==================== design 1
Design 1, clock wires, drivers and flops:
Drawn at 2 px/micron.
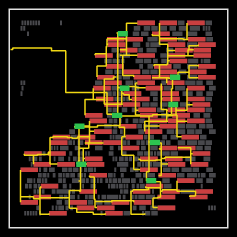

--- config.mk ---
export PLATFORM = sky130hd
export DESIGN_NAME = uart_pix_cmd_parser
export DESIGN_NICKNAME = d
export VERILOG_FILES = /design/src/rtl/uart_pix_pkg.sv /design/src/rtl/uart_pix_out_reg.sv /design/src/rtl/uart_pix_cmd_parser.sv
export SDC_FILE = /design/constraint.sdc
export NUM_CORES = 1
export LEC_CHECK = 0
export CORE_MARGIN = 5
export CORE_UTILIZATION = 50
export CTS_CLUSTER_DIAMETER = 80
export DETAILED_ROUTE_END_ITERATION = 16
export PLACE_DENSITY = 0.8
export REMOVE_ABC_BUFFERS = 1
export SKIP_LAST_GASP = 1
export SLEW_MARGIN = 5
export SYNTH_ARGS = -nofsm -noshare
export SYNTH_HDL_FRONTEND = slang
export SYNTH_HIERARCHICAL = 1
export SYNTH_SLANG_ARGS = --single-unit
--- constraint.sdc ---
create_clock -name CLK_100M -period 2.27 [get_ports CLK_100M]
set_input_delay 0.227 -clock CLK_100M [delete_from_list [all_inputs] [get_ports CLK_100M]]
set_output_delay 0.227 -clock CLK_100M [all_outputs]
set_load 0.01 [all_outputs]
--- src/rtl/uart_pix_pkg.sv ---
// Shared definitions for the UART pixel command path: parser state encoding,
// frame constants and the display limits shared with the VGA timing block.
package uart_pix_pkg;

    typedef enum logic [2:0] {
        StIdle  = 3'd0,
        StXh    = 3'd1,
        StXl    = 3'd2,
        StYh    = 3'd3,
        StYl    = 3'd4,
        StColor = 3'd5,
        StChk   = 3'd6
    } pix_state_e;

    localparam logic [7:0]  SofByte    = 8'hA5;
    localparam int unsigned FrameLen   = 7;
    localparam logic [9:0]  HActiveDef = 10'd640;
    localparam logic [9:0]  VActiveDef = 10'd480;

    // Coordinates carry only two significant bits in the high byte.
    function automatic logic [9:0] pix_coord(input logic [7:0] hi, input logic [7:0] lo);
        return {hi[1:0], lo};
    endfunction

endpackage

--- src/rtl/uart_pix_out_reg.sv ---
// Single-entry valid/ready output register. A commit while the held entry is
// stalled is dropped and flagged; a commit coinciding with a transfer reloads.
module uart_pix_out_reg (
    input  logic       CLK_100M,
    input  logic       SYS_RST,
    input  logic       commit_i,
    input  logic [9:0] x_i,
    input  logic [9:0] y_i,
    input  logic [7:0] color_i,
    input  logic       rdy_i,
    output logic       vld_o,
    output logic [9:0] x_o,
    output logic [9:0] y_o,
    output logic [7:0] color_o,
    output logic       ovf_o
);

    logic       vld_q, vld_d;
    logic [9:0] x_q, x_d;
    logic [9:0] y_q, y_d;
    logic [7:0] color_q, color_d;
    logic       ovf_q, ovf_d;

    // Next-state: drain on handshake, load or flag overflow on commit.
    always_comb begin
        vld_d   = vld_q;
        x_d     = x_q;
        y_d     = y_q;
        color_d = color_q;
        ovf_d   = 1'b0;
        if (vld_q && rdy_i) begin
            vld_d = 1'b0;
        end
        if (commit_i) begin
            if (vld_q && !rdy_i) begin
                ovf_d = 1'b1;
            end else begin
                vld_d   = 1'b1;
                x_d     = x_i;
                y_d     = y_i;
                color_d = color_i;
            end
        end
    end

    // Output register state.
    always_ff @(posedge CLK_100M or posedge SYS_RST) begin
        if (SYS_RST) begin
            vld_q   <= 1'b0;
            x_q     <= 10'd0;
            y_q     <= 10'd0;
            color_q <= 8'd0;
            ovf_q   <= 1'b0;
        end else begin
            vld_q   <= vld_d;
            x_q     <= x_d;
            y_q     <= y_d;
            color_q <= color_d;
            ovf_q   <= ovf_d;
        end
    end

    assign vld_o   = vld_q;
    assign x_o     = x_q;
    assign y_o     = y_q;
    assign color_o = color_q;
    assign ovf_o   = ovf_q;

endmodule

--- src/rtl/uart_pix_cmd_parser.sv ---
// UART pixel-write frame parser: assembles SOF,XH,XL,YH,YL,COLOR,CHK frames,
// validates them and hands pixel writes to the framebuffer writer.
// Optional statistics counters are built when UART_PIX_CMD_STATS_EN is defined.
module uart_pix_cmd_parser
    import uart_pix_pkg::*;
#(
    parameter logic [7:0]  P_SOF      = SofByte,
    parameter logic [9:0]  P_H_ACTIVE = HActiveDef,
    parameter logic [9:0]  P_V_ACTIVE = VActiveDef,
    parameter logic [19:0] P_TIMEOUT  = 20'd100000
) (
    input  logic        CLK_100M,
    input  logic        SYS_RST,
    input  logic [7:0]  RX_DATA,
    input  logic        RX_DVLD,
    input  logic        RX_ERR,
    output logic [9:0]  PIX_X,
    output logic [9:0]  PIX_Y,
    output logic [7:0]  PIX_COLOR,
    output logic        PIX_VLD,
    input  logic        PIX_RDY,
    output logic        FRAME_ERR,
    output logic        FRAME_OVF,
    output logic [15:0] STAT_FRAMES,
    output logic [15:0] STAT_ERRORS
);

    pix_state_e  state_q, state_d;
    logic [7:0]  chk_q, chk_d;
    logic [19:0] tmo_q, tmo_d;
    logic [7:0]  xh_q, xh_d;
    logic [7:0]  xl_q, xl_d;
    logic [7:0]  yh_q, yh_d;
    logic [7:0]  yl_q, yl_d;
    logic [7:0]  color_q, color_d;
    logic        frame_err_q, frame_err_d;
    logic        commit;
    logic        frame_ok;
    logic [9:0]  pix_x, pix_y;

    assign pix_x = pix_coord(xh_q, xl_q);
    assign pix_y = pix_coord(yh_q, yl_q);

    // chk_q already includes COLOR when the checksum byte arrives.
    assign frame_ok = (RX_DATA == chk_q) && (xh_q[7:2] == 6'd0) && (yh_q[7:2] == 6'd0) &&
                      (pix_x < P_H_ACTIVE) && (pix_y < P_V_ACTIVE);

    // Frame FSM next-state: RX_ERR beats a byte, a byte beats the timeout.
    always_comb begin
        state_d     = state_q;
        chk_d       = chk_q;
        tmo_d       = tmo_q;
        xh_d        = xh_q;
        xl_d        = xl_q;
        yh_d        = yh_q;
        yl_d        = yl_q;
        color_d     = color_q;
        frame_err_d = 1'b0;
        commit      = 1'b0;
        if (state_q == StIdle) begin
            tmo_d = 20'd0;
            if (RX_DVLD && (RX_DATA == P_SOF)) begin
                state_d = StXh;
                chk_d   = 8'd0;
            end
        end else if (RX_ERR) begin
            state_d     = StIdle;
            frame_err_d = 1'b1;
            tmo_d       = 20'd0;
        end else if (RX_DVLD) begin
            tmo_d = 20'd0;
            chk_d = chk_q ^ RX_DATA;
            case (state_q)
                StXh: begin
                    xh_d    = RX_DATA;
                    state_d = StXl;
                end
                StXl: begin
                    xl_d    = RX_DATA;
                    state_d = StYh;
                end
                StYh: begin
                    yh_d    = RX_DATA;
                    state_d = StYl;
                end
                StYl: begin
                    yl_d    = RX_DATA;
                    state_d = StColor;
                end
                StColor: begin
                    color_d = RX_DATA;
                    state_d = StChk;
                end
                StChk: begin
                    chk_d   = chk_q;
                    state_d = StIdle;
                    if (frame_ok) begin
                        commit = 1'b1;
                    end else begin
                        frame_err_d = 1'b1;
                    end
                end
                default: state_d = StIdle;
            endcase
        end else if (tmo_q == P_TIMEOUT - 20'd1) begin
            state_d     = StIdle;
            frame_err_d = 1'b1;
            tmo_d       = 20'd0;
        end else begin
            tmo_d = tmo_q + 20'd1;
        end
    end

    // Frame FSM and byte registers.
    always_ff @(posedge CLK_100M or posedge SYS_RST) begin
        if (SYS_RST) begin
            state_q     <= StIdle;
            chk_q       <= 8'd0;
            tmo_q       <= 20'd0;
            xh_q        <= 8'd0;
            xl_q        <= 8'd0;
            yh_q        <= 8'd0;
            yl_q        <= 8'd0;
            color_q     <= 8'd0;
            frame_err_q <= 1'b0;
        end else begin
            state_q     <= state_d;
            chk_q       <= chk_d;
            tmo_q       <= tmo_d;
            xh_q        <= xh_d;
            xl_q        <= xl_d;
            yh_q        <= yh_d;
            yl_q        <= yl_d;
            color_q     <= color_d;
            frame_err_q <= frame_err_d;
        end
    end

    // Commit uses the fresh COLOR register, which is stable by the CHK byte.
    uart_pix_out_reg u_out_reg (
        .CLK_100M (CLK_100M),
        .SYS_RST  (SYS_RST),
        .commit_i (commit),
        .x_i      (pix_x),
        .y_i      (pix_y),
        .color_i  (color_q),
        .rdy_i    (PIX_RDY),
        .vld_o    (PIX_VLD),
        .x_o      (PIX_X),
        .y_o      (PIX_Y),
        .color_o  (PIX_COLOR),
        .ovf_o    (FRAME_OVF)
    );

    assign FRAME_ERR = frame_err_q;

`ifdef UART_PIX_CMD_STATS_EN
    logic [15:0] stat_frames_q;
    logic [15:0] stat_errors_q;

    // Saturating good-frame and error counters.
    always_ff @(posedge CLK_100M or posedge SYS_RST) begin
        if (SYS_RST) begin
            stat_frames_q <= 16'd0;
            stat_errors_q <= 16'd0;
        end else begin
            if (commit && (stat_frames_q != 16'hFFFF)) begin
                stat_frames_q <= stat_frames_q + 16'd1;
            end
            if ((frame_err_q || FRAME_OVF) && (stat_errors_q != 16'hFFFF)) begin
                stat_errors_q <= stat_errors_q + 16'd1;
            end
        end
    end

    assign STAT_FRAMES = stat_frames_q;
    assign STAT_ERRORS = stat_errors_q;
`else
    assign STAT_FRAMES = 16'd0;
    assign STAT_ERRORS = 16'd0;
`endif

endmodule

==================== design 2
### config.mk
export PLATFORM = sky130hd
export DESIGN_NAME = mem_arbiter
export DESIGN_NICKNAME = d
export VERILOG_FILES = /design/src/rtl/mem_arbiter.sv
export SDC_FILE = /design/constraint.sdc
export NUM_CORES = 1
export LEC_CHECK = 0
export ABC_AREA = 1
export CAP_MARGIN = 20
export CORE_UTILIZATION = 44
export CTS_CLUSTER_SIZE = 8
export DETAILED_ROUTE_END_ITERATION = 12
export GPL_ROUTABILITY_DRIVEN = 0
export GPL_TIMING_DRIVEN = 0
export PLACE_DENSITY = 0.89
export REMOVE_ABC_BUFFERS = 1
export SYNTH_ARGS = -nofsm -noshare
export SYNTH_HDL_FRONTEND = slang
export SYNTH_SLANG_ARGS = --single-unit
### constraint.sdc
create_clock -name clk -period 2 [get_ports clk]
set_clock_uncertainty 0.05 [all_clocks]
set_input_delay 0.6 -clock clk [delete_from_list [all_inputs] [get_ports clk]]
set_output_delay 0.6 -clock clk [all_outputs]
set_load 0.02 [all_outputs]
### src/rtl/mem_arbiter.sv
// Two-requester memory port arbiter (GBA cart front-end and USB FIFO bridge).
// Cart has default priority; an aging counter bounds USB wait; a watchdog aborts hung transfers.
module mem_arbiter #(
  parameter int unsigned STARVE_LIMIT = 16,
  parameter int unsigned TIMEOUT      = 1024
) (
  input  logic        clk,
  input  logic        rst_n,
  input  logic        cart_req,
  input  logic        cart_we,
  input  logic [25:0] cart_addr,
  input  logic [1:0]  cart_width,
  input  logic [15:0] cart_wr_data,
  output logic [15:0] cart_rd_data,
  output logic        cart_done,
  input  logic        usb_req,
  input  logic        usb_we,
  input  logic [25:0] usb_addr,
  input  logic [31:0] usb_wr_data,
  output logic [31:0] usb_rd_data,
  output logic        usb_done,
  output logic        mem_rd,
  output logic        mem_wr,
  output logic [25:0] mem_addr,
  output logic [1:0]  mem_data_width,
  output logic [31:0] mem_wr_data,
  input  logic        mem_rd_ready,
  input  logic        mem_wr_ready,
  input  logic        mem_rd_valid,
  input  logic [31:0] mem_rd_data,
  input  logic        err_clr,
  output logic        err_sticky
);

  // state   | meaning
  // IDLE    | arbitrate; latch the winning transfer
  // ISSUE   | wait for ready, then strobe mem_rd/mem_wr
  // WAIT_RD | wait for read data (ready drop -> retry)
  // WAIT_WR | confirm write accepted (ready drop -> retry)
  // RESP    | owner done pulse is visible this cycle

  localparam int unsigned      WD_W    = (TIMEOUT > 2) ? $clog2(TIMEOUT) : 1;
  localparam logic [WD_W-1:0]  WD_LAST = WD_W'(TIMEOUT - 1);
  localparam logic [7:0]       AGE_MAX = 8'(STARVE_LIMIT);

  typedef enum logic [2:0] {
    S_IDLE    = 3'd0,
    S_ISSUE   = 3'd1,
    S_WAIT_RD = 3'd2,
    S_WAIT_WR = 3'd3,
    S_RESP    = 3'd4
  } state_t;

  state_t          state_q;
  logic            owner_usb_q;
  logic            we_q;
  logic [WD_W-1:0] wdog_q;
  logic [7:0]      usb_age_q, usb_age_d;
  logic            cart_armed_q, cart_armed_d;
  logic            mem_rd_q, mem_wr_q;
  logic [25:0]     mem_addr_q;
  logic [1:0]      mem_width_q;
  logic [31:0]     mem_wr_data_q;
  logic [15:0]     cart_rd_data_q;
  logic [31:0]     usb_rd_data_q;
  logic            cart_done_q, usb_done_q;
  logic            err_q;

  logic in_idle, cart_elig, usb_starved, grant_usb, grant_cart, usb_owns, wd_expired;

  always_comb begin
    in_idle     = (state_q == S_IDLE);
    cart_elig   = cart_req & cart_armed_q;
    usb_starved = usb_req & (usb_age_q == AGE_MAX);
    grant_usb   = in_idle & usb_req & (usb_starved | ~cart_elig);
    grant_cart  = in_idle & cart_elig & ~usb_starved;
    usb_owns    = ~in_idle & owner_usb_q;
    wd_expired  = (wdog_q == WD_LAST);

    usb_age_d = usb_age_q;
    if (!usb_req || grant_usb) begin
      usb_age_d = '0;
    end else if (!usb_owns && (usb_age_q != AGE_MAX)) begin
      usb_age_d = usb_age_q + 8'd1;
    end

    // A dropped request re-arms even if it coincides with the cart's own RESP.
    cart_armed_d = cart_armed_q;
    if (!cart_req) begin
      cart_armed_d = 1'b1;
    end else if ((state_q == S_RESP) && !owner_usb_q) begin
      cart_armed_d = 1'b0;
    end
  end

  always_ff @(posedge clk or negedge rst_n) begin
    if (!rst_n) begin
      state_q        <= S_IDLE;
      owner_usb_q    <= 1'b0;
      we_q           <= 1'b0;
      wdog_q         <= '0;
      usb_age_q      <= '0;
      cart_armed_q   <= 1'b1;
      mem_rd_q       <= 1'b0;
      mem_wr_q       <= 1'b0;
      mem_addr_q     <= '0;
      mem_width_q    <= '0;
      mem_wr_data_q  <= '0;
      cart_rd_data_q <= '0;
      usb_rd_data_q  <= '0;
      cart_done_q    <= 1'b0;
      usb_done_q     <= 1'b0;
      err_q          <= 1'b0;
    end else begin
      mem_rd_q     <= 1'b0;
      mem_wr_q     <= 1'b0;
      cart_done_q  <= 1'b0;
      usb_done_q   <= 1'b0;
      usb_age_q    <= usb_age_d;
      cart_armed_q <= cart_armed_d;
      if (err_clr) err_q <= 1'b0;

      case (state_q)
        S_IDLE: begin
          if (grant_usb) begin
            owner_usb_q   <= 1'b1;
            we_q          <= usb_we;
            mem_addr_q    <= usb_addr;
            mem_width_q   <= 2'b11;
            mem_wr_data_q <= usb_wr_data;
            wdog_q        <= '0;
            state_q       <= S_ISSUE;
          end else if (grant_cart) begin
            owner_usb_q   <= 1'b0;
            we_q          <= cart_we;
            mem_addr_q    <= cart_addr;
            mem_width_q   <= cart_width;
            mem_wr_data_q <= {16'h0000, cart_wr_data};
            wdog_q        <= '0;
            state_q       <= S_ISSUE;
          end
        end

        S_ISSUE, S_WAIT_RD, S_WAIT_WR: begin
          if (wd_expired) begin
            // Abort: zeroed read data with done, error latched over any err_clr.
            err_q   <= 1'b1;
            state_q <= S_RESP;
            if (owner_usb_q) begin
              usb_rd_data_q <= '0;
              usb_done_q    <= 1'b1;
            end else begin
              cart_rd_data_q <= '0;
              cart_done_q    <= 1'b1;
            end
          end else begin
            wdog_q <= wdog_q + WD_W'(1);
            if (state_q == S_ISSUE) begin
              if (we_q && mem_wr_ready) begin
                mem_wr_q <= 1'b1;
                state_q  <= S_WAIT_WR;
              end else if (!we_q && mem_rd_ready) begin
                mem_rd_q <= 1'b1;
                state_q  <= S_WAIT_RD;
              end
            end else if (state_q == S_WAIT_RD) begin
              if (!mem_rd_ready) begin
                state_q <= S_ISSUE;
              end else if (mem_rd_valid) begin
                state_q <= S_RESP;
                if (owner_usb_q) begin
                  usb_rd_data_q <= mem_rd_data;
                  usb_done_q    <= 1'b1;
                end else begin
                  cart_rd_data_q <= mem_rd_data[15:0];
                  cart_done_q    <= 1'b1;
                end
              end
            end else begin
              if (!mem_wr_ready) begin
                state_q <= S_ISSUE;
              end else begin
                state_q <= S_RESP;
                if (owner_usb_q) usb_done_q  <= 1'b1;
                else             cart_done_q <= 1'b1;
              end
            end
          end
        end

        S_RESP:  state_q <= S_IDLE;
        default: state_q <= S_IDLE;
      endcase
    end
  end

  assign cart_rd_data   = cart_rd_data_q;
  assign cart_done      = cart_done_q;
  assign usb_rd_data    = usb_rd_data_q;
  assign usb_done       = usb_done_q;
  assign mem_rd         = mem_rd_q;
  assign mem_wr         = mem_wr_q;
  assign mem_addr       = mem_addr_q;
  assign mem_data_width = mem_width_q;
  assign mem_wr_data    = mem_wr_data_q;
  assign err_sticky     = err_q;

endmodule
==================== design 3
[src/rtl/piece_pixel_pipe.sv]
// Pixel back-end: sprite ROM addressing, blinking cursor overlay and 12-bit VGA colour resolve.
// Latency: 3 register stages for colour and syncs alike; one pixel per clock, no backpressure.
module piece_pixel_pipe #(
  parameter int BORDER     = 3,
  parameter int BLINK_LOG2 = 5
) (
  input  logic        CLK,
  input  logic        RESET,
  input  logic [9:0]  DrawX,
  input  logic [9:0]  DrawY,
  input  logic        de_in,
  input  logic        hs_in,
  input  logic        vs_in,
  input  logic [11:0] pixel_addr,
  input  logic [3:0]  img_addr,
  input  logic        board_on,
  input  logic        background_index,
  input  logic [2:0]  cursor_x,
  input  logic [2:0]  cursor_y,
  input  logic        cursor_en,
  output logic [15:0] rom_addr,
  input  logic [1:0]  rom_data,
  output logic [3:0]  Red,
  output logic [3:0]  Green,
  output logic [3:0]  Blue,
  output logic        hs_out,
  output logic        vs_out
);

  localparam logic [9:0]  SQ_SIZE     = 10'd60;
  localparam logic [9:0]  BOARD_W     = 10'd480;
  localparam logic [9:0]  B_LO        = 10'(BORDER);
  localparam logic [9:0]  B_HI        = 10'(60 - BORDER);
  localparam logic [15:0] SPRITE_SIZE = 16'd3600;
  localparam logic [BLINK_LOG2-1:0] FRAME_ONE = {{(BLINK_LOG2-1){1'b0}}, 1'b1};

  typedef struct packed {
    logic de;
    logic hs;
    logic vs;
    logic board_on;
    logic bg;
    logic piece_valid;
    logic is_white;
    logic cur_hit;
  } attr_t;

  localparam attr_t ATTR_RST = '{de: 1'b0, hs: 1'b1, vs: 1'b1, default: 1'b0};

  // Frame event tracking and cursor latch
  logic                  vs_q;
  logic                  frame_evt;
  logic [2:0]            cur_x_l;
  logic [2:0]            cur_y_l;
  logic                  cur_en_l;
  logic [BLINK_LOG2-1:0] frame_cnt;
  logic                  blink_on;

  assign frame_evt = vs_q & ~vs_in;
  assign blink_on  = ~frame_cnt[BLINK_LOG2-1];

  always_ff @(posedge CLK or posedge RESET) begin
    if (RESET) begin
      vs_q      <= 1'b1;
      cur_x_l   <= 3'd0;
      cur_y_l   <= 3'd0;
      cur_en_l  <= 1'b0;
      frame_cnt <= '0;
    end else begin
      vs_q <= vs_in;
      if (frame_evt) begin
        cur_x_l   <= cursor_x;
        cur_y_l   <= cursor_y;
        cur_en_l  <= cursor_en;
        frame_cnt <= frame_cnt + FRAME_ONE;
      end
    end
  end

  // Stage A combinational: square position, border test, sprite address
  logic [9:0]  sq_col;
  logic [9:0]  sq_row;
  logic [9:0]  off_x;
  logic [9:0]  off_y;
  logic        on_sq;
  logic        on_edge;
  logic        piece_valid_c;
  logic [15:0] addr_c;
  attr_t       attr_c;

  assign sq_col  = DrawX / SQ_SIZE;
  assign sq_row  = DrawY / SQ_SIZE;
  assign off_x   = DrawX % SQ_SIZE;
  assign off_y   = DrawY % SQ_SIZE;
  assign on_sq   = (DrawX < BOARD_W) && (sq_col == {7'd0, cur_x_l}) && (sq_row == {7'd0, cur_y_l});
  assign on_edge = (off_x < B_LO) || (off_x >= B_HI) || (off_y < B_LO) || (off_y >= B_HI);

  assign piece_valid_c = (img_addr <= 4'hB);
  assign addr_c = piece_valid_c ? (16'(img_addr) * SPRITE_SIZE + 16'(pixel_addr)) : 16'd0;

  always_comb begin
    attr_c             = ATTR_RST;
    attr_c.de          = de_in;
    attr_c.hs          = hs_in;
    attr_c.vs          = vs_in;
    attr_c.board_on    = board_on;
    attr_c.bg          = background_index;
    attr_c.piece_valid = piece_valid_c;
    attr_c.is_white    = img_addr[0];
    attr_c.cur_hit     = on_sq & on_edge;
  end

  // Stage A and B registers; stage B waits out the ROM read
  attr_t attr_a;
  attr_t attr_b;

  always_ff @(posedge CLK or posedge RESET) begin
    if (RESET) begin
      rom_addr <= 16'd0;
      attr_a   <= ATTR_RST;
      attr_b   <= ATTR_RST;
    end else begin
      rom_addr <= addr_c;
      attr_a   <= attr_c;
      attr_b   <= attr_a;
    end
  end

  // Stage C: colour priority resolve
  logic [11:0] rgb_c;

  always_comb begin
    rgb_c = 12'h000;
    if (!attr_b.de) begin
      rgb_c = 12'h000;
    end else if (attr_b.cur_hit && cur_en_l && blink_on) begin
      rgb_c = 12'h0F0;
    end else if (!attr_b.board_on) begin
      rgb_c = 12'h222;
    end else if (attr_b.piece_valid && rom_data == 2'd1) begin
      rgb_c = attr_b.is_white ? 12'hFFF : 12'h111;
    end else if (attr_b.piece_valid && rom_data == 2'd2) begin
      rgb_c = attr_b.is_white ? 12'h000 : 12'hCCC;
    end else begin
      rgb_c = attr_b.bg ? 12'h864 : 12'hEDB;
    end
  end

  always_ff @(posedge CLK or posedge RESET) begin
    if (RESET) begin
      Red    <= 4'h0;
      Green  <= 4'h0;
      Blue   <= 4'h0;
      hs_out <= 1'b1;
      vs_out <= 1'b1;
    end else begin
      {Red, Green, Blue} <= rgb_c;
      hs_out             <= attr_b.hs;
      vs_out             <= attr_b.vs;
    end
  end

endmodule

[config.mk]
export PLATFORM = sky130hd
export DESIGN_NAME = piece_pixel_pipe
export DESIGN_NICKNAME = d
export VERILOG_FILES = /design/src/rtl/piece_pixel_pipe.sv
export SDC_FILE = /design/constraint.sdc
export NUM_CORES = 1
export LEC_CHECK = 0
export CAP_MARGIN = 10
export CORE_MARGIN = 2
export CORE_UTILIZATION = 46
export DETAILED_ROUTE_END_ITERATION = 6
export PLACE_DENSITY = 0.76
export SETUP_SLACK_MARGIN = 0.1
export SLEW_MARGIN = 20
export SYNTH_ARGS = -nofsm -noshare
export SYNTH_HDL_FRONTEND = slang
export SYNTH_SLANG_ARGS = --single-unit
[constraint.sdc]
create_clock -name CLK -period 1.5 [get_ports CLK]
set_clock_uncertainty 0.05 [all_clocks]
set_input_delay 0.15 -clock CLK [delete_from_list [all_inputs] [get_ports CLK]]
set_output_delay 0.15 -clock CLK [all_outputs]
set_load 0.005 [all_outputs]
==================== design 4
[config.mk]
export PLATFORM = sky130hd
export DESIGN_NAME = agu_ctx_encoder_flat
export DESIGN_NICKNAME = d
export VERILOG_FILES = /design/src/rtl/agu_ctx_encoder_if.sv /design/src/rtl/agu_ctx_encoder.sv /design/src/flat_wrapper.sv
export SDC_FILE = /design/constraint.sdc
export NUM_CORES = 1
export LEC_CHECK = 0
export ABC_AREA = 0
export CAP_MARGIN = 20
export CORE_MARGIN = 5
export CORE_UTILIZATION = 25
export DETAILED_ROUTE_END_ITERATION = 12
export DONT_BUFFER_PORTS = 1
export SYNTH_ARGS = -nofsm -noshare
export SYNTH_HDL_FRONTEND = slang
export SYNTH_SLANG_ARGS = --single-unit
[constraint.sdc]
create_clock -name CLK -period 7 [get_ports CLK]
set_input_delay 1.4 -clock CLK [delete_from_list [all_inputs] [get_ports CLK]]
set_output_delay 1.4 -clock CLK [all_outputs]
set_load 0.01 [all_outputs]
[src/rtl/agu_ctx_encoder_if.sv]
// AGU context-encoder port bundle: entry-write handshake, playback control and
// the context-word stream. The master drives the store; the slave is the encoder.
`timescale 1ns/1ps

interface agu_ctx_encoder_if #(
  parameter int WIDTH = 28,
  parameter int AW    = 4
);
  logic             clear;
  logic             wr_valid;
  logic             wr_ready;
  logic [3:0]       wr_op_code;
  logic [3:0]       wr_bus2mem_ld;
  logic [7:0]       wr_imm_val;
  logic             wr_pred_control;
  logic [3:0]       wr_select_pred;
  logic [3:0]       wr_bus2mem_st_addr;
  logic [3:0]       wr_bus2mem_st_data;
  logic             start;
  logic [7:0]       run_iters;
  logic [WIDTH:0]   outdata;
  logic             out_valid;
  logic             busy;
  logic             done;
  logic [AW:0]      count;
  logic             err;

  modport master (
    output clear, wr_valid, wr_op_code, wr_bus2mem_ld, wr_imm_val,
           wr_pred_control, wr_select_pred, wr_bus2mem_st_addr,
           wr_bus2mem_st_data, start, run_iters,
    input  wr_ready, outdata, out_valid, busy, done, count, err
  );

  modport slave (
    input  clear, wr_valid, wr_op_code, wr_bus2mem_ld, wr_imm_val,
           wr_pred_control, wr_select_pred, wr_bus2mem_st_addr,
           wr_bus2mem_st_data, start, run_iters,
    output wr_ready, outdata, out_valid, busy, done, count, err
  );
endinterface

[src/rtl/agu_ctx_encoder.sv]
// Packs AGU context entries into 29-bit words, holds them in a small store and
// replays the store onto the AGU context-word input a programmed number of times.
`timescale 1ns/1ps

module agu_ctx_encoder #(
  parameter int WIDTH = 28,
  parameter int DEPTH = 16,
  parameter int AW    = 4
) (
  input  logic             CLK,
  input  logic             RST_N,
  agu_ctx_encoder_if.slave bus
);

  typedef enum logic {IDLE, RUN} state_t;

  localparam logic [AW:0] DEPTH_C = (AW+1)'(DEPTH);
  localparam logic [AW:0] ONE_C   = (AW+1)'(1);

  logic [WIDTH:0] store [DEPTH];

  state_t         state, state_d;
  logic [AW:0]    count, count_d;
  logic [AW:0]    pc, pc_d;
  logic [7:0]     iter, iter_d;
  logic [WIDTH:0] outdata, outdata_d;
  logic           out_valid, out_valid_d;
  logic           done, done_d;
  logic           err, err_d;
  logic           store_we;
  logic           wr_fire;
  logic           wr_legal;
  logic [WIDTH:0] wr_word;

  function automatic logic onehot0(input logic [3:0] v);
    return (v & (v - 4'd1)) == 4'd0;
  endfunction

  assign wr_word = {bus.wr_bus2mem_st_data, bus.wr_bus2mem_st_addr,
                    bus.wr_select_pred, bus.wr_pred_control,
                    bus.wr_imm_val, bus.wr_bus2mem_ld, bus.wr_op_code};

  assign wr_legal = onehot0(bus.wr_bus2mem_ld)      && onehot0(bus.wr_select_pred) &&
                    onehot0(bus.wr_bus2mem_st_addr) && onehot0(bus.wr_bus2mem_st_data);

  assign bus.wr_ready = (state == IDLE) && (count < DEPTH_C) && !bus.start && !bus.clear;
  assign wr_fire      = bus.wr_valid && bus.wr_ready;

  // pc is the index of the next word to emit; pc == count marks the end of a pass.
  always_comb begin
    // NOTE: every combinational output gets a default first so no path can infer a latch.
    state_d     = state;
    count_d     = count;
    pc_d        = pc;
    iter_d      = iter;
    outdata_d   = '0;
    out_valid_d = 1'b0;
    done_d      = 1'b0;
    err_d       = err;
    store_we    = 1'b0;

    if (bus.clear) begin
      state_d = IDLE;
      count_d = '0;
      pc_d    = '0;
      iter_d  = '0;
      err_d   = 1'b0;
    end else begin
      unique case (state)
        IDLE: begin
          if (bus.start) begin
            if (count != '0 && bus.run_iters != 8'd0) begin
              state_d     = RUN;
              outdata_d   = store[0];
              out_valid_d = 1'b1;
              pc_d        = ONE_C;
              iter_d      = bus.run_iters;
            end else begin
              done_d = 1'b1;
            end
          end else if (wr_fire) begin
            if (wr_legal) begin
              store_we = 1'b1;
              count_d  = count + ONE_C;
            end else begin
              err_d = 1'b1;
            end
          end
        end
        RUN: begin
          if (pc == count) begin
            if (iter == 8'd1) begin
              state_d = IDLE;
              pc_d    = '0;
              iter_d  = '0;
              done_d  = 1'b1;
            end else begin
              outdata_d   = store[0];
              out_valid_d = 1'b1;
              pc_d        = ONE_C;
              iter_d      = iter - 8'd1;
            end
          end else begin
            outdata_d   = store[pc[AW-1:0]];
            out_valid_d = 1'b1;
            pc_d        = pc + ONE_C;
          end
        end
        default: state_d = IDLE;
      endcase
    end
  end

  always_ff @(posedge CLK or negedge RST_N) begin
    if (!RST_N) begin
      state     <= IDLE;
      count     <= '0;
      pc        <= '0;
      iter      <= '0;
      outdata   <= '0;
      out_valid <= 1'b0;
      done      <= 1'b0;
      err       <= 1'b0;
    end else begin
      // NOTE: sequential state uses non-blocking assignments so all registers update together.
      state     <= state_d;
      count     <= count_d;
      pc        <= pc_d;
      iter      <= iter_d;
      outdata   <= outdata_d;
      out_valid <= out_valid_d;
      done      <= done_d;
      err       <= err_d;
    end
  end

  // NOTE: the store has no reset; count alone defines which entries are meaningful.
  always_ff @(posedge CLK) begin
    if (store_we) store[count[AW-1:0]] <= wr_word;
  end

  assign bus.outdata   = outdata;
  assign bus.out_valid = out_valid;
  assign bus.busy      = (state == RUN);
  assign bus.done      = done;
  assign bus.count     = count;
  assign bus.err       = err;

endmodule

[src/flat_wrapper.sv]
// flat-port wrapper written by rule: the top's interface ports become plain ports
module agu_ctx_encoder_flat 
#(
  parameter int WIDTH = 28,
  parameter int DEPTH = 16,
  parameter int AW    = 4
)
  (CLK, RST_N, bus_clear, bus_wr_valid, bus_wr_op_code, bus_wr_bus2mem_ld, bus_wr_imm_val, bus_wr_pred_control, bus_wr_select_pred, bus_wr_bus2mem_st_addr, bus_wr_bus2mem_st_data, bus_start, bus_run_iters, bus_wr_ready, bus_outdata, bus_out_valid, bus_busy, bus_done, bus_count, bus_err);
  agu_ctx_encoder_if #(.WIDTH(WIDTH), .AW(AW)) bus_i ();
  input  logic CLK;
  input  logic RST_N;
  input wire logic [$bits(bus_i.clear)-1:0] bus_clear;
  input wire logic [$bits(bus_i.wr_valid)-1:0] bus_wr_valid;
  input wire logic [$bits(bus_i.wr_op_code)-1:0] bus_wr_op_code;
  input wire logic [$bits(bus_i.wr_bus2mem_ld)-1:0] bus_wr_bus2mem_ld;
  input wire logic [$bits(bus_i.wr_imm_val)-1:0] bus_wr_imm_val;
  input wire logic [$bits(bus_i.wr_pred_control)-1:0] bus_wr_pred_control;
  input wire logic [$bits(bus_i.wr_select_pred)-1:0] bus_wr_select_pred;
  input wire logic [$bits(bus_i.wr_bus2mem_st_addr)-1:0] bus_wr_bus2mem_st_addr;
  input wire logic [$bits(bus_i.wr_bus2mem_st_data)-1:0] bus_wr_bus2mem_st_data;
  input wire logic [$bits(bus_i.start)-1:0] bus_start;
  input wire logic [$bits(bus_i.run_iters)-1:0] bus_run_iters;
  output wire logic [$bits(bus_i.wr_ready)-1:0] bus_wr_ready;
  output wire logic [$bits(bus_i.outdata)-1:0] bus_outdata;
  output wire logic [$bits(bus_i.out_valid)-1:0] bus_out_valid;
  output wire logic [$bits(bus_i.busy)-1:0] bus_busy;
  output wire logic [$bits(bus_i.done)-1:0] bus_done;
  output wire logic [$bits(bus_i.count)-1:0] bus_count;
  output wire logic [$bits(bus_i.err)-1:0] bus_err;
  assign bus_i.clear = bus_clear;
  assign bus_i.wr_valid = bus_wr_valid;
  assign bus_i.wr_op_code = bus_wr_op_code;
  assign bus_i.wr_bus2mem_ld = bus_wr_bus2mem_ld;
  assign bus_i.wr_imm_val = bus_wr_imm_val;
  assign bus_i.wr_pred_control = bus_wr_pred_control;
  assign bus_i.wr_select_pred = bus_wr_select_pred;
  assign bus_i.wr_bus2mem_st_addr = bus_wr_bus2mem_st_addr;
  assign bus_i.wr_bus2mem_st_data = bus_wr_bus2mem_st_data;
  assign bus_i.start = bus_start;
  assign bus_i.run_iters = bus_run_iters;
  assign bus_wr_ready = bus_i.wr_ready;
  assign bus_outdata = bus_i.outdata;
  assign bus_out_valid = bus_i.out_valid;
  assign bus_busy = bus_i.busy;
  assign bus_done = bus_i.done;
  assign bus_count = bus_i.count;
  assign bus_err = bus_i.err;
  agu_ctx_encoder #(.WIDTH(WIDTH), .DEPTH(DEPTH), .AW(AW)) u_core (.CLK(CLK), .RST_N(RST_N), .bus(bus_i));
endmodule

## Gallery

Clock wires, drivers and flops.
Plate I
Drawn at 2 px/micron.
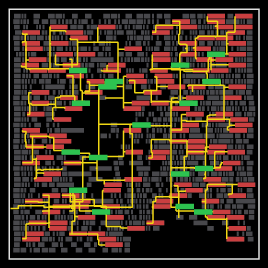
Plate II
Drawn at 3 px/micron.
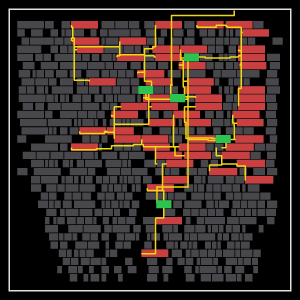
Plate III
Drawn at 1 px/micron.
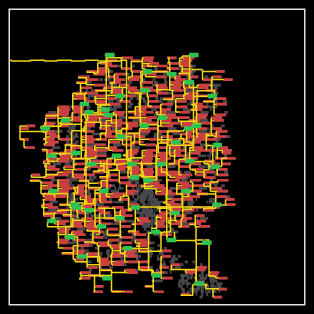
Of these, most sequential cells: Plate III
Of these, largest die: Plate III
- Plate III = design 4
- Plate I = design 2
- Plate II = design 3

Key to Plate I:
- red: flip-flops (count 137)
- green: clock-net drivers (count 17)
- yellow: clock wires (length 1710 microns)
- flops lie: spread over the die

Design 4, routing congestion map:
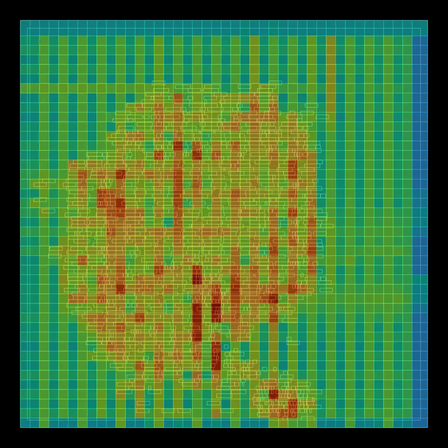
Global Route Usage Sum: 10.7%
GRT Max-Usage Layer: met2
wire length per cell: 21.4 microns

Design 4, sequential cells coloured by netlist name:
Drawn at 1.5 px/micron. Other sequential cells in the stronger grey, the rest of the logic in the fainter grey.
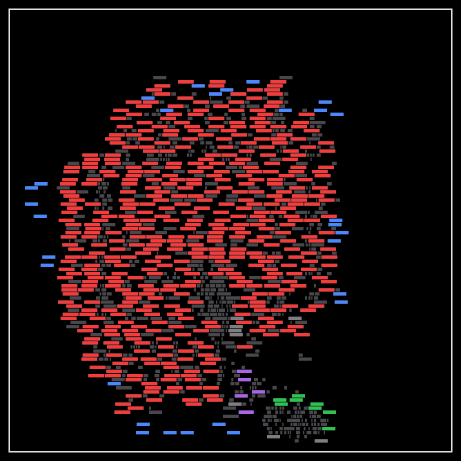
- blue: u_core.bus.outdata (placed flops 29; where spread over the die)
- green: u_core.iter (placed flops 8)
- purple: u_core.pc (placed flops 5; where bottom centre)
- red: u_core.store (placed flops 464)

==> GITHUB_STEP_SUMMARY, design 4 <==
### Yosys + OpenROAD results

| Metric | Value |
|---|---|
| Status | finished, final reports clean |
| Combinational cell power | 0.0142 mW |
| Cell-internal power | between 5 and 6 mW |
| Cell Type Count | 51 |
| Number of nets with antenna violations after routing | 0 |
| Crit share post-route | 59.5% |
| Gpl congestion | 0.752 |
| Met1 usage | 13.7% |
| Power Dens Cells | ~270 nW/um^2 |
| Die X | 294 microns |
| Most frequent CP cell | nand2_1 |
| Clock skew | 0.0313 ns |
| First-pass GRT wire length | between 70000 and 80000 microns |
| Syn Inst Count | 1096 |
| Vias in the first global route | between 10000 and 15000 |
| Routed wl met2 | ~24000 microns |
| Seq pwr | 3.35 mW |
| CP endpoint | u_core.store[11][12] |
| CP max stage delay | 0.93 ns |
| Post-placement cell area | 21500 sq um |
| Final Hold Fails | 0 |
| DR iter-0 viols | 684 |
| #FFs+latches synth | 514 |
| Hold slack final | 0.484 ns |
| Vias per cell | 4.61 |
| Total grt overflow | 0 |
| Share of power burned in registers | a little over half |
| Pwr Total | 6.22 mW |
| Final non-filler cell area | 23400 sq um |
| Worst setup startpoint | u_core.bus.out_valid |
| FP Util | 25.1% |
| Crit path time final | 4.17 ns |
| Post-DP HPWL | 28800 microns |
| Worst r2r src | u_core.bus.out_valid |
| Syn_nets | 1145 |
| Warnings from Yosys | 0 |
| Initial antenna violation count | 1 |
| CTS clk-pin slew, worst paths | around 0.06 ns |
| Nets | between 1000 and 1500 |
| Slew HR | 26.0% |
| Top routing layer in use | met4 |
| Site row count | 104 |
| CP max FO | 29 |
| Fraction of area in registers | 64.9% |
| Combinational share of cell area | approximately a fifth |
| Post-synth top area cell | edfxtp_1 |
| Worst VDD drop | 0.221 mV |
| Setup Crit Path Kind | reg2reg |
| Routed WL | 47300 microns |
design 4: sequential cells by signal, indices dropped and copies added (netlist names):
register	flops
u_core.pc	5
u_core.iter	8
u_core.store	464
u_core.bus.done	1
u_core.bus.err	1
u_core.bus.outdata	29
u_core.bus.count	5
u_core.bus.out_valid	1
design 4: cells by family after synthesis:
family	count (synthesis)	synth area share, %
compound gates	202	7.15
buf+inv	77	1.66
mux	176	12.3
fa+ha+maj	7	0.434
simple gates	112	2.76
flops	514	75.3
xor+xnor	8	0.347
Design 3, metal 4:
Drawn at 4 px/micron.
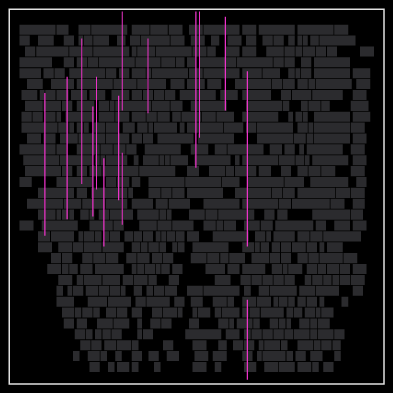
- wire length on this layer: 426 microns
- longest straight run: 43.5 microns
- share of all routed wire: 4.0%
routed via count: 3599
Routed WL: 10600 microns

Design 3, wiring by layer:
Drawn at 4 px/micron.
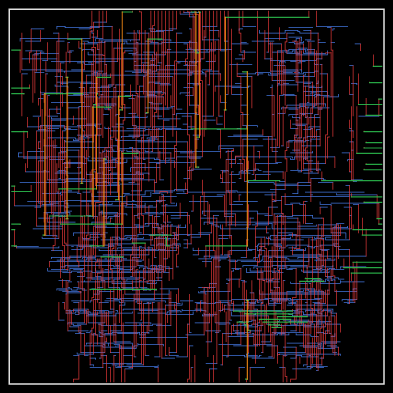
- blue: M1 (wire length 4180 microns)
- orange: M4 (wire length 426 microns)
- red: M2 (wire length 5580 microns)
- green: M3 (wire length 375 microns)
Global Route Usage Sum: 23.3%
wire length per cell: 15.9 microns

==> GITHUB_STEP_SUMMARY, design 3 <==
### Yosys + OpenROAD results

| Metric | Value |
|---|---|
| Status | finished, violations left |
| Failing checks | setup timing |
| MI comb area | 2540 sq um |
| Largest net degree at the start of global routing | 25 |
| Final Non-Filler Cells | 666 |
| CP max FO | 3 |
| # Post-CTS Setup Buffers | 11 |
| Final Setup Violations | 6 |
| Main flop type after synthesis | dfrtp_1 |
| Leak | 2.80 nW |
| Dpl cells | 637 |
| Placement Setup Slack | -1.40 ns |
| Syn_nets | 452 |
| Post-synth top area cell | dfrtp_1 |
| Setup ws final | -0.660 ns |
| Aoi share | 18.4% |
| Routed wl met2 | about 5600 microns |
| Inverters | 17 |
## design 3: per-stage QoR
stage | power (mW) | utilization, %
CTS | 4.64 | 74.3
finish | 4.80 | 77.5
global route | 5.07 | 77.5
detailed placement | 3.62 | 69.4
floorplan | 2.78 | -
global placement | 3.55 | 69.4
## design 3: power by group
part / total, mW / switching (mW) / leakage [nW] / internal (mW)
Sequential: 1.84 / 0.111 / 0.677 / 1.73
Combinational: 2.11 / 0.935 / 2.08 / 1.18
Clock: 0.850 / 0.509 / 0.0452 / 0.341
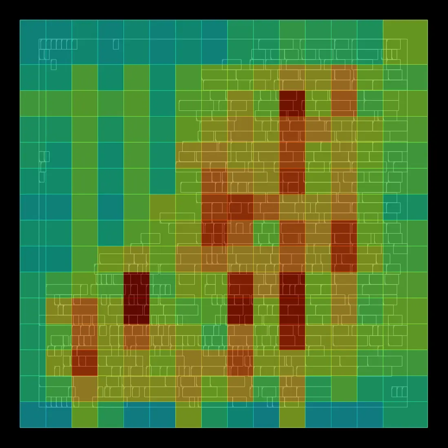
Design 1: routing congestion map
final core utilization: 57.8%
wire length per cell: 16.3 microns

## Picture notes: 'clock wires, drivers and flops' of design 1
- green: clock-net drivers (count 9)
- red: flip-flops (count 102)
- yellow: clock wires (length 1130 microns)
- flops lie: spread over the die
clock latency (worst-skew pair): 0.37 ns
Power Clock: 1.10 mW
clock share of power: 30.8%
clock skew: 0.0138 ns

==> GITHUB_STEP_SUMMARY, design 1 <==
### Yosys + OpenROAD results

| Metric | Value |
|---|---|
| Status | finished, final reports clean |
| Least-Margin Pin Slew | 0.575 ns |
| Layout fillers | around 760 |
| Drt drc | 0 |
| Root buffer cell | clkbuf_8 |
| PortBufs | roughly 43 |
| Cell-internal power | 2.56 mW |
| Combinational cell power | between 0.4 and 0.5 mW |
| Synth Seq Share | 52.7% |
| Crit end category | flip-flop |
| CTS Hold Bufs | 0 |
| R2r setup slk | ~0.10 ns |
| Vias in the first global route | just over 3000 |
| Post-CTS Resized | 0 |
| Site row count | 36 |
| CP endpoint | u_out_reg/y_o[4] |
| Net switching power | 1.00 mW |
| Ys cells | 397 |
| #FFs+latches synth | about 100 |
| Adder Area Share | 0.258% |
| Dominant kind of combinational cell | multiplexers |
| Warnings from Yosys | 6 |
| Most frequent cells in the layout | dfrtp_1 (102), mux2_2 (48), clkdlybuf4s50_1 (43), conb_1 (32), nor2_1 (22) |
| CP max FO | 21 |
| Aoi share | 5.81% |
| Worst Setup Start Kind | flip-flop |
design 1: layer usage:
metal	vias to the layer above	part of all wire [%]	GRT usage, %
met5	-	0	0
met4	0	1.6	6.85
met3	14	5.5	3.34
met2	96	51	29.0
met1	1507	42	20.9
li1	1432	-	-
design 1: state kept, by name (all words and copies together), names as in the netlist:
register,flops
yh_q,8
u_out_reg/color_o,8
u_out_reg/vld_o,1
u_out_reg/y_o,10
chk_q,8
u_out_reg/ovf_o,1
tmo_q,20
state_q,3
xh_q,8
FRAME_ERR,1
color_q,8
u_out_reg/x_o,10
xl_q,8
yl_q,8
Design 2, zoomed window:
Window x 83 to 103, y 21 to 41 microns. Cells in grey, sequential cells in the stronger grey; small squares are vias.
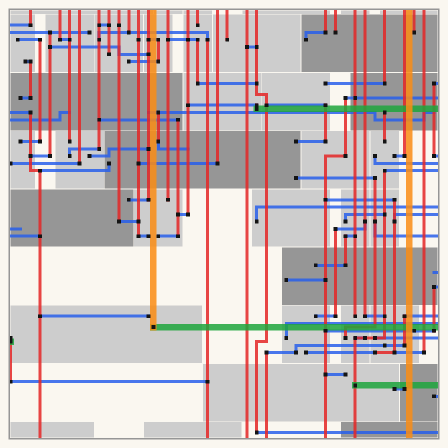
- red: M2
- blue: M1
- orange: M4
- green: M3
- netlist names of flops here include: usb_rd_data (3), state_q (2)
- most frequent: nand2_1 (5), dfrtp_1 (5), nand4_1 (4)
- cells with their middle in the window: 26
- sequential cells in the window: 5

==> GITHUB_STEP_SUMMARY, design 2 <==
### Yosys + OpenROAD results

| Metric | Value |
|---|---|
| CTS HTree Levels | 4 |
| Post-CTS Resized | 141 |
| Fraction of area in registers | 33.0% |
| Aoi share | 2.42% |
| Synth Seq Share | 52.3% |
| R2r setup slk | about 0.070 ns |
| CP max stage delay | about 0.48 ns |
| Vias per cell | 5.35 |
| Least-Margin Pin Slew | 0.556 ns |
| Dominant kind of cell | registers |
| Non-clk buf share | 28.8% |
| Tap Count | 184 |
| WP data required | approximately 2.2 ns |
| Combinational share of cell area | 28.1% |
| Delay-heaviest family, CP | buffers and inverters |
| CTS sink cnt | 137 |
| Crit end category | flip-flop |
| Nets | 1293 |
| Routed wl met3 | 2570 microns |
| Cell area after synthesis | 6560 sq um |
| Root buffer cell | clkbuf_16 |
| Syn Inst Count | 872 |
| MI comb area | 2920 sq um |
| Final Hold Fails | 0 |
| Wire length per cell | ~18 microns |
| Status | finished, final reports clean |
| Worst r2r src | wdog_q[1] |
| Clock Path Buffers | 2 |
| Layout fillers | 1118 |
| Number of clock buffers in the layout | 17 |
| Clk tree area frac | 5.59% |
| Inverters | 59 |
| Final non-filler cell area | approximately 10000 sq um |
| Worst setup startpoint | mem_rd_valid |
| PortBufs | 256 |
| CP endpoint | usb_rd_data[8] |
| Hold slack final | ~0.10 ns |
| CTS Hold Bufs | 0 |
| Met2 usage | 49.8% |
| Setup Crit Path Kind | in2reg |
| First-pass GRT wire length | 34100 microns |
| Number of nets with antenna violations after routing | 0 |
| FP Util | 45.1% |
| Registers | 137 |
| Syn-to-layout area delta | 58.5% |
| M1 WL | 8440 microns |
| WP depth | 10 |
| Max-slew violations | 0 |
| Worst min path class | in2async |
| Crit share post-route | 97.0% |
| Met1 usage | approximately a third |
| Final core utilization | 71.6% |
| GRT Max-Usage Layer | met2 |
| CP arrival | 2.18 ns |
| Final Setup Violations | 0 |
| Post-synth top area cell | dfrtp_1 |
| Cell Type Count | 28 |
| Worst VDD drop | between 0.6 and 0.7 mV |
| Most frequent CP cell | nand2_1 |
| #FFs+latches synth | 137 |
| # Post-CTS Setup Buffers | 19 |
| # IOs | 257 |
| Drt drc | 0 |
| Mux cell area share | 0% |
| Global Route Usage Sum | a little under 30% |
| Final Non-Filler Cells | 1343 |
| Warnings from Yosys | 0 |
| Post-synth ARST share | 100% |
-- design 2: flip-flops by register name, summed over array words and instances (netlist names) --
register / flops
mem_data_width: 2
usb_rd_data: 32
err_sticky: 1
usb_age_q: 8
cart_done: 1
mem_wr_data: 32
usb_done: 1
mem_rd: 1
owner_usb_q: 1
mem_wr: 1
state_q: 3
cart_armed_q: 1
we_q: 1
cart_rd_data: 16
wdog_q: 10
mem_addr: 26
-- design 2: where the power goes --
part / internal, mW / switching (mW) / total (mW)
sequential: 3.86 / 0.643 / 4.50
combinational: 2.51 / 4.27 / 6.78
clock: 1.76 / 1.34 / 3.10

==================== design 5
Design 5, metal 4:
Drawn at 1 px/micron.
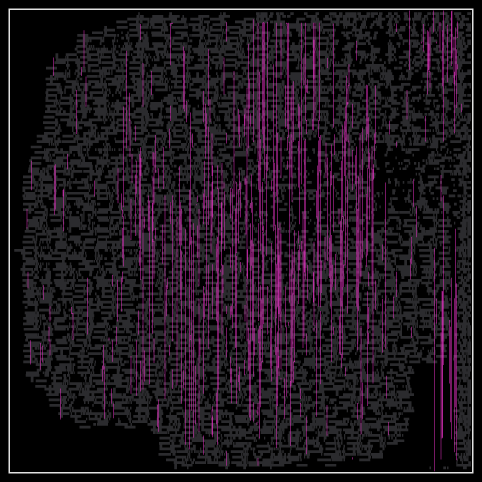

[src/rtl/l1_instr_ctrl.sv]
// l1_instr_ctrl: tag/valid store and fetch/refill sequencer for a 64x128-bit L1 instruction array
module l1_instr_ctrl #(
    parameter int ADDR_W = 32,
    parameter int IDX_W  = 6,
    parameter int LINE_W = 128,
    parameter int TAG_W  = ADDR_W - IDX_W - 4
) (
    input  logic              clk_i,
    input  logic              rst_ni,
    input  logic              req_valid_i,
    output logic              req_ready_o,
    input  logic [ADDR_W-1:0] req_addr_i,
    output logic              rsp_valid_o,
    input  logic              rsp_ready_i,
    output logic [31:0]       rsp_instr_o,
    input  logic              flush_i,
    output logic              mem_req_o,
    output logic [ADDR_W-1:0] mem_addr_o,
    input  logic              mem_valid_i,
    input  logic [LINE_W-1:0] mem_data_i,
    output logic              dat_we_o,
    output logic              dat_we_next_o,
    output logic [IDX_W-1:0]  dat_addr_o,
    output logic [LINE_W-1:0] dat_wdata_o,
    input  logic [LINE_W-1:0] dat_rdata_i,
    input  logic [15:0]       dat_next_i
);
    localparam int LINES = 1 << IDX_W;

    typedef enum logic [2:0] {IDLE, LOOKUP, MISS_CUR, MISS_NXT, REREAD, RESP} state_t;

    state_t            state_q, state_d;
    logic [ADDR_W-1:0] addr_q, addr_d;
    logic [LINES-1:0]  valid_q, valid_d;
    logic [TAG_W-1:0]  tag_q [LINES];
    logic              tag_we;
    logic [IDX_W-1:0]  tag_widx;
    logic [TAG_W-1:0]  tag_wdata;

    logic [2:0]        hw;
    logic [IDX_W-1:0]  idx, nidx;
    logic [TAG_W-1:0]  tag, ntag;
    logic              span, cur_hit, nxt_hit;
    logic [LINE_W+15:0] ext;

    assign hw      = addr_q[3:1];
    assign idx     = addr_q[IDX_W+3:4];
    assign tag     = addr_q[ADDR_W-1:IDX_W+4];
    assign nidx    = idx + 1'b1;
    assign ntag    = &idx ? tag + 1'b1 : tag;
    assign span    = &hw;
    assign cur_hit = valid_q[idx] && tag_q[idx] == tag;
    assign nxt_hit = valid_q[nidx] && tag_q[nidx] == ntag;
    // the next line's low halfword sits just above the current line, so one slice covers the spanning case
    assign ext     = {dat_next_i, dat_rdata_i};

    // next-state, valid-bit updates and all controller outputs
    always_comb begin
        state_d       = state_q;
        addr_d        = addr_q;
        valid_d       = valid_q;
        tag_we        = 1'b0;
        tag_widx      = idx;
        tag_wdata     = tag;
        req_ready_o   = 1'b0;
        rsp_valid_o   = 1'b0;
        rsp_instr_o   = '0;
        mem_req_o     = 1'b0;
        mem_addr_o    = '0;
        dat_we_o      = 1'b0;
        dat_we_next_o = 1'b0;
        dat_addr_o    = idx;
        dat_wdata_o   = '0;
        case (state_q)
            IDLE: begin
                req_ready_o = !flush_i;
                dat_addr_o  = req_valid_i ? req_addr_i[IDX_W+3:4] : '0;
                if (flush_i) valid_d = '0;
                else if (req_valid_i) begin
                    addr_d  = req_addr_i;
                    state_d = LOOKUP;
                end
            end
            LOOKUP: state_d = !cur_hit ? MISS_CUR : (span && !nxt_hit) ? MISS_NXT : RESP;
            MISS_CUR: begin
                mem_req_o  = 1'b1;
                mem_addr_o = {tag, idx, 4'b0};
                if (mem_valid_i) begin
                    dat_we_o     = 1'b1;
                    dat_wdata_o  = mem_data_i;
                    tag_we       = 1'b1;
                    valid_d[idx] = 1'b1;
                    state_d      = (span && !nxt_hit) ? MISS_NXT : REREAD;
                end
            end
            MISS_NXT: begin
                mem_req_o  = 1'b1;
                mem_addr_o = {ntag, nidx, 4'b0};
                tag_widx   = nidx;
                tag_wdata  = ntag;
                if (mem_valid_i) begin
                    dat_we_o      = 1'b1;
                    dat_we_next_o = 1'b1;
                    dat_wdata_o   = mem_data_i;
                    tag_we        = 1'b1;
                    valid_d[nidx] = 1'b1;
                    state_d       = REREAD;
                end
            end
            REREAD: state_d = RESP;
            RESP: begin
                rsp_valid_o = 1'b1;
                rsp_instr_o = ext[{1'b0, hw, 4'b0} +: 32];
                if (rsp_ready_i) state_d = IDLE;
            end
            default: state_d = IDLE;
        endcase
    end

    // FSM state, latched request address and valid bits
    always_ff @(posedge clk_i or negedge rst_ni) begin
        if (!rst_ni) begin
            state_q <= IDLE;
            addr_q  <= '0;
            valid_q <= '0;
        end else begin
            state_q <= state_d;
            addr_q  <= addr_d;
            valid_q <= valid_d;
        end
    end

    // tag store needs no reset: entries are qualified by their valid bit
    always_ff @(posedge clk_i) begin
        if (tag_we) tag_q[tag_widx] <= tag_wdata;
    end
endmodule

[config.mk]
export PLATFORM = sky130hd
export DESIGN_NAME = l1_instr_ctrl
export DESIGN_NICKNAME = d
export VERILOG_FILES = /design/src/rtl/l1_instr_ctrl.sv
export SDC_FILE = /design/constraint.sdc
export NUM_CORES = 2
export LEC_CHECK = 0
export ABC_AREA = 1
export CORE_UTILIZATION = 40
export CTS_BUF_LIST = sky130_fd_sc_hd__clkbuf_4
export DETAILED_ROUTE_END_ITERATION = 12
export PLACE_DENSITY_LB_ADDON = 0.15
export SLEW_MARGIN = 15
export SYNTH_ARGS = -nofsm -noshare
export SYNTH_HDL_FRONTEND = slang
export SYNTH_SLANG_ARGS = --single-unit
[constraint.sdc]
create_clock -name clk_i -period 5.4 [get_ports clk_i]
set_input_delay 0.81 -clock clk_i [delete_from_list [all_inputs] [get_ports clk_i]]
set_output_delay 0.81 -clock clk_i [all_outputs]
set_load 0.02 [all_outputs]
==================== design 6
## src/rtl/ucie_ctl_sb_tx_sched.sv

```systemverilog
// Sideband TX scheduler: round-robin arbitration over NUM_REQ sources and an N-bit beat sequencer.
// Optional post-packet idle gap is built only when UCIE_SB_IDLE_GAP_EN is defined.
module ucie_ctl_sb_tx_sched #(
    parameter int N         = 16,
    parameter int NUM_REQ   = 3,
    parameter int GAP_BEATS = 2
) (
    input  logic                  i_clk,
    input  logic                  i_reset,
    input  logic [NUM_REQ-1:0]    i_req,
    input  logic [NUM_REQ-1:0]    i_has_data,
    input  logic [NUM_REQ*64-1:0] i_hdr,
    input  logic [NUM_REQ*64-1:0] i_data,
    output logic [NUM_REQ-1:0]    o_grant,
    output logic                  o_tx_valid,
    output logic [N-1:0]          o_tx_data,
    input  logic                  i_tx_ready,
    output logic                  o_busy
);

    localparam int BPP = 64 / N;
    localparam int CW  = (BPP > 1) ? $clog2(BPP) : 1;
    localparam int PW  = $clog2(NUM_REQ);
    localparam logic [CW-1:0] LAST_BEAT = CW'(BPP - 1);

    if (!(N == 1 || N == 2 || N == 4 || N == 8 || N == 16 || N == 32)) begin : g_bad_n
        $error("ucie_ctl_sb_tx_sched: N must be 1, 2, 4, 8, 16 or 32");
    end
    if (NUM_REQ < 2 || NUM_REQ > 8) begin : g_bad_num_req
        $error("ucie_ctl_sb_tx_sched: NUM_REQ must be in 2..8");
    end
    if (GAP_BEATS < 1 || GAP_BEATS > 15) begin : g_bad_gap
        $error("ucie_ctl_sb_tx_sched: GAP_BEATS must be in 1..15");
    end

`ifdef UCIE_SB_IDLE_GAP_EN
    typedef enum logic [1:0] {IDLE, HDR, DATA, GAP} state_t;
    logic [3:0] gap_cnt;
`else
    typedef enum logic [1:0] {IDLE, HDR, DATA} state_t;
`endif

    state_t          state;
    logic [CW-1:0]   beat;
    logic [PW-1:0]   rr_ptr;
    logic [63:0]     hdr_sh;
    logic [63:0]     data_sh;
    logic            has_data_sh;

    logic            found;
    logic [PW-1:0]   pick;
    logic [PW-1:0]   cand;
    logic [PW-1:0]   next_ptr;
    logic [63:0]     hdr_arr  [NUM_REQ];
    logic [63:0]     data_arr [NUM_REQ];
    logic            accept;
    logic            last_beat;
    logic            eop;

    always_comb begin
        for (int k = 0; k < NUM_REQ; k++) begin
            hdr_arr[k]  = i_hdr[k*64 +: 64];
            data_arr[k] = i_data[k*64 +: 64];
        end
    end

    // First requester at or after rr_ptr, wrapping, wins.
    always_comb begin
        found = 1'b0;
        pick  = '0;
        cand  = '0;
        for (int i = 0; i < NUM_REQ; i++) begin
            cand = PW'((int'(rr_ptr) + i) % NUM_REQ);
            if (!found && i_req[cand]) begin
                found = 1'b1;
                pick  = cand;
            end
        end
    end

    assign next_ptr = (pick == PW'(NUM_REQ - 1)) ? '0 : pick + 1'b1;
    assign o_grant  = (state == IDLE && found) ? (NUM_REQ'(1) << pick) : '0;

    assign accept    = o_tx_valid && i_tx_ready;
    assign last_beat = (beat == LAST_BEAT);
    assign eop       = accept && last_beat &&
                       ((state == DATA) || (state == HDR && !has_data_sh));

    // Shadow registers shift right by N per accepted beat, so the next beat is always bits [2N-1:N].
    always_ff @(posedge i_clk or posedge i_reset) begin
        if (i_reset) begin
            state       <= IDLE;
            beat        <= '0;
            rr_ptr      <= '0;
            hdr_sh      <= '0;
            data_sh     <= '0;
            has_data_sh <= 1'b0;
            o_tx_valid  <= 1'b0;
            o_tx_data   <= '0;
            o_busy      <= 1'b0;
`ifdef UCIE_SB_IDLE_GAP_EN
            gap_cnt     <= '0;
`endif
        end else if (eop) begin
            beat       <= '0;
            o_tx_valid <= 1'b0;
            o_tx_data  <= '0;
`ifdef UCIE_SB_IDLE_GAP_EN
            state      <= GAP;
            gap_cnt    <= 4'(GAP_BEATS - 1);
            o_busy     <= 1'b1;
`else
            state      <= IDLE;
            o_busy     <= 1'b0;
`endif
        end else begin
            case (state)
                IDLE: begin
                    if (found) begin
                        state       <= HDR;
                        beat        <= '0;
                        rr_ptr      <= next_ptr;
                        hdr_sh      <= hdr_arr[pick];
                        data_sh     <= data_arr[pick];
                        has_data_sh <= i_has_data[pick];
                        o_tx_valid  <= 1'b1;
                        o_tx_data   <= hdr_arr[pick][N-1:0];
                        o_busy      <= 1'b1;
                    end
                end
                HDR: begin
                    if (accept) begin
                        if (last_beat) begin
                            state     <= DATA;
                            beat      <= '0;
                            o_tx_data <= data_sh[N-1:0];
                        end else begin
                            beat      <= beat + 1'b1;
                            hdr_sh    <= hdr_sh >> N;
                            o_tx_data <= hdr_sh[2*N-1:N];
                        end
                    end
                end
                DATA: begin
                    if (accept) begin
                        beat      <= beat + 1'b1;
                        data_sh   <= data_sh >> N;
                        o_tx_data <= data_sh[2*N-1:N];
                    end
                end
`ifdef UCIE_SB_IDLE_GAP_EN
                GAP: begin
                    if (gap_cnt == 4'd0) begin
                        state  <= IDLE;
                        o_busy <= 1'b0;
                    end else begin
                        gap_cnt <= gap_cnt - 4'd1;
                    end
                end
`endif
                default: begin
                    state      <= IDLE;
                    o_tx_valid <= 1'b0;
                    o_tx_data  <= '0;
                    o_busy     <= 1'b0;
                end
            endcase
        end
    end

endmodule

```

## config.mk

```make
export PLATFORM = sky130hd
export DESIGN_NAME = ucie_ctl_sb_tx_sched
export DESIGN_NICKNAME = d
export VERILOG_FILES = /design/src/rtl/ucie_ctl_sb_tx_sched.sv
export SDC_FILE = /design/constraint.sdc
export NUM_CORES = 1
export LEC_CHECK = 0
export ABC_CLOCK_PERIOD_IN_PS = 6400
export CAP_MARGIN = 25
export CORE_ASPECT_RATIO = 0.6
export CORE_UTILIZATION = 30
export CTS_CLUSTER_DIAMETER = 120
export DETAILED_ROUTE_END_ITERATION = 6
export MAX_ROUTING_LAYER = met4
export PLACE_DENSITY = 0.68
export SETUP_SLACK_MARGIN = 0.4
export SLEW_MARGIN = 20
export SYNTH_ARGS = -nofsm -noshare
export SYNTH_HDL_FRONTEND = slang
export SYNTH_SLANG_ARGS = --single-unit
```

## constraint.sdc

```tcl
create_clock -name i_clk -period 6.4 [get_ports i_clk]
set_input_delay 0.64 -clock i_clk [delete_from_list [all_inputs] [get_ports i_clk]]
set_output_delay 0.64 -clock i_clk [all_outputs]
set_load 0.02 [all_outputs]
```

==================== design 7
[src/rtl/sysblock_int.sv]
// sysblock_int: one processing element of a systolic MAC array.
// Operands pass through to the right and downward with one cycle of delay.
// Valid operand pairs are multiplied and accumulated in ACC_W bits, with
// optional saturation. A drain request reads the accumulator out onto a
// column result chain. Non-head elements then forward words from the element
// above until the last word of the chain has passed.
module sysblock_int #(
  parameter int DATA_W = 8,
  parameter int ACC_W  = 32,
  parameter int CNT_W  = 16,
  parameter int SAT    = 1,
  parameter int TOP    = 0
) (
  input  logic              clk,
  input  logic              rst,
  input  logic [DATA_W-1:0] up,
  input  logic              up_valid,
  input  logic [DATA_W-1:0] left,
  input  logic              left_valid,
  input  logic              clear,
  input  logic              drain,
  input  logic [ACC_W-1:0]  res_in,
  input  logic              res_in_valid,
  input  logic              res_in_last,
  output logic [DATA_W-1:0] down,
  output logic              down_valid,
  output logic [DATA_W-1:0] right,
  output logic              right_valid,
  output logic [ACC_W-1:0]  res,
  output logic              res_valid,
  output logic              res_last,
  output logic [CNT_W-1:0]  count,
  output logic              ovf,
  output logic              skew_err,
  output logic              busy
);

  typedef enum logic {ST_ACC = 1'b0, ST_DRAIN = 1'b1} state_t;

  state_t state_q, state_d;

  logic signed [ACC_W-1:0]  acc_q, acc_d;
  logic [CNT_W-1:0]         count_q, count_d;
  logic                     ovf_q, ovf_d;
  logic                     skew_err_q, skew_err_d;
  logic [DATA_W-1:0]        down_q, down_d;
  logic                     down_valid_q, down_valid_d;
  logic [DATA_W-1:0]        right_q, right_d;
  logic                     right_valid_q, right_valid_d;
  logic [ACC_W-1:0]         res_q, res_d;
  logic                     res_valid_q, res_valid_d;
  logic                     res_last_q, res_last_d;

  logic signed [DATA_W-1:0]   up_s;
  logic signed [DATA_W-1:0]   left_s;
  logic signed [2*DATA_W-1:0] prod;
  logic signed [ACC_W-1:0]    prod_ext;
  logic signed [ACC_W-1:0]    acc_base;
  logic signed [ACC_W-1:0]    sum;
  logic signed [ACC_W-1:0]    acc_mac;
  logic [CNT_W-1:0]           count_base;
  logic [CNT_W-1:0]           count_mac;
  logic                       ovf_base;
  logic                       skew_base;
  logic                       add_ovf;
  logic                       ovf_mac;
  logic                       skew_mac;
  logic                       pair;
  logic                       skew;
  logic                       last_word;

  // Signed overflow of a + b = s: operands agree in sign, result does not.
  function automatic logic add_overflows(input logic signed [ACC_W-1:0] a,
                                         input logic signed [ACC_W-1:0] b,
                                         input logic signed [ACC_W-1:0] s);
    return (a[ACC_W-1] == b[ACC_W-1]) && (s[ACC_W-1] != a[ACC_W-1]);
  endfunction

  // Clamp an overflowed sum toward the side the addends were on (SAT only).
  function automatic logic signed [ACC_W-1:0] saturate(input logic signed [ACC_W-1:0] s,
                                                       input logic                    of,
                                                       input logic                    neg);
    if (of && (SAT != 0)) begin
      if (neg) return {1'b1, {(ACC_W-1){1'b0}}};
      else     return {1'b0, {(ACC_W-1){1'b1}}};
    end
    return s;
  endfunction

  // Counter sticks at all-ones instead of wrapping.
  function automatic logic [CNT_W-1:0] count_inc(input logic [CNT_W-1:0] c);
    return (&c) ? c : c + CNT_W'(1);
  endfunction

  assign up_s      = up;
  assign left_s    = left;
  assign pair      = up_valid & left_valid;
  assign skew      = up_valid ^ left_valid;
  assign last_word = res_in_valid & res_in_last;

  // MAC candidate: clear restarts from zero before this cycle's pair is added.
  always_comb begin
    prod       = (2*DATA_W)'(up_s) * (2*DATA_W)'(left_s);
    prod_ext   = (ACC_W)'(prod);
    acc_base   = clear ? '0 : acc_q;
    count_base = clear ? '0 : count_q;
    ovf_base   = clear ? 1'b0 : ovf_q;
    skew_base  = clear ? 1'b0 : skew_err_q;
    sum        = acc_base + prod_ext;
    add_ovf    = pair & add_overflows(acc_base, prod_ext, sum);
    acc_mac    = pair ? saturate(sum, add_ovf, acc_base[ACC_W-1]) : acc_base;
    count_mac  = pair ? count_inc(count_base) : count_base;
    ovf_mac    = ovf_base | add_ovf;
    skew_mac   = skew_base | skew;
  end

  // FSM state register.
  always_ff @(posedge clk or negedge rst) begin
    if (!rst) state_q <= ST_ACC;
    else      state_q <= state_d;
  end

  // FSM next state: a head element drains one word, others wait for the last word.
  always_comb begin
    state_d = state_q;
    case (state_q)
      ST_ACC:   if (drain) state_d = ST_DRAIN;
      ST_DRAIN: if ((TOP != 0) || last_word) state_d = ST_ACC;
      default:  state_d = ST_ACC;
    endcase
  end

  // FSM outputs and datapath next values; operands always pass through.
  always_comb begin
    down_d        = up;
    down_valid_d  = up_valid;
    right_d       = left;
    right_valid_d = left_valid;
    acc_d         = acc_q;
    count_d       = count_q;
    ovf_d         = ovf_q;
    skew_err_d    = skew_err_q;
    res_d         = res_q;
    res_valid_d   = 1'b0;
    res_last_d    = 1'b0;
    case (state_q)
      ST_ACC: begin
        acc_d      = acc_mac;
        count_d    = count_mac;
        ovf_d      = ovf_mac;
        skew_err_d = skew_mac;
        if (drain) begin
          res_d       = acc_mac;
          res_valid_d = 1'b1;
          res_last_d  = (TOP != 0);
        end
      end
      ST_DRAIN: begin
        if (TOP == 0) begin
          res_d       = res_in;
          res_valid_d = res_in_valid;
          res_last_d  = last_word;
        end
        if (state_d == ST_ACC) begin
          acc_d      = '0;
          count_d    = '0;
          ovf_d      = 1'b0;
          skew_err_d = 1'b0;
        end
      end
      default: ;
    endcase
  end

  // Datapath and output registers; reset clears everything immediately.
  always_ff @(posedge clk or negedge rst) begin
    if (!rst) begin
      acc_q         <= '0;
      count_q       <= '0;
      ovf_q         <= 1'b0;
      skew_err_q    <= 1'b0;
      down_q        <= '0;
      down_valid_q  <= 1'b0;
      right_q       <= '0;
      right_valid_q <= 1'b0;
      res_q         <= '0;
      res_valid_q   <= 1'b0;
      res_last_q    <= 1'b0;
    end else begin
      acc_q         <= acc_d;
      count_q       <= count_d;
      ovf_q         <= ovf_d;
      skew_err_q    <= skew_err_d;
      down_q        <= down_d;
      down_valid_q  <= down_valid_d;
      right_q       <= right_d;
      right_valid_q <= right_valid_d;
      res_q         <= res_d;
      res_valid_q   <= res_valid_d;
      res_last_q    <= res_last_d;
    end
  end

  assign down        = down_q;
  assign down_valid  = down_valid_q;
  assign right       = right_q;
  assign right_valid = right_valid_q;
  assign res         = res_q;
  assign res_valid   = res_valid_q;
  assign res_last    = res_last_q;
  assign count       = count_q;
  assign ovf         = ovf_q;
  assign skew_err    = skew_err_q;
  assign busy        = (state_q == ST_DRAIN);

endmodule

[config.mk]
export PLATFORM = sky130hd
export DESIGN_NAME = sysblock_int
export DESIGN_NICKNAME = d
export VERILOG_FILES = /design/src/rtl/sysblock_int.sv
export SDC_FILE = /design/constraint.sdc
export NUM_CORES = 1
export LEC_CHECK = 0
export CAP_MARGIN = 5
export CORE_AREA = 10 10 209 132
export DETAILED_ROUTE_END_ITERATION = 10
export DIE_AREA = 0 0 219 142
export GPL_TIMING_DRIVEN = 0
export HOLD_SLACK_MARGIN = 0.1
export MAX_ROUTING_LAYER = met4
export SLEW_MARGIN = 20
export SYNTH_ARGS = -nofsm -noshare
export SYNTH_HDL_FRONTEND = slang
export SYNTH_SLANG_ARGS = --single-unit
[constraint.sdc]
create_clock -name clk -period 8.3 [get_ports clk]
set_clock_uncertainty 0.1 [all_clocks]
set_input_delay 1.66 -clock clk [delete_from_list [all_inputs] [get_ports clk]]
set_output_delay 1.66 -clock clk [all_outputs]
set_load 0.05 [all_outputs]

==> screenshots <==
Wiring by layer.
shot_01.png
Drawn at 1.5 px/micron.
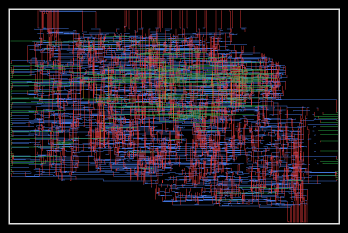
shot_02.png
Drawn at 2 px/micron.
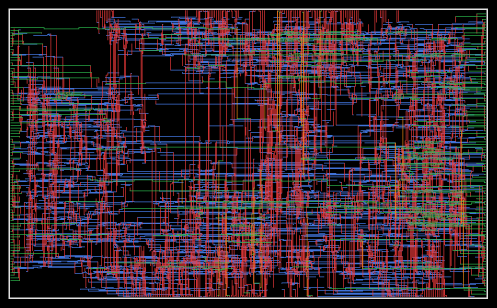
shot_03.png
Drawn at 1 px/micron.
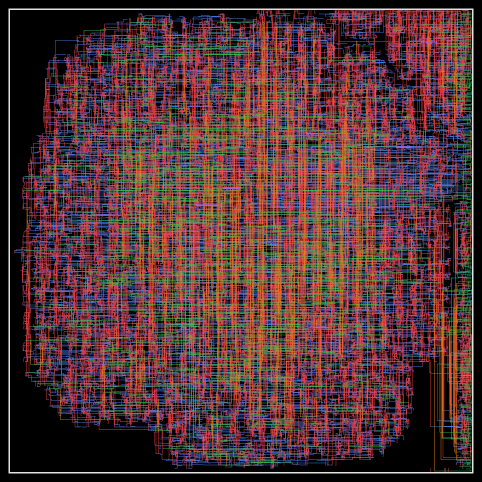
| from | picture |
|---|---|
| design 5 | shot_03.png |
| design 6 | shot_02.png |
| design 7 | shot_01.png |
The one with the largest die is shot_03.png.

Design 7, zoomed window:
Window x 154 to 174, y 26 to 46 microns. Cells in grey, sequential cells in the stronger grey; small squares are vias.
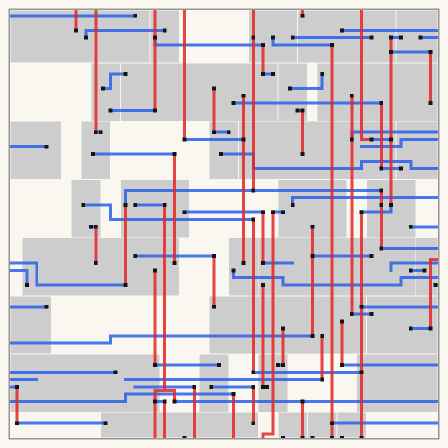
- red: M2
- blue: M1
- most frequent: inv_1 (8), fa_1 (8), and2_1 (3)
- sequential cells in the window: 0
- cells with their middle in the window: 26

==> GITHUB_STEP_SUMMARY, design 7 <==
### Yosys + OpenROAD results

| Metric | Value |
|---|---|
| Setup ws final | -0.0569 ns |
| First-pass GRT wire length | slightly above 50000 microns |
| Routed via count | 9017 |
| Most frequent CP cell | fa_1 |
| Status | finished, violations left |
| XOR Share, Synth | 3.79% |
| Failing checks | setup timing |
| Post-synth area hogs | dfrtp_1 (28%), fa_1 (12%), ha_1 (6.8%) |
| CTS Hold Bufs | 0 |
| Most frequent cells in the layout | clkdlybuf4s50_1 (107), dfrtp_1 (103), nand2_1 (94), inv_1 (93), buf_4 (65) |
| Final Setup Violations | 8 |
| Synth Seq Share | 27.6% |
| Fmax | 120 MHz |
| Least-Margin Pin Slew | ~1.1 ns |
design 7: sequential cells by signal, indices dropped and copies added (netlist names):
| name | cells |
|---|---|
| acc_q | 32 |
| busy | 1 |
| count | 16 |
| down | 8 |
| down_valid | 1 |
| ovf | 1 |
| res | 32 |
| res_last | 1 |
| res_valid | 1 |
| right | 8 |
| right_valid | 1 |
| skew_err | 1 |
design 7: critical path: cells and delay by family:
| kind | cells | cell delay (ns) |
|---|---|---|
| buf+inv | 8 | 0.94 |
| xor+xnor | 1 | 0.11 |
| fa+ha+maj | 6 | 2.64 |
| compound gates | 12 | 2.46 |
| simple gates | 4 | 0.73 |
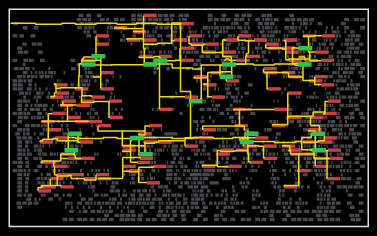
Design 6: clock wires, drivers and flops
Drawn at 1.5 px/micron.
- yellow: clock wires (length 2250 microns)
- green: clock-net drivers (count 17)
- red: flip-flops (count 136)
- routed clock nets: 18
clock latency (worst-skew pair): 0.44 ns
clock skew: 0.0129 ns

==> GITHUB_STEP_SUMMARY, design 6 <==
### Yosys + OpenROAD results

| Metric | Value |
|---|---|
| Status | finished, final reports clean |
| Simple-gate share of the synthesized area | between 10% and 20% |
| Site row count | a little over 50 |
| #FFs+latches synth | 136 |
| Final core utilization | 45.9% |
| Dpl cells | 2060 |
| Root buffer cell | clkbuf_16 |
| Vias in the first global route | about 11000 |
| Final Hold Fails | 0 |
| Number of nets with antenna violations after routing | 0 |
| Dominant kind of combinational cell | AND-OR/OR-AND gates |
| Post-placement cell area | 14400 sq um |
| Share of layout cells above drive strength 1 | under 10% |
| Met1 usage | 40.1% |
| RSZ-0062 raised after global routing | no |
| Biggest regs | data_sh (64), hdr_sh (48), o_tx_data (16) |
| CTS sink cnt | 136 |
| Fmax | 208 MHz |
| Highest-count logic cell in the final layout | clkdlybuf4s50_1 |
| EDFF count, synth | 0 |
| Worst setup startpoint | rr_ptr[1] |
| Cell Type Count | roughly 40 |
| Reg-to-Reg End | data_sh[4] |
| Largest net degree at the start of global routing | between 80 and 90 |
| Gpl congestion | 0.917 |
| Avg Inst Size Synth | 7.57 sq um |
| Met2 usage | 41.3% |
| Hold Crit Start | data_sh[62] |
| Max-slew violations | 0 |
| Adder Area Share | 1.12% |
| Setup Crit Path Kind | reg2out |
| Post-synth area hogs | dfrtp_1 (34%), a21oi_1 (11%), a311o_1 (8.1%) |
| Vias per cell | just under 6 |
| Post-DP HPWL | around 35000 microns |
| Global Route Usage Sum | between 20 and 30% |
| Least-Margin Pin Slew | between 1 and 1.5 ns |
| Post-CTS Resized | 0 |
| GRT met3 Usage | under 10% |
design 6: final cells by class:
| cell class | count | area (sq um) | share of cell area, % |
|---|---|---|---|
| Antenna cell | 11 | 27.5 | 0.184 |
| Clock buffer | 20 | 447 | 2.98 |
| Sequential cell | 136 | 3400 | 22.7 |
| Multi-Input combinational cell | 1024 | 6040 | 40.3 |
| Clock inverter | 12 | 141 | 0.943 |
| Timing Repair Buffer | 439 | 4330 | 28.9 |
| Tap cell | 450 | 563 | 3.76 |
| Inverter | 11 | 46.3 | 0.309 |
Design 5, zoomed window:
Window x 337 to 357, y 106 to 126 microns. Cells in grey, sequential cells in the stronger grey; small squares are vias.
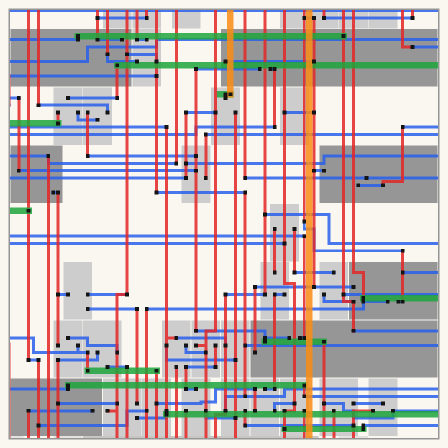
- orange: M4
- green: M3
- red: M2
- blue: M1
- most frequent: nand2_1 (18), edfxtp_1 (4), o21ai_0 (3)
- cells with their middle in the window: 27
- netlist names of flops here include: tag_q (4)
- sequential cells in the window: 4

Design 5, clock wires, drivers and flops:
Drawn at 1 px/micron.
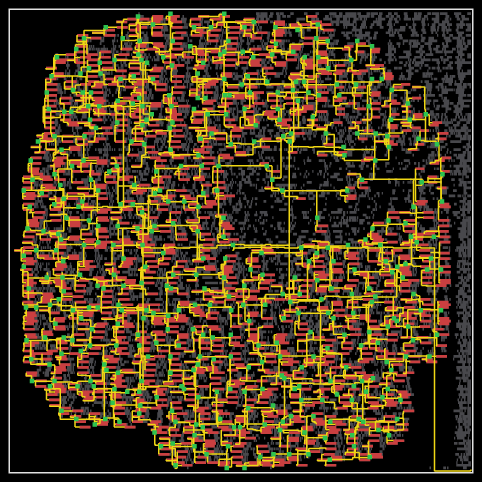
- yellow: clock wires (length 23.3 mm)
- green: clock-net drivers (count 429)
- red: flip-flops (count 1506)
- routed clock nets: 430

Notes on 'metal 4' of design 5 above:
- nets with wire on the layer: 291
- longest straight run: 259 microns
- main direction: vertical
- wire length on this layer: 24.2 mm
- share of all routed wire: 6.6%

==> GITHUB_STEP_SUMMARY, design 5 <==
### Yosys + OpenROAD results

| Metric | Value |
|---|---|
| Status | finished, final reports clean |
| Most frequent cells in the layout | nand2_1 (5712), edfxtp_1 (1408), o21ai_0 (937), nor2_1 (832), clkbuf_4 (643) |
| Routed wl met3 | 39500 microns |
| Hold Crit Start | req_addr_i[28] |
| Die height | 462 microns |
| Total grt overflow | 0 |
| Syn Inst Count | 11200 |
| Registers | 1506 |
| Layout fillers | 20600 |
| Core area | approximately 210000 sq um |
| MI comb area | between 30000 and 40000 sq um |
| Most common library cells after synthesis | nand2_1 (5714), edfxtp_1 (1408), o21ai_0 (966) |
| GRT met3 Usage | 7.40% |
| Largest register FFs | about 1400 |
| Root buffer cell | clkbuf_4 |
| CTS HTree Levels | 5 |
| CP max stage delay | roughly 0.74 ns |
| WP data required | approximately 4.6 ns |
| Post-synth ARST share | under 10% |
| Combinational share of cell area | 35.5% |
| Final Hold Fails | 0 |
| Simple-gate share of the synthesized area | 31.1% |
| Worst Setup Start Kind | flip-flop |
| Initial antenna violation count | 31 |
| RSZ-0062 raised after global routing | no |
| Post-synth top area cell | edfxtp_1 |
| Inverters | 609 |
| Adder Area Share | 0.0296% |
| Count leader, synth | nand2_1 |
| Cell area after synthesis | 84700 sq um |
| Dominant kind of combinational cell | simple AND/OR/NAND/NOR gates |
| Biggest register | tag_q |
| Largest net degree at the start of global routing | 238 |
| Yosys stat chip area | 84700 sq um |
| Final Non-Filler Cells | 14900 |
| Dpl cells | approximately 14000 |
| Post-DP HPWL | 232000 microns |
| Max Cap Viol | 0 |
| Biggest regs | tag_q (1408), valid_q (64), addr_q (31) |
| FF+latch area | 44800 sq um |
| WP depth | 9 |
==> design 5: through the flow <==
| step | setup slack (ns) | utilization (%) |
|---|---|---|
| global route | 0.000788 | 47.1 |
| CTS | 0.00941 | 47.1 |
| global placement | 0.784 | 44.4 |
| detailed placement | 0.822 | 44.4 |
| floorplan | 1.23 | - |
| finish | 0.0672 | 47.1 |

==================== design 8
Design 8, routing congestion map:
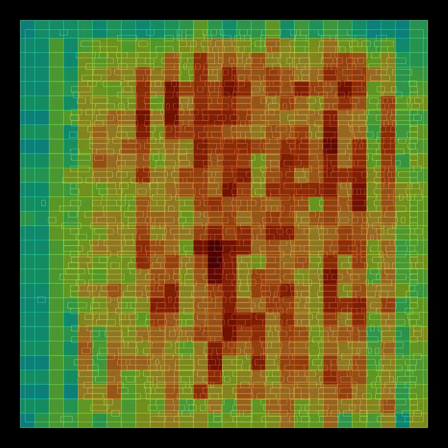

$ cat src/rtl/operand_stage_pkg.sv
// Shared definitions for the operand (register-read) stage in front of the
// 16-bit ALU: datapath widths, ALU control encodings, handshake state
// encoding and the immediate-extend helper.
package operand_stage_pkg;

    localparam int WIDTH = 16;          // datapath width
    localparam int AW    = 4;           // register address width
    localparam int NREGS = 2 ** AW;     // number of general registers
    localparam int IMMW  = 8;           // immediate field width
    localparam int CONTW = 4;           // ALU control width

    // ALU operation select carried in alucont[2:0]
    typedef enum logic [2:0] {
        ALU_AND   = 3'b000,
        ALU_OR    = 3'b001,
        ALU_ADD   = 3'b010,
        ALU_SLT   = 3'b011,
        ALU_SHIFT = 3'b100
    } alu_op_e;

    // alucont[3] selects carry-in usage / subtract in the ALU
    localparam int ALU_CIN_SUB_BIT = 3;

    // Output buffer occupancy
    typedef enum logic {
        ST_EMPTY = 1'b0,
        ST_FULL  = 1'b1
    } opst_state_e;

    // Widen the immediate to the datapath: sign bit replicated when
    // sign_ext is set, zeros otherwise.
    function automatic logic [WIDTH-1:0] ext_imm(input logic [IMMW-1:0] imm,
                                                 input logic            sign_ext);
        logic [WIDTH-1:0] w_ext;
        w_ext = {{(WIDTH-IMMW){sign_ext & imm[IMMW-1]}}, imm};
        return w_ext;
    endfunction

endpackage

$ cat src/rtl/operand_stage_if.sv
// Bundle of the operand stage's instruction handshake, ALU operand bus and
// writeback port. master = upstream/ALU side, slave = operand_stage.
interface operand_stage_if;
    import operand_stage_pkg::*;

    // instruction input handshake
    logic              in_valid;
    logic              in_ready;
    logic [AW-1:0]     in_rdest;
    logic [AW-1:0]     in_rsrc;
    logic [IMMW-1:0]   in_imm;
    logic              in_use_imm;
    logic              in_sign_ext;
    logic [CONTW-1:0]  in_alucont;

    // ALU operand output handshake
    logic              out_valid;
    logic              out_ready;
    logic [WIDTH-1:0]  alu_in1;
    logic [WIDTH-1:0]  alu_in2;
    logic [CONTW-1:0]  alu_cont;
    logic              alu_cin;
    logic [AW-1:0]     out_rdest;

    // writeback from the ALU
    logic              wb_en;
    logic [AW-1:0]     wb_addr;
    logic [WIDTH-1:0]  wb_data;
    logic              wb_c_en;
    logic              wb_c;

    modport master (
        output in_valid, in_rdest, in_rsrc, in_imm, in_use_imm, in_sign_ext,
               in_alucont, out_ready, wb_en, wb_addr, wb_data, wb_c_en, wb_c,
        input  in_ready, out_valid, alu_in1, alu_in2, alu_cont, alu_cin,
               out_rdest
    );

    modport slave (
        input  in_valid, in_rdest, in_rsrc, in_imm, in_use_imm, in_sign_ext,
               in_alucont, out_ready, wb_en, wb_addr, wb_data, wb_c_en, wb_c,
        output in_ready, out_valid, alu_in1, alu_in2, alu_cont, alu_cin,
               out_rdest
    );

endinterface

$ cat src/rtl/operand_stage_regfile_2r1w.sv
// General register file: two asynchronous read ports, one synchronous write
// port, asynchronous active-low clear of every entry. No entry is hardwired.
module regfile_2r1w #(
    parameter int W  = 16,
    parameter int AW = 4
) (
    input  logic          clk,
    input  logic          rst_n,
    input  logic          i_we,
    input  logic [AW-1:0] i_waddr,
    input  logic [W-1:0]  i_wdata,
    input  logic [AW-1:0] i_raddr1,
    output logic [W-1:0]  o_rdata1,
    input  logic [AW-1:0] i_raddr2,
    output logic [W-1:0]  o_rdata2
);

    localparam int N = 2 ** AW;

    logic [W-1:0] r_mem [N];

    // Storage: cleared on reset, one write per clock when enabled
    always_ff @(posedge clk or negedge rst_n) begin
        if (!rst_n) begin
            for (int i = 0; i < N; i++) begin
                r_mem[i] <= '0;
            end
        end else if (i_we) begin
            r_mem[i_waddr] <= i_wdata;
        end
    end

    // Reads see the stored contents; a same-cycle write is not forwarded here
    assign o_rdata1 = r_mem[i_raddr1];
    assign o_rdata2 = r_mem[i_raddr2];

endmodule

$ cat src/rtl/operand_stage.sv
// Register-file read stage feeding the 16-bit ALU. Accepts decoded
// instructions over valid/ready, reads two operands (or one plus an extended
// immediate) and presents them registered with control and carry-in. Owns
// the register file and the carry flag; results return on the writeback port.
// Optional feature macro: OPSTAGE_WB_BYPASS_EN -- forwards same-cycle
// writeback into accepted operands and patches held operands in place.
module operand_stage
    import operand_stage_pkg::*;
(
    input  logic            clk,
    input  logic            rst_n,
    operand_stage_if.slave  bus
);

    // handshake / occupancy
    opst_state_e       r_state;
    opst_state_e       w_state_nxt;
    logic              w_in_ready;
    logic              w_accept;

    // register file read data and selected operands
    logic [WIDTH-1:0]  w_rf_rd1;
    logic [WIDTH-1:0]  w_rf_rd2;
    logic [WIDTH-1:0]  w_op1;
    logic [WIDTH-1:0]  w_op2;
    logic              w_cin;

    // architectural carry flag
    logic              r_carry;

    // registered ALU-facing outputs
    logic [WIDTH-1:0]  r_alu_in1;
    logic [WIDTH-1:0]  r_alu_in2;
    logic [CONTW-1:0]  r_alu_cont;
    logic              r_alu_cin;
    logic [AW-1:0]     r_out_rdest;

`ifdef OPSTAGE_WB_BYPASS_EN
    // source tag of the held instruction, needed to patch operand 2
    logic [AW-1:0]     r_rsrc;
    logic              r_use_imm;
`endif

    regfile_2r1w #(
        .W  (WIDTH),
        .AW (AW)
    ) u_rf (
        .clk      (clk),
        .rst_n    (rst_n),
        .i_we     (bus.wb_en),
        .i_waddr  (bus.wb_addr),
        .i_wdata  (bus.wb_data),
        .i_raddr1 (bus.in_rdest),
        .o_rdata1 (w_rf_rd1),
        .i_raddr2 (bus.in_rsrc),
        .o_rdata2 (w_rf_rd2)
    );

    // A new instruction may enter when the buffer is empty or being drained
    assign w_in_ready   = (r_state == ST_EMPTY) || bus.out_ready;
    assign w_accept     = bus.in_valid && w_in_ready;

    assign bus.in_ready  = w_in_ready;
    assign bus.out_valid = (r_state == ST_FULL);
    assign bus.alu_in1   = r_alu_in1;
    assign bus.alu_in2   = r_alu_in2;
    assign bus.alu_cont  = r_alu_cont;
    assign bus.alu_cin   = r_alu_cin;
    assign bus.out_rdest = r_out_rdest;

    // Occupancy state register
    always_ff @(posedge clk or negedge rst_n) begin
        if (!rst_n) begin
            r_state <= ST_EMPTY;
        end else begin
            r_state <= w_state_nxt;
        end
    end

    // Occupancy next state: fill on accept, drain on consume without refill
    always_comb begin
        w_state_nxt = r_state;
        case (r_state)
            ST_EMPTY: begin
                if (w_accept) begin
                    w_state_nxt = ST_FULL;
                end
            end
            ST_FULL: begin
                if (bus.out_ready && !w_accept) begin
                    w_state_nxt = ST_EMPTY;
                end
            end
            default: w_state_nxt = ST_EMPTY;
        endcase
    end

    // Carry flag, written by the ALU independently of the handshake
    always_ff @(posedge clk or negedge rst_n) begin
        if (!rst_n) begin
            r_carry <= 1'b0;
        end else if (bus.wb_c_en) begin
            r_carry <= bus.wb_c;
        end
    end

    // Operand selection for the instruction presented this cycle
    always_comb begin
        w_op1 = w_rf_rd1;
        w_op2 = bus.in_use_imm ? ext_imm(bus.in_imm, bus.in_sign_ext) : w_rf_rd2;
        w_cin = r_carry;
`ifdef OPSTAGE_WB_BYPASS_EN
        // write-through: a same-cycle writeback wins over the stored value
        if (bus.wb_en && (bus.wb_addr == bus.in_rdest)) begin
            w_op1 = bus.wb_data;
        end
        if (bus.wb_en && !bus.in_use_imm && (bus.wb_addr == bus.in_rsrc)) begin
            w_op2 = bus.wb_data;
        end
        if (bus.wb_c_en) begin
            w_cin = bus.wb_c;
        end
`endif
    end

    // Output operand registers: load on accept, otherwise hold (or patch)
    always_ff @(posedge clk or negedge rst_n) begin
        if (!rst_n) begin
            r_alu_in1   <= '0;
            r_alu_in2   <= '0;
            r_alu_cont  <= '0;
            r_alu_cin   <= 1'b0;
            r_out_rdest <= '0;
`ifdef OPSTAGE_WB_BYPASS_EN
            r_rsrc      <= '0;
            r_use_imm   <= 1'b0;
`endif
        end else if (w_accept) begin
            r_alu_in1   <= w_op1;
            r_alu_in2   <= w_op2;
            r_alu_cont  <= bus.in_alucont;
            r_alu_cin   <= w_cin;
            r_out_rdest <= bus.in_rdest;
`ifdef OPSTAGE_WB_BYPASS_EN
            r_rsrc      <= bus.in_rsrc;
            r_use_imm   <= bus.in_use_imm;
`endif
        end
`ifdef OPSTAGE_WB_BYPASS_EN
        else if ((r_state == ST_FULL) && !bus.out_ready) begin
            // stalled operands track writebacks to their source registers
            if (bus.wb_en && (bus.wb_addr == r_out_rdest)) begin
                r_alu_in1 <= bus.wb_data;
            end
            if (bus.wb_en && !r_use_imm && (bus.wb_addr == r_rsrc)) begin
                r_alu_in2 <= bus.wb_data;
            end
            if (bus.wb_c_en) begin
                r_alu_cin <= bus.wb_c;
            end
        end
`endif
    end

endmodule

$ cat src/flat_wrapper.sv
// flat-port wrapper written by rule: the top's interface ports become plain ports
module operand_stage_flat import operand_stage_pkg::*;
  (clk, rst_n, bus_in_valid, bus_in_rdest, bus_in_rsrc, bus_in_imm, bus_in_use_imm, bus_in_sign_ext, bus_in_alucont, bus_out_ready, bus_wb_en, bus_wb_addr, bus_wb_data, bus_wb_c_en, bus_wb_c, bus_in_ready, bus_out_valid, bus_alu_in1, bus_alu_in2, bus_alu_cont, bus_alu_cin, bus_out_rdest);
  operand_stage_if bus_i ();
  input  logic clk;
  input  logic rst_n;
  input wire logic [$bits(bus_i.in_valid)-1:0] bus_in_valid;
  input wire logic [$bits(bus_i.in_rdest)-1:0] bus_in_rdest;
  input wire logic [$bits(bus_i.in_rsrc)-1:0] bus_in_rsrc;
  input wire logic [$bits(bus_i.in_imm)-1:0] bus_in_imm;
  input wire logic [$bits(bus_i.in_use_imm)-1:0] bus_in_use_imm;
  input wire logic [$bits(bus_i.in_sign_ext)-1:0] bus_in_sign_ext;
  input wire logic [$bits(bus_i.in_alucont)-1:0] bus_in_alucont;
  input wire logic [$bits(bus_i.out_ready)-1:0] bus_out_ready;
  input wire logic [$bits(bus_i.wb_en)-1:0] bus_wb_en;
  input wire logic [$bits(bus_i.wb_addr)-1:0] bus_wb_addr;
  input wire logic [$bits(bus_i.wb_data)-1:0] bus_wb_data;
  input wire logic [$bits(bus_i.wb_c_en)-1:0] bus_wb_c_en;
  input wire logic [$bits(bus_i.wb_c)-1:0] bus_wb_c;
  output wire logic [$bits(bus_i.in_ready)-1:0] bus_in_ready;
  output wire logic [$bits(bus_i.out_valid)-1:0] bus_out_valid;
  output wire logic [$bits(bus_i.alu_in1)-1:0] bus_alu_in1;
  output wire logic [$bits(bus_i.alu_in2)-1:0] bus_alu_in2;
  output wire logic [$bits(bus_i.alu_cont)-1:0] bus_alu_cont;
  output wire logic [$bits(bus_i.alu_cin)-1:0] bus_alu_cin;
  output wire logic [$bits(bus_i.out_rdest)-1:0] bus_out_rdest;
  assign bus_i.in_valid = bus_in_valid;
  assign bus_i.in_rdest = bus_in_rdest;
  assign bus_i.in_rsrc = bus_in_rsrc;
  assign bus_i.in_imm = bus_in_imm;
  assign bus_i.in_use_imm = bus_in_use_imm;
  assign bus_i.in_sign_ext = bus_in_sign_ext;
  assign bus_i.in_alucont = bus_in_alucont;
  assign bus_i.out_ready = bus_out_ready;
  assign bus_i.wb_en = bus_wb_en;
  assign bus_i.wb_addr = bus_wb_addr;
  assign bus_i.wb_data = bus_wb_data;
  assign bus_i.wb_c_en = bus_wb_c_en;
  assign bus_i.wb_c = bus_wb_c;
  assign bus_in_ready = bus_i.in_ready;
  assign bus_out_valid = bus_i.out_valid;
  assign bus_alu_in1 = bus_i.alu_in1;
  assign bus_alu_in2 = bus_i.alu_in2;
  assign bus_alu_cont = bus_i.alu_cont;
  assign bus_alu_cin = bus_i.alu_cin;
  assign bus_out_rdest = bus_i.out_rdest;
  operand_stage u_core (.clk(clk), .rst_n(rst_n), .bus(bus_i));
endmodule
$ cat config.mk
export PLATFORM = sky130hd
export DESIGN_NAME = operand_stage_flat
export DESIGN_NICKNAME = d
export VERILOG_FILES = /design/src/rtl/operand_stage_pkg.sv /design/src/rtl/operand_stage_if.sv /design/src/rtl/operand_stage_regfile_2r1w.sv /design/src/rtl/operand_stage.sv /design/src/flat_wrapper.sv
export SDC_FILE = /design/constraint.sdc
export NUM_CORES = 1
export LEC_CHECK = 0
export CELL_PAD_IN_SITES_DETAIL_PLACEMENT = 2
export CELL_PAD_IN_SITES_GLOBAL_PLACEMENT = 2
export CORE_MARGIN = 2
export CORE_UTILIZATION = 42
export CTS_BUF_LIST = sky130_fd_sc_hd__clkbuf_4 sky130_fd_sc_hd__clkbuf_8
export CTS_CLUSTER_SIZE = 24
export DETAILED_ROUTE_END_ITERATION = 16
export MAX_ROUTING_LAYER = met4
export PLACE_DENSITY = 0.78
export SLEW_MARGIN = 0
export SYNTH_ARGS = -nofsm -noshare
export SYNTH_HDL_FRONTEND = slang
export SYNTH_HIERARCHICAL = 1
export SYNTH_SLANG_ARGS = --single-unit
$ cat constraint.sdc
create_clock -name clk -period 4.1 [get_ports clk]
set_input_delay 0.615 -clock clk [delete_from_list [all_inputs] [get_ports clk]]
set_output_delay 0.615 -clock clk [all_outputs]
set_load 0.01 [all_outputs]
==================== design 9
$ cat src/rtl/nano_pkg.sv
// nano_pkg: shared definitions for the NanoProcessor control unit.
//   - Field widths of the 9-bit instruction word {opcode, Rx, Ry}.
//   - Time-step state encoding T0..T3.
//   - Opcode constants for mv, mvi, add and sub.
package nano_pkg;

  localparam int OPCODE_W  = 3;
  localparam int REG_SEL_W = 3;
  localparam int INSTR_W   = OPCODE_W + 2 * REG_SEL_W;

  typedef enum logic [1:0] {
    T0 = 2'b00,
    T1 = 2'b01,
    T2 = 2'b10,
    T3 = 2'b11
  } state_t;

  localparam logic [OPCODE_W-1:0] OP_MV  = 3'b000;
  localparam logic [OPCODE_W-1:0] OP_MVI = 3'b001;
  localparam logic [OPCODE_W-1:0] OP_ADD = 3'b010;
  localparam logic [OPCODE_W-1:0] OP_SUB = 3'b011;

endpackage

$ cat src/rtl/nano_control_unit.sv
// nano_control_unit: instruction sequencer for the NanoProcessor datapath.
// Latches an instruction from din in T0 when run is high, then steps it
// through T1..T3 and emits the datapath strobes plus the select/enable pairs
// for the downstream register-write and register-read 3-to-8 decoders.
//
// Ports:
//   clock   - system clock, rising edge
//   resetn  - asynchronous active-low reset
//   run     - start-instruction request, sampled in T0 only
//   din     - data-in bus; instruction word in T0, immediate in mvi T1
//   wr_sel  - register-write select (0 when wr_en = 0)
//   wr_en   - write-decoder enable
//   rd_sel  - register-read select (0 when rd_en = 0)
//   rd_en   - read-decoder enable
//   ir_in   - instruction register load strobe
//   din_out - din drives the bus
//   a_in    - load accumulator A
//   g_in    - load result register G
//   g_out   - G drives the bus
//   add_sub - ALU op select, 0 = add, 1 = subtract
//   done    - instruction completes this cycle
module nano_control_unit
  import nano_pkg::*;
#(
  parameter int OPCODE_WIDTH  = OPCODE_W,
  parameter int REG_SEL_WIDTH = REG_SEL_W,
  parameter int INSTR_WIDTH   = OPCODE_WIDTH + 2 * REG_SEL_WIDTH
) (
  input  logic                     clock,
  input  logic                     resetn,
  input  logic                     run,
  input  logic [INSTR_WIDTH-1:0]   din,
  output logic [REG_SEL_WIDTH-1:0] wr_sel,
  output logic                     wr_en,
  output logic [REG_SEL_WIDTH-1:0] rd_sel,
  output logic                     rd_en,
  output logic                     ir_in,
  output logic                     din_out,
  output logic                     a_in,
  output logic                     g_in,
  output logic                     g_out,
  output logic                     add_sub,
  output logic                     done
);

  state_t                   state_q, state_d;
  logic [INSTR_WIDTH-1:0]   ir_q, ir_d;

  logic [OPCODE_WIDTH-1:0]  opcode;
  logic [REG_SEL_WIDTH-1:0] rx;
  logic [REG_SEL_WIDTH-1:0] ry;

  assign opcode = ir_q[INSTR_WIDTH-1 -: OPCODE_WIDTH];
  assign rx     = ir_q[2*REG_SEL_WIDTH-1 -: REG_SEL_WIDTH];
  assign ry     = ir_q[REG_SEL_WIDTH-1:0];

  // Decode: outputs depend only on the registered state, registered IR and
  // run, so every strobe is valid in the cycle its time step is entered.
  always_comb begin
    state_d = state_q;
    ir_d    = ir_q;
    wr_sel  = '0;
    wr_en   = 1'b0;
    rd_sel  = '0;
    rd_en   = 1'b0;
    ir_in   = 1'b0;
    din_out = 1'b0;
    a_in    = 1'b0;
    g_in    = 1'b0;
    g_out   = 1'b0;
    add_sub = 1'b0;
    done    = 1'b0;

    case (state_q)
      T0: begin
        // Gated by resetn so a high run cannot raise ir_in while reset is held.
        if (run && resetn) begin
          ir_in   = 1'b1;
          ir_d    = din;
          state_d = T1;
        end
      end

      T1: begin
        state_d = T0;
        case (opcode)
          OP_MV: begin
            rd_sel = ry;
            rd_en  = 1'b1;
            wr_sel = rx;
            wr_en  = 1'b1;
            done   = 1'b1;
          end
          OP_MVI: begin
            din_out = 1'b1;
            wr_sel  = rx;
            wr_en   = 1'b1;
            done    = 1'b1;
          end
          OP_ADD, OP_SUB: begin
            rd_sel  = rx;
            rd_en   = 1'b1;
            a_in    = 1'b1;
            state_d = T2;
          end
          // Reserved opcodes retire as a one-step NOP.
          default: done = 1'b1;
        endcase
      end

      // T2/T3 are only reachable from add/sub.
      T2: begin
        rd_sel  = ry;
        rd_en   = 1'b1;
        g_in    = 1'b1;
        add_sub = (opcode == OP_SUB);
        state_d = T3;
      end

      T3: begin
        g_out   = 1'b1;
        wr_sel  = rx;
        wr_en   = 1'b1;
        done    = 1'b1;
        state_d = T0;
      end

      default: state_d = T0;
    endcase
  end

  // State and IR registers; reset aborts any in-flight instruction.
  always_ff @(posedge clock or negedge resetn) begin
    if (!resetn) begin
      state_q <= T0;
      ir_q    <= '0;
    end else begin
      state_q <= state_d;
      ir_q    <= ir_d;
    end
  end

endmodule
$ cat config.mk
export PLATFORM = sky130hd
export DESIGN_NAME = nano_control_unit
export DESIGN_NICKNAME = d
export VERILOG_FILES = /design/src/rtl/nano_pkg.sv /design/src/rtl/nano_control_unit.sv
export SDC_FILE = /design/constraint.sdc
export NUM_CORES = 1
export LEC_CHECK = 0
export CORE_MARGIN = 2
export CORE_UTILIZATION = 36
export CTS_CLUSTER_SIZE = 28
export DETAILED_ROUTE_END_ITERATION = 6
export PLACE_DENSITY = 0.77
export SLEW_MARGIN = 15
export SYNTH_ARGS = -nofsm -noshare
export SYNTH_HDL_FRONTEND = slang
export SYNTH_SLANG_ARGS = --single-unit
$ cat constraint.sdc
create_clock -name clock -period 1.41 [get_ports clock]
set_input_delay 0.282 -clock clock [delete_from_list [all_inputs] [get_ports clock]]
set_output_delay 0.282 -clock clock [all_outputs]
set_load 0.05 [all_outputs]
Design 9, gate families picked out:
Drawn at 8 px/micron.
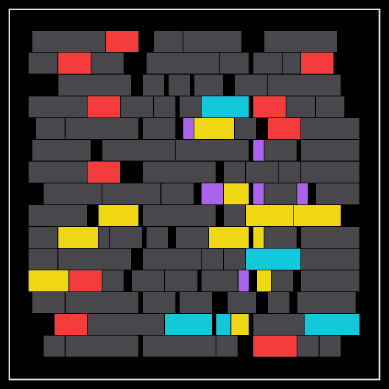
- cyan: aoi and oai cells (cells 5; where bottom centre)
- yellow: nor cells (cells 11)
- purple: inv cells (cells 6)
- red: mux cells (cells 10)

==> GITHUB_STEP_SUMMARY, design 9 <==
### Yosys + OpenROAD results

| Metric | Value |
|---|---|
| Failing checks | setup timing |
| Routed wl met2 | 1280 microns |
| Biggest regs | ir_q (9), state_q (1) |
| RSZ-0062 raised after global routing | yes |
| Dominant kind of cell | buffers |
| Power Dens Cells | 2730 nW/um^2 |
| Post-synth top area cell | dfrtp_1 |
| FP Util | 37.8% |
| Worst VDD drop | 1.81 mV |
| Gpl congestion | 0.766 |
| Die X | 46.1 microns |
| Vias in the first global route | 699 |
| Leak | slightly below 0.7 nW |
| Combinational share of cell area | 34.0% |
| Critical Path, Cell by Cell | inv_2 > buf_4 > ha_4 > and3_4 > a32o_2 > buf_12 |
| Status | finished, violations left |
| FF+latch area | 277 sq um |
| GRT Max-Usage Layer | met2 |
| Ys cells | approximately 56 |
| Max-slew violations | 0 |
| Final Setup Violations | 26 |
| Biggest register | ir_q |
| Tap Count | 17 |
| Cell Type Count | 16 |
| Crit path time final | roughly 2.0 ns |
| Combinational share of power | 79.0% |
| Buf/Inv on CP | 3 |
| WP data required | 1.13 ns |
| Final non-filler cell area | 1520 sq um |
| Crit share post-route | 140% |
| Clock share of power | 5.4% |
| Main power group | combinational cells |
| CTS sink cnt | 11 |
| Reg-to-Reg End | ir_q[0] |
| Post-synth ARST share | 100% |
| Ant diodes | 0 |
| # Post-CTS Setup Buffers | 4 |
| Num CTS Buffers | 3 |
| Log Warnings | 33 |
| Number of nets with antenna violations after routing | 0 |
| DR iter-0 viols | 6 |
| DRT Pass-1 Iters | 4 |
| EDFF count, synth | 0 |
| Core area | 1690 sq um |
| Root buffer cell | clkbuf_4 |
| Aoi share | 11.2% |
| Clk tree area frac | 1.73% |
| Net switching power | 1.84 mW |
| Dpl cells | 117 |
| Syn_nets | 73 |
| Largest register FFs | 9 |
| Mux cell area share | 17.6% |
| Global Route Usage Sum | between 20% and 30% |
| Worst Setup Start Kind | flip-flop |
| Top routing layer in use | met4 |
| Total grt overflow | 0 |
| Power Clock | 0.223 mW |
| R2r setup slk | -0.22 ns |
| Worst reg-to-reg path cell count | 8 |
| Combinational cell power | between 3 and 4 mW |
| Hold Path Depth | 1 |
| Setup ws final | -0.569 ns |
| Post-placement cell area | 1350 sq um |
| Final core utilization | between 90% and 100% |
| Final Hold Fails | 0 |
| CP arrival | 1.70 ns |
| Avg Inst Size Synth | 11.4 sq um |
## design 9: cell families after synthesis
family	after synthesis
AND-OR/OR-AND	9
adder cells (fa/ha/maj)	5
buffers and inverters	6
flip-flops	11
multiplexers	10
AND/OR/NAND/NOR	15
## design 9: worst reg2reg max path, stage by stage, from the launching register on
cell	delay (ns)
dfrtp_1	0.41
inv_2	0.11
buf_4	0.13
ha_4	0.14
nand3_4	0.09
buf_6	0.14
buf_6	0.12
buf_4	0.13
mux2_2	0.26
Design 8, metal 4:
Drawn at 2 px/micron.
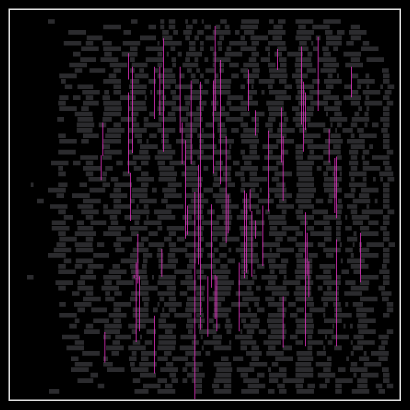
- nets with wire on the layer: 30
- longest straight run: 116 microns
- main direction: vertical
routed via count: 10000
Routed WL: 51800 microns

## Picture notes: 'routing congestion map' of design 8
wire length per cell: 32.8 microns
met1 usage: 35.6%
met2 usage: 47.9%
GRT met3 Usage: 5.26%

==> GITHUB_STEP_SUMMARY, design 8 <==
### Yosys + OpenROAD results

| Metric | Value |
|---|---|
| Final Non-Filler Cells | roughly 1600 |
| Share of layout cells above drive strength 1 | 47.0% |
| Die height | 195 microns |
| Nets | 1124 |
| Warnings from Yosys | 6 |
| Status | finished, final reports clean |
| Hold slack final | 0.0983 ns |
| Site row count | 69 |
| Vias per cell | 6.36 |
| CP endpoint | bus_in_ready |
| Initial antenna violation count | 2 |
| CP max FO | 19 |
| Yosys stat chip area | 15300 sq um |
| Final Setup Violations | 0 |
| Non-clk buf share | approximately 7.2% |
| XOR Share, Synth | 0% |
| # IOs | 92 |
-- design 8: where the power goes --
group	total [mW]	internal [mW]	leakage [nW]	switching, mW
clock	3.31	1.98	0.641	1.34
combinational	2.25	1.36	3.25	0.898
sequential	4.24	3.64	3.66	0.599
total	9.81	6.97	7.56	2.84
-- design 8: worst register-to-register path: cells and delay by family (launching register included) --
| family | cells | cell delay (ns) |
|---|---|---|
| buffers and inverters | 1 | 0.11 |
| multiplexers | 2 | 0.75 |
| AND-OR/OR-AND | 2 | 0.30 |
| flip-flops | 1 | 0.40 |
| AND/OR/NAND/NOR | 1 | 0.23 |

==================== design 10
Design 10, metal 4:
Drawn at 3 px/micron.
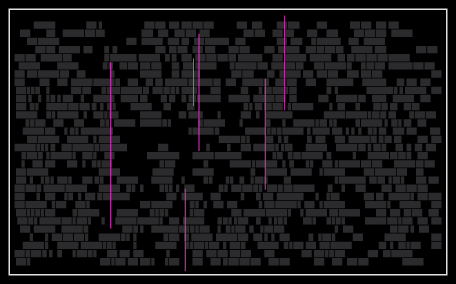

$ cat config.mk
export PLATFORM = sky130hd
export DESIGN_NAME = mem_access_unit
export DESIGN_NICKNAME = d
export VERILOG_FILES = /design/src/rtl/mem_pkg.sv /design/src/rtl/load_align.sv /design/src/rtl/mem_access_unit.sv
export SDC_FILE = /design/constraint.sdc
export NUM_CORES = 1
export LEC_CHECK = 0
export CAP_MARGIN = 20
export CORE_ASPECT_RATIO = 0.6
export CORE_UTILIZATION = 38
export DETAILED_ROUTE_END_ITERATION = 16
export PLACE_DENSITY_LB_ADDON = 0.05
export SYNTH_ARGS = -nofsm -noshare
export SYNTH_HDL_FRONTEND = slang
export SYNTH_SLANG_ARGS = --single-unit
$ cat constraint.sdc
create_clock -name clk_i -period 1.95 [get_ports clk_i]
set_input_delay 0.39 -clock clk_i [delete_from_list [all_inputs] [get_ports clk_i]]
set_output_delay 0.39 -clock clk_i [all_outputs]
set_load 0.01 [all_outputs]
$ cat src/rtl/mem_pkg.sv
// Shared types and constants for the MEM-stage access unit.
package mem_pkg;

  localparam int unsigned XLEN = 32;
  localparam int unsigned BE_W = XLEN / 8;

  typedef enum logic [1:0] {IDLE, REQ, DONE} state_e;
  typedef enum logic [1:0] {SZ_B, SZ_H, SZ_W} size_e;

  localparam logic [2:0] F3_B  = 3'b000;
  localparam logic [2:0] F3_H  = 3'b001;
  localparam logic [2:0] F3_W  = 3'b010;
  localparam logic [2:0] F3_BU = 3'b100;
  localparam logic [2:0] F3_HU = 3'b101;

  // Reserved encodings fall through to a word access.
  function automatic size_e f3_size(input logic [2:0] f3);
    case (f3)
      F3_B, F3_BU: return SZ_B;
      F3_H, F3_HU: return SZ_H;
      F3_W:        return SZ_W;
      default:     return SZ_W;
    endcase
  endfunction

endpackage

$ cat src/rtl/load_align.sv
// Load lane select plus sign/zero extension of the returned memory word.
module load_align
  import mem_pkg::*;
(
  input  logic [XLEN-1:0] rdata,
  input  logic [1:0]      addr,
  input  logic [2:0]      funct3,
  output logic [XLEN-1:0] data
);

  logic [XLEN-1:0] lane;

  always_comb begin
    lane = rdata >> {addr, 3'b000};
    data = lane;
    case (funct3)
      F3_B:    data = {{24{lane[7]}}, lane[7:0]};
      F3_BU:   data = {24'h0, lane[7:0]};
      F3_H:    data = {{16{lane[15]}}, lane[15:0]};
      F3_HU:   data = {16'h0, lane[15:0]};
      default: data = lane;
    endcase
  end

endmodule

$ cat src/rtl/mem_access_unit.sv
// MEM-stage load/store controller: req/ack data-memory handshake with pipeline stall.
// Optional REQ timeout abort when MEM_TIMEOUT_EN is defined.
module mem_access_unit
  import mem_pkg::*;
#(
  parameter int unsigned TIMEOUT = 16,
  parameter int unsigned CNT_W   = 5
) (
  input  logic            clk_i,
  input  logic            rst_i,
  input  logic            MemRead_i,
  input  logic            MemWrite_i,
  input  logic [2:0]      funct3_i,
  input  logic [XLEN-1:0] addr_i,
  input  logic [XLEN-1:0] wdata_i,
  output logic            mem_req_o,
  output logic            mem_we_o,
  output logic [XLEN-1:0] mem_addr_o,
  output logic [BE_W-1:0] mem_be_o,
  output logic [XLEN-1:0] mem_wdata_o,
  input  logic            mem_ack_i,
  input  logic [XLEN-1:0] mem_rdata_i,
  output logic            stall_o,
  output logic [XLEN-1:0] rdata_o,
  output logic            err_o
);

  if (TIMEOUT >= (1 << CNT_W)) begin : g_cfg_err
    $error("CNT_W too narrow for TIMEOUT");
  end

  state_e          state;
  logic [2:0]      funct3_q;
  logic [1:0]      addr_lo_q;
  logic            access_c;
  logic            misaligned_c;
  size_e           size_c;
  logic [BE_W-1:0] be_c;
  logic [XLEN-1:0] wdata_c;
  logic [XLEN-1:0] load_data;
`ifdef MEM_TIMEOUT_EN
  logic [CNT_W-1:0] to_cnt;
`endif

  assign access_c = MemRead_i | MemWrite_i;
  assign stall_o  = ~rst_i & ((state == REQ) | ((state == IDLE) & access_c));

  // Byte enables, lane replication and alignment check for the incoming access.
  always_comb begin
    size_c       = f3_size(funct3_i);
    be_c         = '1;
    wdata_c      = wdata_i;
    misaligned_c = 1'b0;
    case (size_c)
      SZ_B: begin
        be_c    = BE_W'(1) << addr_i[1:0];
        wdata_c = {4{wdata_i[7:0]}};
      end
      SZ_H: begin
        be_c         = addr_i[1] ? 4'b1100 : 4'b0011;
        wdata_c      = {2{wdata_i[15:0]}};
        misaligned_c = addr_i[0];
      end
      default: misaligned_c = |addr_i[1:0];
    endcase
  end

  load_align u_load_align (
    .rdata  (mem_rdata_i),
    .addr   (addr_lo_q),
    .funct3 (funct3_q),
    .data   (load_data)
  );

  always_ff @(posedge clk_i) begin
    if (rst_i) begin
      state       <= IDLE;
      mem_req_o   <= 1'b0;
      mem_we_o    <= 1'b0;
      mem_addr_o  <= '0;
      mem_be_o    <= '0;
      mem_wdata_o <= '0;
      rdata_o     <= '0;
      err_o       <= 1'b0;
      funct3_q    <= '0;
      addr_lo_q   <= '0;
`ifdef MEM_TIMEOUT_EN
      to_cnt      <= '0;
`endif
    end else begin
      case (state)
        IDLE: begin
          err_o <= 1'b0;
          if (access_c) begin
            // A simultaneous read and write is treated as a write.
            mem_we_o    <= MemWrite_i;
            mem_addr_o  <= {addr_i[XLEN-1:2], 2'b00};
            mem_be_o    <= be_c;
            mem_wdata_o <= wdata_c;
            funct3_q    <= funct3_i;
            addr_lo_q   <= addr_i[1:0];
            if (misaligned_c) begin
              state   <= DONE;
              err_o   <= 1'b1;
              rdata_o <= '0;
            end else begin
              state     <= REQ;
              mem_req_o <= 1'b1;
`ifdef MEM_TIMEOUT_EN
              to_cnt    <= '0;
`endif
            end
          end
        end
        REQ: begin
          if (mem_ack_i) begin
            state     <= DONE;
            mem_req_o <= 1'b0;
            rdata_o   <= mem_we_o ? '0 : load_data;
          end
`ifdef MEM_TIMEOUT_EN
          else if (to_cnt == CNT_W'(TIMEOUT - 1)) begin
            state     <= DONE;
            mem_req_o <= 1'b0;
            err_o     <= 1'b1;
            rdata_o   <= '0;
          end else begin
            to_cnt <= to_cnt + CNT_W'(1);
          end
`endif
        end
        DONE: begin
          // Pipeline advances on this edge; never re-issue the same instruction.
          state <= IDLE;
          err_o <= 1'b0;
        end
        default: state <= IDLE;
      endcase
    end
  end

endmodule

==================== design 11
### src/rtl/cpu_defs_pkg.sv
// Shared definitions for the accumulator processor: opcodes, sequencer states
// and the bundle of control strobes the sequencer drives onto the system bus.
package cpu_defs_pkg;

    localparam int OP_W = 3;

    typedef enum logic [OP_W-1:0] {
        OP_LOAD  = 3'b000,
        OP_STORE = 3'b001,
        OP_ADD   = 3'b010,
        OP_SUB   = 3'b011,
        OP_BNE   = 3'b100,
        OP_BRA   = 3'b101,
        OP_HALT  = 3'b110,
        OP_NOP   = 3'b111
    } opcode_t;

    typedef enum logic [2:0] {
        FETCH0 = 3'd0,
        FETCH1 = 3'd1,
        FETCH2 = 3'd2,
        EXEC0  = 3'd3,
        EXEC1  = 3'd4,
        EXEC2  = 3'd5,
        HALT   = 3'd6
    } state_t;

    typedef struct packed {
        logic acc_bus;
        logic load_acc;
        logic alu_acc;
        logic alu_add;
        logic alu_sub;
        logic pc_bus;
        logic load_pc;
        logic inc_pc;
        logic addr_bus;
        logic load_ir;
        logic load_mar;
        logic mdr_bus;
        logic load_mdr;
        logic cs;
        logic r_nw;
        logic halted;
    } ctrl_t;

    // Instructions that fetch or store a memory operand through MAR/MDR.
    function automatic logic uses_operand(input opcode_t op);
        return (op == OP_LOAD) || (op == OP_STORE) ||
               (op == OP_ADD)  || (op == OP_SUB);
    endfunction

endpackage

### src/rtl/sequencer.sv
// Fetch/decode/execute control unit for the accumulator processor. Outputs are
// decoded from the state (plus op/z_flag in EXEC states) and forced low in reset.
module sequencer #(
    parameter int OP_W = cpu_defs_pkg::OP_W
) (
    input  logic            clock,
    input  logic            reset,
    input  logic [OP_W-1:0] op,
    input  logic            z_flag,
    output logic            ACC_bus,
    output logic            load_ACC,
    output logic            ALU_ACC,
    output logic            ALU_add,
    output logic            ALU_sub,
    output logic            PC_bus,
    output logic            load_PC,
    output logic            INC_PC,
    output logic            Addr_bus,
    output logic            load_IR,
    output logic            load_MAR,
    output logic            MDR_bus,
    output logic            load_MDR,
    output logic            CS,
    output logic            R_NW,
    output logic            halted
);
    import cpu_defs_pkg::*;

    state_t  state_q;
    state_t  state_d;
    ctrl_t   ctrl;
    opcode_t op_e;

    assign op_e = opcode_t'(op);

    always_ff @(posedge clock) begin
        if (reset) begin
            state_q <= FETCH0;
        end else begin
            state_q <= state_d;
        end
    end

    always_comb begin
        ctrl    = '0;
        state_d = FETCH0;
        unique case (state_q)
            FETCH0: begin
                ctrl.pc_bus   = 1'b1;
                ctrl.load_mar = 1'b1;
                ctrl.load_pc  = 1'b1;
                ctrl.inc_pc   = 1'b1;
                state_d       = FETCH1;
            end
            FETCH1: begin
                ctrl.cs       = 1'b1;
                ctrl.r_nw     = 1'b1;
                ctrl.load_mdr = 1'b1;
                state_d       = FETCH2;
            end
            FETCH2: begin
                ctrl.mdr_bus = 1'b1;
                ctrl.load_ir = 1'b1;
                state_d      = EXEC0;
            end
            EXEC0: begin
                if (uses_operand(op_e)) begin
                    ctrl.addr_bus = 1'b1;
                    ctrl.load_mar = 1'b1;
                    state_d       = EXEC1;
                end else if ((op_e == OP_BRA) || ((op_e == OP_BNE) && !z_flag)) begin
                    ctrl.addr_bus = 1'b1;
                    ctrl.load_pc  = 1'b1;
                    state_d       = FETCH0;
                end else if (op_e == OP_HALT) begin
                    state_d = HALT;
                end else begin
                    state_d = FETCH0;
                end
            end
            EXEC1: begin
                if (op_e == OP_STORE) begin
                    ctrl.acc_bus  = 1'b1;
                    ctrl.load_mdr = 1'b1;
                end else begin
                    ctrl.cs       = 1'b1;
                    ctrl.r_nw     = 1'b1;
                    ctrl.load_mdr = 1'b1;
                end
                state_d = EXEC2;
            end
            EXEC2: begin
                // STORE writes memory: CS with R_NW left low.
                if (op_e == OP_STORE) begin
                    ctrl.cs = 1'b1;
                end else begin
                    ctrl.mdr_bus  = 1'b1;
                    ctrl.load_acc = 1'b1;
                    ctrl.alu_acc  = (op_e == OP_ADD) || (op_e == OP_SUB);
                    ctrl.alu_add  = (op_e == OP_ADD);
                    ctrl.alu_sub  = (op_e == OP_SUB);
                end
                state_d = FETCH0;
            end
            HALT: begin
                ctrl.halted = 1'b1;
                state_d     = HALT;
            end
            default: begin
                ctrl    = '0;
                state_d = FETCH0;
            end
        endcase
        if (reset) begin
            ctrl = '0;
        end
    end

    assign ACC_bus  = ctrl.acc_bus;
    assign load_ACC = ctrl.load_acc;
    assign ALU_ACC  = ctrl.alu_acc;
    assign ALU_add  = ctrl.alu_add;
    assign ALU_sub  = ctrl.alu_sub;
    assign PC_bus   = ctrl.pc_bus;
    assign load_PC  = ctrl.load_pc;
    assign INC_PC   = ctrl.inc_pc;
    assign Addr_bus = ctrl.addr_bus;
    assign load_IR  = ctrl.load_ir;
    assign load_MAR = ctrl.load_mar;
    assign MDR_bus  = ctrl.mdr_bus;
    assign load_MDR = ctrl.load_mdr;
    assign CS       = ctrl.cs;
    assign R_NW     = ctrl.r_nw;
    assign halted   = ctrl.halted;

endmodule

### config.mk
export PLATFORM = sky130hd
export DESIGN_NAME = sequencer
export DESIGN_NICKNAME = d
export VERILOG_FILES = /design/src/rtl/cpu_defs_pkg.sv /design/src/rtl/sequencer.sv
export SDC_FILE = /design/constraint.sdc
export NUM_CORES = 1
export LEC_CHECK = 0
export ABC_CLOCK_PERIOD_IN_PS = 2470
export CORE_AREA = 8 8 45 47
export DETAILED_ROUTE_END_ITERATION = 6
export DIE_AREA = 0 0 53 55
export PLACE_DENSITY = 0.65
export SETUP_SLACK_MARGIN = 0.15
export SLEW_MARGIN = 20
export SYNTH_ARGS = -nofsm -noshare
export SYNTH_HDL_FRONTEND = slang
export SYNTH_SLANG_ARGS = --single-unit
### constraint.sdc
create_clock -name clock -period 2.47 [get_ports clock]
set_input_delay 0.6175 -clock clock [delete_from_list [all_inputs] [get_ports clock]]
set_output_delay 0.6175 -clock clock [all_outputs]
set_load 0.02 [all_outputs]
==================== design 12
===== src/rtl/ac_drip_monitor.sv =====
// ac_drip_monitor: condensate tank level tracker with a timed drain sequence.
// Each cooling step adds one unit to the tank, and the level saturates at all-ones.
// A drain request in IDLE empties the tank at one unit per DRAIN_DIV cycles and
// then emits a one-cycle drain_done pulse.
// Optional feature: define DRIP_ALARM_EN to get a sticky alarm that sets when a
// drop is lost because the tank is full.
module ac_drip_monitor #(
  parameter int unsigned LEVEL_W     = 4,
  parameter int unsigned DRIP_THRESH = 12,
  parameter int unsigned DRAIN_DIV   = 4
) (
  input  logic               clk_2,
  input  logic               reset,
  input  logic               step_valid,
  input  logic               step_down,
  input  logic               drain_req,
  output logic [LEVEL_W-1:0] level,
  output logic               pingando,
  output logic               full,
  output logic               cool_inhibit,
  output logic               draining,
  output logic               drain_done,
  output logic               alarm
);

  localparam logic [LEVEL_W-1:0] LVL_MAX  = '1;
  localparam logic [LEVEL_W-1:0] THRESH   = LEVEL_W'(DRIP_THRESH);
  localparam logic [7:0]         DIV_LAST = 8'(DRAIN_DIV - 1);

  typedef enum logic [1:0] {IDLE, DRAINING, DONE} state_t;

  state_t             state;
  logic [7:0]         div_cnt;
  logic [LEVEL_W-1:0] next_level;
  logic               drop;
  logic               accept;
  logic               tick;

  assign drop   = step_valid & step_down;
  assign accept = drop & ~full;
  assign tick   = (state == DRAINING) && (div_cnt == DIV_LAST);

  assign full         = (level == LVL_MAX);
  assign cool_inhibit = full;
  assign pingando     = (level >= THRESH);
  assign draining     = (state == DRAINING);

  // Next level: an accepted drop and a drain tick on the same edge cancel out.
  always_comb begin
    next_level = level;
    unique case ({accept, tick})
      2'b10:   next_level = level + 1'b1;
      2'b01:   next_level = level - 1'b1;
      default: next_level = level;
    endcase
  end

  // Drain FSM, level register, drain divider and the drain_done pulse.
  always_ff @(posedge clk_2 or posedge reset) begin
    if (reset) begin
      state      <= IDLE;
      level      <= '0;
      div_cnt    <= '0;
      drain_done <= 1'b0;
    end else begin
      level      <= next_level;
      drain_done <= 1'b0;
      unique case (state)
        IDLE: begin
          div_cnt <= '0;
          if (drain_req && (level != '0)) begin
            state <= DRAINING;
          end
        end
        DRAINING: begin
          div_cnt <= tick ? '0 : div_cnt + 8'd1;
          if (next_level == '0) begin
            state      <= DONE;
            drain_done <= 1'b1;
          end
        end
        DONE: begin
          div_cnt <= '0;
          state   <= IDLE;
        end
        default: state <= IDLE;
      endcase
    end
  end

`ifdef DRIP_ALARM_EN
  // Sticky overflow alarm: only reset clears it.
  always_ff @(posedge clk_2 or posedge reset) begin
    if (reset) begin
      alarm <= 1'b0;
    end else if (drop && full) begin
      alarm <= 1'b1;
    end
  end
`else
  assign alarm = 1'b0;
`endif

endmodule


===== config.mk =====
export PLATFORM = sky130hd
export DESIGN_NAME = ac_drip_monitor
export DESIGN_NICKNAME = d
export VERILOG_FILES = /design/src/rtl/ac_drip_monitor.sv
export SDC_FILE = /design/constraint.sdc
export NUM_CORES = 1
export LEC_CHECK = 0
export CORE_MARGIN = 5
export CORE_UTILIZATION = 38
export CTS_BUF_LIST = sky130_fd_sc_hd__clkbuf_8 sky130_fd_sc_hd__clkbuf_16
export CTS_CLUSTER_DIAMETER = 50
export CTS_CLUSTER_SIZE = 28
export DETAILED_ROUTE_END_ITERATION = 12
export HOLD_SLACK_MARGIN = 0.12
export SYNTH_ARGS = -nofsm -noshare
export SYNTH_HDL_FRONTEND = slang
export SYNTH_SLANG_ARGS = --single-unit
export TNS_END_PERCENT = 20

===== constraint.sdc =====
create_clock -name clk_2 -period 4.2 [get_ports clk_2]
set_input_delay 1.05 -clock clk_2 [delete_from_list [all_inputs] [get_ports clk_2]]
set_output_delay 1.05 -clock clk_2 [all_outputs]
set_load 0.005 [all_outputs]

==================== design 13
**config.mk**
```make
export PLATFORM = sky130hd
export DESIGN_NAME = traffic_light_controller
export DESIGN_NICKNAME = d
export VERILOG_FILES = /design/src/rtl/tlc_pkg.sv /design/src/rtl/tlc_interval_timer.sv /design/src/rtl/traffic_light_controller.sv
export SDC_FILE = /design/constraint.sdc
export NUM_CORES = 1
export LEC_CHECK = 0
export ABC_CLOCK_PERIOD_IN_PS = 1700
export CAP_MARGIN = 0
export CORE_UTILIZATION = 30
export DETAILED_ROUTE_END_ITERATION = 10
export PLACE_DENSITY = 0.56
export SLEW_MARGIN = 20
export SYNTH_ARGS = -nofsm -noshare
export SYNTH_HDL_FRONTEND = slang
export SYNTH_SLANG_ARGS = --single-unit
```
**constraint.sdc**
```tcl
create_clock -name clk -period 1.7 [get_ports clk]
set_input_delay 0.255 -clock clk [delete_from_list [all_inputs] [get_ports clk]]
set_output_delay 0.255 -clock clk [all_outputs]
set_load 0.05 [all_outputs]
```
**src/rtl/tlc_pkg.sv**
```systemverilog
// Shared types and constants for the traffic light controller: phase enum,
// lamp codes and default phase durations.
package tlc_pkg;

  typedef enum logic [2:0] {
    MG,
    MGX,
    MY,
    WALK,
    SG,
    SGX,
    SY
  } tlc_state_e;

  localparam logic [2:0] LIGHT_R = 3'b100;
  localparam logic [2:0] LIGHT_Y = 3'b010;
  localparam logic [2:0] LIGHT_G = 3'b001;

  localparam int DEF_T_BASE = 6;
  localparam int DEF_T_EXT  = 3;
  localparam int DEF_T_YEL  = 2;

  function automatic int max3(input int a, input int b, input int c);
    int m;
    m = (a > b) ? a : b;
    return (m > c) ? m : c;
  endfunction

endpackage

```
**src/rtl/tlc_interval_timer.sv**
```systemverilog
// Loadable down-counter stepped by tick; expire flags the tick that consumes
// the last unit of the current interval.
module tlc_interval_timer #(
  parameter int           W         = 3,
  parameter logic [W-1:0] RESET_VAL = '0
) (
  input  logic         clk,
  input  logic         wr_reset,
  input  logic         load,
  input  logic [W-1:0] load_val,
  input  logic         tick,
  output logic [W-1:0] count,
  output logic         expire
);

  logic [W-1:0] count_q;
  logic [W-1:0] count_d;

  // A load coincides with the expiring tick, so it must win over the decrement.
  always_comb begin
    count_d = count_q;
    if (load) begin
      count_d = load_val;
    end else if (tick) begin
      count_d = count_q - W'(1);
    end
  end

  always_ff @(posedge clk or posedge wr_reset) begin
    if (wr_reset) begin
      count_q <= RESET_VAL;
    end else begin
      count_q <= count_d;
    end
  end

  assign count  = count_q;
  assign expire = tick && (count_q == W'(1));

endmodule

```
**src/rtl/traffic_light_controller.sv**
```systemverilog
// Main/side street light sequencer with an optional pedestrian walk phase.
// Define TLC_WALK_FLASH_EN to make the walk lamp flash near the end of WALK.
module traffic_light_controller
  import tlc_pkg::*;
#(
  parameter int T_BASE = DEF_T_BASE,
  parameter int T_EXT  = DEF_T_EXT,
  parameter int T_YEL  = DEF_T_YEL
) (
  input  logic       clk,
  input  logic       wr_reset,
  input  logic       tick,
  input  logic       wr,
  input  logic       sensor,
  output logic [2:0] main_light,
  output logic [2:0] side_light,
  output logic       walk_lamp,
  output logic       wr_clear
);

  localparam int CW = $clog2(max3(T_BASE, T_EXT, T_YEL) + 1);

  tlc_state_e state_q;
  tlc_state_e state_d;
  logic       wr_clear_q;
  logic       wr_clear_d;
  logic [CW-1:0] count;
  logic [CW-1:0] load_val;
  logic          expire;

  function automatic logic [CW-1:0] duration_of(input tlc_state_e s);
    case (s)
      MG:      return CW'(T_BASE);
      MY, SY:  return CW'(T_YEL);
      default: return CW'(T_EXT);
    endcase
  endfunction

  tlc_interval_timer #(
    .W        (CW),
    .RESET_VAL(CW'(T_BASE))
  ) u_timer (
    .clk     (clk),
    .wr_reset(wr_reset),
    .load    (expire),
    .load_val(load_val),
    .tick    (tick),
    .count   (count),
    .expire  (expire)
  );

  // wr and sensor only matter on the tick that ends a phase.
  always_comb begin
    state_d    = state_q;
    wr_clear_d = 1'b0;
    if (expire) begin
      case (state_q)
        MG:  state_d = sensor ? MGX : MY;
        MGX: state_d = MY;
        MY: begin
          if (wr) begin
            state_d    = WALK;
            wr_clear_d = 1'b1;
          end else begin
            state_d = SG;
          end
        end
        WALK:    state_d = SG;
        SG:      state_d = sensor ? SGX : SY;
        SGX:     state_d = SY;
        SY:      state_d = MG;
        default: state_d = MG;
      endcase
    end
  end

  assign load_val = duration_of(state_d);

  always_ff @(posedge clk or posedge wr_reset) begin
    if (wr_reset) begin
      state_q    <= MG;
      wr_clear_q <= 1'b0;
    end else begin
      state_q    <= state_d;
      wr_clear_q <= wr_clear_d;
    end
  end

  always_comb begin
    main_light = LIGHT_R;
    side_light = LIGHT_R;
    walk_lamp  = 1'b0;
    case (state_q)
      MG, MGX: main_light = LIGHT_G;
      MY:      main_light = LIGHT_Y;
      SG, SGX: side_light = LIGHT_G;
      SY:      side_light = LIGHT_Y;
      WALK: begin
`ifdef TLC_WALK_FLASH_EN
        walk_lamp = (int'(count) > 2) || count[0];
`else
        walk_lamp = 1'b1;
`endif
      end
      default: begin
        main_light = LIGHT_R;
        side_light = LIGHT_R;
      end
    endcase
  end

`ifndef TLC_WALK_FLASH_EN
  logic unused_count;
  assign unused_count = ^count;
`endif

  assign wr_clear = wr_clear_q;

endmodule

```
Design 11, gate families picked out:
Drawn at 6 px/micron.
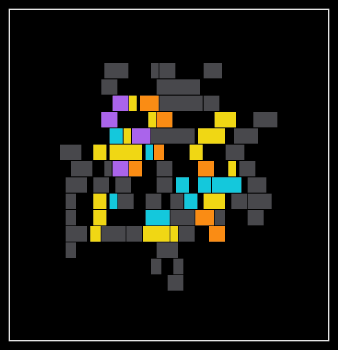
- orange: aoi and oai cells (cells 7; where centre)
- purple: non-inverting ao/oa cells (cells 4)
- yellow: nor cells (cells 15)
- cyan: nand cells (cells 8; where centre)
Final Non-Filler Cells: 91
combinational share of cell area: 43.9%
highest-count logic cell in the final layout: buf_4

Design 11, zoomed window:
Window x 30 to 50, y 4 to 24 microns. Cells in grey, sequential cells in the stronger grey; small squares are vias.
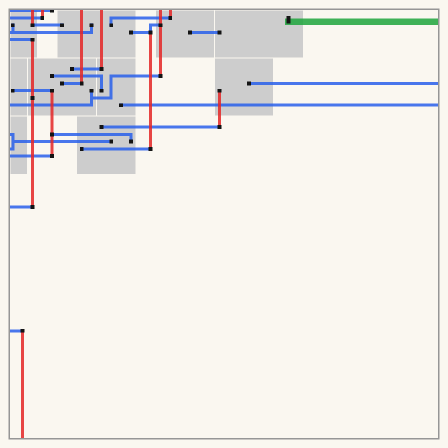
- green: M3
- blue: M1
- red: M2
- cells with their middle in the window: 8
- most frequent: buf_4 (2)
- sequential cells in the window: 0

==> GITHUB_STEP_SUMMARY, design 11 <==
### Yosys + OpenROAD results

| Metric | Value |
|---|---|
| Status | finished, final reports clean |
| Placement Setup Slack | -0.536 ns |
| Cell area after synthesis | roughly 340 sq um |
| Vias in the first global route | 432 |
| FF+latch area | 60.1 sq um |
| Dominant kind of combinational cell | simple AND/OR/NAND/NOR gates |
| Main power group | combinational cells |
| #FFs+latches synth | 3 |
| FP Util | 24.9% |
| Largest net degree at the start of global routing | 11 |
| DR iter-0 viols | 7 |
| Pwr Total | 0.233 mW |
| Non-clk buf share | 38.6% |
| CTS sink cnt | 3 |
| Synth top area share | around 17% |
| GRT met3 Usage | 1.60% |
| Seq pwr | 0.0623 mW |
| Warnings from Yosys | 0 |
| Cell Type Count | 27 |
| Avg Inst Size Synth | between 7 and 8 sq um |
| Mi-comb count | 37 |
| Worst VDD drop | 0.177 mV |
| RSZ-0062 raised after global routing | yes |
| Post-synth area hogs | dfxtp_1 (17%), nand2b_1 (7.3%), nor2_1 (6.5%) |
| Final core utilization | between 40% and 50% |
| Synth Seq Share | 17.5% |
| Post-DP HPWL | approximately 840 microns |
| Post-CTS Resized | roughly 74 |
| CTS clk-pin slew, worst paths | ~0.03 ns |
| Combinational share of power | between 30 and 40% |
| Biggest regs | state_q (3) |
| Yosys stat chip area | 344 sq um |
| Post-placement cell area | 609 sq um |
| Least-Margin Pin Slew | 0.423 ns |
| Worst setup startpoint | z_flag |
| First-pass GRT wire length | 1700 microns |
| Drt drc | 0 |
| Met2 usage | 12.3% |
| Worst min path class | reg2reg |
| Most frequent cells in the layout | buf_4 (12), buf_2 (6), nor2_1 (5), clkdlybuf4s15_2 (4) |
| Post-synth top area cell | dfxtp_1 |
| Combinational cell power | between 0.08 and 0.09 mW |
| CP max FO | 2 |
| Post-synth ARST share | 0% |
| Share of power burned in registers | a little over a quarter |
| Routed via count | roughly 440 |
| Most common library cells after synthesis | nor2_1 (6), buf_2 (4), nand2b_1 (4) |
| Cell-internal power | 0.156 mW |
| Crit end category | output port |
| Die height | 55 microns |
| Worst r2r src | state_q[1] |
| Num CTS Buffers | 3 |
| Registers | 3 |
## design 11: worst max-delay path, stage by stage
cell	delay, ns
clkdlybuf4s50_1	0.39
nor2b_1	0.14
nor4b_2	0.24
o21a_1	0.14
buf_4	0.13
## design 11: worst min-delay path by stage
| stage | end | slack [ns] | start |
|---|---|---|---|
| global placement | state_q[0] | 0.61 | state_q[0] |
| detailed placement | state_q[0] | 0.63 | state_q[0] |
| global route | state_q[0] | 0.69 | state_q[0] |
| floorplan | state_q[0] | 0.56 | state_q[0] |
| finish | state_q[0] | 0.64 | state_q[0] |
| CTS | state_q[0] | 0.65 | state_q[0] |
Design 12, clock wires, drivers and flops:
Drawn at 4 px/micron.
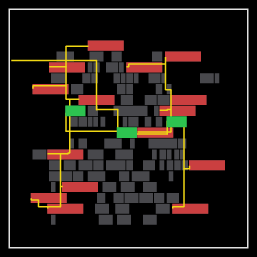
- red: flip-flops (count 15)
- green: clock-net drivers (count 3)
- yellow: clock wires (length 232 microns)
- routed clock nets: 4
clock skew: 0.00185 ns
clock share of power: 15.9%
Power Clock: 0.114 mW

==> GITHUB_STEP_SUMMARY, design 12 <==
### Yosys + OpenROAD results

| Metric | Value |
|---|---|
| Status | finished, final reports clean |
| Top routing layer in use | met4 |
| Avg Inst Size Synth | 10.0 sq um |
| Aoi share | 17.4% |
| Clock latency (worst-skew pair) | around 0.25 ns |
| Synth top area share | 40.8% |
| CP endpoint | drain_done |
| Post-synth ARST share | 100% |
| Registers | 15 |
| Inverters | 5 |
| Met1 usage | 15.9% |
| FP Util | 40.8% |
| Post-placement cell area | 1060 sq um |
| Final non-filler cell area | 1110 sq um |
| Largest register FFs | 8 |
| Initial antenna violation count | 0 |
| Hold slack final | 0.536 ns |
| Worst Setup Start Kind | input pin |
| Wire length per cell | 13.2 microns |
| Max Cap Viol | 0 |
| Hold Path Depth | 1 |
| CP max FO | 5 |
| CTS clk-pin slew, worst paths | around 0.060 ns |
| Reg-to-Reg End | drain_done |
| Bufs w/o clock | 13 |
| CP arrival | ~3.1 ns |
| Dominant kind of cell | logic gates |
| CTS tree | done |
| CTS HTree Levels | 1 |
| Warnings from Yosys | 0 |
| Most common library cells after synthesis | dfrtp_1 (15), nand2_1 (10), inv_1 (5), nor2_1 (5) |
| WP data required | 4.34 ns |
| XOR Share, Synth | ~2.9% |
| Main flop type after synthesis | dfrtp_1 |
| PortBufs | 13 |
| Routed via count | 684 |
| Worst setup startpoint | step_down |
| GRT Max-Usage Layer | met2 |
| Log Warnings | 26 |
| CTS Hold Bufs | 0 |
| Post-synth area hogs | dfrtp_1 (41%), ha_1 (5.4%), nand2_1 (4.1%) |
| RSZ-0062 raised after global routing | no |
| Adder Area Share | approximately 7.6% |
| Syn-to-layout area delta | 20.2% |
| Routed wl met3 | 64 microns |
| Dpl cells | 129 |
| Syn Inst Count | 92 |
| Setup ws final | 1.19 ns |
| Cell area after synthesis | 921 sq um |
| Worst min path class | reg2reg |
| Final Setup Violations | 0 |
| Least-Margin Pin Slew | 0.592 ns |
| Pwr Total | 0.718 mW |
| Share of layout cells above drive strength 1 | 11.4% |
| Clk tree area frac | 4.07% |
| Final Non-Filler Cells | ~130 |
| Fraction of area in registers | 33.9% |
| CTS sink cnt | 15 |
| Post-DP HPWL | 1370 microns |
| Non-clk buf share | 11.8% |
| MI comb area | about 500 sq um |
| Synth Seq Share | 40.8% |
| Nets | approximately 120 |
## design 12: report_power, final
| part | switching, mW | leakage [nW] | internal [mW] | total, mW |
|---|---|---|---|---|
| Sequential | 0.0555 | 0.193 | 0.190 | 0.246 |
| Clock | 0.0497 | 0.0269 | 0.0647 | 0.114 |
| Combinational | 0.167 | 0.279 | 0.190 | 0.357 |
| Total | 0.272 | 0.500 | 0.445 | 0.718 |
## design 12: worst max-delay path: cells and delay by family
kind	cells	cell delay, ns
compound gates	2	0.32
fa+ha+maj	2	0.62
buf+inv	1	0.45
simple gates	3	0.71
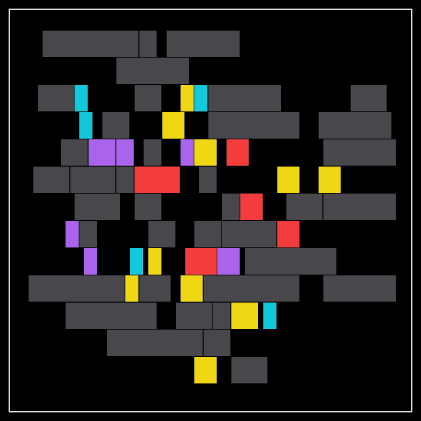
Design 13: gate families picked out
Drawn at 10 px/micron.
- cyan: inv cells (cells 5)
- red: and/or cells (cells 5; where centre)
- yellow: nor cells (cells 10)
- purple: nand cells (cells 6)

==> GITHUB_STEP_SUMMARY, design 13 <==
### Yosys + OpenROAD results

| Metric | Value |
|---|---|
| Top routing layer in use | met4 |
| RSZ-0062 raised after global routing | no |
| Clk tree area frac | 4.04% |
| Worst VDD drop | 0.762 mV |
| EDFF count, synth | 0 |
| Number of clock buffers in the layout | 3 |
| Synth top area share | approximately 29% |
| Status | finished, final reports clean |
| Full die area | 1610 sq um |
| Combinational cell power | 0.902 mW |
| Layout fillers | 122 |
| Most common library cells after synthesis | nor2_1 (7), dfrtp_1 (5), inv_1 (5) |
| XOR Share, Synth | 0% |
| Site row count | 13 |
| Met1 usage | 16.6% |
| R2r setup slk | about 0.20 ns |
| Fmax | 613 MHz |
| Least-Margin Pin Slew | around 0.49 ns |
| Power Dens Cells | 2060 nW/um^2 |
| CTS HTree Levels | 1 |
| Combinational share of cell area | between 30% and 40% |
| Mi-comb count | 35 |
| Mux cell area share | roughly 5.7% |
| Final non-filler cell area | slightly below 700 sq um |
| Pwr Total | around 1.4 mW |
| Sw Ratio | between 40% and 50% |
| Final core utilization | 51.7% |
| Placement Setup Slack | 0.210 ns |
| Final Setup Violations | 0 |
| Clock share of power | 10.9% |
| Clock skew | 0.00902 ns |
| Synth Seq Share | 40.8% |
| Cell area after synthesis | 435 sq um |
| Slew HR | 67.5% |
| # IOs | 13 |
| Crit path time final | 1.63 ns |
| Wire length per cell | 11.4 microns |
| Cell-internal power | 0.758 mW |
| Routed WL | about 900 microns |
| Inverters | 5 |
| Slowest CP cell | clkdlybuf4s50_1 |
| Reg-to-Reg End | state_q[2] |
| Share of layout cells above drive strength 1 | between 30 and 40% |
| Crit share post-route | between 90 and 100% |
| Post-placement cell area | 651 sq um |
| Core area | about 1300 sq um |
| Buf/Inv on CP | 1 |
| Post-synth area hogs | dfrtp_1 (29%), dfstp_2 (12%), nor2_1 (6.0%) |
| Global Route Usage Sum | 14.7% |
| Post-synth ARST share | 100% |
| CTS clk-pin slew, worst paths | 0.06 ns |
| Drt drc | 0 |
| Final Non-Filler Cells | roughly 80 |
| Vias in the first global route | ~380 |
| Seq pwr | 0.345 mW |
| Worst Setup Start Kind | flip-flop |
| Setup ws final | 0.0691 ns |
| Dominant kind of cell | logic gates |
| Number of nets with antenna violations after routing | 0 |
| Combinational share of power | ~65% |
-- design 13: cells in the final DEF (no fill, tap or decap) --
cell type	instances
buf_4	1
dfstp_2	2
dfrtp_1	3
nand3b_1	1
ha_1	2
o21ai_1	1
mux2_4	1
dfrtp_2	2
nand2_2	1
and3b_4	1
nand3_1	1
o31ai_1	1
buf_12	7
nor2_2	4
inv_1	5
and3b_1	1
clkbuf_4	3
mux2i_1	1
a221oi_1	1
clkdlybuf4s50_1	5
nor2_1	3
clkinv_2	1
nor3b_1	1
a21oi_1	2
nand2_1	3
and3_1	3
nor2b_1	2
o21ai_0	3
o211ai_1	1
o21a_1	1
Design 10, clock wires, drivers and flops:
Drawn at 2 px/micron.
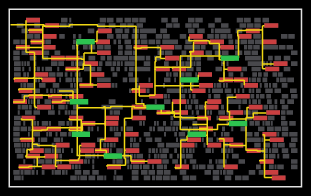
- yellow: clock wires (length 1350 microns)
- green: clock-net drivers (count 9)
- red: flip-flops (count 108)
- routed clock nets: 10

## Picture notes: 'metal 4' of design 10
- main direction: vertical
- wire length on this layer: 205 microns
- longest straight run: 55.1 microns

==> GITHUB_STEP_SUMMARY, design 10 <==
### Yosys + OpenROAD results

| Metric | Value |
|---|---|
| CTS clk-pin slew, worst paths | roughly 0.070 ns |
| Final core utilization | 64.1% |
| Final Non-Filler Cells | roughly 900 |
| Die X | 145 microns |
| CP max FO | 5 |
| CTS tree | done |
| CP arrival | about 2.1 ns |
| Final non-filler cell area | 7460 sq um |
| Ant diodes | 0 |
| Number of clock buffers in the layout | 10 |
| Highest-count logic cell in the final layout | clkdlybuf4s50_1 |
| CTS Hold Bufs | 0 |
| Root buffer cell | clkbuf_16 |
| Leak | 2.84 nW |
| Worst hold endpoint | state[1] |
| Status | finished, final reports clean |
| Worst VDD drop | 0.479 mV |
| Worst min path class | in2reg |
==> design 10: repair_timing <==
action | CTS | global route
gates cloned | 0 | 2
resized | 2 | 5
pin swaps | 1 | 0
buffers inserted | 2 | 0
endpoints found under the setup margin | 17 | 16
==> design 10: worst max path at each step <==
stage,start,endpoint,slack (ns),depth (start not counted)
final,addr_i[1],rdata_o[31],0.06,6
after global routing,addr_i[1],rdata_o[23],0.04,6
after CTS,funct3_i[1],rdata_o[30],0.02,6
after detailed placement,mem_ack_i,rdata_o[20],-0.59,5
after global placement,mem_ack_i,rdata_o[20],-0.51,5
after floorplan,state[0],rdata_o[30],0.13,8

==================== design 14
Design 14, wiring by layer:
Drawn at 2 px/micron.
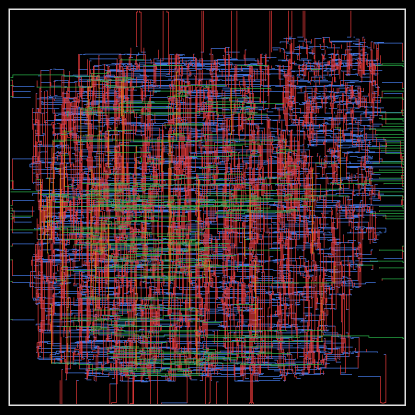

==> config.mk <==
export PLATFORM = sky130hd
export DESIGN_NAME = framebuffer_scanout
export DESIGN_NICKNAME = d
export VERILOG_FILES = /design/src/rtl/framebuffer_scanout.sv
export SDC_FILE = /design/constraint.sdc
export NUM_CORES = 1
export LEC_CHECK = 0
export CAP_MARGIN = 10
export CORE_MARGIN = 10
export CORE_UTILIZATION = 65
export DETAILED_ROUTE_END_ITERATION = 10
export PLACE_DENSITY = 0.85
export REMOVE_ABC_BUFFERS = 1
export SLEW_MARGIN = 15
export SYNTH_ARGS = -nofsm -noshare
export SYNTH_HDL_FRONTEND = slang
export SYNTH_SLANG_ARGS = --single-unit
==> constraint.sdc <==
create_clock -name clk_rgb -period 14.3 [get_ports clk_rgb]
set_input_delay 2.86 -clock clk_rgb [delete_from_list [all_inputs] [get_ports clk_rgb]]
set_output_delay 2.86 -clock clk_rgb [all_outputs]
set_load 0.01 [all_outputs]
==> src/rtl/framebuffer_scanout.sv <==
// framebuffer_scanout: maps iterator coordinates to framebuffer addresses,
// looks colour indices up in a writable palette, keeps hs/vs/de aligned with
// the RGB pipeline and manages the front/back bank handshake with the renderer.
module framebuffer_scanout #(
  parameter int HOR_ACTIVE_PIXELS = 480,
  parameter int VER_ACTIVE_PIXELS = 272,
  parameter int HOR_SYNC_POLARITY = 0,
  parameter int VER_SYNC_POLARITY = 0,
  parameter int SCALE_SHIFT       = 1,
  parameter int INDEX_WIDTH       = 4,
  parameter int MEM_LATENCY       = 2,
  localparam int FB_W       = HOR_ACTIVE_PIXELS >> SCALE_SHIFT,
  localparam int FB_H       = VER_ACTIVE_PIXELS >> SCALE_SHIFT,
  localparam int FB_SIZE    = FB_W * FB_H,
  localparam int ADDR_WIDTH = $clog2(2 * FB_SIZE),
  localparam int X_W        = $clog2(HOR_ACTIVE_PIXELS),
  localparam int Y_W        = $clog2(VER_ACTIVE_PIXELS)
) (
  input  logic                   clk_rgb,
  input  logic                   rst,
  input  logic                   ce,
  input  logic [X_W-1:0]         x,
  input  logic [Y_W-1:0]         y,
  input  logic                   hs_in,
  input  logic                   vs_in,
  input  logic                   de_in,
  input  logic                   swap,
  input  logic                   frame_done,
  output logic                   back_ready,
  output logic                   back_bank,
  output logic                   swapped,
  output logic                   rd_en,
  output logic [ADDR_WIDTH-1:0]  rd_addr,
  input  logic [INDEX_WIDTH-1:0] rd_data,
  input  logic                   pal_we,
  input  logic [INDEX_WIDTH-1:0] pal_addr,
  input  logic [23:0]            pal_data,
  output logic [7:0]             r,
  output logic [7:0]             g,
  output logic [7:0]             b,
  output logic                   hs,
  output logic                   vs,
  output logic                   de
);

  // Total pipeline depth: address register, RAM latency, palette register.
  localparam int L      = MEM_LATENCY + 2;
  localparam int PAL_N  = 1 << INDEX_WIDTH;
  localparam logic HS_IDLE = (HOR_SYNC_POLARITY == 0) ? 1'b1 : 1'b0;
  localparam logic VS_IDLE = (VER_SYNC_POLARITY == 0) ? 1'b1 : 1'b0;

  logic                  front_bank_r;
  logic                  pending_r;
  logic                  swapped_r;
  logic                  fd_accept_s;
  logic                  flip_s;
  logic [ADDR_WIDTH-1:0] addr_next_s;
  logic [ADDR_WIDTH-1:0] rd_addr_r;
  logic [L-1:0]          hs_dly_r;
  logic [L-1:0]          vs_dly_r;
  logic [L-1:0]          de_dly_r;
  logic [23:0]           rgb_r;
  logic [23:0]           pal_r [PAL_N];

  // Bank handshake decode: accept frame_done only when the back bank is free;
  // flip at a frame event if a finished frame is waiting or arrives now.
  always_comb begin
    fd_accept_s = frame_done & ~pending_r;
    flip_s      = swap & ce & (pending_r | fd_accept_s);
  end

  // Framebuffer address for the current pixel, using the pre-flip front bank.
  always_comb begin
    addr_next_s = (front_bank_r ? ADDR_WIDTH'(FB_SIZE) : {ADDR_WIDTH{1'b0}})
                + ADDR_WIDTH'(32'(y >> SCALE_SHIFT) * FB_W)
                + ADDR_WIDTH'(x >> SCALE_SHIFT);
  end

  // Front bank, pending request and the one-cycle swapped pulse.
  always_ff @(posedge clk_rgb) begin
    if (rst) begin
      front_bank_r <= 1'b0;
      pending_r    <= 1'b0;
      swapped_r    <= 1'b0;
    end else begin
      swapped_r <= flip_s;
      if (flip_s) begin
        front_bank_r <= ~front_bank_r;
        pending_r    <= 1'b0;
      end else if (fd_accept_s) begin
        pending_r <= 1'b1;
      end else begin
        pending_r <= pending_r;
      end
    end
  end

  // Address stage: load on active pixels, hold during blanking.
  always_ff @(posedge clk_rgb) begin
    if (rst) begin
      rd_addr_r <= {ADDR_WIDTH{1'b0}};
    end else if (ce && de_in) begin
      rd_addr_r <= addr_next_s;
    end else begin
      rd_addr_r <= rd_addr_r;
    end
  end

  // Sync/data-enable delay line, L ce-cycles deep, idles at inactive levels.
  always_ff @(posedge clk_rgb) begin
    if (rst) begin
      hs_dly_r <= {L{HS_IDLE}};
      vs_dly_r <= {L{VS_IDLE}};
      de_dly_r <= {L{1'b0}};
    end else if (ce) begin
      hs_dly_r <= {hs_dly_r[L-2:0], hs_in};
      vs_dly_r <= {vs_dly_r[L-2:0], vs_in};
      de_dly_r <= {de_dly_r[L-2:0], de_in};
    end else begin
      hs_dly_r <= hs_dly_r;
      vs_dly_r <= vs_dly_r;
      de_dly_r <= de_dly_r;
    end
  end

  // Palette storage: written on any edge, independent of the pixel enable.
  always_ff @(posedge clk_rgb) begin
    if (rst) begin
      for (int i = 0; i < PAL_N; i++) begin
        pal_r[i] <= 24'h000000;
      end
    end else if (pal_we) begin
      pal_r[pal_addr] <= pal_data;
    end else begin
      pal_r[pal_addr] <= pal_r[pal_addr];
    end
  end

  // Palette lookup register; blanks the colour when the aligned de is low.
  always_ff @(posedge clk_rgb) begin
    if (rst) begin
      rgb_r <= 24'h000000;
    end else if (ce) begin
      rgb_r <= de_dly_r[L-2] ? pal_r[rd_data] : 24'h000000;
    end else begin
      rgb_r <= rgb_r;
    end
  end

  assign rd_en      = ce;
  assign rd_addr    = rd_addr_r;
  assign back_ready = ~pending_r;
  assign back_bank  = ~front_bank_r;
  assign swapped    = swapped_r;
  assign r          = rgb_r[23:16];
  assign g          = rgb_r[15:8];
  assign b          = rgb_r[7:0];
  assign hs         = hs_dly_r[L-1];
  assign vs         = vs_dly_r[L-1];
  assign de         = de_dly_r[L-1];

endmodule

==================== design 15
[src/rtl/note_sequencer.sv]
// Programmable melody source: a writable note RAM stepped on fs ticks, driving the PWM tone stage.
// Optional feature macro NOTE_SEQ_REST_EN: stored pitch 0 becomes a muted rest.
module note_sequencer #(
    parameter int PITCH_BITWIDTH = 9,
    parameter int DUR_BITWIDTH   = 13,
    parameter int DEPTH_LOG2     = 5
) (
    input  logic                      clk,
    input  logic                      reset,
    input  logic                      fs_tick,
    input  logic                      wr_en,
    input  logic [DEPTH_LOG2-1:0]     wr_addr,
    input  logic [PITCH_BITWIDTH-1:0] wr_pitch,
    input  logic [DUR_BITWIDTH-1:0]   wr_dur,
    input  logic [DEPTH_LOG2:0]       len,
    input  logic                      loop_en,
    input  logic                      start,
    input  logic                      stop,
    output logic [PITCH_BITWIDTH-1:0] pitch_o,
    output logic                      note_start,
    output logic                      playing,
    output logic                      done,
    output logic                      mute_o
);

    localparam int DEPTH = 1 << DEPTH_LOG2;

    localparam logic [1:0] ST_IDLE = 2'd0;
    localparam logic [1:0] ST_LOAD = 2'd1;
    localparam logic [1:0] ST_PLAY = 2'd2;

    localparam logic [DEPTH_LOG2:0]       LEN_MAX  = (DEPTH_LOG2+1)'(DEPTH);
    localparam logic [DEPTH_LOG2:0]       LEN_ONE  = (DEPTH_LOG2+1)'(1);
    localparam logic [DEPTH_LOG2-1:0]     IDX_ONE  = DEPTH_LOG2'(1);
    localparam logic [DUR_BITWIDTH-1:0]   DUR_ONE  = DUR_BITWIDTH'(1);
    localparam logic [PITCH_BITWIDTH-1:0] PITCH_IDLE = '1;

    logic [PITCH_BITWIDTH-1:0] mem_pitch [DEPTH];
    logic [DUR_BITWIDTH-1:0]   mem_dur   [DEPTH];

    logic [1:0]                state_q, state_d;
    logic [DEPTH_LOG2-1:0]     idx_q, idx_d;
    logic [DEPTH_LOG2:0]       len_q, len_d;
    logic [DUR_BITWIDTH-1:0]   ctr_q, ctr_d;
    logic [DUR_BITWIDTH-1:0]   dur_q, dur_d;
    logic [PITCH_BITWIDTH-1:0] pitch_q, pitch_d;
    logic                      note_start_q, note_start_d;
    logic                      done_q, done_d;
    logic                      mute_q, mute_d;

    logic [PITCH_BITWIDTH-1:0] rd_pitch;
    logic [DUR_BITWIDTH-1:0]   rd_dur;
    logic                      last_note;

    // RAM contents survive reset; the read is captured at the LOAD->PLAY edge, so a
    // write landing on that same edge is not yet visible.
    always_ff @(posedge clk) begin
        if (wr_en) begin
            mem_pitch[wr_addr] <= wr_pitch;
            mem_dur[wr_addr]   <= wr_dur;
        end
    end

    assign rd_pitch  = mem_pitch[idx_q];
    assign rd_dur    = mem_dur[idx_q];
    assign last_note = ({1'b0, idx_q} == (len_q - LEN_ONE));

    always_comb begin
        state_d      = state_q;
        idx_d        = idx_q;
        len_d        = len_q;
        ctr_d        = ctr_q;
        dur_d        = dur_q;
        pitch_d      = pitch_q;
        mute_d       = mute_q;
        note_start_d = 1'b0;
        done_d       = 1'b0;

        if (stop) begin
            state_d = ST_IDLE;
            pitch_d = PITCH_IDLE;
            mute_d  = 1'b0;
        end else begin
            case (state_q)
                ST_IDLE: begin
                    if (start && (len != '0)) begin
                        state_d = ST_LOAD;
                        idx_d   = '0;
                        len_d   = (len > LEN_MAX) ? LEN_MAX : len;
                    end
                end
                ST_LOAD: begin
                    state_d      = ST_PLAY;
                    note_start_d = 1'b1;
                    ctr_d        = '0;
                    dur_d        = (rd_dur == '0) ? DUR_ONE : rd_dur;
`ifdef NOTE_SEQ_REST_EN
                    if (rd_pitch == '0) begin
                        pitch_d = PITCH_IDLE;
                        mute_d  = 1'b1;
                    end else begin
                        pitch_d = rd_pitch;
                        mute_d  = 1'b0;
                    end
`else
                    pitch_d = rd_pitch;
`endif
                end
                ST_PLAY: begin
                    // Ticks are counted only in PLAY, so the count restarts cleanly per note.
                    if (fs_tick) begin
                        if (ctr_q == (dur_q - DUR_ONE)) begin
                            if (!last_note) begin
                                idx_d   = idx_q + IDX_ONE;
                                state_d = ST_LOAD;
                            end else if (loop_en) begin
                                idx_d   = '0;
                                state_d = ST_LOAD;
                            end else begin
                                state_d = ST_IDLE;
                                done_d  = 1'b1;
                                pitch_d = PITCH_IDLE;
                                mute_d  = 1'b0;
                            end
                        end else begin
                            ctr_d = ctr_q + DUR_ONE;
                        end
                    end
                end
                default: state_d = ST_IDLE;
            endcase
        end
    end

    always_ff @(posedge clk or negedge reset) begin
        if (!reset) begin
            state_q      <= ST_IDLE;
            idx_q        <= '0;
            len_q        <= '0;
            ctr_q        <= '0;
            dur_q        <= '0;
            pitch_q      <= PITCH_IDLE;
            note_start_q <= 1'b0;
            done_q       <= 1'b0;
            mute_q       <= 1'b0;
        end else begin
            state_q      <= state_d;
            idx_q        <= idx_d;
            len_q        <= len_d;
            ctr_q        <= ctr_d;
            dur_q        <= dur_d;
            pitch_q      <= pitch_d;
            note_start_q <= note_start_d;
            done_q       <= done_d;
            mute_q       <= mute_d;
        end
    end

    assign pitch_o    = pitch_q;
    assign note_start = note_start_q;
    assign done       = done_q;
    assign mute_o     = mute_q;
    assign playing    = (state_q == ST_LOAD) || (state_q == ST_PLAY);

endmodule
[config.mk]
export PLATFORM = sky130hd
export DESIGN_NAME = note_sequencer
export DESIGN_NICKNAME = d
export VERILOG_FILES = /design/src/rtl/note_sequencer.sv
export SDC_FILE = /design/constraint.sdc
export NUM_CORES = 1
export LEC_CHECK = 0
export CORE_AREA = 2 2 253 305
export DETAILED_ROUTE_END_ITERATION = 6
export DIE_AREA = 0 0 255 307
export HOLD_SLACK_MARGIN = 0.08
export PLACE_DENSITY = 0.59
export SLEW_MARGIN = 25
export SYNTH_ARGS = -nofsm -noshare
export SYNTH_HDL_FRONTEND = slang
export SYNTH_SLANG_ARGS = --single-unit
[constraint.sdc]
create_clock -name clk -period 3.7 [get_ports clk]
set_input_delay 0.925 -clock clk [delete_from_list [all_inputs] [get_ports clk]]
set_output_delay 0.925 -clock clk [all_outputs]
set_load 0.01 [all_outputs]
==================== design 16
===== src/rtl/sakebi_ethernet_tx_arbiter.sv =====
// -----------------------------------------------------------------------------
// sakebi_ethernet_tx_arbiter
//
// Purpose: merges two AXI-Stream frame sources (requester 0 = ARP, requester
// 1 = IPv4) onto a single frame-TX stream. Arbitration happens between frames
// only: once a requester is granted it owns the output until its TLAST beat is
// accepted. Ties are broken round-robin (the requester not served last wins).
// The EtherType and destination MAC of the granted requester are latched at
// grant time and held until the next grant.
//
// Ports:
//   i_axis_ACLK, i_axis_ARESETn         clock, asynchronous active-low reset
//   i_axis{0,1}_TVALID/TDATA/TLAST      requester streams
//   o_axis{0,1}_TREADY                  per-requester ready (only owner sees it)
//   i_ethertype{0,1}, i_dst_mac{0,1}    per-requester sideband, valid with TVALID
//   o_axis_TVALID/TDATA/TLAST           merged stream
//   i_axis_TREADY                       downstream ready
//   o_ethertype, o_dst_mac_addr         sideband latched for the current frame
//   o_grant                             one-hot owner, 2'b00 when idle
//   o_abort                             one-cycle pulse on watchdog abort
//
// Optional feature: define SAKEBI_TX_ARB_WATCHDOG_EN to enable the stalled
// owner watchdog (255 consecutive owner-TVALID-low cycles abort the frame).
// Without it o_abort is tied low and a grant is held indefinitely.
// -----------------------------------------------------------------------------
module sakebi_ethernet_tx_arbiter #(
  parameter int unsigned DATA_WIDTH = 8
) (
  input  logic                      i_axis_ACLK,
  input  logic                      i_axis_ARESETn,
  input  logic                      i_axis0_TVALID,
  output logic                      o_axis0_TREADY,
  input  logic [DATA_WIDTH-1:0]     i_axis0_TDATA,
  input  logic                      i_axis0_TLAST,
  input  logic [DATA_WIDTH*2-1:0]   i_ethertype0,
  input  logic [DATA_WIDTH*6-1:0]   i_dst_mac0,
  input  logic                      i_axis1_TVALID,
  output logic                      o_axis1_TREADY,
  input  logic [DATA_WIDTH-1:0]     i_axis1_TDATA,
  input  logic                      i_axis1_TLAST,
  input  logic [DATA_WIDTH*2-1:0]   i_ethertype1,
  input  logic [DATA_WIDTH*6-1:0]   i_dst_mac1,
  output logic                      o_axis_TVALID,
  input  logic                      i_axis_TREADY,
  output logic [DATA_WIDTH-1:0]     o_axis_TDATA,
  output logic                      o_axis_TLAST,
  output logic [DATA_WIDTH*2-1:0]   o_ethertype,
  output logic [DATA_WIDTH*6-1:0]   o_dst_mac_addr,
  output logic [1:0]                o_grant,
  output logic                      o_abort
);

  typedef enum logic [1:0] {
    IDLE   = 2'd0,
    GRANT0 = 2'd1,
    GRANT1 = 2'd2
  } state_e;

  state_e                    state_q, state_d;
  // Last requester served; reset to 1 so requester 0 wins the first tie.
  logic                      ptr_q, ptr_d;
  logic [DATA_WIDTH*2-1:0]   ethertype_q, ethertype_d;
  logic [DATA_WIDTH*6-1:0]   dst_mac_q, dst_mac_d;

  logic                      own_sel;
  logic                      own_valid;
  logic                      own_last;

`ifdef SAKEBI_TX_ARB_WATCHDOG_EN
  logic [7:0]                wd_q, wd_d;
  logic                      abort_q, abort_d;
`endif

  // Owner-side view of the requesters; only meaningful while granted.
  assign own_sel   = (state_q == GRANT1);
  assign own_valid = own_sel ? i_axis1_TVALID : i_axis0_TVALID;
  assign own_last  = own_sel ? i_axis1_TLAST  : i_axis0_TLAST;

  always_comb begin
    state_d        = state_q;
    ptr_d          = ptr_q;
    ethertype_d    = ethertype_q;
    dst_mac_d      = dst_mac_q;
    o_axis0_TREADY = 1'b0;
    o_axis1_TREADY = 1'b0;
    o_axis_TVALID  = 1'b0;
    o_axis_TDATA   = '0;
    o_axis_TLAST   = 1'b0;
    o_grant        = 2'b00;
`ifdef SAKEBI_TX_ARB_WATCHDOG_EN
    wd_d           = '0;
    abort_d        = 1'b0;
`endif

    case (state_q)
      IDLE: begin
        // Requester 0 wins when alone, or on a tie when requester 1 went last.
        if (i_axis0_TVALID && (!i_axis1_TVALID || ptr_q)) begin
          state_d     = GRANT0;
          ethertype_d = i_ethertype0;
          dst_mac_d   = i_dst_mac0;
        end else if (i_axis1_TVALID) begin
          state_d     = GRANT1;
          ethertype_d = i_ethertype1;
          dst_mac_d   = i_dst_mac1;
        end
      end

      GRANT0, GRANT1: begin
        o_grant        = own_sel ? 2'b10 : 2'b01;
        o_axis_TVALID  = own_valid;
        o_axis_TDATA   = own_sel ? i_axis1_TDATA : i_axis0_TDATA;
        o_axis_TLAST   = own_last;
        o_axis0_TREADY = !own_sel && i_axis_TREADY;
        o_axis1_TREADY =  own_sel && i_axis_TREADY;
        if (own_valid && i_axis_TREADY && own_last) begin
          state_d = IDLE;
          ptr_d   = own_sel;
        end
`ifdef SAKEBI_TX_ARB_WATCHDOG_EN
        // wd_q counts prior low cycles, so 254 here marks the 255th.
        else if (!own_valid) begin
          if (wd_q == 8'd254) begin
            state_d = IDLE;
            ptr_d   = own_sel;
            abort_d = 1'b1;
          end else begin
            wd_d = wd_q + 8'd1;
          end
        end
`endif
      end

      default: state_d = IDLE;
    endcase
  end

  always_ff @(posedge i_axis_ACLK or negedge i_axis_ARESETn) begin
    if (!i_axis_ARESETn) begin
      state_q     <= IDLE;
      ptr_q       <= 1'b1;
      ethertype_q <= '0;
      dst_mac_q   <= '0;
`ifdef SAKEBI_TX_ARB_WATCHDOG_EN
      wd_q        <= '0;
      abort_q     <= 1'b0;
`endif
    end else begin
      state_q     <= state_d;
      ptr_q       <= ptr_d;
      ethertype_q <= ethertype_d;
      dst_mac_q   <= dst_mac_d;
`ifdef SAKEBI_TX_ARB_WATCHDOG_EN
      wd_q        <= wd_d;
      abort_q     <= abort_d;
`endif
    end
  end

  assign o_ethertype    = ethertype_q;
  assign o_dst_mac_addr = dst_mac_q;

`ifdef SAKEBI_TX_ARB_WATCHDOG_EN
  assign o_abort = abort_q;
`else
  assign o_abort = 1'b0;
`endif

endmodule

===== config.mk =====
export PLATFORM = sky130hd
export DESIGN_NAME = sakebi_ethernet_tx_arbiter
export DESIGN_NICKNAME = d
export VERILOG_FILES = /design/src/rtl/sakebi_ethernet_tx_arbiter.sv
export SDC_FILE = /design/constraint.sdc
export NUM_CORES = 1
export LEC_CHECK = 0
export CORE_MARGIN = 4
export CORE_UTILIZATION = 35
export CTS_CLUSTER_SIZE = 14
export DETAILED_ROUTE_END_ITERATION = 10
export GPL_TIMING_DRIVEN = 0
export HOLD_SLACK_MARGIN = 0.05
export PLACE_DENSITY = 0.72
export SETUP_SLACK_MARGIN = 0.15
export SLEW_MARGIN = 20
export SYNTH_ARGS = -nofsm -noshare
export SYNTH_HDL_FRONTEND = slang
export SYNTH_SLANG_ARGS = --single-unit

===== constraint.sdc =====
create_clock -name i_axis_ACLK -period 4.2 [get_ports i_axis_ACLK]
set_input_delay 0.84 -clock i_axis_ACLK [delete_from_list [all_inputs] [get_ports i_axis_ACLK]]
set_output_delay 0.84 -clock i_axis_ACLK [all_outputs]
set_load 0.01 [all_outputs]

==================== design 17
$ cat config.mk
export PLATFORM = sky130hd
export DESIGN_NAME = out_layer_sched
export DESIGN_NICKNAME = d
export VERILOG_FILES = /design/src/rtl/out_layer_sched_pkg.sv /design/src/rtl/out_layer_sched_li_argmax.sv /design/src/rtl/out_layer_sched.sv
export SDC_FILE = /design/constraint.sdc
export NUM_CORES = 1
export LEC_CHECK = 0
export CAP_MARGIN = 20
export CORE_ASPECT_RATIO = 0.8
export CORE_MARGIN = 1.5
export CORE_UTILIZATION = 45
export DETAILED_ROUTE_END_ITERATION = 8
export HOLD_SLACK_MARGIN = 0.03
export PLACE_DENSITY = 0.68
export REMOVE_ABC_BUFFERS = 1
export SLEW_MARGIN = 5
export SYNTH_ARGS = -nofsm -noshare
export SYNTH_HDL_FRONTEND = slang
export SYNTH_SLANG_ARGS = --single-unit
$ cat constraint.sdc
create_clock -name clk -period 19.75 [get_ports clk]
set_input_delay 1.975 -clock clk [delete_from_list [all_inputs] [get_ports clk]]
set_output_delay 1.975 -clock clk [all_outputs]
set_load 0.02 [all_outputs]
$ cat src/rtl/out_layer_sched_pkg.sv
// ----------------------------------------------------------------------------
// out_layer_sched_pkg
// Shared definitions for the output-layer scheduler:
//   - default array geometry (neuron count, potential width)
//   - firing threshold (3.6667 in Q12) and time units per image
//   - scheduler FSM state encoding
// ----------------------------------------------------------------------------
package out_layer_sched_pkg;

    localparam int DEF_N       = 8;
    localparam int DEF_W       = 24;
    localparam int DEF_TH      = 15018;
    localparam int DEF_T_STEPS = 200;
    localparam int DEF_TW      = 8;

    typedef enum logic [3:0] {
        S_IDLE,
        S_INIT,
        S_WAIT_IP,
        S_DISPATCH,
        S_LI_COLLECT,
        S_LI_RESOLVE,
        S_COLLECT,
        S_ADV,
        S_DONE
    } state_t;

endpackage

$ cat src/rtl/out_layer_sched_li_argmax.sv
// ----------------------------------------------------------------------------
// li_argmax
// Lateral-inhibition arbiter: among N latched signed potentials, picks the
// largest one that reaches the threshold TH. Ties resolve to the lowest index.
// Purely combinational.
// Ports:
//   pot   in  N*W  latched potentials, neuron i at bits [i*W +: W]
//   found out 1    at least one potential >= TH
//   idx   out IW   index of the winning neuron (0 when found = 0)
// ----------------------------------------------------------------------------
module li_argmax
    import out_layer_sched_pkg::*;
#(
    parameter int N  = DEF_N,
    parameter int W  = DEF_W,
    parameter int TH = DEF_TH,
    localparam int IW = $clog2(N)
) (
    input  logic [N*W-1:0] pot,
    output logic           found,
    output logic [IW-1:0]  idx
);

    localparam logic signed [W-1:0] TH_S = W'(TH);

    logic signed [W-1:0] pot_s [N];
    logic signed [W-1:0] best;

    for (genvar gi = 0; gi < N; gi++) begin : g_unpack
        assign pot_s[gi] = pot[gi*W +: W];
    end

    // Strict '>' when updating keeps the earliest index on equal maxima.
    always_comb begin
        found = 1'b0;
        idx   = '0;
        best  = '0;
        for (int i = 0; i < N; i++) begin
            if ((pot_s[i] >= TH_S) && (!found || (pot_s[i] > best))) begin
                found = 1'b1;
                best  = pot_s[i];
                idx   = IW'(i);
            end
        end
    end

endmodule

$ cat src/rtl/out_layer_sched.sv
// ----------------------------------------------------------------------------
// out_layer_sched
// Per-image scheduler for N output neurons. Each time unit it accepts one
// input-spike summary, broadcasts the matching isor start pulse with the
// current li flag, optionally runs lateral-inhibition arbitration, collects
// every neuron's done pulse and advances the time-unit counter. After
// T_STEPS time units it pulses img_done; the winner stays visible until the
// next image starts.
// Ports:
//   clk, rst                  clock, asynchronous active-high reset
//   start_img                 begin a new image (only honoured in IDLE)
//   ip_valid, ip_any, ip_ready  input-summary handshake
//   start_li, potential       per-neuron LI requests and signed potentials
//   valid_nu, spike_op_nu     per-neuron done pulses and spike flags
//   start_core_img            image-start pulse to the neurons
//   isor_0_start/isor_1_start time-unit start without/with input spike
//   li                        a winner already exists in this image
//   valid_li, won_lost        arbitration result pulse and vector
//   TU_incre, img_done        end of time unit / end of image pulses
//   winner_valid, winner_idx  image winner, held until next start_img
//   busy                      scheduler not idle
// ----------------------------------------------------------------------------
module out_layer_sched
    import out_layer_sched_pkg::*;
#(
    parameter int N       = DEF_N,
    parameter int W       = DEF_W,
    parameter int TH      = DEF_TH,
    parameter int T_STEPS = DEF_T_STEPS,
    parameter int TW      = DEF_TW,
    localparam int IW     = $clog2(N)
) (
    input  logic           clk,
    input  logic           rst,
    input  logic           start_img,
    input  logic           ip_valid,
    input  logic           ip_any,
    output logic           ip_ready,
    input  logic [N-1:0]   start_li,
    input  logic [N*W-1:0] potential,
    input  logic [N-1:0]   valid_nu,
    input  logic [N-1:0]   spike_op_nu,
    output logic           start_core_img,
    output logic           isor_0_start,
    output logic           isor_1_start,
    output logic           li,
    output logic           valid_li,
    output logic [N-1:0]   won_lost,
    output logic           TU_incre,
    output logic           img_done,
    output logic           winner_valid,
    output logic [IW-1:0]  winner_idx,
    output logic           busy
);

    state_t          state_reg, state_next;
    logic [TW-1:0]   tu_cnt_reg;
    logic            li_reg;
    logic            ip_any_reg;
    logic [N-1:0]    li_mask_reg;
    logic [N-1:0]    done_mask_reg;
    logic [N-1:0]    spk_vec_reg;
    logic [W-1:0]    pot_q_reg [N];
    logic [N*W-1:0]  pot_q_flat;
    logic            winner_valid_reg;
    logic [IW-1:0]   winner_idx_reg;
    logic            valid_li_reg;
    logic [N-1:0]    won_lost_reg;

    logic            arb_found;
    logic [IW-1:0]   arb_idx;
    logic            collect_en;
    logic            last_tu;
    logic            spk_unused;

    for (genvar gi = 0; gi < N; gi++) begin : g_pack
        assign pot_q_flat[gi*W +: W] = pot_q_reg[gi];
    end

    li_argmax #(.N(N), .W(W), .TH(TH)) u_argmax (
        .pot   (pot_q_flat),
        .found (arb_found),
        .idx   (arb_idx)
    );

    // Done pulses are recorded from the isor pulse onwards so a neuron that
    // finishes while arbitration is still running is never lost.
    assign collect_en = (state_reg == S_DISPATCH)   || (state_reg == S_LI_COLLECT) ||
                        (state_reg == S_LI_RESOLVE) || (state_reg == S_COLLECT);
    assign last_tu    = (tu_cnt_reg == TW'(T_STEPS - 1));

    // The spike vector has no consumer at this level; kept for observability.
    assign spk_unused = ^spk_vec_reg;

    always_comb begin
        state_next     = state_reg;
        ip_ready       = 1'b0;
        start_core_img = 1'b0;
        isor_0_start   = 1'b0;
        isor_1_start   = 1'b0;
        TU_incre       = 1'b0;
        img_done       = 1'b0;
        busy           = (state_reg != S_IDLE);
        case (state_reg)
            S_IDLE:       if (start_img) state_next = S_INIT;
            S_INIT: begin
                start_core_img = 1'b1;
                state_next     = S_WAIT_IP;
            end
            S_WAIT_IP: begin
                ip_ready = 1'b1;
                if (ip_valid) state_next = S_DISPATCH;
            end
            S_DISPATCH: begin
                isor_1_start = ip_any_reg;
                isor_0_start = !ip_any_reg;
                state_next   = (ip_any_reg && !li_reg) ? S_LI_COLLECT : S_COLLECT;
            end
            S_LI_COLLECT: if (&(li_mask_reg | start_li)) state_next = S_LI_RESOLVE;
            S_LI_RESOLVE: state_next = S_COLLECT;
            S_COLLECT:    if (&(done_mask_reg | valid_nu)) state_next = S_ADV;
            S_ADV: begin
                TU_incre   = 1'b1;
                state_next = last_tu ? S_DONE : S_WAIT_IP;
            end
            S_DONE: begin
                img_done   = 1'b1;
                state_next = S_IDLE;
            end
            default:      state_next = S_IDLE;
        endcase
    end

    always_ff @(posedge clk or posedge rst) begin
        if (rst) begin
            state_reg        <= S_IDLE;
            tu_cnt_reg       <= '0;
            li_reg           <= 1'b0;
            ip_any_reg       <= 1'b0;
            li_mask_reg      <= '0;
            done_mask_reg    <= '0;
            spk_vec_reg      <= '0;
            winner_valid_reg <= 1'b0;
            winner_idx_reg   <= '0;
            valid_li_reg     <= 1'b0;
            won_lost_reg     <= '0;
            for (int i = 0; i < N; i++) pot_q_reg[i] <= '0;
        end else begin
            state_reg    <= state_next;
            valid_li_reg <= 1'b0;
            won_lost_reg <= '0;
            case (state_reg)
                S_INIT: begin
                    tu_cnt_reg       <= '0;
                    li_reg           <= 1'b0;
                    winner_valid_reg <= 1'b0;
                    winner_idx_reg   <= '0;
                    li_mask_reg      <= '0;
                    done_mask_reg    <= '0;
                    spk_vec_reg      <= '0;
                end
                S_WAIT_IP: if (ip_valid) ip_any_reg <= ip_any;
                S_LI_COLLECT: begin
                    li_mask_reg <= li_mask_reg | start_li;
                    // Only the first request of a neuron captures its potential.
                    for (int i = 0; i < N; i++) begin
                        if (start_li[i] && !li_mask_reg[i]) pot_q_reg[i] <= potential[i*W +: W];
                    end
                end
                // Result is registered, so valid_li/won_lost appear in the first
                // COLLECT cycle together with the updated li flag.
                S_LI_RESOLVE: begin
                    valid_li_reg <= 1'b1;
                    if (arb_found) begin
                        won_lost_reg     <= N'(1) << arb_idx;
                        li_reg           <= 1'b1;
                        winner_idx_reg   <= arb_idx;
                        winner_valid_reg <= 1'b1;
                    end else begin
                        won_lost_reg <= '1;
                    end
                end
                S_ADV: begin
                    li_mask_reg   <= '0;
                    done_mask_reg <= '0;
                    spk_vec_reg   <= '0;
                    if (!last_tu) tu_cnt_reg <= tu_cnt_reg + TW'(1);
                end
                default: ;
            endcase
            if (collect_en) begin
                done_mask_reg <= done_mask_reg | valid_nu;
                spk_vec_reg   <= spk_vec_reg | (valid_nu & spike_op_nu);
            end
        end
    end

    assign li           = li_reg;
    assign valid_li     = valid_li_reg;
    assign won_lost     = won_lost_reg;
    assign winner_valid = winner_valid_reg;
    assign winner_idx   = winner_idx_reg;

endmodule

Design 14, clock wires, drivers and flops:
Drawn at 1.5 px/micron.
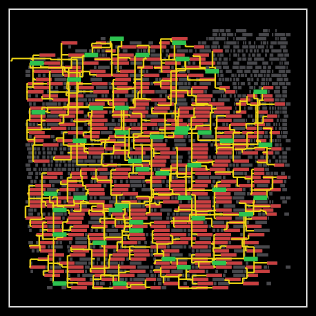
- green: clock-net drivers (count 44)
- red: flip-flops (count 439)
- yellow: clock wires (length 4690 microns)
- flops lie: spread over the die

Notes on 'wiring by layer' of design 14 above:
- orange: M4 (wire length 1360 microns)
- red: M2 (wire length 24.1 mm)
- green: M3 (wire length 5410 microns)
- blue: M1 (wire length 18400 microns)
Global Route Usage Sum: 25.4%
wire length per cell: 26.5 microns

==> GITHUB_STEP_SUMMARY, design 14 <==
### Yosys + OpenROAD results

| Metric | Value |
|---|---|
| Status | finished, final reports clean |
| CP arrival | 4.46 ns |
| FP Util | between 60% and 70% |
| Synth top area share | 56.4% |
| FF+latch area | about 13000 sq um |
| Worst r2r src | front_bank_r |
| Cell area after synthesis | 20400 sq um |
| Gpl congestion | approximately 0.77 |
| EDFF count, synth | 384 |
| CTS tree | done |
| Routed wl met2 | 24100 microns |
| Fraction of area in registers | between 50% and 60% |
| Routed via count | 11900 |
| Mux cell area share | 13.3% |
| Final Hold Fails | 0 |
| Clock Path Buffers | 3 |
| Hold slack final | 0.452 ns |
| #FFs+latches synth | 439 |
| Dpl cells | ~1800 |
| Die X | 197 microns |
| Log Warnings | 31 |
| WP depth | 2 |
| XOR Share, Synth | 0.643% |
| Avg Inst Size Synth | roughly 15 sq um |
| Worst setup startpoint | ce |
| Worst hold endpoint | rd_addr[9] |
| Largest register FFs | 384 |
| Clock skew | 0.0226 ns |
| Max-slew violations | 0 |
| Cell Type Count | 45 |
| Full die area | roughly 39000 sq um |
| Syn Inst Count | 1360 |
| CP max FO | 22 |
| Buf/Inv on CP | 2 |
| Vias in the first global route | 12400 |
| Post-CTS Resized | 0 |
| Setup Crit Path Kind | in2out |
| Max Cap Viol | 0 |
| CP max stage delay | ~0.93 ns |
| Site row count | approximately 64 |
| Final Setup Violations | 0 |
| Mi-comb count | 791 |
| Number of clock buffers in the layout | slightly below 60 |
| Post-synth top area cell | edfxtp_1 |
| Crit path time final | 7.32 ns |
| CTS Hold Bufs | 0 |
| Largest net degree at the start of global routing | 73 |
| Least-Margin Pin Slew | 1.09 ns |
| Registers | approximately 440 |
| RSZ-0062 raised after global routing | no |
| Aoi share | 3.09% |
| MI comb area | 7270 sq um |
| Worst reg-to-reg path cell count | 10 |
| Post-placement cell area | 21700 sq um |
| Slew HR | 27.2% |
| Clock latency (worst-skew pair) | 0.54 ns |
| DR iter-0 viols | about 1400 |
| Combinational share of cell area | 31.4% |
| CTS sink cnt | 439 |
| Number of nets with antenna violations after routing | 0 |
==> design 14: layout by cell type, fill, tap and decap left out, types with 15 or more instances in the layout <==
master / instances
a21oi_1: 24
fa_1: 15
mux4_2: 120
edfxtp_1: 384
nor2_1: 39
or2_2: 16
buf_4: 22
clkbuf_16: 45
ha_1: 35
and2_1: 389
nand2_1: 27
clkdlybuf4s50_1: 99
dfxtp_1: 55
a22oi_1: 24
inv_1: 27
==> design 14: layer usage <==
metal | global-route usage (%) | vias to the layer above
met1 | 33.1 | 5983
met3 | 5.49 | 111
li1 | - | 5100
met4 | 8.12 | 0
met2 | 42.2 | 735
met5 | 0 | -
Design 17, clock wires, drivers and flops:
Drawn at 1 px/micron.
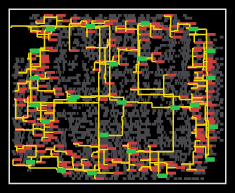
- yellow: clock wires (length 3410 microns)
- green: clock-net drivers (count 25)
- red: flip-flops (count 234)
- routed clock nets: 26

==> GITHUB_STEP_SUMMARY, design 17 <==
### Yosys + OpenROAD results

| Metric | Value |
|---|---|
| RSZ-0062 raised after global routing | no |
| Routed wl met3 | 3190 microns |
| Synth top area share | 36.2% |
| Cell Type Count | 82 |
| Status | finished, final reports clean |
| Warnings from Yosys | 0 |
| Placement Setup Slack | 0.771 ns |
| Syn Inst Count | 1555 |
| Final Hold Fails | 0 |
| Full die area | 37100 sq um |
| Total negative setup slack | 0 ns |
| Hold slack final | slightly above 0.5 ns |
| WP depth | around 80 |
| Least-Margin Pin Slew | a little over 0.9 ns |
| Main flop type after synthesis | dfrtp_1 |
| Die height | 173 microns |
| Worst Setup Start Kind | flip-flop |
| GRT Max-Usage Layer | met2 |
| Post-DP HPWL | 38900 microns |
| M1 WL | between 20000 and 25000 microns |
| CTS sink cnt | roughly 230 |
| Share of layout cells above drive strength 1 | 24.3% |
| Clock skew | around 0.011 ns |
| Post-synth ARST share | 100% |
| Post-synth top area cell | dfrtp_1 |
| DRT Pass-1 Iters | 5 |
| Largest net degree at the start of global routing | 96 |
| Routed WL | 49400 microns |
| Routed wl met2 | 22100 microns |
| Most common library cells after synthesis | dfrtp_1 (234), mux2_2 (195), ha_1 (169) |
| Simple-gate share of the synthesized area | 12.1% |
| Gpl congestion | a little over 0.9 |
| Hold Crit Start | done_mask_reg[1] |
| Crit path time final | approximately 19 ns |
| WP data required | around 20 ns |
-- design 17: layout make-up --
cell class / count / area, sq um / share of cell area, %
multi-input combinational: 1189 / 9840 / 47.3
clock inverter: 14 / 208 / 0.999
tap: 472 / 591 / 2.84
timing repair buffer: 359 / 3350 / 16.1
sequential: 234 / 5860 / 28.2
inverter: 66 / 255 / 1.23
clock buffer: 31 / 688 / 3.31
-- design 17: timing repair --
action,in CTS,in global routing
setup endpoints to repair,0,11
buffers inserted,0,0
resized,0,14
Design 15, wiring by layer:
Drawn at 1 px/micron.
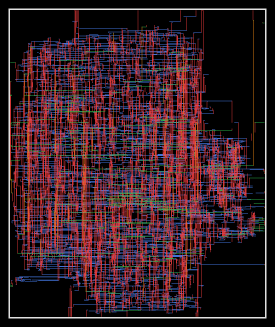
- blue: M1 (wire length 29.3 mm)
- green: M3 (wire length 3630 microns)
- orange: M4 (wire length 2000 microns)
- red: M2 (wire length 37.9 mm)
Routed WL: 72800 microns
wire length per cell: 27.1 microns

==> GITHUB_STEP_SUMMARY, design 15 <==
### Yosys + OpenROAD results

| Metric | Value |
|---|---|
| Status | finished, final reports clean |
| Combinational share of cell area | 21.1% |
| Post-synth ARST share | under 10% |
| CTS clk-pin slew, worst paths | 0.06 ns |
| RSZ-0062 raised after global routing | no |
| Num CTS Buffers | 76 |
| Setup ws final | 0.375 ns |
| Routed wl met2 | 37900 microns |
| Routed via count | 15000 |
| Total negative setup slack | 0 ns |
| Clk tree area frac | 7.52% |
| Inverters | 17 |
| Final non-filler cell area | 35100 sq um |
| Worst min path class | in2async |
| Fraction of area in registers | a little under two thirds |
| Avg Inst Size Synth | 20.2 sq um |
| Worst Setup Start Kind | flip-flop |
| MI comb area | 7390 sq um |
| CTS tree | done |
| Synth Seq Share | around 75% |
| #FFs+latches synth | 754 |
| Routed wl met3 | 3630 microns |
| Post-synth area hogs | edfxtp_1 (70%), mux4_2 (14%), dfrtp_1 (3.4%) |
| Crit share post-route | 89.9% |
| Placement Setup Slack | 0.382 ns |
| Hold slack final | approximately 0.4 ns |
| DR iter-0 viols | 1389 |
| CTS HTree Levels | 3 |
| Slowest CP cell | or4_4 |
| PortBufs | 51 |
| Log Warnings | 30 |
| Largest net degree at the start of global routing | 59 |
| Aoi share | 3.50% |
| Final Setup Violations | 0 |
| Crit end category | flip-flop |
| Dpl cells | 2547 |
| First-pass GRT wire length | around 110000 microns |
| Max Cap Viol | 0 |
| GRT met3 Usage | under 10% |
| Clock skew | 0.0303 ns |
| EDFF count, synth | 704 |
| Reg-to-Reg End | pitch_o[0] |
| Drt drc | 0 |
## design 15: sequential cells by signal, indices dropped and copies added, names as in the netlist
register    count
mem_dur       416
mem_pitch     288
ctr_q          13
dur_q          13
pitch_o         9
len_q           6
idx_q           5
state_q         2
done            1
note_start      1
## design 15: critical path, delay by kind of cell (launching register included)
kind | cells | cell delay, ns
AOI/OAI and AO/OA | 4 | 0.94
adders and majority gates | 1 | 0.28
buffers and inverters | 1 | 0.10
and+or+nand+nor | 4 | 1.50
DFF | 1 | 0.41
Design 16, zoomed window:
Window x 74 to 94, y 18 to 38 microns. Cells in grey, sequential cells in the stronger grey; small squares are vias.
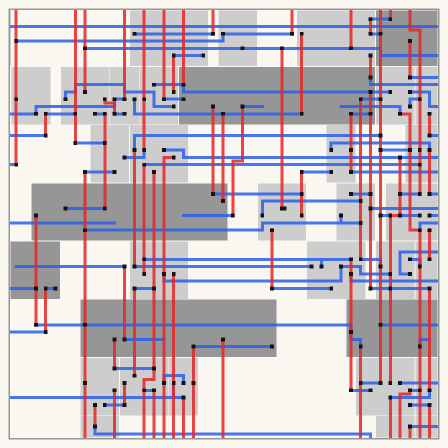
- red: M2
- blue: M1
- most frequent: o211ai_1 (6), o21ai_1 (5)
- cells with their middle in the window: 26
- netlist names of flops here include: o_ethertype (2), o_dst_mac_addr (1)
- sequential cells in the window: 3

==> GITHUB_STEP_SUMMARY, design 16 <==
### Yosys + OpenROAD results

| Metric | Value |
|---|---|
| Status | finished, final reports clean |
| Reg-to-Reg End | o_dst_mac_addr[27] |
| Share of layout cells above drive strength 1 | 8.96% |
| Synth top area share | 44.0% |
| Non-clk buf share | 40.2% |
| Num CTS Buffers | 9 |
| Initial antenna violation count | 0 |
| Worst setup startpoint | state_q[0] |
| Buf/Inv on CP | 4 |
| Final Non-Filler Cells | 806 |
| DRT Pass-1 Iters | 5 |
| # Post-CTS Setup Buffers | 0 |
| Cell area after synthesis | about 3800 sq um |
| Syn Inst Count | 426 |
| Highest-count logic cell in the final layout | clkdlybuf4s50_1 |
| Final Hold Fails | 0 |
| R2r setup slk | approximately 2.6 ns |
| Syn-to-layout area delta | 71.5% |
| Inverters | 4 |
| Post-synth area hogs | dfrtp_1 (44%), o211ai_1 (13%), a31oi_1 (11%) |
| Worst reg-to-reg path cell count | 7 |
| Met2 usage | 38.4% |
| CTS tree | done |
| CP max stage delay | 0.48 ns |
| Critical Path, Cell by Cell | inv_1 > ha_1 > buf_2 > buf_2 > mux2i_1 > nor2b_1 > clkdlybuf4s50_1 |
design 16: flip-flops by register name (all words and copies together) (netlist names):
| name | cells |
|---|---|
| ptr_q | 1 |
| o_ethertype | 16 |
| o_dst_mac_addr | 48 |
| state_q | 2 |
design 16: per-layer routing:
layer / vias up / wire [microns]
li1: 2077 / -
met1: 2131 / 6100
met2: 194 / 7210
met3: 18 / 1180
met4: 0 / 216
met5: - / 0

==================== design 18
Design 18, zoomed window:
Window x 90 to 110, y 23 to 43 microns. Cells in grey, sequential cells in the stronger grey; small squares are vias.
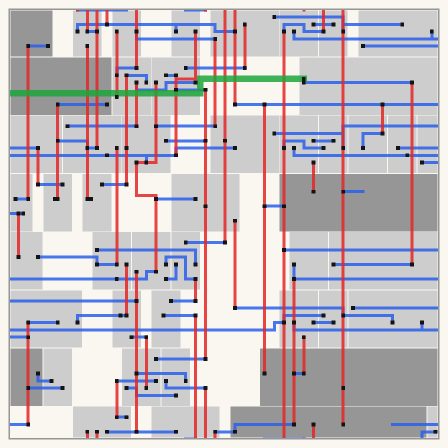

$ cat src/rtl/pdm_decimator.sv
// PDM-to-PCM receiver: 3rd-order CIC decimator by R = 2**LOG2_DECIM, one PDM bit per en strobe.
// Optional build macro PDM_DECIM_SIGNED_EN: re-centre the output as two's complement (0.5 density -> 0).
module pdm_decimator #(
    parameter int LOG2_DECIM = 5
) (
    input  logic                  clk,
    input  logic                  reset,
    input  logic                  en,
    input  logic                  pdm_in,
    output logic [3*LOG2_DECIM:0] sample_out,
    output logic                  sample_valid
);

    localparam int OUT_W = 3 * LOG2_DECIM + 1;
`ifdef PDM_DECIM_SIGNED_EN
    localparam logic [OUT_W-1:0] SIGN_OFS = {2'b01, {(OUT_W-2){1'b0}}};
`endif

    logic [OUT_W-1:0]      i1_q, i2_q, i3_q, i1_d, i2_d, i3_d;
    logic [OUT_W-1:0]      d1_q, d2_q, d3_q, d1_d, d2_d, d3_d;
    logic [OUT_W-1:0]      c1, c2, c3;
    logic [OUT_W-1:0]      sample_q, sample_d;
    logic [LOG2_DECIM-1:0] phase_q, phase_d;
    logic                  dec_pend_q, dec_pend_d;
    logic                  valid_q, valid_d;

    // Integrators cascade within one edge: i2 and i3 take the freshly updated stage below.
    always_comb begin
        i1_d       = i1_q;
        i2_d       = i2_q;
        i3_d       = i3_q;
        phase_d    = phase_q;
        dec_pend_d = 1'b0;
        if (en) begin
            i1_d       = i1_q + {{(OUT_W-1){1'b0}}, pdm_in};
            i2_d       = i2_q + i1_d;
            i3_d       = i3_q + i2_d;
            phase_d    = phase_q + {{(LOG2_DECIM-1){1'b0}}, 1'b1};
            dec_pend_d = &phase_q;
        end
    end

    // Comb runs one edge after the decimating edge, so i3_q already holds the last bit.
    always_comb begin
        c1       = i3_q - d1_q;
        c2       = c1 - d2_q;
        c3       = c2 - d3_q;
        d1_d     = d1_q;
        d2_d     = d2_q;
        d3_d     = d3_q;
        sample_d = sample_q;
        valid_d  = 1'b0;
        if (dec_pend_q) begin
            d1_d     = i3_q;
            d2_d     = c1;
            d3_d     = c2;
`ifdef PDM_DECIM_SIGNED_EN
            sample_d = c3 - SIGN_OFS;
`else
            sample_d = c3;
`endif
            valid_d  = 1'b1;
        end
    end

    always_ff @(posedge clk or posedge reset) begin
        if (reset) begin
            i1_q       <= '0;
            i2_q       <= '0;
            i3_q       <= '0;
            d1_q       <= '0;
            d2_q       <= '0;
            d3_q       <= '0;
            phase_q    <= '0;
            dec_pend_q <= 1'b0;
            sample_q   <= '0;
            valid_q    <= 1'b0;
        end else begin
            i1_q       <= i1_d;
            i2_q       <= i2_d;
            i3_q       <= i3_d;
            d1_q       <= d1_d;
            d2_q       <= d2_d;
            d3_q       <= d3_d;
            phase_q    <= phase_d;
            dec_pend_q <= dec_pend_d;
            sample_q   <= sample_d;
            valid_q    <= valid_d;
        end
    end

    assign sample_out   = sample_q;
    assign sample_valid = valid_q;

endmodule

$ cat config.mk
export PLATFORM = sky130hd
export DESIGN_NAME = pdm_decimator
export DESIGN_NICKNAME = d
export VERILOG_FILES = /design/src/rtl/pdm_decimator.sv
export SDC_FILE = /design/constraint.sdc
export NUM_CORES = 1
export LEC_CHECK = 0
export ABC_AREA = 1
export CORE_MARGIN = 2
export CORE_UTILIZATION = 49
export DETAILED_ROUTE_END_ITERATION = 8
export GPL_ROUTABILITY_DRIVEN = 0
export PLACE_DENSITY_LB_ADDON = 0.2
export SLEW_MARGIN = 20
export SYNTH_ARGS = -nofsm -noshare
export SYNTH_HDL_FRONTEND = slang
export SYNTH_SLANG_ARGS = --single-unit
$ cat constraint.sdc
create_clock -name clk -period 9.91 [get_ports clk]
set_input_delay 2.4775 -clock clk [delete_from_list [all_inputs] [get_ports clk]]
set_output_delay 2.4775 -clock clk [all_outputs]
set_load 0.1 [all_outputs]
==================== design 19
==> config.mk <==
export PLATFORM = sky130hd
export DESIGN_NAME = alu_out_stage
export DESIGN_NICKNAME = d
export VERILOG_FILES = /design/src/rtl/alu_out_stage.sv
export SDC_FILE = /design/constraint.sdc
export NUM_CORES = 1
export LEC_CHECK = 0
export ABC_AREA = 1
export CAP_MARGIN = 20
export CORE_MARGIN = 2
export CORE_UTILIZATION = 30
export DETAILED_ROUTE_END_ITERATION = 10
export MAX_ROUTING_LAYER = met4
export SLEW_MARGIN = 20
export SYNTH_ARGS = -nofsm -noshare
export SYNTH_HDL_FRONTEND = slang
export SYNTH_SLANG_ARGS = --single-unit
==> constraint.sdc <==
create_clock -name CLK -period 2.3 [get_ports CLK]
set_input_delay 0.23 -clock CLK [delete_from_list [all_inputs] [get_ports CLK]]
set_output_delay 0.23 -clock CLK [all_outputs]
set_load 0.05 [all_outputs]
==> src/rtl/alu_out_stage.sv <==
// ALUOut register: two-entry skid buffer between the ALU and writeback/PC update.
// Optional taken-branch counter enabled by defining ALU_OUT_TAKEN_CNT_EN.
module alu_out_stage #(
  parameter int unsigned WIDTH = 32,
  parameter int unsigned RD_W  = 5,
  parameter int unsigned CNT_W = 16
) (
  input  logic             CLK,
  input  logic             RST,
  input  logic             flush,
  input  logic             in_valid,
  output logic             in_ready,
  input  logic [WIDTH-1:0] result,
  input  logic             zero,
  input  logic             sign,
  input  logic [2:0]       br_type,
  input  logic [RD_W-1:0]  rd,
  input  logic             wr_en,
  output logic             out_valid,
  input  logic             out_ready,
  output logic [WIDTH-1:0] alu_out,
  output logic             out_zero,
  output logic             out_sign,
  output logic [RD_W-1:0]  out_rd,
  output logic             out_wr_en,
  output logic             branch_taken
`ifdef ALU_OUT_TAKEN_CNT_EN
  ,
  output logic [CNT_W-1:0] taken_cnt
`endif
);

  typedef enum logic [1:0] {StEmpty, StHalf, StFull} state_e;

  typedef struct packed {
    logic [WIDTH-1:0] res;
    logic             z;
    logic             s;
    logic [RD_W-1:0]  dst;
    logic             we;
    logic             tk;
  } entry_t;

  state_e state_q, state_d;
  entry_t main_q, main_d;
  entry_t skid_q, skid_d;
  entry_t in_entry;
  logic   in_ready_q, in_ready_d;
  logic   accept, pop;

  function automatic logic eval_branch(input logic [2:0] bt, input logic z, input logic s);
    logic tk;
    case (bt)
      3'b001:  tk = z;
      3'b010:  tk = !z;
      3'b011:  tk = s;
      3'b100:  tk = !s;
      3'b101:  tk = !s && !z;
      3'b110:  tk = s || z;
      default: tk = 1'b0;
    endcase
    return tk;
  endfunction

  assign in_ready  = in_ready_q;
  assign out_valid = (state_q != StEmpty);
  assign accept    = in_valid & in_ready_q;
  assign pop       = out_valid & out_ready;

  always_comb begin
    in_entry     = '0;
    in_entry.res = result;
    in_entry.z   = zero;
    in_entry.s   = sign;
    in_entry.dst = rd;
    in_entry.we  = wr_en;
    in_entry.tk  = eval_branch(br_type, zero, sign);
  end

  always_comb begin
    state_d = state_q;
    main_d  = main_q;
    skid_d  = skid_q;
    if (flush) begin
      // Payload may go stale, but nothing downstream may act on it.
      state_d   = StEmpty;
      main_d.we = 1'b0;
      main_d.tk = 1'b0;
      skid_d.we = 1'b0;
      skid_d.tk = 1'b0;
    end else begin
      case (state_q)
        StEmpty: begin
          if (accept) begin
            main_d  = in_entry;
            state_d = StHalf;
          end
        end
        StHalf: begin
          if (accept && pop) begin
            main_d = in_entry;
          end else if (accept) begin
            skid_d  = in_entry;
            state_d = StFull;
          end else if (pop) begin
            state_d = StEmpty;
          end
        end
        StFull: begin
          // in_ready is low here, so only a pop can occur.
          if (pop) begin
            main_d  = skid_q;
            state_d = StHalf;
          end
        end
        default: state_d = StEmpty;
      endcase
    end
    in_ready_d = (state_d != StFull);
  end

  always_ff @(posedge CLK or negedge RST) begin
    if (!RST) begin
      state_q    <= StEmpty;
      main_q     <= '0;
      skid_q     <= '0;
      in_ready_q <= 1'b1;
    end else begin
      state_q    <= state_d;
      main_q     <= main_d;
      skid_q     <= skid_d;
      in_ready_q <= in_ready_d;
    end
  end

  assign alu_out      = main_q.res;
  assign out_zero     = main_q.z;
  assign out_sign     = main_q.s;
  assign out_rd       = main_q.dst;
  assign out_wr_en    = main_q.we;
  assign branch_taken = main_q.tk;

`ifdef ALU_OUT_TAKEN_CNT_EN
  logic [CNT_W-1:0] cnt_q;

  // Pops in a flush cycle are discarded, so they are not counted.
  always_ff @(posedge CLK or negedge RST) begin
    if (!RST) begin
      cnt_q <= '0;
    end else if (pop && main_q.tk && !flush) begin
      cnt_q <= cnt_q + CNT_W'(1);
    end
  end

  assign taken_cnt = cnt_q;
`else
  logic unused_cnt_w;
  assign unused_cnt_w = |CNT_W;
`endif

endmodule

Design 18, routing congestion map:
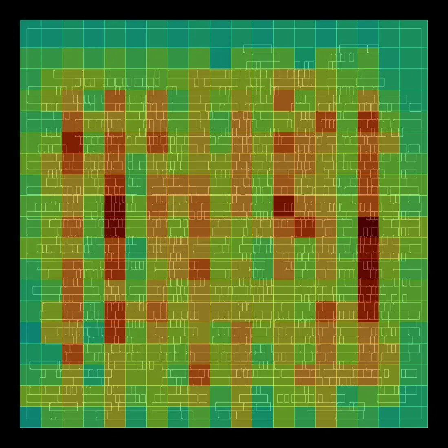
final core utilization: 55.6%
Global Route Usage Sum: 19.0%
met1 usage: 21.5%

Notes on 'zoomed window' of design 18 above:
- green: M3
- blue: M1
- red: M2
- most frequent: nand2_1 (8), inv_1 (7)
- sequential cells in the window: 4
- netlist names of flops here include: d3_q (3), d2_q (1)
- cells with their middle in the window: 42

==> GITHUB_STEP_SUMMARY, design 18 <==
### Yosys + OpenROAD results

| Metric | Value |
|---|---|
| Status | finished, final reports clean |
| Share of layout cells above drive strength 1 | 5.83% |
| Setup Crit Path Kind | in2reg |
| Cell area after synthesis | 8190 sq um |
| CP max stage delay | roughly 0.46 ns |
| DRT Pass-1 Iters | 4 |
| Most frequent cells in the layout | nand2_1 (299), inv_1 (147), dfrtp_1 (118), o21ai_0 (93), ha_1 (79) |
| Clock skew | about 0.0062 ns |
| Clock latency (worst-skew pair) | 0.42 ns |
| Post-placement cell area | approximately 8600 sq um |
| Worst hold endpoint | sample_out[1] |
| Clock Path Buffers | 2 |
| Top routing layer in use | met4 |
| Routed wl met2 | 7650 microns |
| Post-synth ARST share | 100% |
| Total grt overflow | 0 |
| Core area | 16500 sq um |
| Dpl cells | approximately 1300 |
| Synth Seq Share | 36.4% |
| Full die area | 17800 sq um |
| Final Setup Violations | 0 |
| Met2 usage | 34.9% |
| WP depth | 26 |
| Setup ws final | roughly 3.5 ns |
| Avg Inst Size Synth | 7.68 sq um |
| CTS tree | done |
| Placement Setup Slack | just over 3 ns |
| First-pass GRT wire length | 27800 microns |
| CTS sink cnt | 119 |
| Crit end category | flip-flop |
| Max-slew violations | 0 |
| Cell Type Count | approximately 43 |
| Highest-count logic cell in the final layout | nand2_1 |
| Buf/Inv on CP | 4 |
| Max Cap Viol | 0 |
| Routed via count | between 6000 and 7000 |
| Nets | 1173 |
| Number of nets with antenna violations after routing | 0 |
| Count leader, synth | nand2_1 |
| Vias in the first global route | between 6000 and 7000 |
| Least-Margin Pin Slew | 1.02 ns |
[design 18: layout make-up]
cell class                 count  area, sq um
fill                        1578         7300
timing repair buffer          24          230
clock buffer                  24          512
multi-input combinational    773         4560
inverter                     150          566
tap                          220          275
sequential                   119         2980
clock inverter                 8         45.0
[design 18: worst min-delay path: cells and delay by family, from the launching register on]
kind | cells | cell delay [ns]
AND/OR/NAND/NOR | 2 | 0.11
flip-flops | 1 | 0.34
[design 18: logic make-up after synthesis]
group,Yosys count,synth area share (%)
fa+ha+maj,84,13.3
flops,119,36.4
buf+inv,174,7.99
compound gates,205,13.9
xor+xnor,62,6.63
simple gates,422,21.8
Design 19, wiring by layer:
Drawn at 3 px/micron.
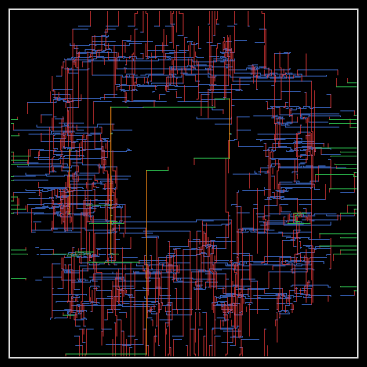
- red: M2 (wire length 3950 microns)
- blue: M1 (wire length 3850 microns)
- green: M3 (wire length 369 microns)
- orange: M4 (wire length 151 microns)
Routed WL: 8320 microns
routed via count: 3130

Design 19, routing congestion map:
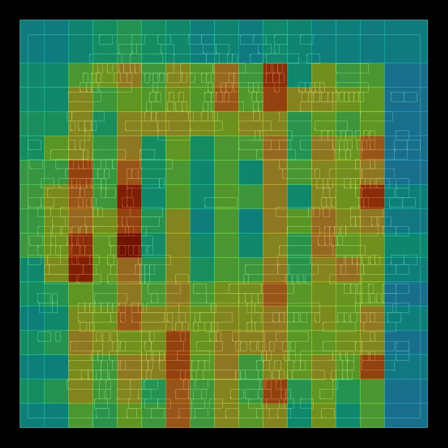
final core utilization: 41.9%
wire length per cell: 11.8 microns
Global Route Usage Sum: 13.5%
GRT Max-Usage Layer: met2

==> GITHUB_STEP_SUMMARY, design 19 <==
### Yosys + OpenROAD results

| Metric | Value |
|---|---|
| Clock skew | 0.0120 ns |
| WP data required | 2.07 ns |
| Inverters | around 48 |
| Gpl congestion | 0.825 |
| Vias in the first global route | 2903 |
| Status | finished, final reports clean |
| Mi-comb count | 294 |
| Largest net degree at the start of global routing | roughly 83 |
| Number of nets with antenna violations after routing | 0 |
| Crit path time final | around 2.0 ns |
| Non-clk buf share | between 10% and 20% |
| FF+latch area | roughly 2100 sq um |
| Setup ws final | 0.330 ns |
| Post-DP HPWL | ~5600 microns |
-- design 19: layer usage --
layer / part of all wire, % / track usage (%) / up-vias
met5: 0 / - / -
li1: - / - / 1586
met2: 47 / 21.3 / 78
met4: 1.8 / 6.03 / 0
met1: 46 / 16.9 / 1455
met3: 4.4 / 2.56 / 11
-- design 19: state kept, by name, summed over array words and instances (netlist names) --
signal	count
alu_out	32
branch_taken	1
in_ready	1
out_rd	5
out_sign	1
out_wr_en	1
out_zero	1
skid_q	41
state_q	2

==================== design 20
Design 20, routing congestion map:
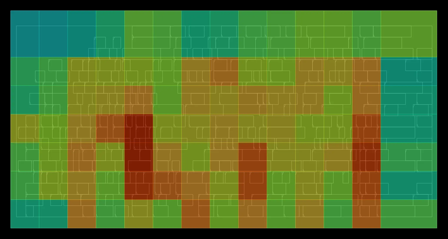

**src/rtl/multi_cycle_ctrl.sv**
```systemverilog
// Main control FSM for the multi-cycle datapath: IF/ID/EX/MEM/WB sequencing with ready handshake.
// Optional CTRL_ILLEGAL_TRAP_EN: unknown opcodes lock the FSM in TRAP instead of retiring as a NOP.
module multi_cycle_ctrl #(
    parameter int unsigned ADDR_W = 32
) (
    input  logic              clk_i,
    input  logic              rst_n,
    input  logic [5:0]        instr_op_i,
    input  logic              zero_i,
    input  logic              mem_ready_i,
    output logic [2:0]        ALUOp_o,
    output logic              alu_src_o,
    output logic              reg_dst_o,
    output logic              reg_write_o,
    output logic              mem_read_o,
    output logic              mem_write_o,
    output logic              iord_o,
    output logic              mem_to_reg_o,
    output logic              ir_write_o,
    output logic              pc_write_o,
    output logic              pc_src_o,
    output logic              retire_o,
    output logic [ADDR_W-1:0] retire_cnt_o,
    output logic              illegal_o
);

    localparam logic [5:0] OpR     = 6'b000000;
    localparam logic [5:0] OpAddi  = 6'b001000;
    localparam logic [5:0] OpSltiu = 6'b001011;
    localparam logic [5:0] OpOri   = 6'b001101;
    localparam logic [5:0] OpLui   = 6'b001111;
    localparam logic [5:0] OpBeq   = 6'b000100;
    localparam logic [5:0] OpBne   = 6'b000101;
    localparam logic [5:0] OpLw    = 6'b100011;
    localparam logic [5:0] OpSw    = 6'b101011;

    typedef enum logic [2:0] {
        StIf  = 3'd0,
        StId  = 3'd1,
        StEx  = 3'd2,
        StMem = 3'd3,
        StWb  = 3'd4
`ifdef CTRL_ILLEGAL_TRAP_EN
        , StTrap = 3'd5
`endif
    } state_e;

    state_e state_q, state_d;
    logic [ADDR_W-1:0] cnt_q;

    logic is_r, is_addi, is_sltiu, is_ori, is_lui, is_beq, is_bne, is_lw, is_sw;
    logic known, is_branch, is_ls;
    logic [2:0] alu_class;

    assign is_r      = (instr_op_i == OpR);
    assign is_addi   = (instr_op_i == OpAddi);
    assign is_sltiu  = (instr_op_i == OpSltiu);
    assign is_ori    = (instr_op_i == OpOri);
    assign is_lui    = (instr_op_i == OpLui);
    assign is_beq    = (instr_op_i == OpBeq);
    assign is_bne    = (instr_op_i == OpBne);
    assign is_lw     = (instr_op_i == OpLw);
    assign is_sw     = (instr_op_i == OpSw);
    assign is_branch = is_beq | is_bne;
    assign is_ls     = is_lw | is_sw;
    assign known     = is_r | is_addi | is_sltiu | is_ori | is_lui | is_branch | is_ls;

    always_comb begin
        alu_class = 3'd0;
        if (is_addi || is_ls) alu_class = 3'd1;
        if (is_sltiu)         alu_class = 3'd2;
        if (is_beq)           alu_class = 3'd3;
        if (is_lui)           alu_class = 3'd4;
        if (is_ori)           alu_class = 3'd5;
        if (is_bne)           alu_class = 3'd6;
    end

    logic [2:0] alu_op_c;
    logic alu_src_c, reg_dst_c, reg_write_c, mem_read_c, mem_write_c, iord_c;
    logic mem_to_reg_c, ir_write_c, pc_write_c, pc_src_c, retire_c, illegal_c;

    always_comb begin
        state_d      = state_q;
        alu_op_c     = 3'd0;
        alu_src_c    = 1'b0;
        reg_dst_c    = 1'b0;
        reg_write_c  = 1'b0;
        mem_read_c   = 1'b0;
        mem_write_c  = 1'b0;
        iord_c       = 1'b0;
        mem_to_reg_c = 1'b0;
        ir_write_c   = 1'b0;
        pc_write_c   = 1'b0;
        pc_src_c     = 1'b0;
        retire_c     = 1'b0;
        illegal_c    = 1'b0;
        case (state_q)
            StIf: begin
                mem_read_c = 1'b1;
                if (mem_ready_i) begin
                    ir_write_c = 1'b1;
                    pc_write_c = 1'b1;
                    state_d    = StId;
                end
            end
            StId: begin
                if (known) begin
                    state_d = StEx;
                end else begin
`ifdef CTRL_ILLEGAL_TRAP_EN
                    state_d = StTrap;
`else
                    // Unknown opcode retires as a NOP.
                    illegal_c = 1'b1;
                    retire_c  = 1'b1;
                    state_d   = StIf;
`endif
                end
            end
            StEx: begin
                alu_op_c  = alu_class;
                alu_src_c = ~(is_r | is_branch);
                if (is_branch) begin
                    pc_src_c   = 1'b1;
                    pc_write_c = (is_beq & zero_i) | (is_bne & ~zero_i);
                    retire_c   = 1'b1;
                    state_d    = StIf;
                end else if (is_ls) begin
                    state_d = StMem;
                end else begin
                    state_d = StWb;
                end
            end
            StMem: begin
                iord_c      = 1'b1;
                mem_read_c  = is_lw;
                mem_write_c = is_sw;
                if (mem_ready_i) begin
                    if (is_lw) begin
                        state_d = StWb;
                    end else begin
                        retire_c = 1'b1;
                        state_d  = StIf;
                    end
                end
            end
            StWb: begin
                alu_op_c     = alu_class;
                reg_write_c  = 1'b1;
                reg_dst_c    = is_r;
                mem_to_reg_c = is_lw;
                retire_c     = 1'b1;
                state_d      = StIf;
            end
`ifdef CTRL_ILLEGAL_TRAP_EN
            StTrap: illegal_c = 1'b1;
`endif
            default: state_d = StIf;
        endcase
    end

    always_ff @(posedge clk_i or negedge rst_n) begin
        if (!rst_n) begin
            state_q <= StIf;
            cnt_q   <= '0;
        end else begin
            state_q <= state_d;
            if (retire_c) cnt_q <= cnt_q + ADDR_W'(1);
        end
    end

    // Reset masks every output so an in-flight memory request drops immediately.
    assign ALUOp_o      = rst_n ? alu_op_c : 3'd0;
    assign alu_src_o    = rst_n & alu_src_c;
    assign reg_dst_o    = rst_n & reg_dst_c;
    assign reg_write_o  = rst_n & reg_write_c;
    assign mem_read_o   = rst_n & mem_read_c;
    assign mem_write_o  = rst_n & mem_write_c;
    assign iord_o       = rst_n & iord_c;
    assign mem_to_reg_o = rst_n & mem_to_reg_c;
    assign ir_write_o   = rst_n & ir_write_c;
    assign pc_write_o   = rst_n & pc_write_c;
    assign pc_src_o     = rst_n & pc_src_c;
    assign retire_o     = rst_n & retire_c;
    assign illegal_o    = rst_n & illegal_c;
    assign retire_cnt_o = cnt_q;

endmodule

```
**config.mk**
```make
export PLATFORM = sky130hd
export DESIGN_NAME = multi_cycle_ctrl
export DESIGN_NICKNAME = d
export VERILOG_FILES = /design/src/rtl/multi_cycle_ctrl.sv
export SDC_FILE = /design/constraint.sdc
export NUM_CORES = 1
export LEC_CHECK = 0
export CAP_MARGIN = 10
export CORE_ASPECT_RATIO = 0.5
export CORE_UTILIZATION = 41
export DETAILED_ROUTE_END_ITERATION = 10
export HOLD_SLACK_MARGIN = 0.05
export PLACE_DENSITY = 0.67
export SYNTH_ARGS = -nofsm -noshare
export SYNTH_HDL_FRONTEND = slang
export SYNTH_SLANG_ARGS = --single-unit
```
**constraint.sdc**
```tcl
create_clock -name clk_i -period 3.2 [get_ports clk_i]
set_clock_uncertainty 0.2 [all_clocks]
set_input_delay 0.8 -clock clk_i [delete_from_list [all_inputs] [get_ports clk_i]]
set_output_delay 0.8 -clock clk_i [all_outputs]
set_load 0.005 [all_outputs]
```
==================== design 21
[config.mk]
export PLATFORM = sky130hd
export DESIGN_NAME = acc_cpu_core_flat
export DESIGN_NICKNAME = d
export VERILOG_FILES = /design/src/rtl/acc_cpu_pkg.sv /design/src/rtl/acc_cpu_if.sv /design/src/rtl/acc_cpu_alu.sv /design/src/rtl/acc_cpu_core.sv /design/src/flat_wrapper.sv
export SDC_FILE = /design/constraint.sdc
export NUM_CORES = 1
export LEC_CHECK = 0
export ABC_AREA = 1
export CAP_MARGIN = 20
export CORE_MARGIN = 4
export CORE_UTILIZATION = 45
export DETAILED_ROUTE_END_ITERATION = 10
export SLEW_MARGIN = 10
export SYNTH_ARGS = -nofsm -noshare
export SYNTH_HDL_FRONTEND = slang
export SYNTH_SLANG_ARGS = --single-unit
[constraint.sdc]
create_clock -name clk -period 6.5 [get_ports clk]
set_clock_uncertainty 0.15 [all_clocks]
set_input_delay 1.95 -clock clk [delete_from_list [all_inputs] [get_ports clk]]
set_output_delay 1.95 -clock clk [all_outputs]
set_load 0.05 [all_outputs]
[src/rtl/acc_cpu_pkg.sv]
// Shared definitions for the accumulator core: opcode constants, FSM
// state encoding and a helper that flags reserved opcodes.
package acc_cpu_pkg;

  localparam logic [3:0] OP_ADD   = 4'b0000;
  localparam logic [3:0] OP_SUB   = 4'b0001;
  localparam logic [3:0] OP_STORE = 4'b0010;
  localparam logic [3:0] OP_LOAD  = 4'b0011;
  localparam logic [3:0] OP_AND   = 4'b0101;
  localparam logic [3:0] OP_OR    = 4'b0110;
  localparam logic [3:0] OP_XOR   = 4'b0111;
  localparam logic [3:0] OP_NOT   = 4'b1000;
  localparam logic [3:0] OP_SHL   = 4'b1001;
  localparam logic [3:0] OP_SHR   = 4'b1010;
  localparam logic [3:0] OP_LDI   = 4'b1011;
  localparam logic [3:0] OP_CLR   = 4'b1100;

  typedef enum logic [1:0] {
    ST_IDLE   = 2'd0,
    ST_MEM_RD = 2'd1,
    ST_EXEC   = 2'd2,
    ST_RETIRE = 2'd3
  } state_e;

  // Opcodes 0100 and 1101..1111 have no operation assigned.
  function automatic logic is_reserved_op(input logic [3:0] op);
    return (op == 4'b0100) || (op >= 4'b1101);
  endfunction

endpackage

[src/rtl/acc_cpu_if.sv]
// Instruction issue / status bundle between a master and the core.
interface acc_cpu_if #(
  parameter int DATA_W = 4,
  parameter int ADDR_W = 4
);
  logic              instr_valid;
  logic              instr_ready;
  logic [3:0]        instr_opcode;
  logic [DATA_W-1:0] instr_data;
  logic [ADDR_W-1:0] instr_addr;
  logic              instr_we;
  logic [DATA_W-1:0] acc_out;
  logic              flag_carry;
  logic              flag_zero;
  logic              done;
  logic              illegal;
  logic              busy;

  modport master (
    output instr_valid, instr_opcode, instr_data, instr_addr, instr_we,
    input  instr_ready, acc_out, flag_carry, flag_zero, done, illegal, busy
  );

  modport slave (
    input  instr_valid, instr_opcode, instr_data, instr_addr, instr_we,
    output instr_ready, acc_out, flag_carry, flag_zero, done, illegal, busy
  );
endinterface

[src/rtl/acc_cpu_alu.sv]
// Combinational ALU: computes the new accumulator value and carry for one
// opcode and says whether the accumulator should be written at all.
module acc_cpu_alu
  import acc_cpu_pkg::*;
#(
  parameter int DATA_W = 4
) (
  input  logic [3:0]        opcode,
  input  logic [DATA_W-1:0] a,
  input  logic [DATA_W-1:0] b,
  input  logic              carry_in,
  output logic [DATA_W-1:0] result,
  output logic              carry_out,
  output logic              write_acc
);

  logic [DATA_W:0] sum;
  logic [DATA_W:0] diff;

  // Extra top bit holds carry-out for ADD and borrow for SUB.
  assign sum  = {1'b0, a} + {1'b0, b};
  assign diff = {1'b0, a} - {1'b0, b};

  // Opcode decode; anything not listed keeps A and the carry untouched.
  always_comb begin
    result    = a;
    carry_out = carry_in;
    write_acc = 1'b0;
    case (opcode)
      OP_ADD: begin
        result    = sum[DATA_W-1:0];
        carry_out = sum[DATA_W];
        write_acc = 1'b1;
      end
      OP_SUB: begin
        result    = diff[DATA_W-1:0];
        carry_out = diff[DATA_W];
        write_acc = 1'b1;
      end
      OP_LOAD, OP_LDI: begin
        result    = b;
        write_acc = 1'b1;
      end
      OP_AND: begin
        result    = a & b;
        write_acc = 1'b1;
      end
      OP_OR: begin
        result    = a | b;
        write_acc = 1'b1;
      end
      OP_XOR: begin
        result    = a ^ b;
        write_acc = 1'b1;
      end
      OP_NOT: begin
        result    = ~a;
        write_acc = 1'b1;
      end
      OP_SHL: begin
        result    = {a[DATA_W-2:0], 1'b0};
        carry_out = a[DATA_W-1];
        write_acc = 1'b1;
      end
      OP_SHR: begin
        result    = {1'b0, a[DATA_W-1:1]};
        carry_out = a[0];
        write_acc = 1'b1;
      end
      OP_CLR: begin
        result    = '0;
        carry_out = 1'b0;
        write_acc = 1'b1;
      end
      default: begin
        result    = a;
        carry_out = carry_in;
        write_acc = 1'b0;
      end
    endcase
  end

endmodule

[src/rtl/acc_cpu_core.sv]
// Single-accumulator core: valid/ready issue, a small clearable data memory
// with registered read, and a four-state sequencer around the ALU.
module acc_cpu_core
  import acc_cpu_pkg::*;
#(
  parameter int DATA_W = 4,
  parameter int ADDR_W = 4
) (
  input logic       clk,
  input logic       rst,
  acc_cpu_if.slave  bus
);

  localparam int DEPTH = 1 << ADDR_W;

  state_e            state_reg, state_next;
  logic [3:0]        opcode_reg;
  logic [DATA_W-1:0] data_reg;
  logic [ADDR_W-1:0] addr_reg;
  logic              we_reg;
  logic [DATA_W-1:0] acc_reg;
  logic              carry_reg;
  logic              zero_reg;
  logic [DATA_W-1:0] rd_data_reg;
  logic [DATA_W-1:0] mem_reg [DEPTH];

  logic              accept;
  logic [DATA_W-1:0] alu_b;
  logic [DATA_W-1:0] alu_result;
  logic              alu_carry;
  logic              alu_write_acc;

  assign accept = bus.instr_valid && (state_reg == ST_IDLE);

  // State register.
  always_ff @(posedge clk) begin
    if (rst) state_reg <= ST_IDLE;
    else     state_reg <= state_next;
  end

  // Next-state logic: LOAD takes an extra cycle for the memory read.
  always_comb begin
    state_next = state_reg;
    case (state_reg)
      ST_IDLE: begin
        if (accept)
          state_next = (bus.instr_opcode == OP_LOAD) ? ST_MEM_RD : ST_EXEC;
      end
      ST_MEM_RD: state_next = ST_EXEC;
      ST_EXEC:   state_next = ST_RETIRE;
      ST_RETIRE: state_next = ST_IDLE;
      default:   state_next = ST_IDLE;
    endcase
  end

  // Capture the instruction fields on accept; held until the next accept.
  always_ff @(posedge clk) begin
    if (rst) begin
      opcode_reg <= OP_ADD;
      data_reg   <= '0;
      addr_reg   <= '0;
      we_reg     <= 1'b0;
    end else if (accept) begin
      opcode_reg <= bus.instr_opcode;
      data_reg   <= bus.instr_data;
      addr_reg   <= bus.instr_addr;
      we_reg     <= bus.instr_we;
    end
  end

  // Data memory: cleared by reset, written by STORE at the EXEC edge.
  always_ff @(posedge clk) begin
    if (rst) begin
      for (int i = 0; i < DEPTH; i++) mem_reg[i] <= '0;
    end else if (state_reg == ST_EXEC && opcode_reg == OP_STORE && we_reg) begin
      mem_reg[addr_reg] <= acc_reg;
    end
  end

  // Registered memory read, taken while in MEM_RD.
  always_ff @(posedge clk) begin
    if (rst)                         rd_data_reg <= '0;
    else if (state_reg == ST_MEM_RD) rd_data_reg <= mem_reg[addr_reg];
  end

  // LOAD feeds the memory word through the ALU's B operand.
  assign alu_b = (opcode_reg == OP_LOAD) ? rd_data_reg : data_reg;

  acc_cpu_alu #(.DATA_W(DATA_W)) u_alu (
    .opcode    (opcode_reg),
    .a         (acc_reg),
    .b         (alu_b),
    .carry_in  (carry_reg),
    .result    (alu_result),
    .carry_out (alu_carry),
    .write_acc (alu_write_acc)
  );

  // Architectural state update at the EXEC -> RETIRE edge only.
  always_ff @(posedge clk) begin
    if (rst) begin
      acc_reg   <= '0;
      carry_reg <= 1'b0;
      zero_reg  <= 1'b1;
    end else if (state_reg == ST_EXEC) begin
      carry_reg <= alu_carry;
      if (alu_write_acc) begin
        acc_reg  <= alu_result;
        zero_reg <= (alu_result == '0);
      end
    end
  end

  assign bus.instr_ready = (state_reg == ST_IDLE);
  assign bus.busy        = (state_reg != ST_IDLE);
  assign bus.done        = (state_reg == ST_RETIRE);
  assign bus.illegal     = (state_reg == ST_RETIRE) && is_reserved_op(opcode_reg);
  assign bus.acc_out     = acc_reg;
  assign bus.flag_carry  = carry_reg;
  assign bus.flag_zero   = zero_reg;

endmodule

[src/flat_wrapper.sv]
// flat-port wrapper written by rule: the top's interface ports become plain ports
module acc_cpu_core_flat import acc_cpu_pkg::*;
#(
  parameter int DATA_W = 4,
  parameter int ADDR_W = 4
)
  (clk, rst, bus_instr_valid, bus_instr_opcode, bus_instr_data, bus_instr_addr, bus_instr_we, bus_instr_ready, bus_acc_out, bus_flag_carry, bus_flag_zero, bus_done, bus_illegal, bus_busy);
  acc_cpu_if #(.DATA_W(DATA_W), .ADDR_W(ADDR_W)) bus_i ();
  input logic clk;
  input logic rst;
  input wire logic [$bits(bus_i.instr_valid)-1:0] bus_instr_valid;
  input wire logic [$bits(bus_i.instr_opcode)-1:0] bus_instr_opcode;
  input wire logic [$bits(bus_i.instr_data)-1:0] bus_instr_data;
  input wire logic [$bits(bus_i.instr_addr)-1:0] bus_instr_addr;
  input wire logic [$bits(bus_i.instr_we)-1:0] bus_instr_we;
  output wire logic [$bits(bus_i.instr_ready)-1:0] bus_instr_ready;
  output wire logic [$bits(bus_i.acc_out)-1:0] bus_acc_out;
  output wire logic [$bits(bus_i.flag_carry)-1:0] bus_flag_carry;
  output wire logic [$bits(bus_i.flag_zero)-1:0] bus_flag_zero;
  output wire logic [$bits(bus_i.done)-1:0] bus_done;
  output wire logic [$bits(bus_i.illegal)-1:0] bus_illegal;
  output wire logic [$bits(bus_i.busy)-1:0] bus_busy;
  assign bus_i.instr_valid = bus_instr_valid;
  assign bus_i.instr_opcode = bus_instr_opcode;
  assign bus_i.instr_data = bus_instr_data;
  assign bus_i.instr_addr = bus_instr_addr;
  assign bus_i.instr_we = bus_instr_we;
  assign bus_instr_ready = bus_i.instr_ready;
  assign bus_acc_out = bus_i.acc_out;
  assign bus_flag_carry = bus_i.flag_carry;
  assign bus_flag_zero = bus_i.flag_zero;
  assign bus_done = bus_i.done;
  assign bus_illegal = bus_i.illegal;
  assign bus_busy = bus_i.busy;
  acc_cpu_core #(.DATA_W(DATA_W), .ADDR_W(ADDR_W)) u_core (.clk(clk), .rst(rst), .bus(bus_i));
endmodule
==================== design 22
--- src/rtl/instr_encoder.sv ---
// ----------------------------------------------------------------------------
// instr_encoder
//   Packs field-level RV32I instruction requests into 32-bit instruction words
//   and writes them to consecutive instruction-memory locations. The boot/test
//   loader uses it to fill instruction memory while the core is held in reset.
//
// Ports:
//   clk, rst            clock (rising edge), async active-high reset
//   start               pulse: clear pointer/count/error, abort in-flight work
//   req_valid/req_ready request handshake
//   req_fmt             0 R, 1 I, 2 S, 3 B, 4 U, 5 J (6/7 illegal)
//   req_opcode, req_rd, req_rs1, req_rs2, req_funct3, req_funct7, req_imm
//                       instruction fields
//   imem_we/addr/wdata  one-cycle instruction-memory write port
//   count, full         words written since reset/start, memory full flag
//   err, err_code       sticky error flag and first error code
//                       (01 illegal fmt, 10 imm range, 11 imm misaligned)
// ----------------------------------------------------------------------------
module instr_encoder #(
    parameter int ADDR_WIDTH = 10
) (
    input  logic                  clk,
    input  logic                  rst,
    input  logic                  start,
    input  logic                  req_valid,
    output logic                  req_ready,
    input  logic [2:0]            req_fmt,
    input  logic [6:0]            req_opcode,
    input  logic [4:0]            req_rd,
    input  logic [4:0]            req_rs1,
    input  logic [4:0]            req_rs2,
    input  logic [2:0]            req_funct3,
    input  logic [6:0]            req_funct7,
    input  logic [31:0]           req_imm,
    output logic                  imem_we,
    output logic [ADDR_WIDTH-1:0] imem_addr,
    output logic [31:0]           imem_wdata,
    output logic [ADDR_WIDTH:0]   count,
    output logic                  full,
    output logic                  err,
    output logic [1:0]            err_code
);

    typedef enum logic [1:0] {
        ST_IDLE = 2'd0,
        ST_ENC  = 2'd1,
        ST_WR   = 2'd2
    } state_t;

    localparam logic [2:0] FMT_R = 3'd0;
    localparam logic [2:0] FMT_I = 3'd1;
    localparam logic [2:0] FMT_S = 3'd2;
    localparam logic [2:0] FMT_B = 3'd3;
    localparam logic [2:0] FMT_U = 3'd4;
    localparam logic [2:0] FMT_J = 3'd5;

    localparam logic [1:0] ERR_NONE  = 2'b00;
    localparam logic [1:0] ERR_FMT   = 2'b01;
    localparam logic [1:0] ERR_RANGE = 2'b10;
    localparam logic [1:0] ERR_ALIGN = 2'b11;

    localparam logic [ADDR_WIDTH:0] PTR_ZERO = {(ADDR_WIDTH+1){1'b0}};
    localparam logic [ADDR_WIDTH:0] PTR_ONE  = {{ADDR_WIDTH{1'b0}}, 1'b1};

    // Pack the registered fields into an instruction word by format.
    function automatic logic [31:0] encode_word(
        input logic [2:0]  fmt,
        input logic [6:0]  op,
        input logic [4:0]  rd,
        input logic [4:0]  rs1,
        input logic [4:0]  rs2,
        input logic [2:0]  f3,
        input logic [6:0]  f7,
        input logic [31:0] imm
    );
        logic [31:0] w;
        case (fmt)
            FMT_R:   w = {f7, rs2, rs1, f3, rd, op};
            FMT_I:   w = {imm[11:0], rs1, f3, rd, op};
            FMT_S:   w = {imm[11:5], rs2, rs1, f3, imm[4:0], op};
            FMT_B:   w = {imm[12], imm[10:5], rs2, rs1, f3, imm[4:1], imm[11], op};
            FMT_U:   w = {imm[31:12], rd, op};
            FMT_J:   w = {imm[20], imm[10:1], imm[11], imm[19:12], rd, op};
            default: w = 32'h0000_0000;
        endcase
        return w;
    endfunction

    // Legality check; the fmt check wins over range, range wins over alignment.
    function automatic logic [1:0] check_req(
        input logic [2:0]  fmt,
        input logic [31:0] imm
    );
        logic [1:0] code;
        code = ERR_NONE;
        case (fmt)
            FMT_R: code = ERR_NONE;
            FMT_I, FMT_S: begin
                if ((imm[31:11] != {21{1'b0}}) && (imm[31:11] != {21{1'b1}})) begin
                    code = ERR_RANGE;
                end else begin
                    code = ERR_NONE;
                end
            end
            FMT_B: begin
                if ((imm[31:12] != {20{1'b0}}) && (imm[31:12] != {20{1'b1}})) begin
                    code = ERR_RANGE;
                end else if (imm[0]) begin
                    code = ERR_ALIGN;
                end else begin
                    code = ERR_NONE;
                end
            end
            FMT_U: begin
                if (imm[11:0] != 12'h000) begin
                    code = ERR_RANGE;
                end else begin
                    code = ERR_NONE;
                end
            end
            FMT_J: begin
                if ((imm[31:20] != {12{1'b0}}) && (imm[31:20] != {12{1'b1}})) begin
                    code = ERR_RANGE;
                end else if (imm[0]) begin
                    code = ERR_ALIGN;
                end else begin
                    code = ERR_NONE;
                end
            end
            default: code = ERR_FMT;
        endcase
        return code;
    endfunction

    state_t                state_q, state_d;
    logic [2:0]            fmt_q, fmt_d;
    logic [6:0]            op_q, op_d;
    logic [4:0]            rd_q, rd_d;
    logic [4:0]            rs1_q, rs1_d;
    logic [4:0]            rs2_q, rs2_d;
    logic [2:0]            f3_q, f3_d;
    logic [6:0]            f7_q, f7_d;
    logic [31:0]           imm_q, imm_d;
    logic [ADDR_WIDTH:0]   ptr_q, ptr_d;
    logic                  we_q, we_d;
    logic [31:0]           wdata_q, wdata_d;
    logic                  err_q, err_d;
    logic [1:0]            err_code_q, err_code_d;
    logic [1:0]            chk_s;
    logic                  full_s;
    logic                  ready_s;

    // The pointer never wraps, so its top bit alone marks a full memory.
    assign full_s  = ptr_q[ADDR_WIDTH];
    assign ready_s = (state_q == ST_IDLE) && !full_s && !start;
    assign chk_s   = check_req(fmt_q, imm_q);

    // Next-state, field capture, encode and pointer update.
    always_comb begin
        state_d    = state_q;
        fmt_d      = fmt_q;
        op_d       = op_q;
        rd_d       = rd_q;
        rs1_d      = rs1_q;
        rs2_d      = rs2_q;
        f3_d       = f3_q;
        f7_d       = f7_q;
        imm_d      = imm_q;
        ptr_d      = ptr_q;
        we_d       = 1'b0;
        wdata_d    = wdata_q;
        err_d      = err_q;
        err_code_d = err_code_q;

        case (state_q)
            ST_IDLE: begin
                if (req_valid && ready_s) begin
                    fmt_d   = req_fmt;
                    op_d    = req_opcode;
                    rd_d    = req_rd;
                    rs1_d   = req_rs1;
                    rs2_d   = req_rs2;
                    f3_d    = req_funct3;
                    f7_d    = req_funct7;
                    imm_d   = req_imm;
                    state_d = ST_ENC;
                end else begin
                    state_d = ST_IDLE;
                end
            end
            ST_ENC: begin
                if (chk_s != ERR_NONE) begin
                    state_d = ST_IDLE;
                    err_d   = 1'b1;
                    // Only the first error since reset/start is kept.
                    if (!err_q) begin
                        err_code_d = chk_s;
                    end else begin
                        err_code_d = err_code_q;
                    end
                end else begin
                    wdata_d = encode_word(fmt_q, op_q, rd_q, rs1_q, rs2_q, f3_q, f7_q, imm_q);
                    we_d    = 1'b1;
                    state_d = ST_WR;
                end
            end
            ST_WR: begin
                ptr_d   = ptr_q + PTR_ONE;
                state_d = ST_IDLE;
            end
            default: begin
                state_d = ST_IDLE;
            end
        endcase

        // start overrides everything and discards in-flight work.
        if (start) begin
            state_d    = ST_IDLE;
            ptr_d      = PTR_ZERO;
            we_d       = 1'b0;
            err_d      = 1'b0;
            err_code_d = ERR_NONE;
        end else begin
            state_d    = state_d;
        end
    end

    // State and datapath registers.
    always_ff @(posedge clk or posedge rst) begin
        if (rst) begin
            state_q    <= ST_IDLE;
            fmt_q      <= 3'd0;
            op_q       <= 7'd0;
            rd_q       <= 5'd0;
            rs1_q      <= 5'd0;
            rs2_q      <= 5'd0;
            f3_q       <= 3'd0;
            f7_q       <= 7'd0;
            imm_q      <= 32'h0000_0000;
            ptr_q      <= PTR_ZERO;
            we_q       <= 1'b0;
            wdata_q    <= 32'h0000_0000;
            err_q      <= 1'b0;
            err_code_q <= ERR_NONE;
        end else begin
            state_q    <= state_d;
            fmt_q      <= fmt_d;
            op_q       <= op_d;
            rd_q       <= rd_d;
            rs1_q      <= rs1_d;
            rs2_q      <= rs2_d;
            f3_q       <= f3_d;
            f7_q       <= f7_d;
            imm_q      <= imm_d;
            ptr_q      <= ptr_d;
            we_q       <= we_d;
            wdata_q    <= wdata_d;
            err_q      <= err_d;
            err_code_q <= err_code_d;
        end
    end

    // A start pulse during the write cycle suppresses the strobe immediately.
    assign imem_we    = we_q && !start;
    assign imem_addr  = ptr_q[ADDR_WIDTH-1:0];
    assign imem_wdata = wdata_q;
    assign count      = ptr_q;
    assign full       = full_s;
    assign err        = err_q;
    assign err_code   = err_code_q;
    assign req_ready  = ready_s;

endmodule

--- config.mk ---
export PLATFORM = sky130hd
export DESIGN_NAME = instr_encoder
export DESIGN_NICKNAME = d
export VERILOG_FILES = /design/src/rtl/instr_encoder.sv
export SDC_FILE = /design/constraint.sdc
export NUM_CORES = 1
export LEC_CHECK = 0
export CELL_PAD_IN_SITES_DETAIL_PLACEMENT = 1
export CELL_PAD_IN_SITES_GLOBAL_PLACEMENT = 2
export CORE_MARGIN = 4
export CORE_UTILIZATION = 29
export DETAILED_ROUTE_END_ITERATION = 12
export PLACE_DENSITY = 0.76
export SLEW_MARGIN = 40
export SYNTH_ARGS = -nofsm -noshare
export SYNTH_HDL_FRONTEND = slang
export SYNTH_SLANG_ARGS = --single-unit
--- constraint.sdc ---
create_clock -name clk -period 4.45 [get_ports clk]
set_clock_uncertainty 0.1 [all_clocks]
set_input_delay 1.335 -clock clk [delete_from_list [all_inputs] [get_ports clk]]
set_output_delay 1.335 -clock clk [all_outputs]
set_load 0.05 [all_outputs]
==================== design 23
[src/rtl/fifo_pkg.sv]
// Shared definitions for the parametrised synchronous FIFO.
// Provides clog2, read-mode constants and a parameter-check macro.
`ifndef FIFO_PKG_SV
`define FIFO_PKG_SV

// Fails elaboration with a named generate block when cond is false.
`define FIFO_CHECK(lbl, cond) \
  if (!(cond)) begin : lbl \
    $error("sync_fifo: bad parameters"); \
  end

package fifo_pkg;

  localparam bit MODE_STD  = 1'b0;
  localparam bit MODE_FWFT = 1'b1;

  function automatic int clog2(input int v);
    int r;
    r = 0;
    while ((1 << r) < v) r++;
    return r;
  endfunction

endpackage

`endif

[src/rtl/fifo_ram.sv]
// Simple dual-port storage: synchronous write, asynchronous read.
// Ports: clk, we/wr_addr/wr_data write side, rd_addr/rd_data read side.
module fifo_ram
  import fifo_pkg::*;
#(
  parameter int DATA_WIDTH = 8,
  parameter int DEPTH      = 64,
  localparam int AW        = clog2(DEPTH)
) (
  input  logic                  clk,
  input  logic                  we,
  input  logic [AW-1:0]         wr_addr,
  input  logic [DATA_WIDTH-1:0] wr_data,
  input  logic [AW-1:0]         rd_addr,
  output logic [DATA_WIDTH-1:0] rd_data
);

  logic [DATA_WIDTH-1:0] mem [DEPTH];

  always_ff @(posedge clk) begin
    if (we) mem[wr_addr] <= wr_data;
  end

  assign rd_data = mem[rd_addr];

endmodule

[src/rtl/sync_fifo.sv]
// Single-clock FIFO, standard or first-word-fall-through read.
// Ports: clk, rst (async, active-low), clr (sync flush),
//   wr_en/wr_data, rd_en/rd_data/rd_valid,
//   full/empty/almost_full/almost_empty/count,
//   overflow/underflow (sticky until rst or clr).
module sync_fifo
  import fifo_pkg::*;
#(
  parameter int DATA_WIDTH = 8,
  parameter int DEPTH      = 64,
  parameter bit FWFT       = MODE_STD,
  parameter int AF_LEVEL   = DEPTH - 8,
  parameter int AE_LEVEL   = 8,
  localparam int CW        = clog2(DEPTH) + 1
) (
  input  logic                  clk,
  input  logic                  rst,
  input  logic                  clr,
  input  logic                  wr_en,
  input  logic [DATA_WIDTH-1:0] wr_data,
  input  logic                  rd_en,
  output logic [DATA_WIDTH-1:0] rd_data,
  output logic                  rd_valid,
  output logic                  full,
  output logic                  empty,
  output logic                  almost_full,
  output logic                  almost_empty,
  output logic [CW-1:0]         count,
  output logic                  overflow,
  output logic                  underflow
);

  localparam int AW = clog2(DEPTH);

  `FIFO_CHECK(g_chk_width, DATA_WIDTH >= 1)
  `FIFO_CHECK(g_chk_pow2,
    DEPTH >= 2 && (DEPTH & (DEPTH - 1)) == 0)
  `FIFO_CHECK(g_chk_af,
    AF_LEVEL >= 0 && AF_LEVEL <= DEPTH)
  `FIFO_CHECK(g_chk_ae,
    AE_LEVEL >= 0 && AE_LEVEL < DEPTH)

  logic [AW-1:0]         wr_ptr;
  logic [AW-1:0]         rd_ptr;
  logic [DATA_WIDTH-1:0] ram_q;
  logic                  wr_acc;
  logic                  rd_acc;

  assign full         = count == CW'(DEPTH);
  assign empty        = count == '0;
  assign almost_full  = count >= CW'(AF_LEVEL);
  assign almost_empty = count <= CW'(AE_LEVEL);

  assign wr_acc = wr_en & ~full & ~clr;
  assign rd_acc = rd_en & ~empty & ~clr;

  fifo_ram #(
    .DATA_WIDTH (DATA_WIDTH),
    .DEPTH      (DEPTH)
  ) u_ram (
    .clk     (clk),
    .we      (wr_acc),
    .wr_addr (wr_ptr),
    .wr_data (wr_data),
    .rd_addr (rd_ptr),
    .rd_data (ram_q)
  );

  always_ff @(posedge clk or negedge rst) begin
    if (!rst) begin
      wr_ptr    <= '0;
      rd_ptr    <= '0;
      count     <= '0;
      overflow  <= 1'b0;
      underflow <= 1'b0;
    end else if (clr) begin
      wr_ptr    <= '0;
      rd_ptr    <= '0;
      count     <= '0;
      overflow  <= 1'b0;
      underflow <= 1'b0;
    end else begin
      if (wr_acc) wr_ptr <= wr_ptr + 1'b1;
      if (rd_acc) rd_ptr <= rd_ptr + 1'b1;
      unique case ({wr_acc, rd_acc})
        2'b10:   count <= count + 1'b1;
        2'b01:   count <= count - 1'b1;
        default: count <= count;
      endcase
      if (wr_en & full)  overflow  <= 1'b1;
      if (rd_en & empty) underflow <= 1'b1;
    end
  end

  if (FWFT == MODE_FWFT) begin : g_fwft
    // Head word is presented directly; pop just advances rd_ptr.
    assign rd_data  = ram_q;
    assign rd_valid = ~empty;
  end else begin : g_std
    logic [DATA_WIDTH-1:0] rd_data_q;
    logic                  rd_valid_q;

    always_ff @(posedge clk or negedge rst) begin
      if (!rst) begin
        rd_data_q  <= '0;
        rd_valid_q <= 1'b0;
      end else begin
        rd_valid_q <= rd_acc;
        if (rd_acc) rd_data_q <= ram_q;
      end
    end

    assign rd_data  = rd_data_q;
    assign rd_valid = rd_valid_q;
  end

endmodule

[config.mk]
export PLATFORM = sky130hd
export DESIGN_NAME = sync_fifo
export DESIGN_NICKNAME = d
export VERILOG_FILES = /design/src/rtl/fifo_pkg.sv /design/src/rtl/fifo_ram.sv /design/src/rtl/sync_fifo.sv
export SDC_FILE = /design/constraint.sdc
export NUM_CORES = 1
export LEC_CHECK = 0
export ABC_CLOCK_PERIOD_IN_PS = 4600
export CORE_UTILIZATION = 41
export DETAILED_ROUTE_END_ITERATION = 8
export PLACE_DENSITY = 0.55
export SLEW_MARGIN = 20
export SYNTH_ARGS = -nofsm -noshare
export SYNTH_HDL_FRONTEND = slang
export SYNTH_SLANG_ARGS = --single-unit
export TNS_END_PERCENT = 10
[constraint.sdc]
create_clock -name clk -period 4.6 [get_ports clk]
set_clock_uncertainty 0.15 [all_clocks]
set_input_delay 0.92 -clock clk [delete_from_list [all_inputs] [get_ports clk]]
set_output_delay 0.92 -clock clk [all_outputs]
set_load 0.01 [all_outputs]

## Gallery

Routing congestion map.
panel A
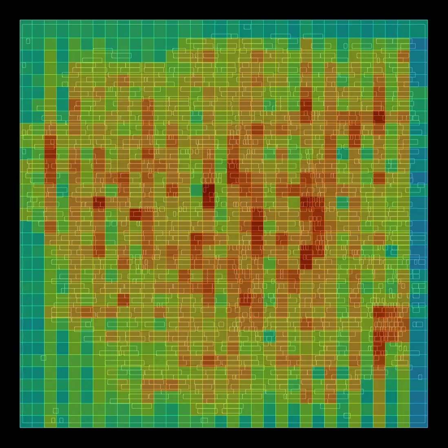
panel B
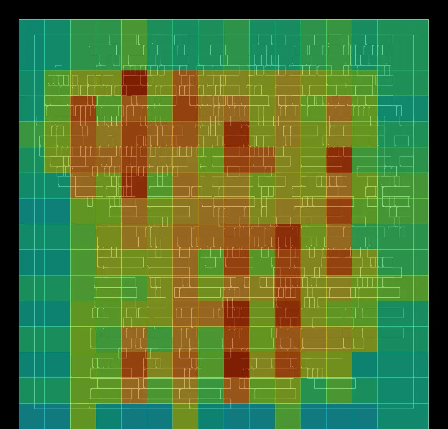
panel C
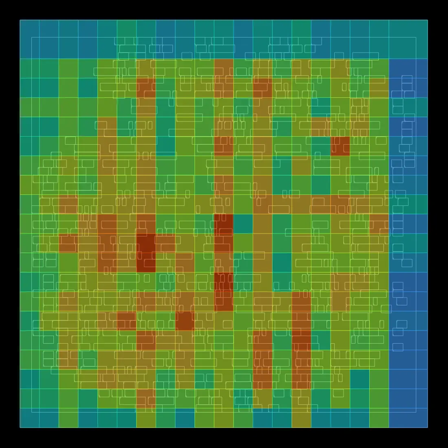
The one with the lowest utilization is panel C.
The one with the lowest track usage is panel C.
design 23 -> panel A
design 22 -> panel C
design 21 -> panel B

Design 22, metal 4:
Drawn at 2 px/micron.
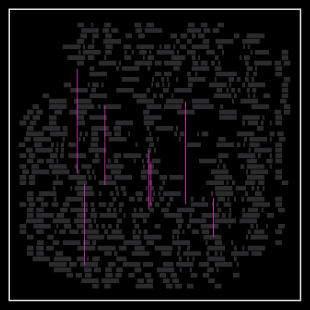
- main direction: vertical
- longest straight run: 51.7 microns
- nets with wire on the layer: 4
Routed WL: 15300 microns
routed via count: 4018

==> GITHUB_STEP_SUMMARY, design 22 <==
### Yosys + OpenROAD results

| Metric | Value |
|---|---|
| Pwr Total | 4.54 mW |
| Full die area | 21000 sq um |
| CP endpoint | req_ready |
| CP arrival | approximately 2.4 ns |
| Layout fillers | 1969 |
| Wire length per cell | around 18 microns |
| Simple-gate share of the synthesized area | about a tenth |
| CTS tree | done |
| Final Non-Filler Cells | 845 |
| Max-slew violations | 0 |
| CP max FO | 2 |
| Hold slack final | a little over 0.4 ns |
| Highest-count logic cell in the final layout | clkdlybuf4s50_1 |
| Status | finished, final reports clean |
| Log Warnings | 26 |
| Delay-heaviest family, CP | buffers and inverters |
| Non-clk buf share | 19.1% |
| Worst setup startpoint | start |
| CTS sink cnt | 116 |
| Root buffer cell | clkbuf_16 |
| Yosys stat chip area | 5430 sq um |
| Initial antenna violation count | 0 |
| Die height | 145 microns |
| Cell Type Count | 37 |
| Worst VDD drop | 0.305 mV |
| Dominant kind of combinational cell | multiplexers |
| RSZ-0062 raised after global routing | no |
| Mux cell area share | 20.8% |
| Mi-comb count | between 200 and 300 |
| Inverters | 29 |
| Gpl congestion | 0.720 |
| Most common library cells after synthesis | dfrtp_1 (116), mux2_2 (59), nand2_1 (52) |
| WP data required | ~3.0 ns |
| Vias in the first global route | approximately 4500 |
| Combinational share of cell area | 29.5% |
| Warnings from Yosys | 0 |
| Largest net degree at the start of global routing | 46 |
| Aoi share | 7.97% |
| FF+latch area | 2900 sq um |
| Post-synth top area cell | dfrtp_1 |
| Slew HR | a little under 50% |
| Total grt overflow | 0 |
| Ys cells | roughly 480 |
| CTS clk-pin slew, worst paths | 0.05 ns |
| Number of nets with antenna violations after routing | 0 |
| Least-Margin Pin Slew | 0.766 ns |
| Syn Inst Count | 480 |
| Reg-to-Reg End | imem_wdata[0] |
| Avg Inst Size Synth | 11.3 sq um |
| Drt drc | 0 |
| Fmax | 262 MHz |
| PortBufs | 129 |
| Routed wl met3 | 602 microns |
| Tap Count | 229 |
| M1 WL | 7080 microns |
| CP max stage delay | 0.44 ns |
| # Post-CTS Setup Buffers | 0 |
| Dpl cells | 812 |
| Final Hold Fails | 0 |
| EDFF count, synth | 0 |
==> design 22: layer usage <==
layer	track usage, %	vias to the layer above
met5	0	-
met4	5.25	0
met3	3.42	18
met2	24.4	90
met1	20.3	2013
li1	-	1897
==> design 22: stage by stage <==
stage          setup WS, ns  cell area [sq um]
2_1_floorplan         0.545               5440
3_3_place_gp          0.641               6960
3_5_place_dp          0.619               6960
4_1_cts               0.619               7550
5_1_grt               0.542               7570
6_report              0.627               7570
==> design 22: report_power, final <==
group / switching, mW / internal [mW]
clock: 0.474 / 0.904
sequential: 0.230 / 1.33
combinational: 0.922 / 0.677
total: 1.63 / 2.91
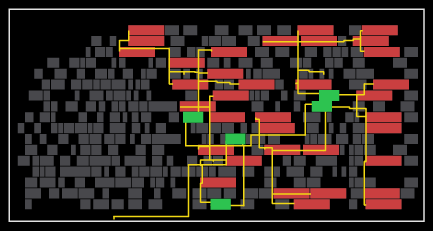
Design 20: clock wires, drivers and flops
Drawn at 4 px/micron.
- green: clock-net drivers (count 5)
- red: flip-flops (count 35)
- yellow: clock wires (length 435 microns)
- routed clock nets: 6

Notes on 'routing congestion map' of design 20 above:
met1 usage: 27.3%
GRT met3 Usage: 4.93%

==> GITHUB_STEP_SUMMARY, design 20 <==
### Yosys + OpenROAD results

| Metric | Value |
|---|---|
| Status | finished, final reports clean |
| Setup ws final | 0.0901 ns |
| Critical Path, Cell by Cell | clkdlybuf4s15_2 > or3b_4 > o2111ai_1 > nand2_1 > buf_4 > nor2_1 > clkdlybuf4s15_1 |
| Sw Ratio | between 30% and 40% |
| Fmax | roughly 320 MHz |
| Seq pwr | 0.568 mW |
| Power Clock | slightly above 0.3 mW |
| Post-synth top area cell | dfrtp_1 |
| Post-synth ARST share | 100% |
| CTS Hold Bufs | 0 |
| Total negative setup slack | 0 ns |
| Nets | 324 |
| Cell Type Count | 40 |
| Clock share of power | between 20% and 30% |
| FP Util | 45.2% |
| Main flop type after synthesis | dfrtp_1 |
| Delay-heaviest family, CP | buffers and inverters |
| Cell area after synthesis | 2100 sq um |
| CP max stage delay | 0.39 ns |
| Worst min path class | reg2reg |
| Combinational cell power | roughly 0.64 mW |
| Hold Path Depth | 1 |
| Most frequent cells in the layout | clkdlybuf4s50_1 (37), buf_4 (36), dfrtp_1 (35), nand2_1 (25), xor2_1 (18) |
| First-pass GRT wire length | ~9200 microns |
| Leak | 1.23 nW |
| Die height | between 50 and 60 microns |
| Crit share post-route | a little over nine tenths |
| Simple-gate share of the synthesized area | 32.1% |
| Dpl cells | 364 |
| Worst reg-to-reg path cell count | 7 |
| WP data required | 2.20 ns |
| WP depth | 7 |
| Number of nets with antenna violations after routing | 0 |
| Adder Area Share | 0.595% |
| Worst r2r src | state_q[2] |
| Post-CTS Resized | approximately 40 |
| R2r setup slk | 0.91 ns |
| Routed WL | 5360 microns |
| PortBufs | 56 |
| Power Dens Cells | 496 nW/um^2 |
| Highest-count logic cell in the final layout | clkdlybuf4s50_1 |
| Setup Crit Path Kind | in2out |
| Routed via count | between 2000 and 2500 |
| Main power group | combinational cells |
-- design 20: final cells by class --
cell class | count | area, sq um
timing repair buffer | 96 | 841
tap | 66 | 82.6
fill | 433 | 1600
multi-input combinational | 168 | 1150
clock buffer | 6 | 72.6
inverter | 7 | 26.3
clock inverter | 2 | 12.5
sequential | 35 | 876
-- design 20: layer usage --
metal  track usage [%]  share of wire [%]  wire length (microns)
met1              27.3                 45                   2400
met2              40.0                 50                   2710
met3              4.93                3.7                    197
met4              5.16                1.0                     54
met5                 0                  0                      0
Design 21, clock wires, drivers and flops:
Drawn at 2 px/micron.
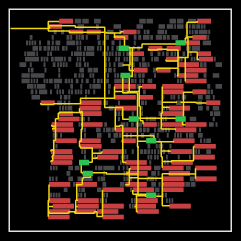
- red: flip-flops (count 89)
- yellow: clock wires (length 1030 microns)
- green: clock-net drivers (count 9)
- flops lie: spread over the die
- routed clock nets: 10
Power Clock: 0.349 mW
clock share of power: 26.9%

Design 21, sequential cells coloured by netlist name:
Drawn at 4 px/micron. Other sequential cells in the stronger grey, the rest of the logic in the fainter grey.
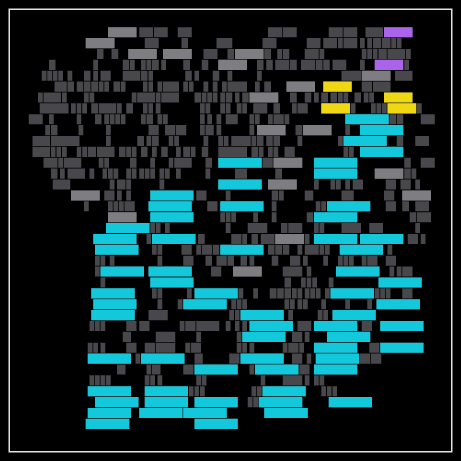
- yellow: u_core.data_reg (placed flops 4; where upper right)
- cyan: u_core.mem_reg (placed flops 64)
- purple: u_core.state_reg (placed flops 2)
seq pwr: 0.666 mW
fraction of area in registers: 46.2%
final core utilization: 51.0%

==> GITHUB_STEP_SUMMARY, design 21 <==
### Yosys + OpenROAD results

| Metric | Value |
|---|---|
| Status | finished, final reports clean |
| Nets | roughly 600 |
| Routed via count | 3797 |
| Leak | 2.08 nW |
| Largest register FFs | 64 |
| Share of layout cells above drive strength 1 | 6.10% |
| Dominant kind of combinational cell | simple AND/OR/NAND/NOR gates |
| RSZ-0062 raised after global routing | no |
| Final Non-Filler Cells | 710 |
| Core area | 10300 sq um |
| Share of power burned in registers | roughly 51% |
| Syn Inst Count | 549 |
| CTS Hold Bufs | 0 |
| Clock Path Buffers | 2 |
| Post-CTS Resized | 0 |
| Vias per cell | 5.35 |
| Power Dens Cells | 248 nW/um^2 |
| Dpl cells | 694 |
| CTS sink cnt | 89 |
| Most common library cells after synthesis | nand2_1 (119), nor2_1 (111), edfxtp_1 (64) |
| R2r setup slk | 3.21 ns |
| Full die area | 12200 sq um |
| Worst reg-to-reg path cell count | 14 |
| Post-synth ARST share | 0% |
| Cell-internal power | 0.874 mW |
| Routed wl met2 | 5320 microns |
| Highest-count logic cell in the final layout | nand2_1 |
| Cell Type Count | 32 |
| Synth top area share | approximately two fifths |
| Routed WL | 11600 microns |
| Root buffer cell | clkbuf_8 |
| Worst r2r src | u_core.opcode_reg[0] |
| Hold Path Depth | 2 |
| First-pass GRT wire length | between 15000 and 20000 microns |
| Ant diodes | 0 |
| CP max FO | 9 |
| Reg-to-Reg End | u_core.bus.flag_zero |
| DRT Pass-1 Iters | 5 |
| Log Warnings | 36 |
| Sw Ratio | 32.8% |
| Fmax | ~230 MHz |
| Worst Setup Start Kind | flip-flop |
| Crit path time final | 4.27 ns |
| Mux cell area share | 0% |
| CP arrival | 2.17 ns |
| CTS clk-pin slew, worst paths | ~0.09 ns |
| Total grt overflow | 0 |
| Placement Setup Slack | between 2 and 2.5 ns |
| Ys cells | 549 |
| Hold slack final | 0.313 ns |
| WP data required | 4.40 ns |
| Post-DP HPWL | 8250 microns |
| Combinational share of power | 22.0% |
| Max Cap Viol | 0 |
| Vias in the first global route | 3689 |
| Final Setup Violations | 0 |
| Die X | 110 microns |
| Clock latency (worst-skew pair) | around 0.36 ns |
| CTS tree | done |
| #FFs+latches synth | approximately 89 |
| Num CTS Buffers | 9 |
| Avg Inst Size Synth | 8.57 sq um |
| Initial antenna violation count | 0 |
design 21: critical path, cell delays in order (launching register included):
cell and delay [ns]:
dfxtp_1 0.61, nand2_1 0.09, inv_1 0.10, o21ai_0 0.08
a21oi_1 0.12, clkdlybuf4s50_1 0.81
design 21: layout make-up:
class                           count  area [sq um]  share of cell area [%]
Clock buffer                       11           141                    2.70
Clock inverter                      5          37.5                   0.717
Inverter                           50           188                    3.58
Multi-Input combinational cell    391          2010                    38.3
Sequential cell                    89          2420                    46.2
Tap cell                          136           170                    3.25
Timing Repair Buffer               28           273                    5.21
Design 23, wiring by layer:
Drawn at 1.5 px/micron.
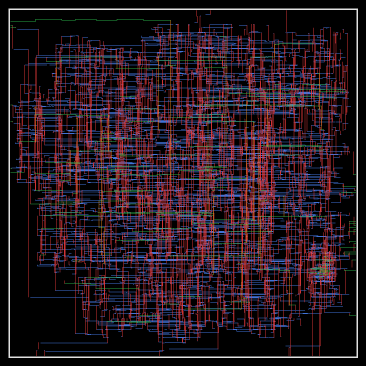
- blue: M1 (wire length 22.5 mm)
- red: M2 (wire length 24.4 mm)
- green: M3 (wire length 2520 microns)
- orange: M4 (wire length 1080 microns)

==> GITHUB_STEP_SUMMARY, design 23 <==
### Yosys + OpenROAD results

| Metric | Value |
|---|---|
| Status | finished, final reports clean |
| Final Non-Filler Cells | 1886 |
| Share of layout cells above drive strength 1 | between 20% and 30% |
| Final non-filler cell area | 24700 sq um |
| Mux cell area share | roughly 16% |
| Buf/Inv on CP | 1 |
| Final Hold Fails | 0 |
| Vias per cell | 5.63 |
| Vias in the first global route | around 11000 |
| Placement Setup Slack | 0.657 ns |
| Highest-count logic cell in the final layout | edfxtp_1 |
| Dpl cells | approximately 1800 |
| # IOs | 35 |
| Crit end category | output port |
| Die height | 231 microns |
| Cell area after synthesis | 21500 sq um |
| Least-Margin Pin Slew | 1.03 ns |
| Avg Inst Size Synth | 20.2 sq um |
| Slew HR | between 30% and 40% |
| Final core utilization | 48.0% |
| Slowest CP cell | nor4_1 |
| GRT Max-Usage Layer | met2 |
| GRT met3 Usage | 3.00% |
| Adder Area Share | 0.233% |
| PortBufs | 34 |
| Nets | 1177 |
| Reg-to-Reg End | count[6] |
| Die X | 231 microns |
| XOR Share, Synth | less than 1% |
| CP max FO | 11 |
| CTS tree | done |
| Share of power burned in registers | 47.8% |
| CTS Hold Bufs | 0 |
| Total grt overflow | 0 |
| FP Util | 41.7% |
| Wire length per cell | 26.8 microns |
| Main flop type after synthesis | edfxtp_1 |
| Core area | 51500 sq um |
| Crit path time final | 3.69 ns |
| Ant diodes | 0 |
| DRT Pass-1 Iters | 5 |
| CP max stage delay | 0.58 ns |
| Syn-to-layout area delta | 15.0% |
| Syn Inst Count | 1066 |
| Clk tree area frac | roughly 7.3% |
| Worst reg-to-reg path cell count | 11 |
| Mi-comb count | 451 |
| Clock Path Buffers | 3 |
| Tap Count | between 600 and 700 |
| Full die area | ~53000 sq um |
| Power Dens Cells | 481 nW/um^2 |
| Max-slew violations | 0 |
| EDFF count, synth | around 500 |
| Dominant kind of combinational cell | multiplexers |
| #FFs+latches synth | 542 |
| Dominant kind of cell | registers |
| Post-CTS Resized | 0 |
| Setup ws final | 0.913 ns |
| Number of nets with antenna violations after routing | 0 |
| Post-DP HPWL | 30900 microns |
| Registers | ~540 |
| RSZ-0062 raised after global routing | no |
| Delay-heaviest family, CP | simple AND/OR/NAND/NOR gates |
[design 23: power by group through the flow]
| stage | Sequential (mW) | Clock (mW) | Combinational [mW] |
|---|---|---|---|
| after floorplan | 5.65 | 0 | 1.22 |
| after global placement | 5.80 | 0 | 1.76 |
| after detailed placement | 5.80 | 0 | 1.76 |
| after CTS | 5.69 | 4.57 | 1.77 |
| after global routing | 5.71 | 4.74 | 1.87 |
| final | 5.69 | 4.48 | 1.73 |
[design 23: sequential cells by signal, indices dropped and copies added, names as in the netlist]
name,flops
underflow,1
overflow,1
rd_ptr,6
wr_ptr,6
rd_valid,1
count,7
rd_data,8
u_ram.mem,512

==================== design 24
Design 24, wiring by layer:
Drawn at 3 px/micron.
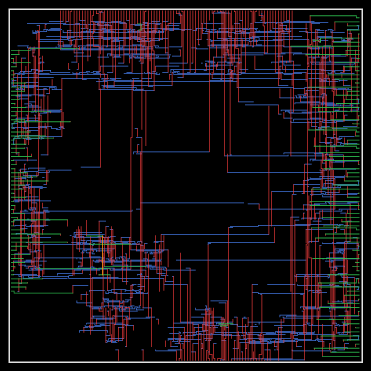
<file path="src/rtl/mem_arbiter_pkg.sv">
// Shared definitions for the two-master memory arbiter: FSM encodings,
// master indices, the timeout fill pattern and small helpers.
package mem_arbiter_pkg;

    localparam logic [1:0] ARB_IDLE    = 2'd0;
    localparam logic [1:0] ARB_GRANT   = 2'd1;
    localparam logic [1:0] ARB_RD_WAIT = 2'd2;

    localparam logic MASTER_M0 = 1'b0;
    localparam logic MASTER_M1 = 1'b1;

    localparam logic [31:0] DEAD_BEEF = 32'hDEAD_BEEF;

    // Fresh arbitration from IDLE: a lone requester wins, a tie goes to the
    // master that did not own the bus last.
    function automatic logic pick_owner(input logic req0, input logic req1, input logic last);
        if (req0 && req1) begin
            return ~last;
        end
        return req1 ? MASTER_M1 : MASTER_M0;
    endfunction

    function automatic logic [15:0] sat_inc16(input logic [15:0] v);
        return (v == 16'hFFFF) ? v : v + 16'd1;
    endfunction

endpackage

</file>
<file path="src/rtl/mem_arbiter.sv">
// Round-robin arbiter sharing one 32-bit memory port between m0 (cpu) and m1 (loader/DMA),
// with m1 burst lock and read timeout. Optional MEM_ARB_STATS_EN adds transaction counters.
module mem_arbiter
    import mem_arbiter_pkg::*;
#(
    parameter int AW      = 16,
    parameter int TIMEOUT = 15
) (
    input  logic          clk,
    input  logic          rst_n,
    input  logic          m0_rd_en,
    input  logic          m0_wr_en,
    input  logic [AW-1:0] m0_addr,
    input  logic [31:0]   m0_wr_data,
    input  logic [3:0]    m0_wr_mask,
    output logic          m0_gnt,
    output logic [31:0]   m0_rd_data,
    output logic          m0_rd_valid,
    input  logic          m1_rd_en,
    input  logic          m1_wr_en,
    input  logic [AW-1:0] m1_addr,
    input  logic [31:0]   m1_wr_data,
    input  logic [3:0]    m1_wr_mask,
    output logic          m1_gnt,
    output logic [31:0]   m1_rd_data,
    output logic          m1_rd_valid,
    input  logic          m1_lock,
    output logic          mem_rd_en,
    output logic          mem_wr_en,
    output logic [AW-1:0] mem_addr,
    output logic [31:0]   mem_wr_data,
    output logic [3:0]    mem_wr_mask,
    input  logic [31:0]   mem_rd_data,
    input  logic          mem_rd_valid,
    output logic          rd_timeout
`ifdef MEM_ARB_STATS_EN
    ,
    output logic [15:0]   m0_txn_cnt,
    output logic [15:0]   m1_txn_cnt,
    output logic [15:0]   timeout_cnt
`endif
);

    localparam int CW = $clog2(TIMEOUT + 1);

    logic [1:0]    state_reg, state_next;
    logic          owner_reg, owner_next;
    logic          last_reg, last_next;
    logic [CW-1:0] cnt_reg, cnt_next;

    logic          req0, req1, other_req;
    logic          own_rd, own_wr, own_req;
    logic [AW-1:0] own_addr;
    logic [31:0]   own_wr_data;
    logic [3:0]    own_wr_mask;
    logic          in_grant, in_wait;
    logic          wr_done, rd_hit, rd_tmo, txn_end;
    logic          gnt_any, rd_valid_any;
    logic [31:0]   rd_data_any;

    assign req0 = m0_rd_en | m0_wr_en;
    assign req1 = m1_rd_en | m1_wr_en;

    // Everything below is the owner's view; the other master's inputs never reach memory.
    assign own_wr      = (owner_reg == MASTER_M1) ? m1_wr_en : m0_wr_en;
    assign own_rd      = ((owner_reg == MASTER_M1) ? m1_rd_en : m0_rd_en) & ~own_wr;
    assign own_req     = own_rd | own_wr;
    assign other_req   = (owner_reg == MASTER_M1) ? req0 : req1;
    assign own_addr    = (owner_reg == MASTER_M1) ? m1_addr : m0_addr;
    assign own_wr_data = (owner_reg == MASTER_M1) ? m1_wr_data : m0_wr_data;
    assign own_wr_mask = (owner_reg == MASTER_M1) ? m1_wr_mask : m0_wr_mask;

    assign in_grant = (state_reg == ARB_GRANT);
    assign in_wait  = (state_reg == ARB_RD_WAIT);

    assign wr_done  = in_grant & own_wr;
    assign rd_hit   = in_wait & mem_rd_valid;
    assign rd_tmo   = in_wait & ~mem_rd_valid & (cnt_reg == CW'(TIMEOUT));
    assign txn_end  = wr_done | rd_hit | rd_tmo;

    assign gnt_any      = (in_grant & own_req) | in_wait;
    assign rd_valid_any = rd_hit | rd_tmo;
    assign rd_data_any  = rd_hit ? mem_rd_data : (rd_tmo ? DEAD_BEEF : 32'd0);

    assign m0_gnt      = gnt_any & (owner_reg == MASTER_M0);
    assign m1_gnt      = gnt_any & (owner_reg == MASTER_M1);
    assign m0_rd_valid = rd_valid_any & (owner_reg == MASTER_M0);
    assign m1_rd_valid = rd_valid_any & (owner_reg == MASTER_M1);
    assign m0_rd_data  = (owner_reg == MASTER_M0) ? rd_data_any : 32'd0;
    assign m1_rd_data  = (owner_reg == MASTER_M1) ? rd_data_any : 32'd0;
    assign rd_timeout  = rd_tmo;

    assign mem_rd_en   = in_grant & own_rd;
    assign mem_wr_en   = in_grant & own_wr;
    assign mem_addr    = (in_grant & own_req) ? own_addr : '0;
    assign mem_wr_data = mem_wr_en ? own_wr_data : 32'd0;
    assign mem_wr_mask = mem_wr_en ? own_wr_mask : 4'd0;

    always_comb begin
        state_next = state_reg;
        owner_next = owner_reg;
        last_next  = last_reg;
        cnt_next   = cnt_reg;
        case (state_reg)
            ARB_IDLE: begin
                if (req0 | req1) begin
                    owner_next = pick_owner(req0, req1, last_reg);
                    state_next = ARB_GRANT;
                end
            end
            ARB_GRANT: begin
                if (own_rd) begin
                    state_next = ARB_RD_WAIT;
                    cnt_next   = '0;
                end else if (!own_wr) begin
                    state_next = ARB_IDLE;
                end
            end
            ARB_RD_WAIT: begin
                if (!rd_valid_any) begin
                    cnt_next = cnt_reg + CW'(1);
                end
            end
            default: state_next = ARB_IDLE;
        endcase
        // End of transaction: lock first, then fairness, then the owner itself.
        if (txn_end) begin
            last_next = owner_reg;
            if (owner_reg == MASTER_M1 && m1_lock) begin
                owner_next = MASTER_M1;
                state_next = ARB_GRANT;
            end else if (other_req) begin
                owner_next = ~owner_reg;
                state_next = ARB_GRANT;
            end else if (own_req) begin
                state_next = ARB_GRANT;
            end else begin
                state_next = ARB_IDLE;
            end
        end
    end

    always_ff @(posedge clk or negedge rst_n) begin
        if (!rst_n) begin
            state_reg <= ARB_IDLE;
            owner_reg <= MASTER_M0;
            last_reg  <= MASTER_M1;
            cnt_reg   <= '0;
        end else begin
            state_reg <= state_next;
            owner_reg <= owner_next;
            last_reg  <= last_next;
            cnt_reg   <= cnt_next;
        end
    end

`ifdef MEM_ARB_STATS_EN
    logic [15:0] m0_txn_cnt_reg, m1_txn_cnt_reg, timeout_cnt_reg;

    always_ff @(posedge clk or negedge rst_n) begin
        if (!rst_n) begin
            m0_txn_cnt_reg  <= '0;
            m1_txn_cnt_reg  <= '0;
            timeout_cnt_reg <= '0;
        end else begin
            if (txn_end && owner_reg == MASTER_M0) begin
                m0_txn_cnt_reg <= sat_inc16(m0_txn_cnt_reg);
            end
            if (txn_end && owner_reg == MASTER_M1) begin
                m1_txn_cnt_reg <= sat_inc16(m1_txn_cnt_reg);
            end
            if (rd_tmo) begin
                timeout_cnt_reg <= sat_inc16(timeout_cnt_reg);
            end
        end
    end

    assign m0_txn_cnt  = m0_txn_cnt_reg;
    assign m1_txn_cnt  = m1_txn_cnt_reg;
    assign timeout_cnt = timeout_cnt_reg;
`endif

endmodule

</file>
<file path="config.mk">
export PLATFORM = sky130hd
export DESIGN_NAME = mem_arbiter
export DESIGN_NICKNAME = d
export VERILOG_FILES = /design/src/rtl/mem_arbiter_pkg.sv /design/src/rtl/mem_arbiter.sv
export SDC_FILE = /design/constraint.sdc
export NUM_CORES = 1
export LEC_CHECK = 0
export ABC_AREA = 1
export CELL_PAD_IN_SITES_DETAIL_PLACEMENT = 0
export CELL_PAD_IN_SITES_GLOBAL_PLACEMENT = 1
export CORE_UTILIZATION = 13
export CTS_BUF_LIST = sky130_fd_sc_hd__clkbuf_4 sky130_fd_sc_hd__clkbuf_8 sky130_fd_sc_hd__clkbuf_16
export CTS_CLUSTER_SIZE = 12
export DETAILED_ROUTE_END_ITERATION = 12
export PLACE_DENSITY = 0.95
export SLEW_MARGIN = 15
export SYNTH_ARGS = -nofsm -noshare
export SYNTH_HDL_FRONTEND = slang
export SYNTH_SLANG_ARGS = --single-unit
</file>
<file path="constraint.sdc">
create_clock -name clk -period 4 [get_ports clk]
set_input_delay 1.2 -clock clk [delete_from_list [all_inputs] [get_ports clk]]
set_output_delay 1.2 -clock clk [all_outputs]
set_load 0.02 [all_outputs]
</file>
==> GITHUB_STEP_SUMMARY <==
### Yosys + OpenROAD results

| Metric | Value |
|---|---|
| Adder Area Share | less than 1% |
| Slowest CP cell | clkdlybuf4s50_1 |
| Post-DP HPWL | 8120 microns |
| Post-placement cell area | approximately 4600 sq um |
| Net switching power | 1.17 mW |
| Post-synth top area cell | nand2_1 |
| DRT Pass-1 Iters | 4 |
| Number of nets with antenna violations after routing | 0 |
| CTS clk-pin slew, worst paths | about 0.04 ns |
| Met2 usage | a little under a quarter |
| FF+latch area | 203 sq um |
| Avg Inst Size Synth | 4.72 sq um |
| Hold Crit Start | last_reg |
| Cell area after synthesis | 1720 sq um |
| Hold slack final | between 0.4 and 0.5 ns |
| Count leader, synth | nand2_1 |
| Least-Margin Pin Slew | about 0.5 ns |
| Main flop type after synthesis | dfrtp_1 |
| Root buffer cell | clkbuf_16 |
| Nets | 770 |
| Clk tree area frac | 1.82% |
| Crit end category | output port |
| Core area | 12800 sq um |
| Worst r2r src | owner_reg |
| CTS Hold Bufs | 0 |
| Critical Path, Cell by Cell | clkdlybuf4s50_1 > nand2_1 > nand2_2 > nand2_4 > buf_12 > buf_4 > a21oi_2 > buf_4 > buf_4 |
| Status | finished, final reports clean |
| Clock share of power | 8.6% |
| Mi-comb count | 307 |
| Synth top area share | approximately 29% |
| CP arrival | 2.70 ns |
| First-pass GRT wire length | 14000 microns |
| Main power group | combinational cells |
| Crit path time final | 3.90 ns |
| Worst setup startpoint | m0_wr_en |
| Yosys stat chip area | 1720 sq um |
| Fraction of area in registers | about 4.5% |
| CTS tree | done |
| CTS sink cnt | 8 |
| Highest-count logic cell in the final layout | clkdlybuf4s50_1 |
| Setup Crit Path Kind | in2out |
| Worst VDD drop | 0.194 mV |
| Non-clk buf share | 57.8% |
| Slew HR | 66.5% |
| M1 WL | 4420 microns |
| Crit share post-route | 97.5% |
| Vias per cell | 3.97 |
| Final core utilization | between 30% and 40% |
| Most frequent CP cell | buf_4 |
| Clock latency (worst-skew pair) | 0.23 ns |
| Leak | 2.45 nW |
| Syn Inst Count | 365 |
| Routed wl met3 | roughly 1100 microns |
| Worst Setup Start Kind | input pin |
| GRT Max-Usage Layer | met2 |
| DR iter-0 viols | 113 |
| Power Dens Cells | 463 nW/um^2 |
| Delay-heaviest family, CP | buffers and inverters |
| CP max stage delay | approximately 0.48 ns |
| Most common library cells after synthesis | nand2_1 (133), nor2_1 (79), a21oi_1 (54) |
About 'wiring by layer' of design 24:
- green: M3 (wire length 1060 microns)
- red: M2 (wire length 5060 microns)
- orange: M4 (wire length 12.9 microns)
- blue: M1 (wire length 4420 microns)
wire length per cell: 13.3 microns
Routed WL: 10600 microns

path summary, 6_finish.rpt:
| check | end | slack [ns] |
|---|---|---|
| max | mem_wr_mask[3] | 0.10 |
| min | last_reg | 0.50 |
| max reg2reg | owner_reg | 2.26 |
| min reg2reg | last_reg | 0.50 |
| max in group asynchronous | last_reg | 2.43 |
| min in group asynchronous | cnt_reg[0] | 1.25 |
what timing repair did:
item,CTS,global route
gates cloned,0,1
setup buffers,2,0
endpoints found under the setup margin,117,81
resized,121,81
pin swaps,1,1


==> notes/layouts.md <==
Pictures saved along the way, in no particular order.

Sequential cells coloured by netlist name.
(a)
Drawn at 4 px/micron. Other sequential cells in the stronger grey, the rest of the logic in the fainter grey.
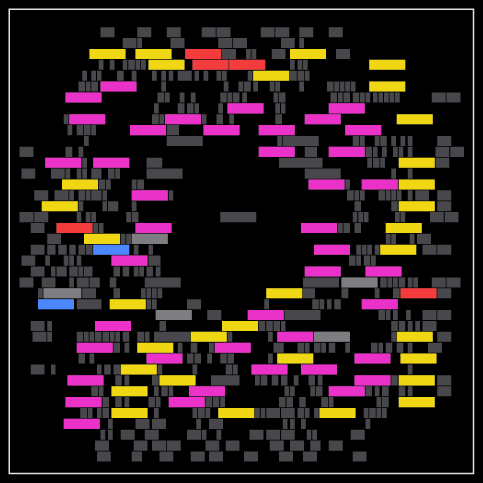
(b)
Drawn at 6 px/micron. Other cells in grey.
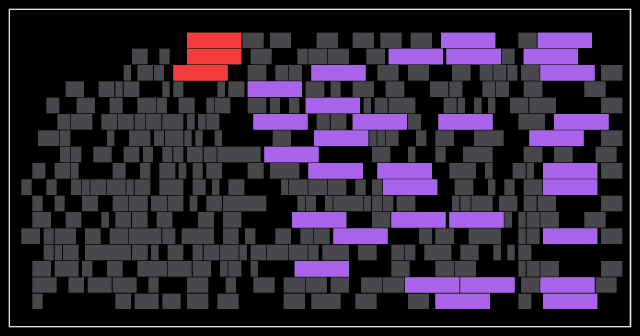
(c)
Drawn at 8 px/micron. Other sequential cells in the stronger grey, the rest of the logic in the fainter grey.
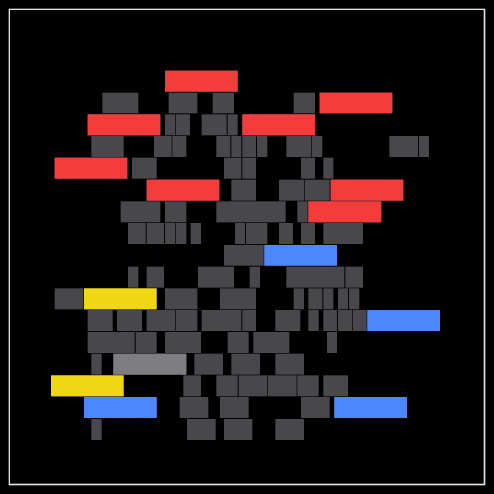
(d)
Drawn at 4 px/micron. Other sequential cells in the stronger grey, the rest of the logic in the fainter grey.
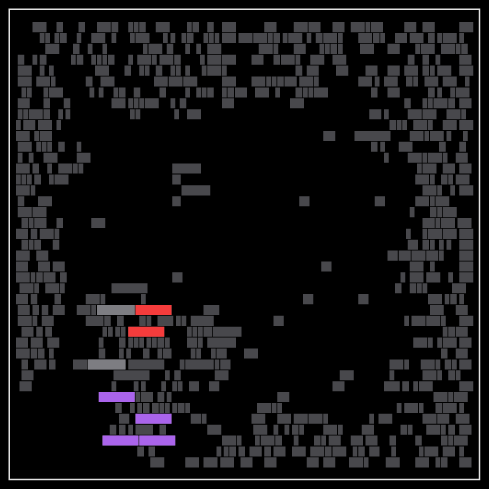
Design 24 is (d).
Design 20 is (b).
Design 19 is (a).
Design 12 is (c).
The one with the fewest sequential cells is (d).
The one with the smallest die is (c).


## Gallery

Clock wires, drivers and flops.
picture 1
Drawn at 6 px/micron.
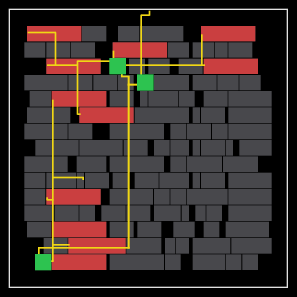
picture 2
Drawn at 6 px/micron.
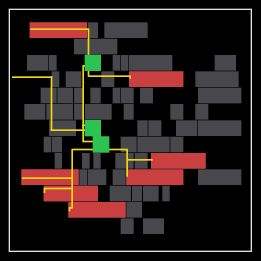
picture 3
Drawn at 2 px/micron.
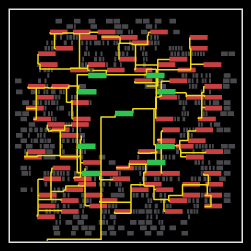
picture 4
Drawn at 2 px/micron.
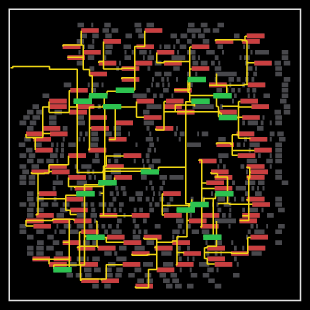
picture 5
Drawn at 2 px/micron.
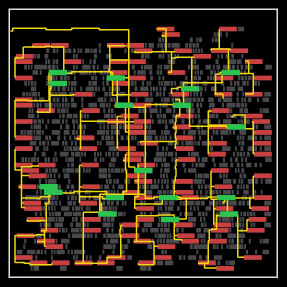
picture 6
Drawn at 1.5 px/micron.
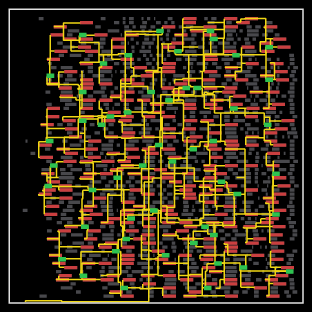
design 19 -> picture 3
design 22 -> picture 4
design 9 -> picture 1
design 18 -> picture 5
design 13 -> picture 2
design 8 -> picture 6
- most sequential cells: picture 6
- fewest sequential cells: picture 2

Power figures rest on the tool's default switching activity, not on a simulated workload.
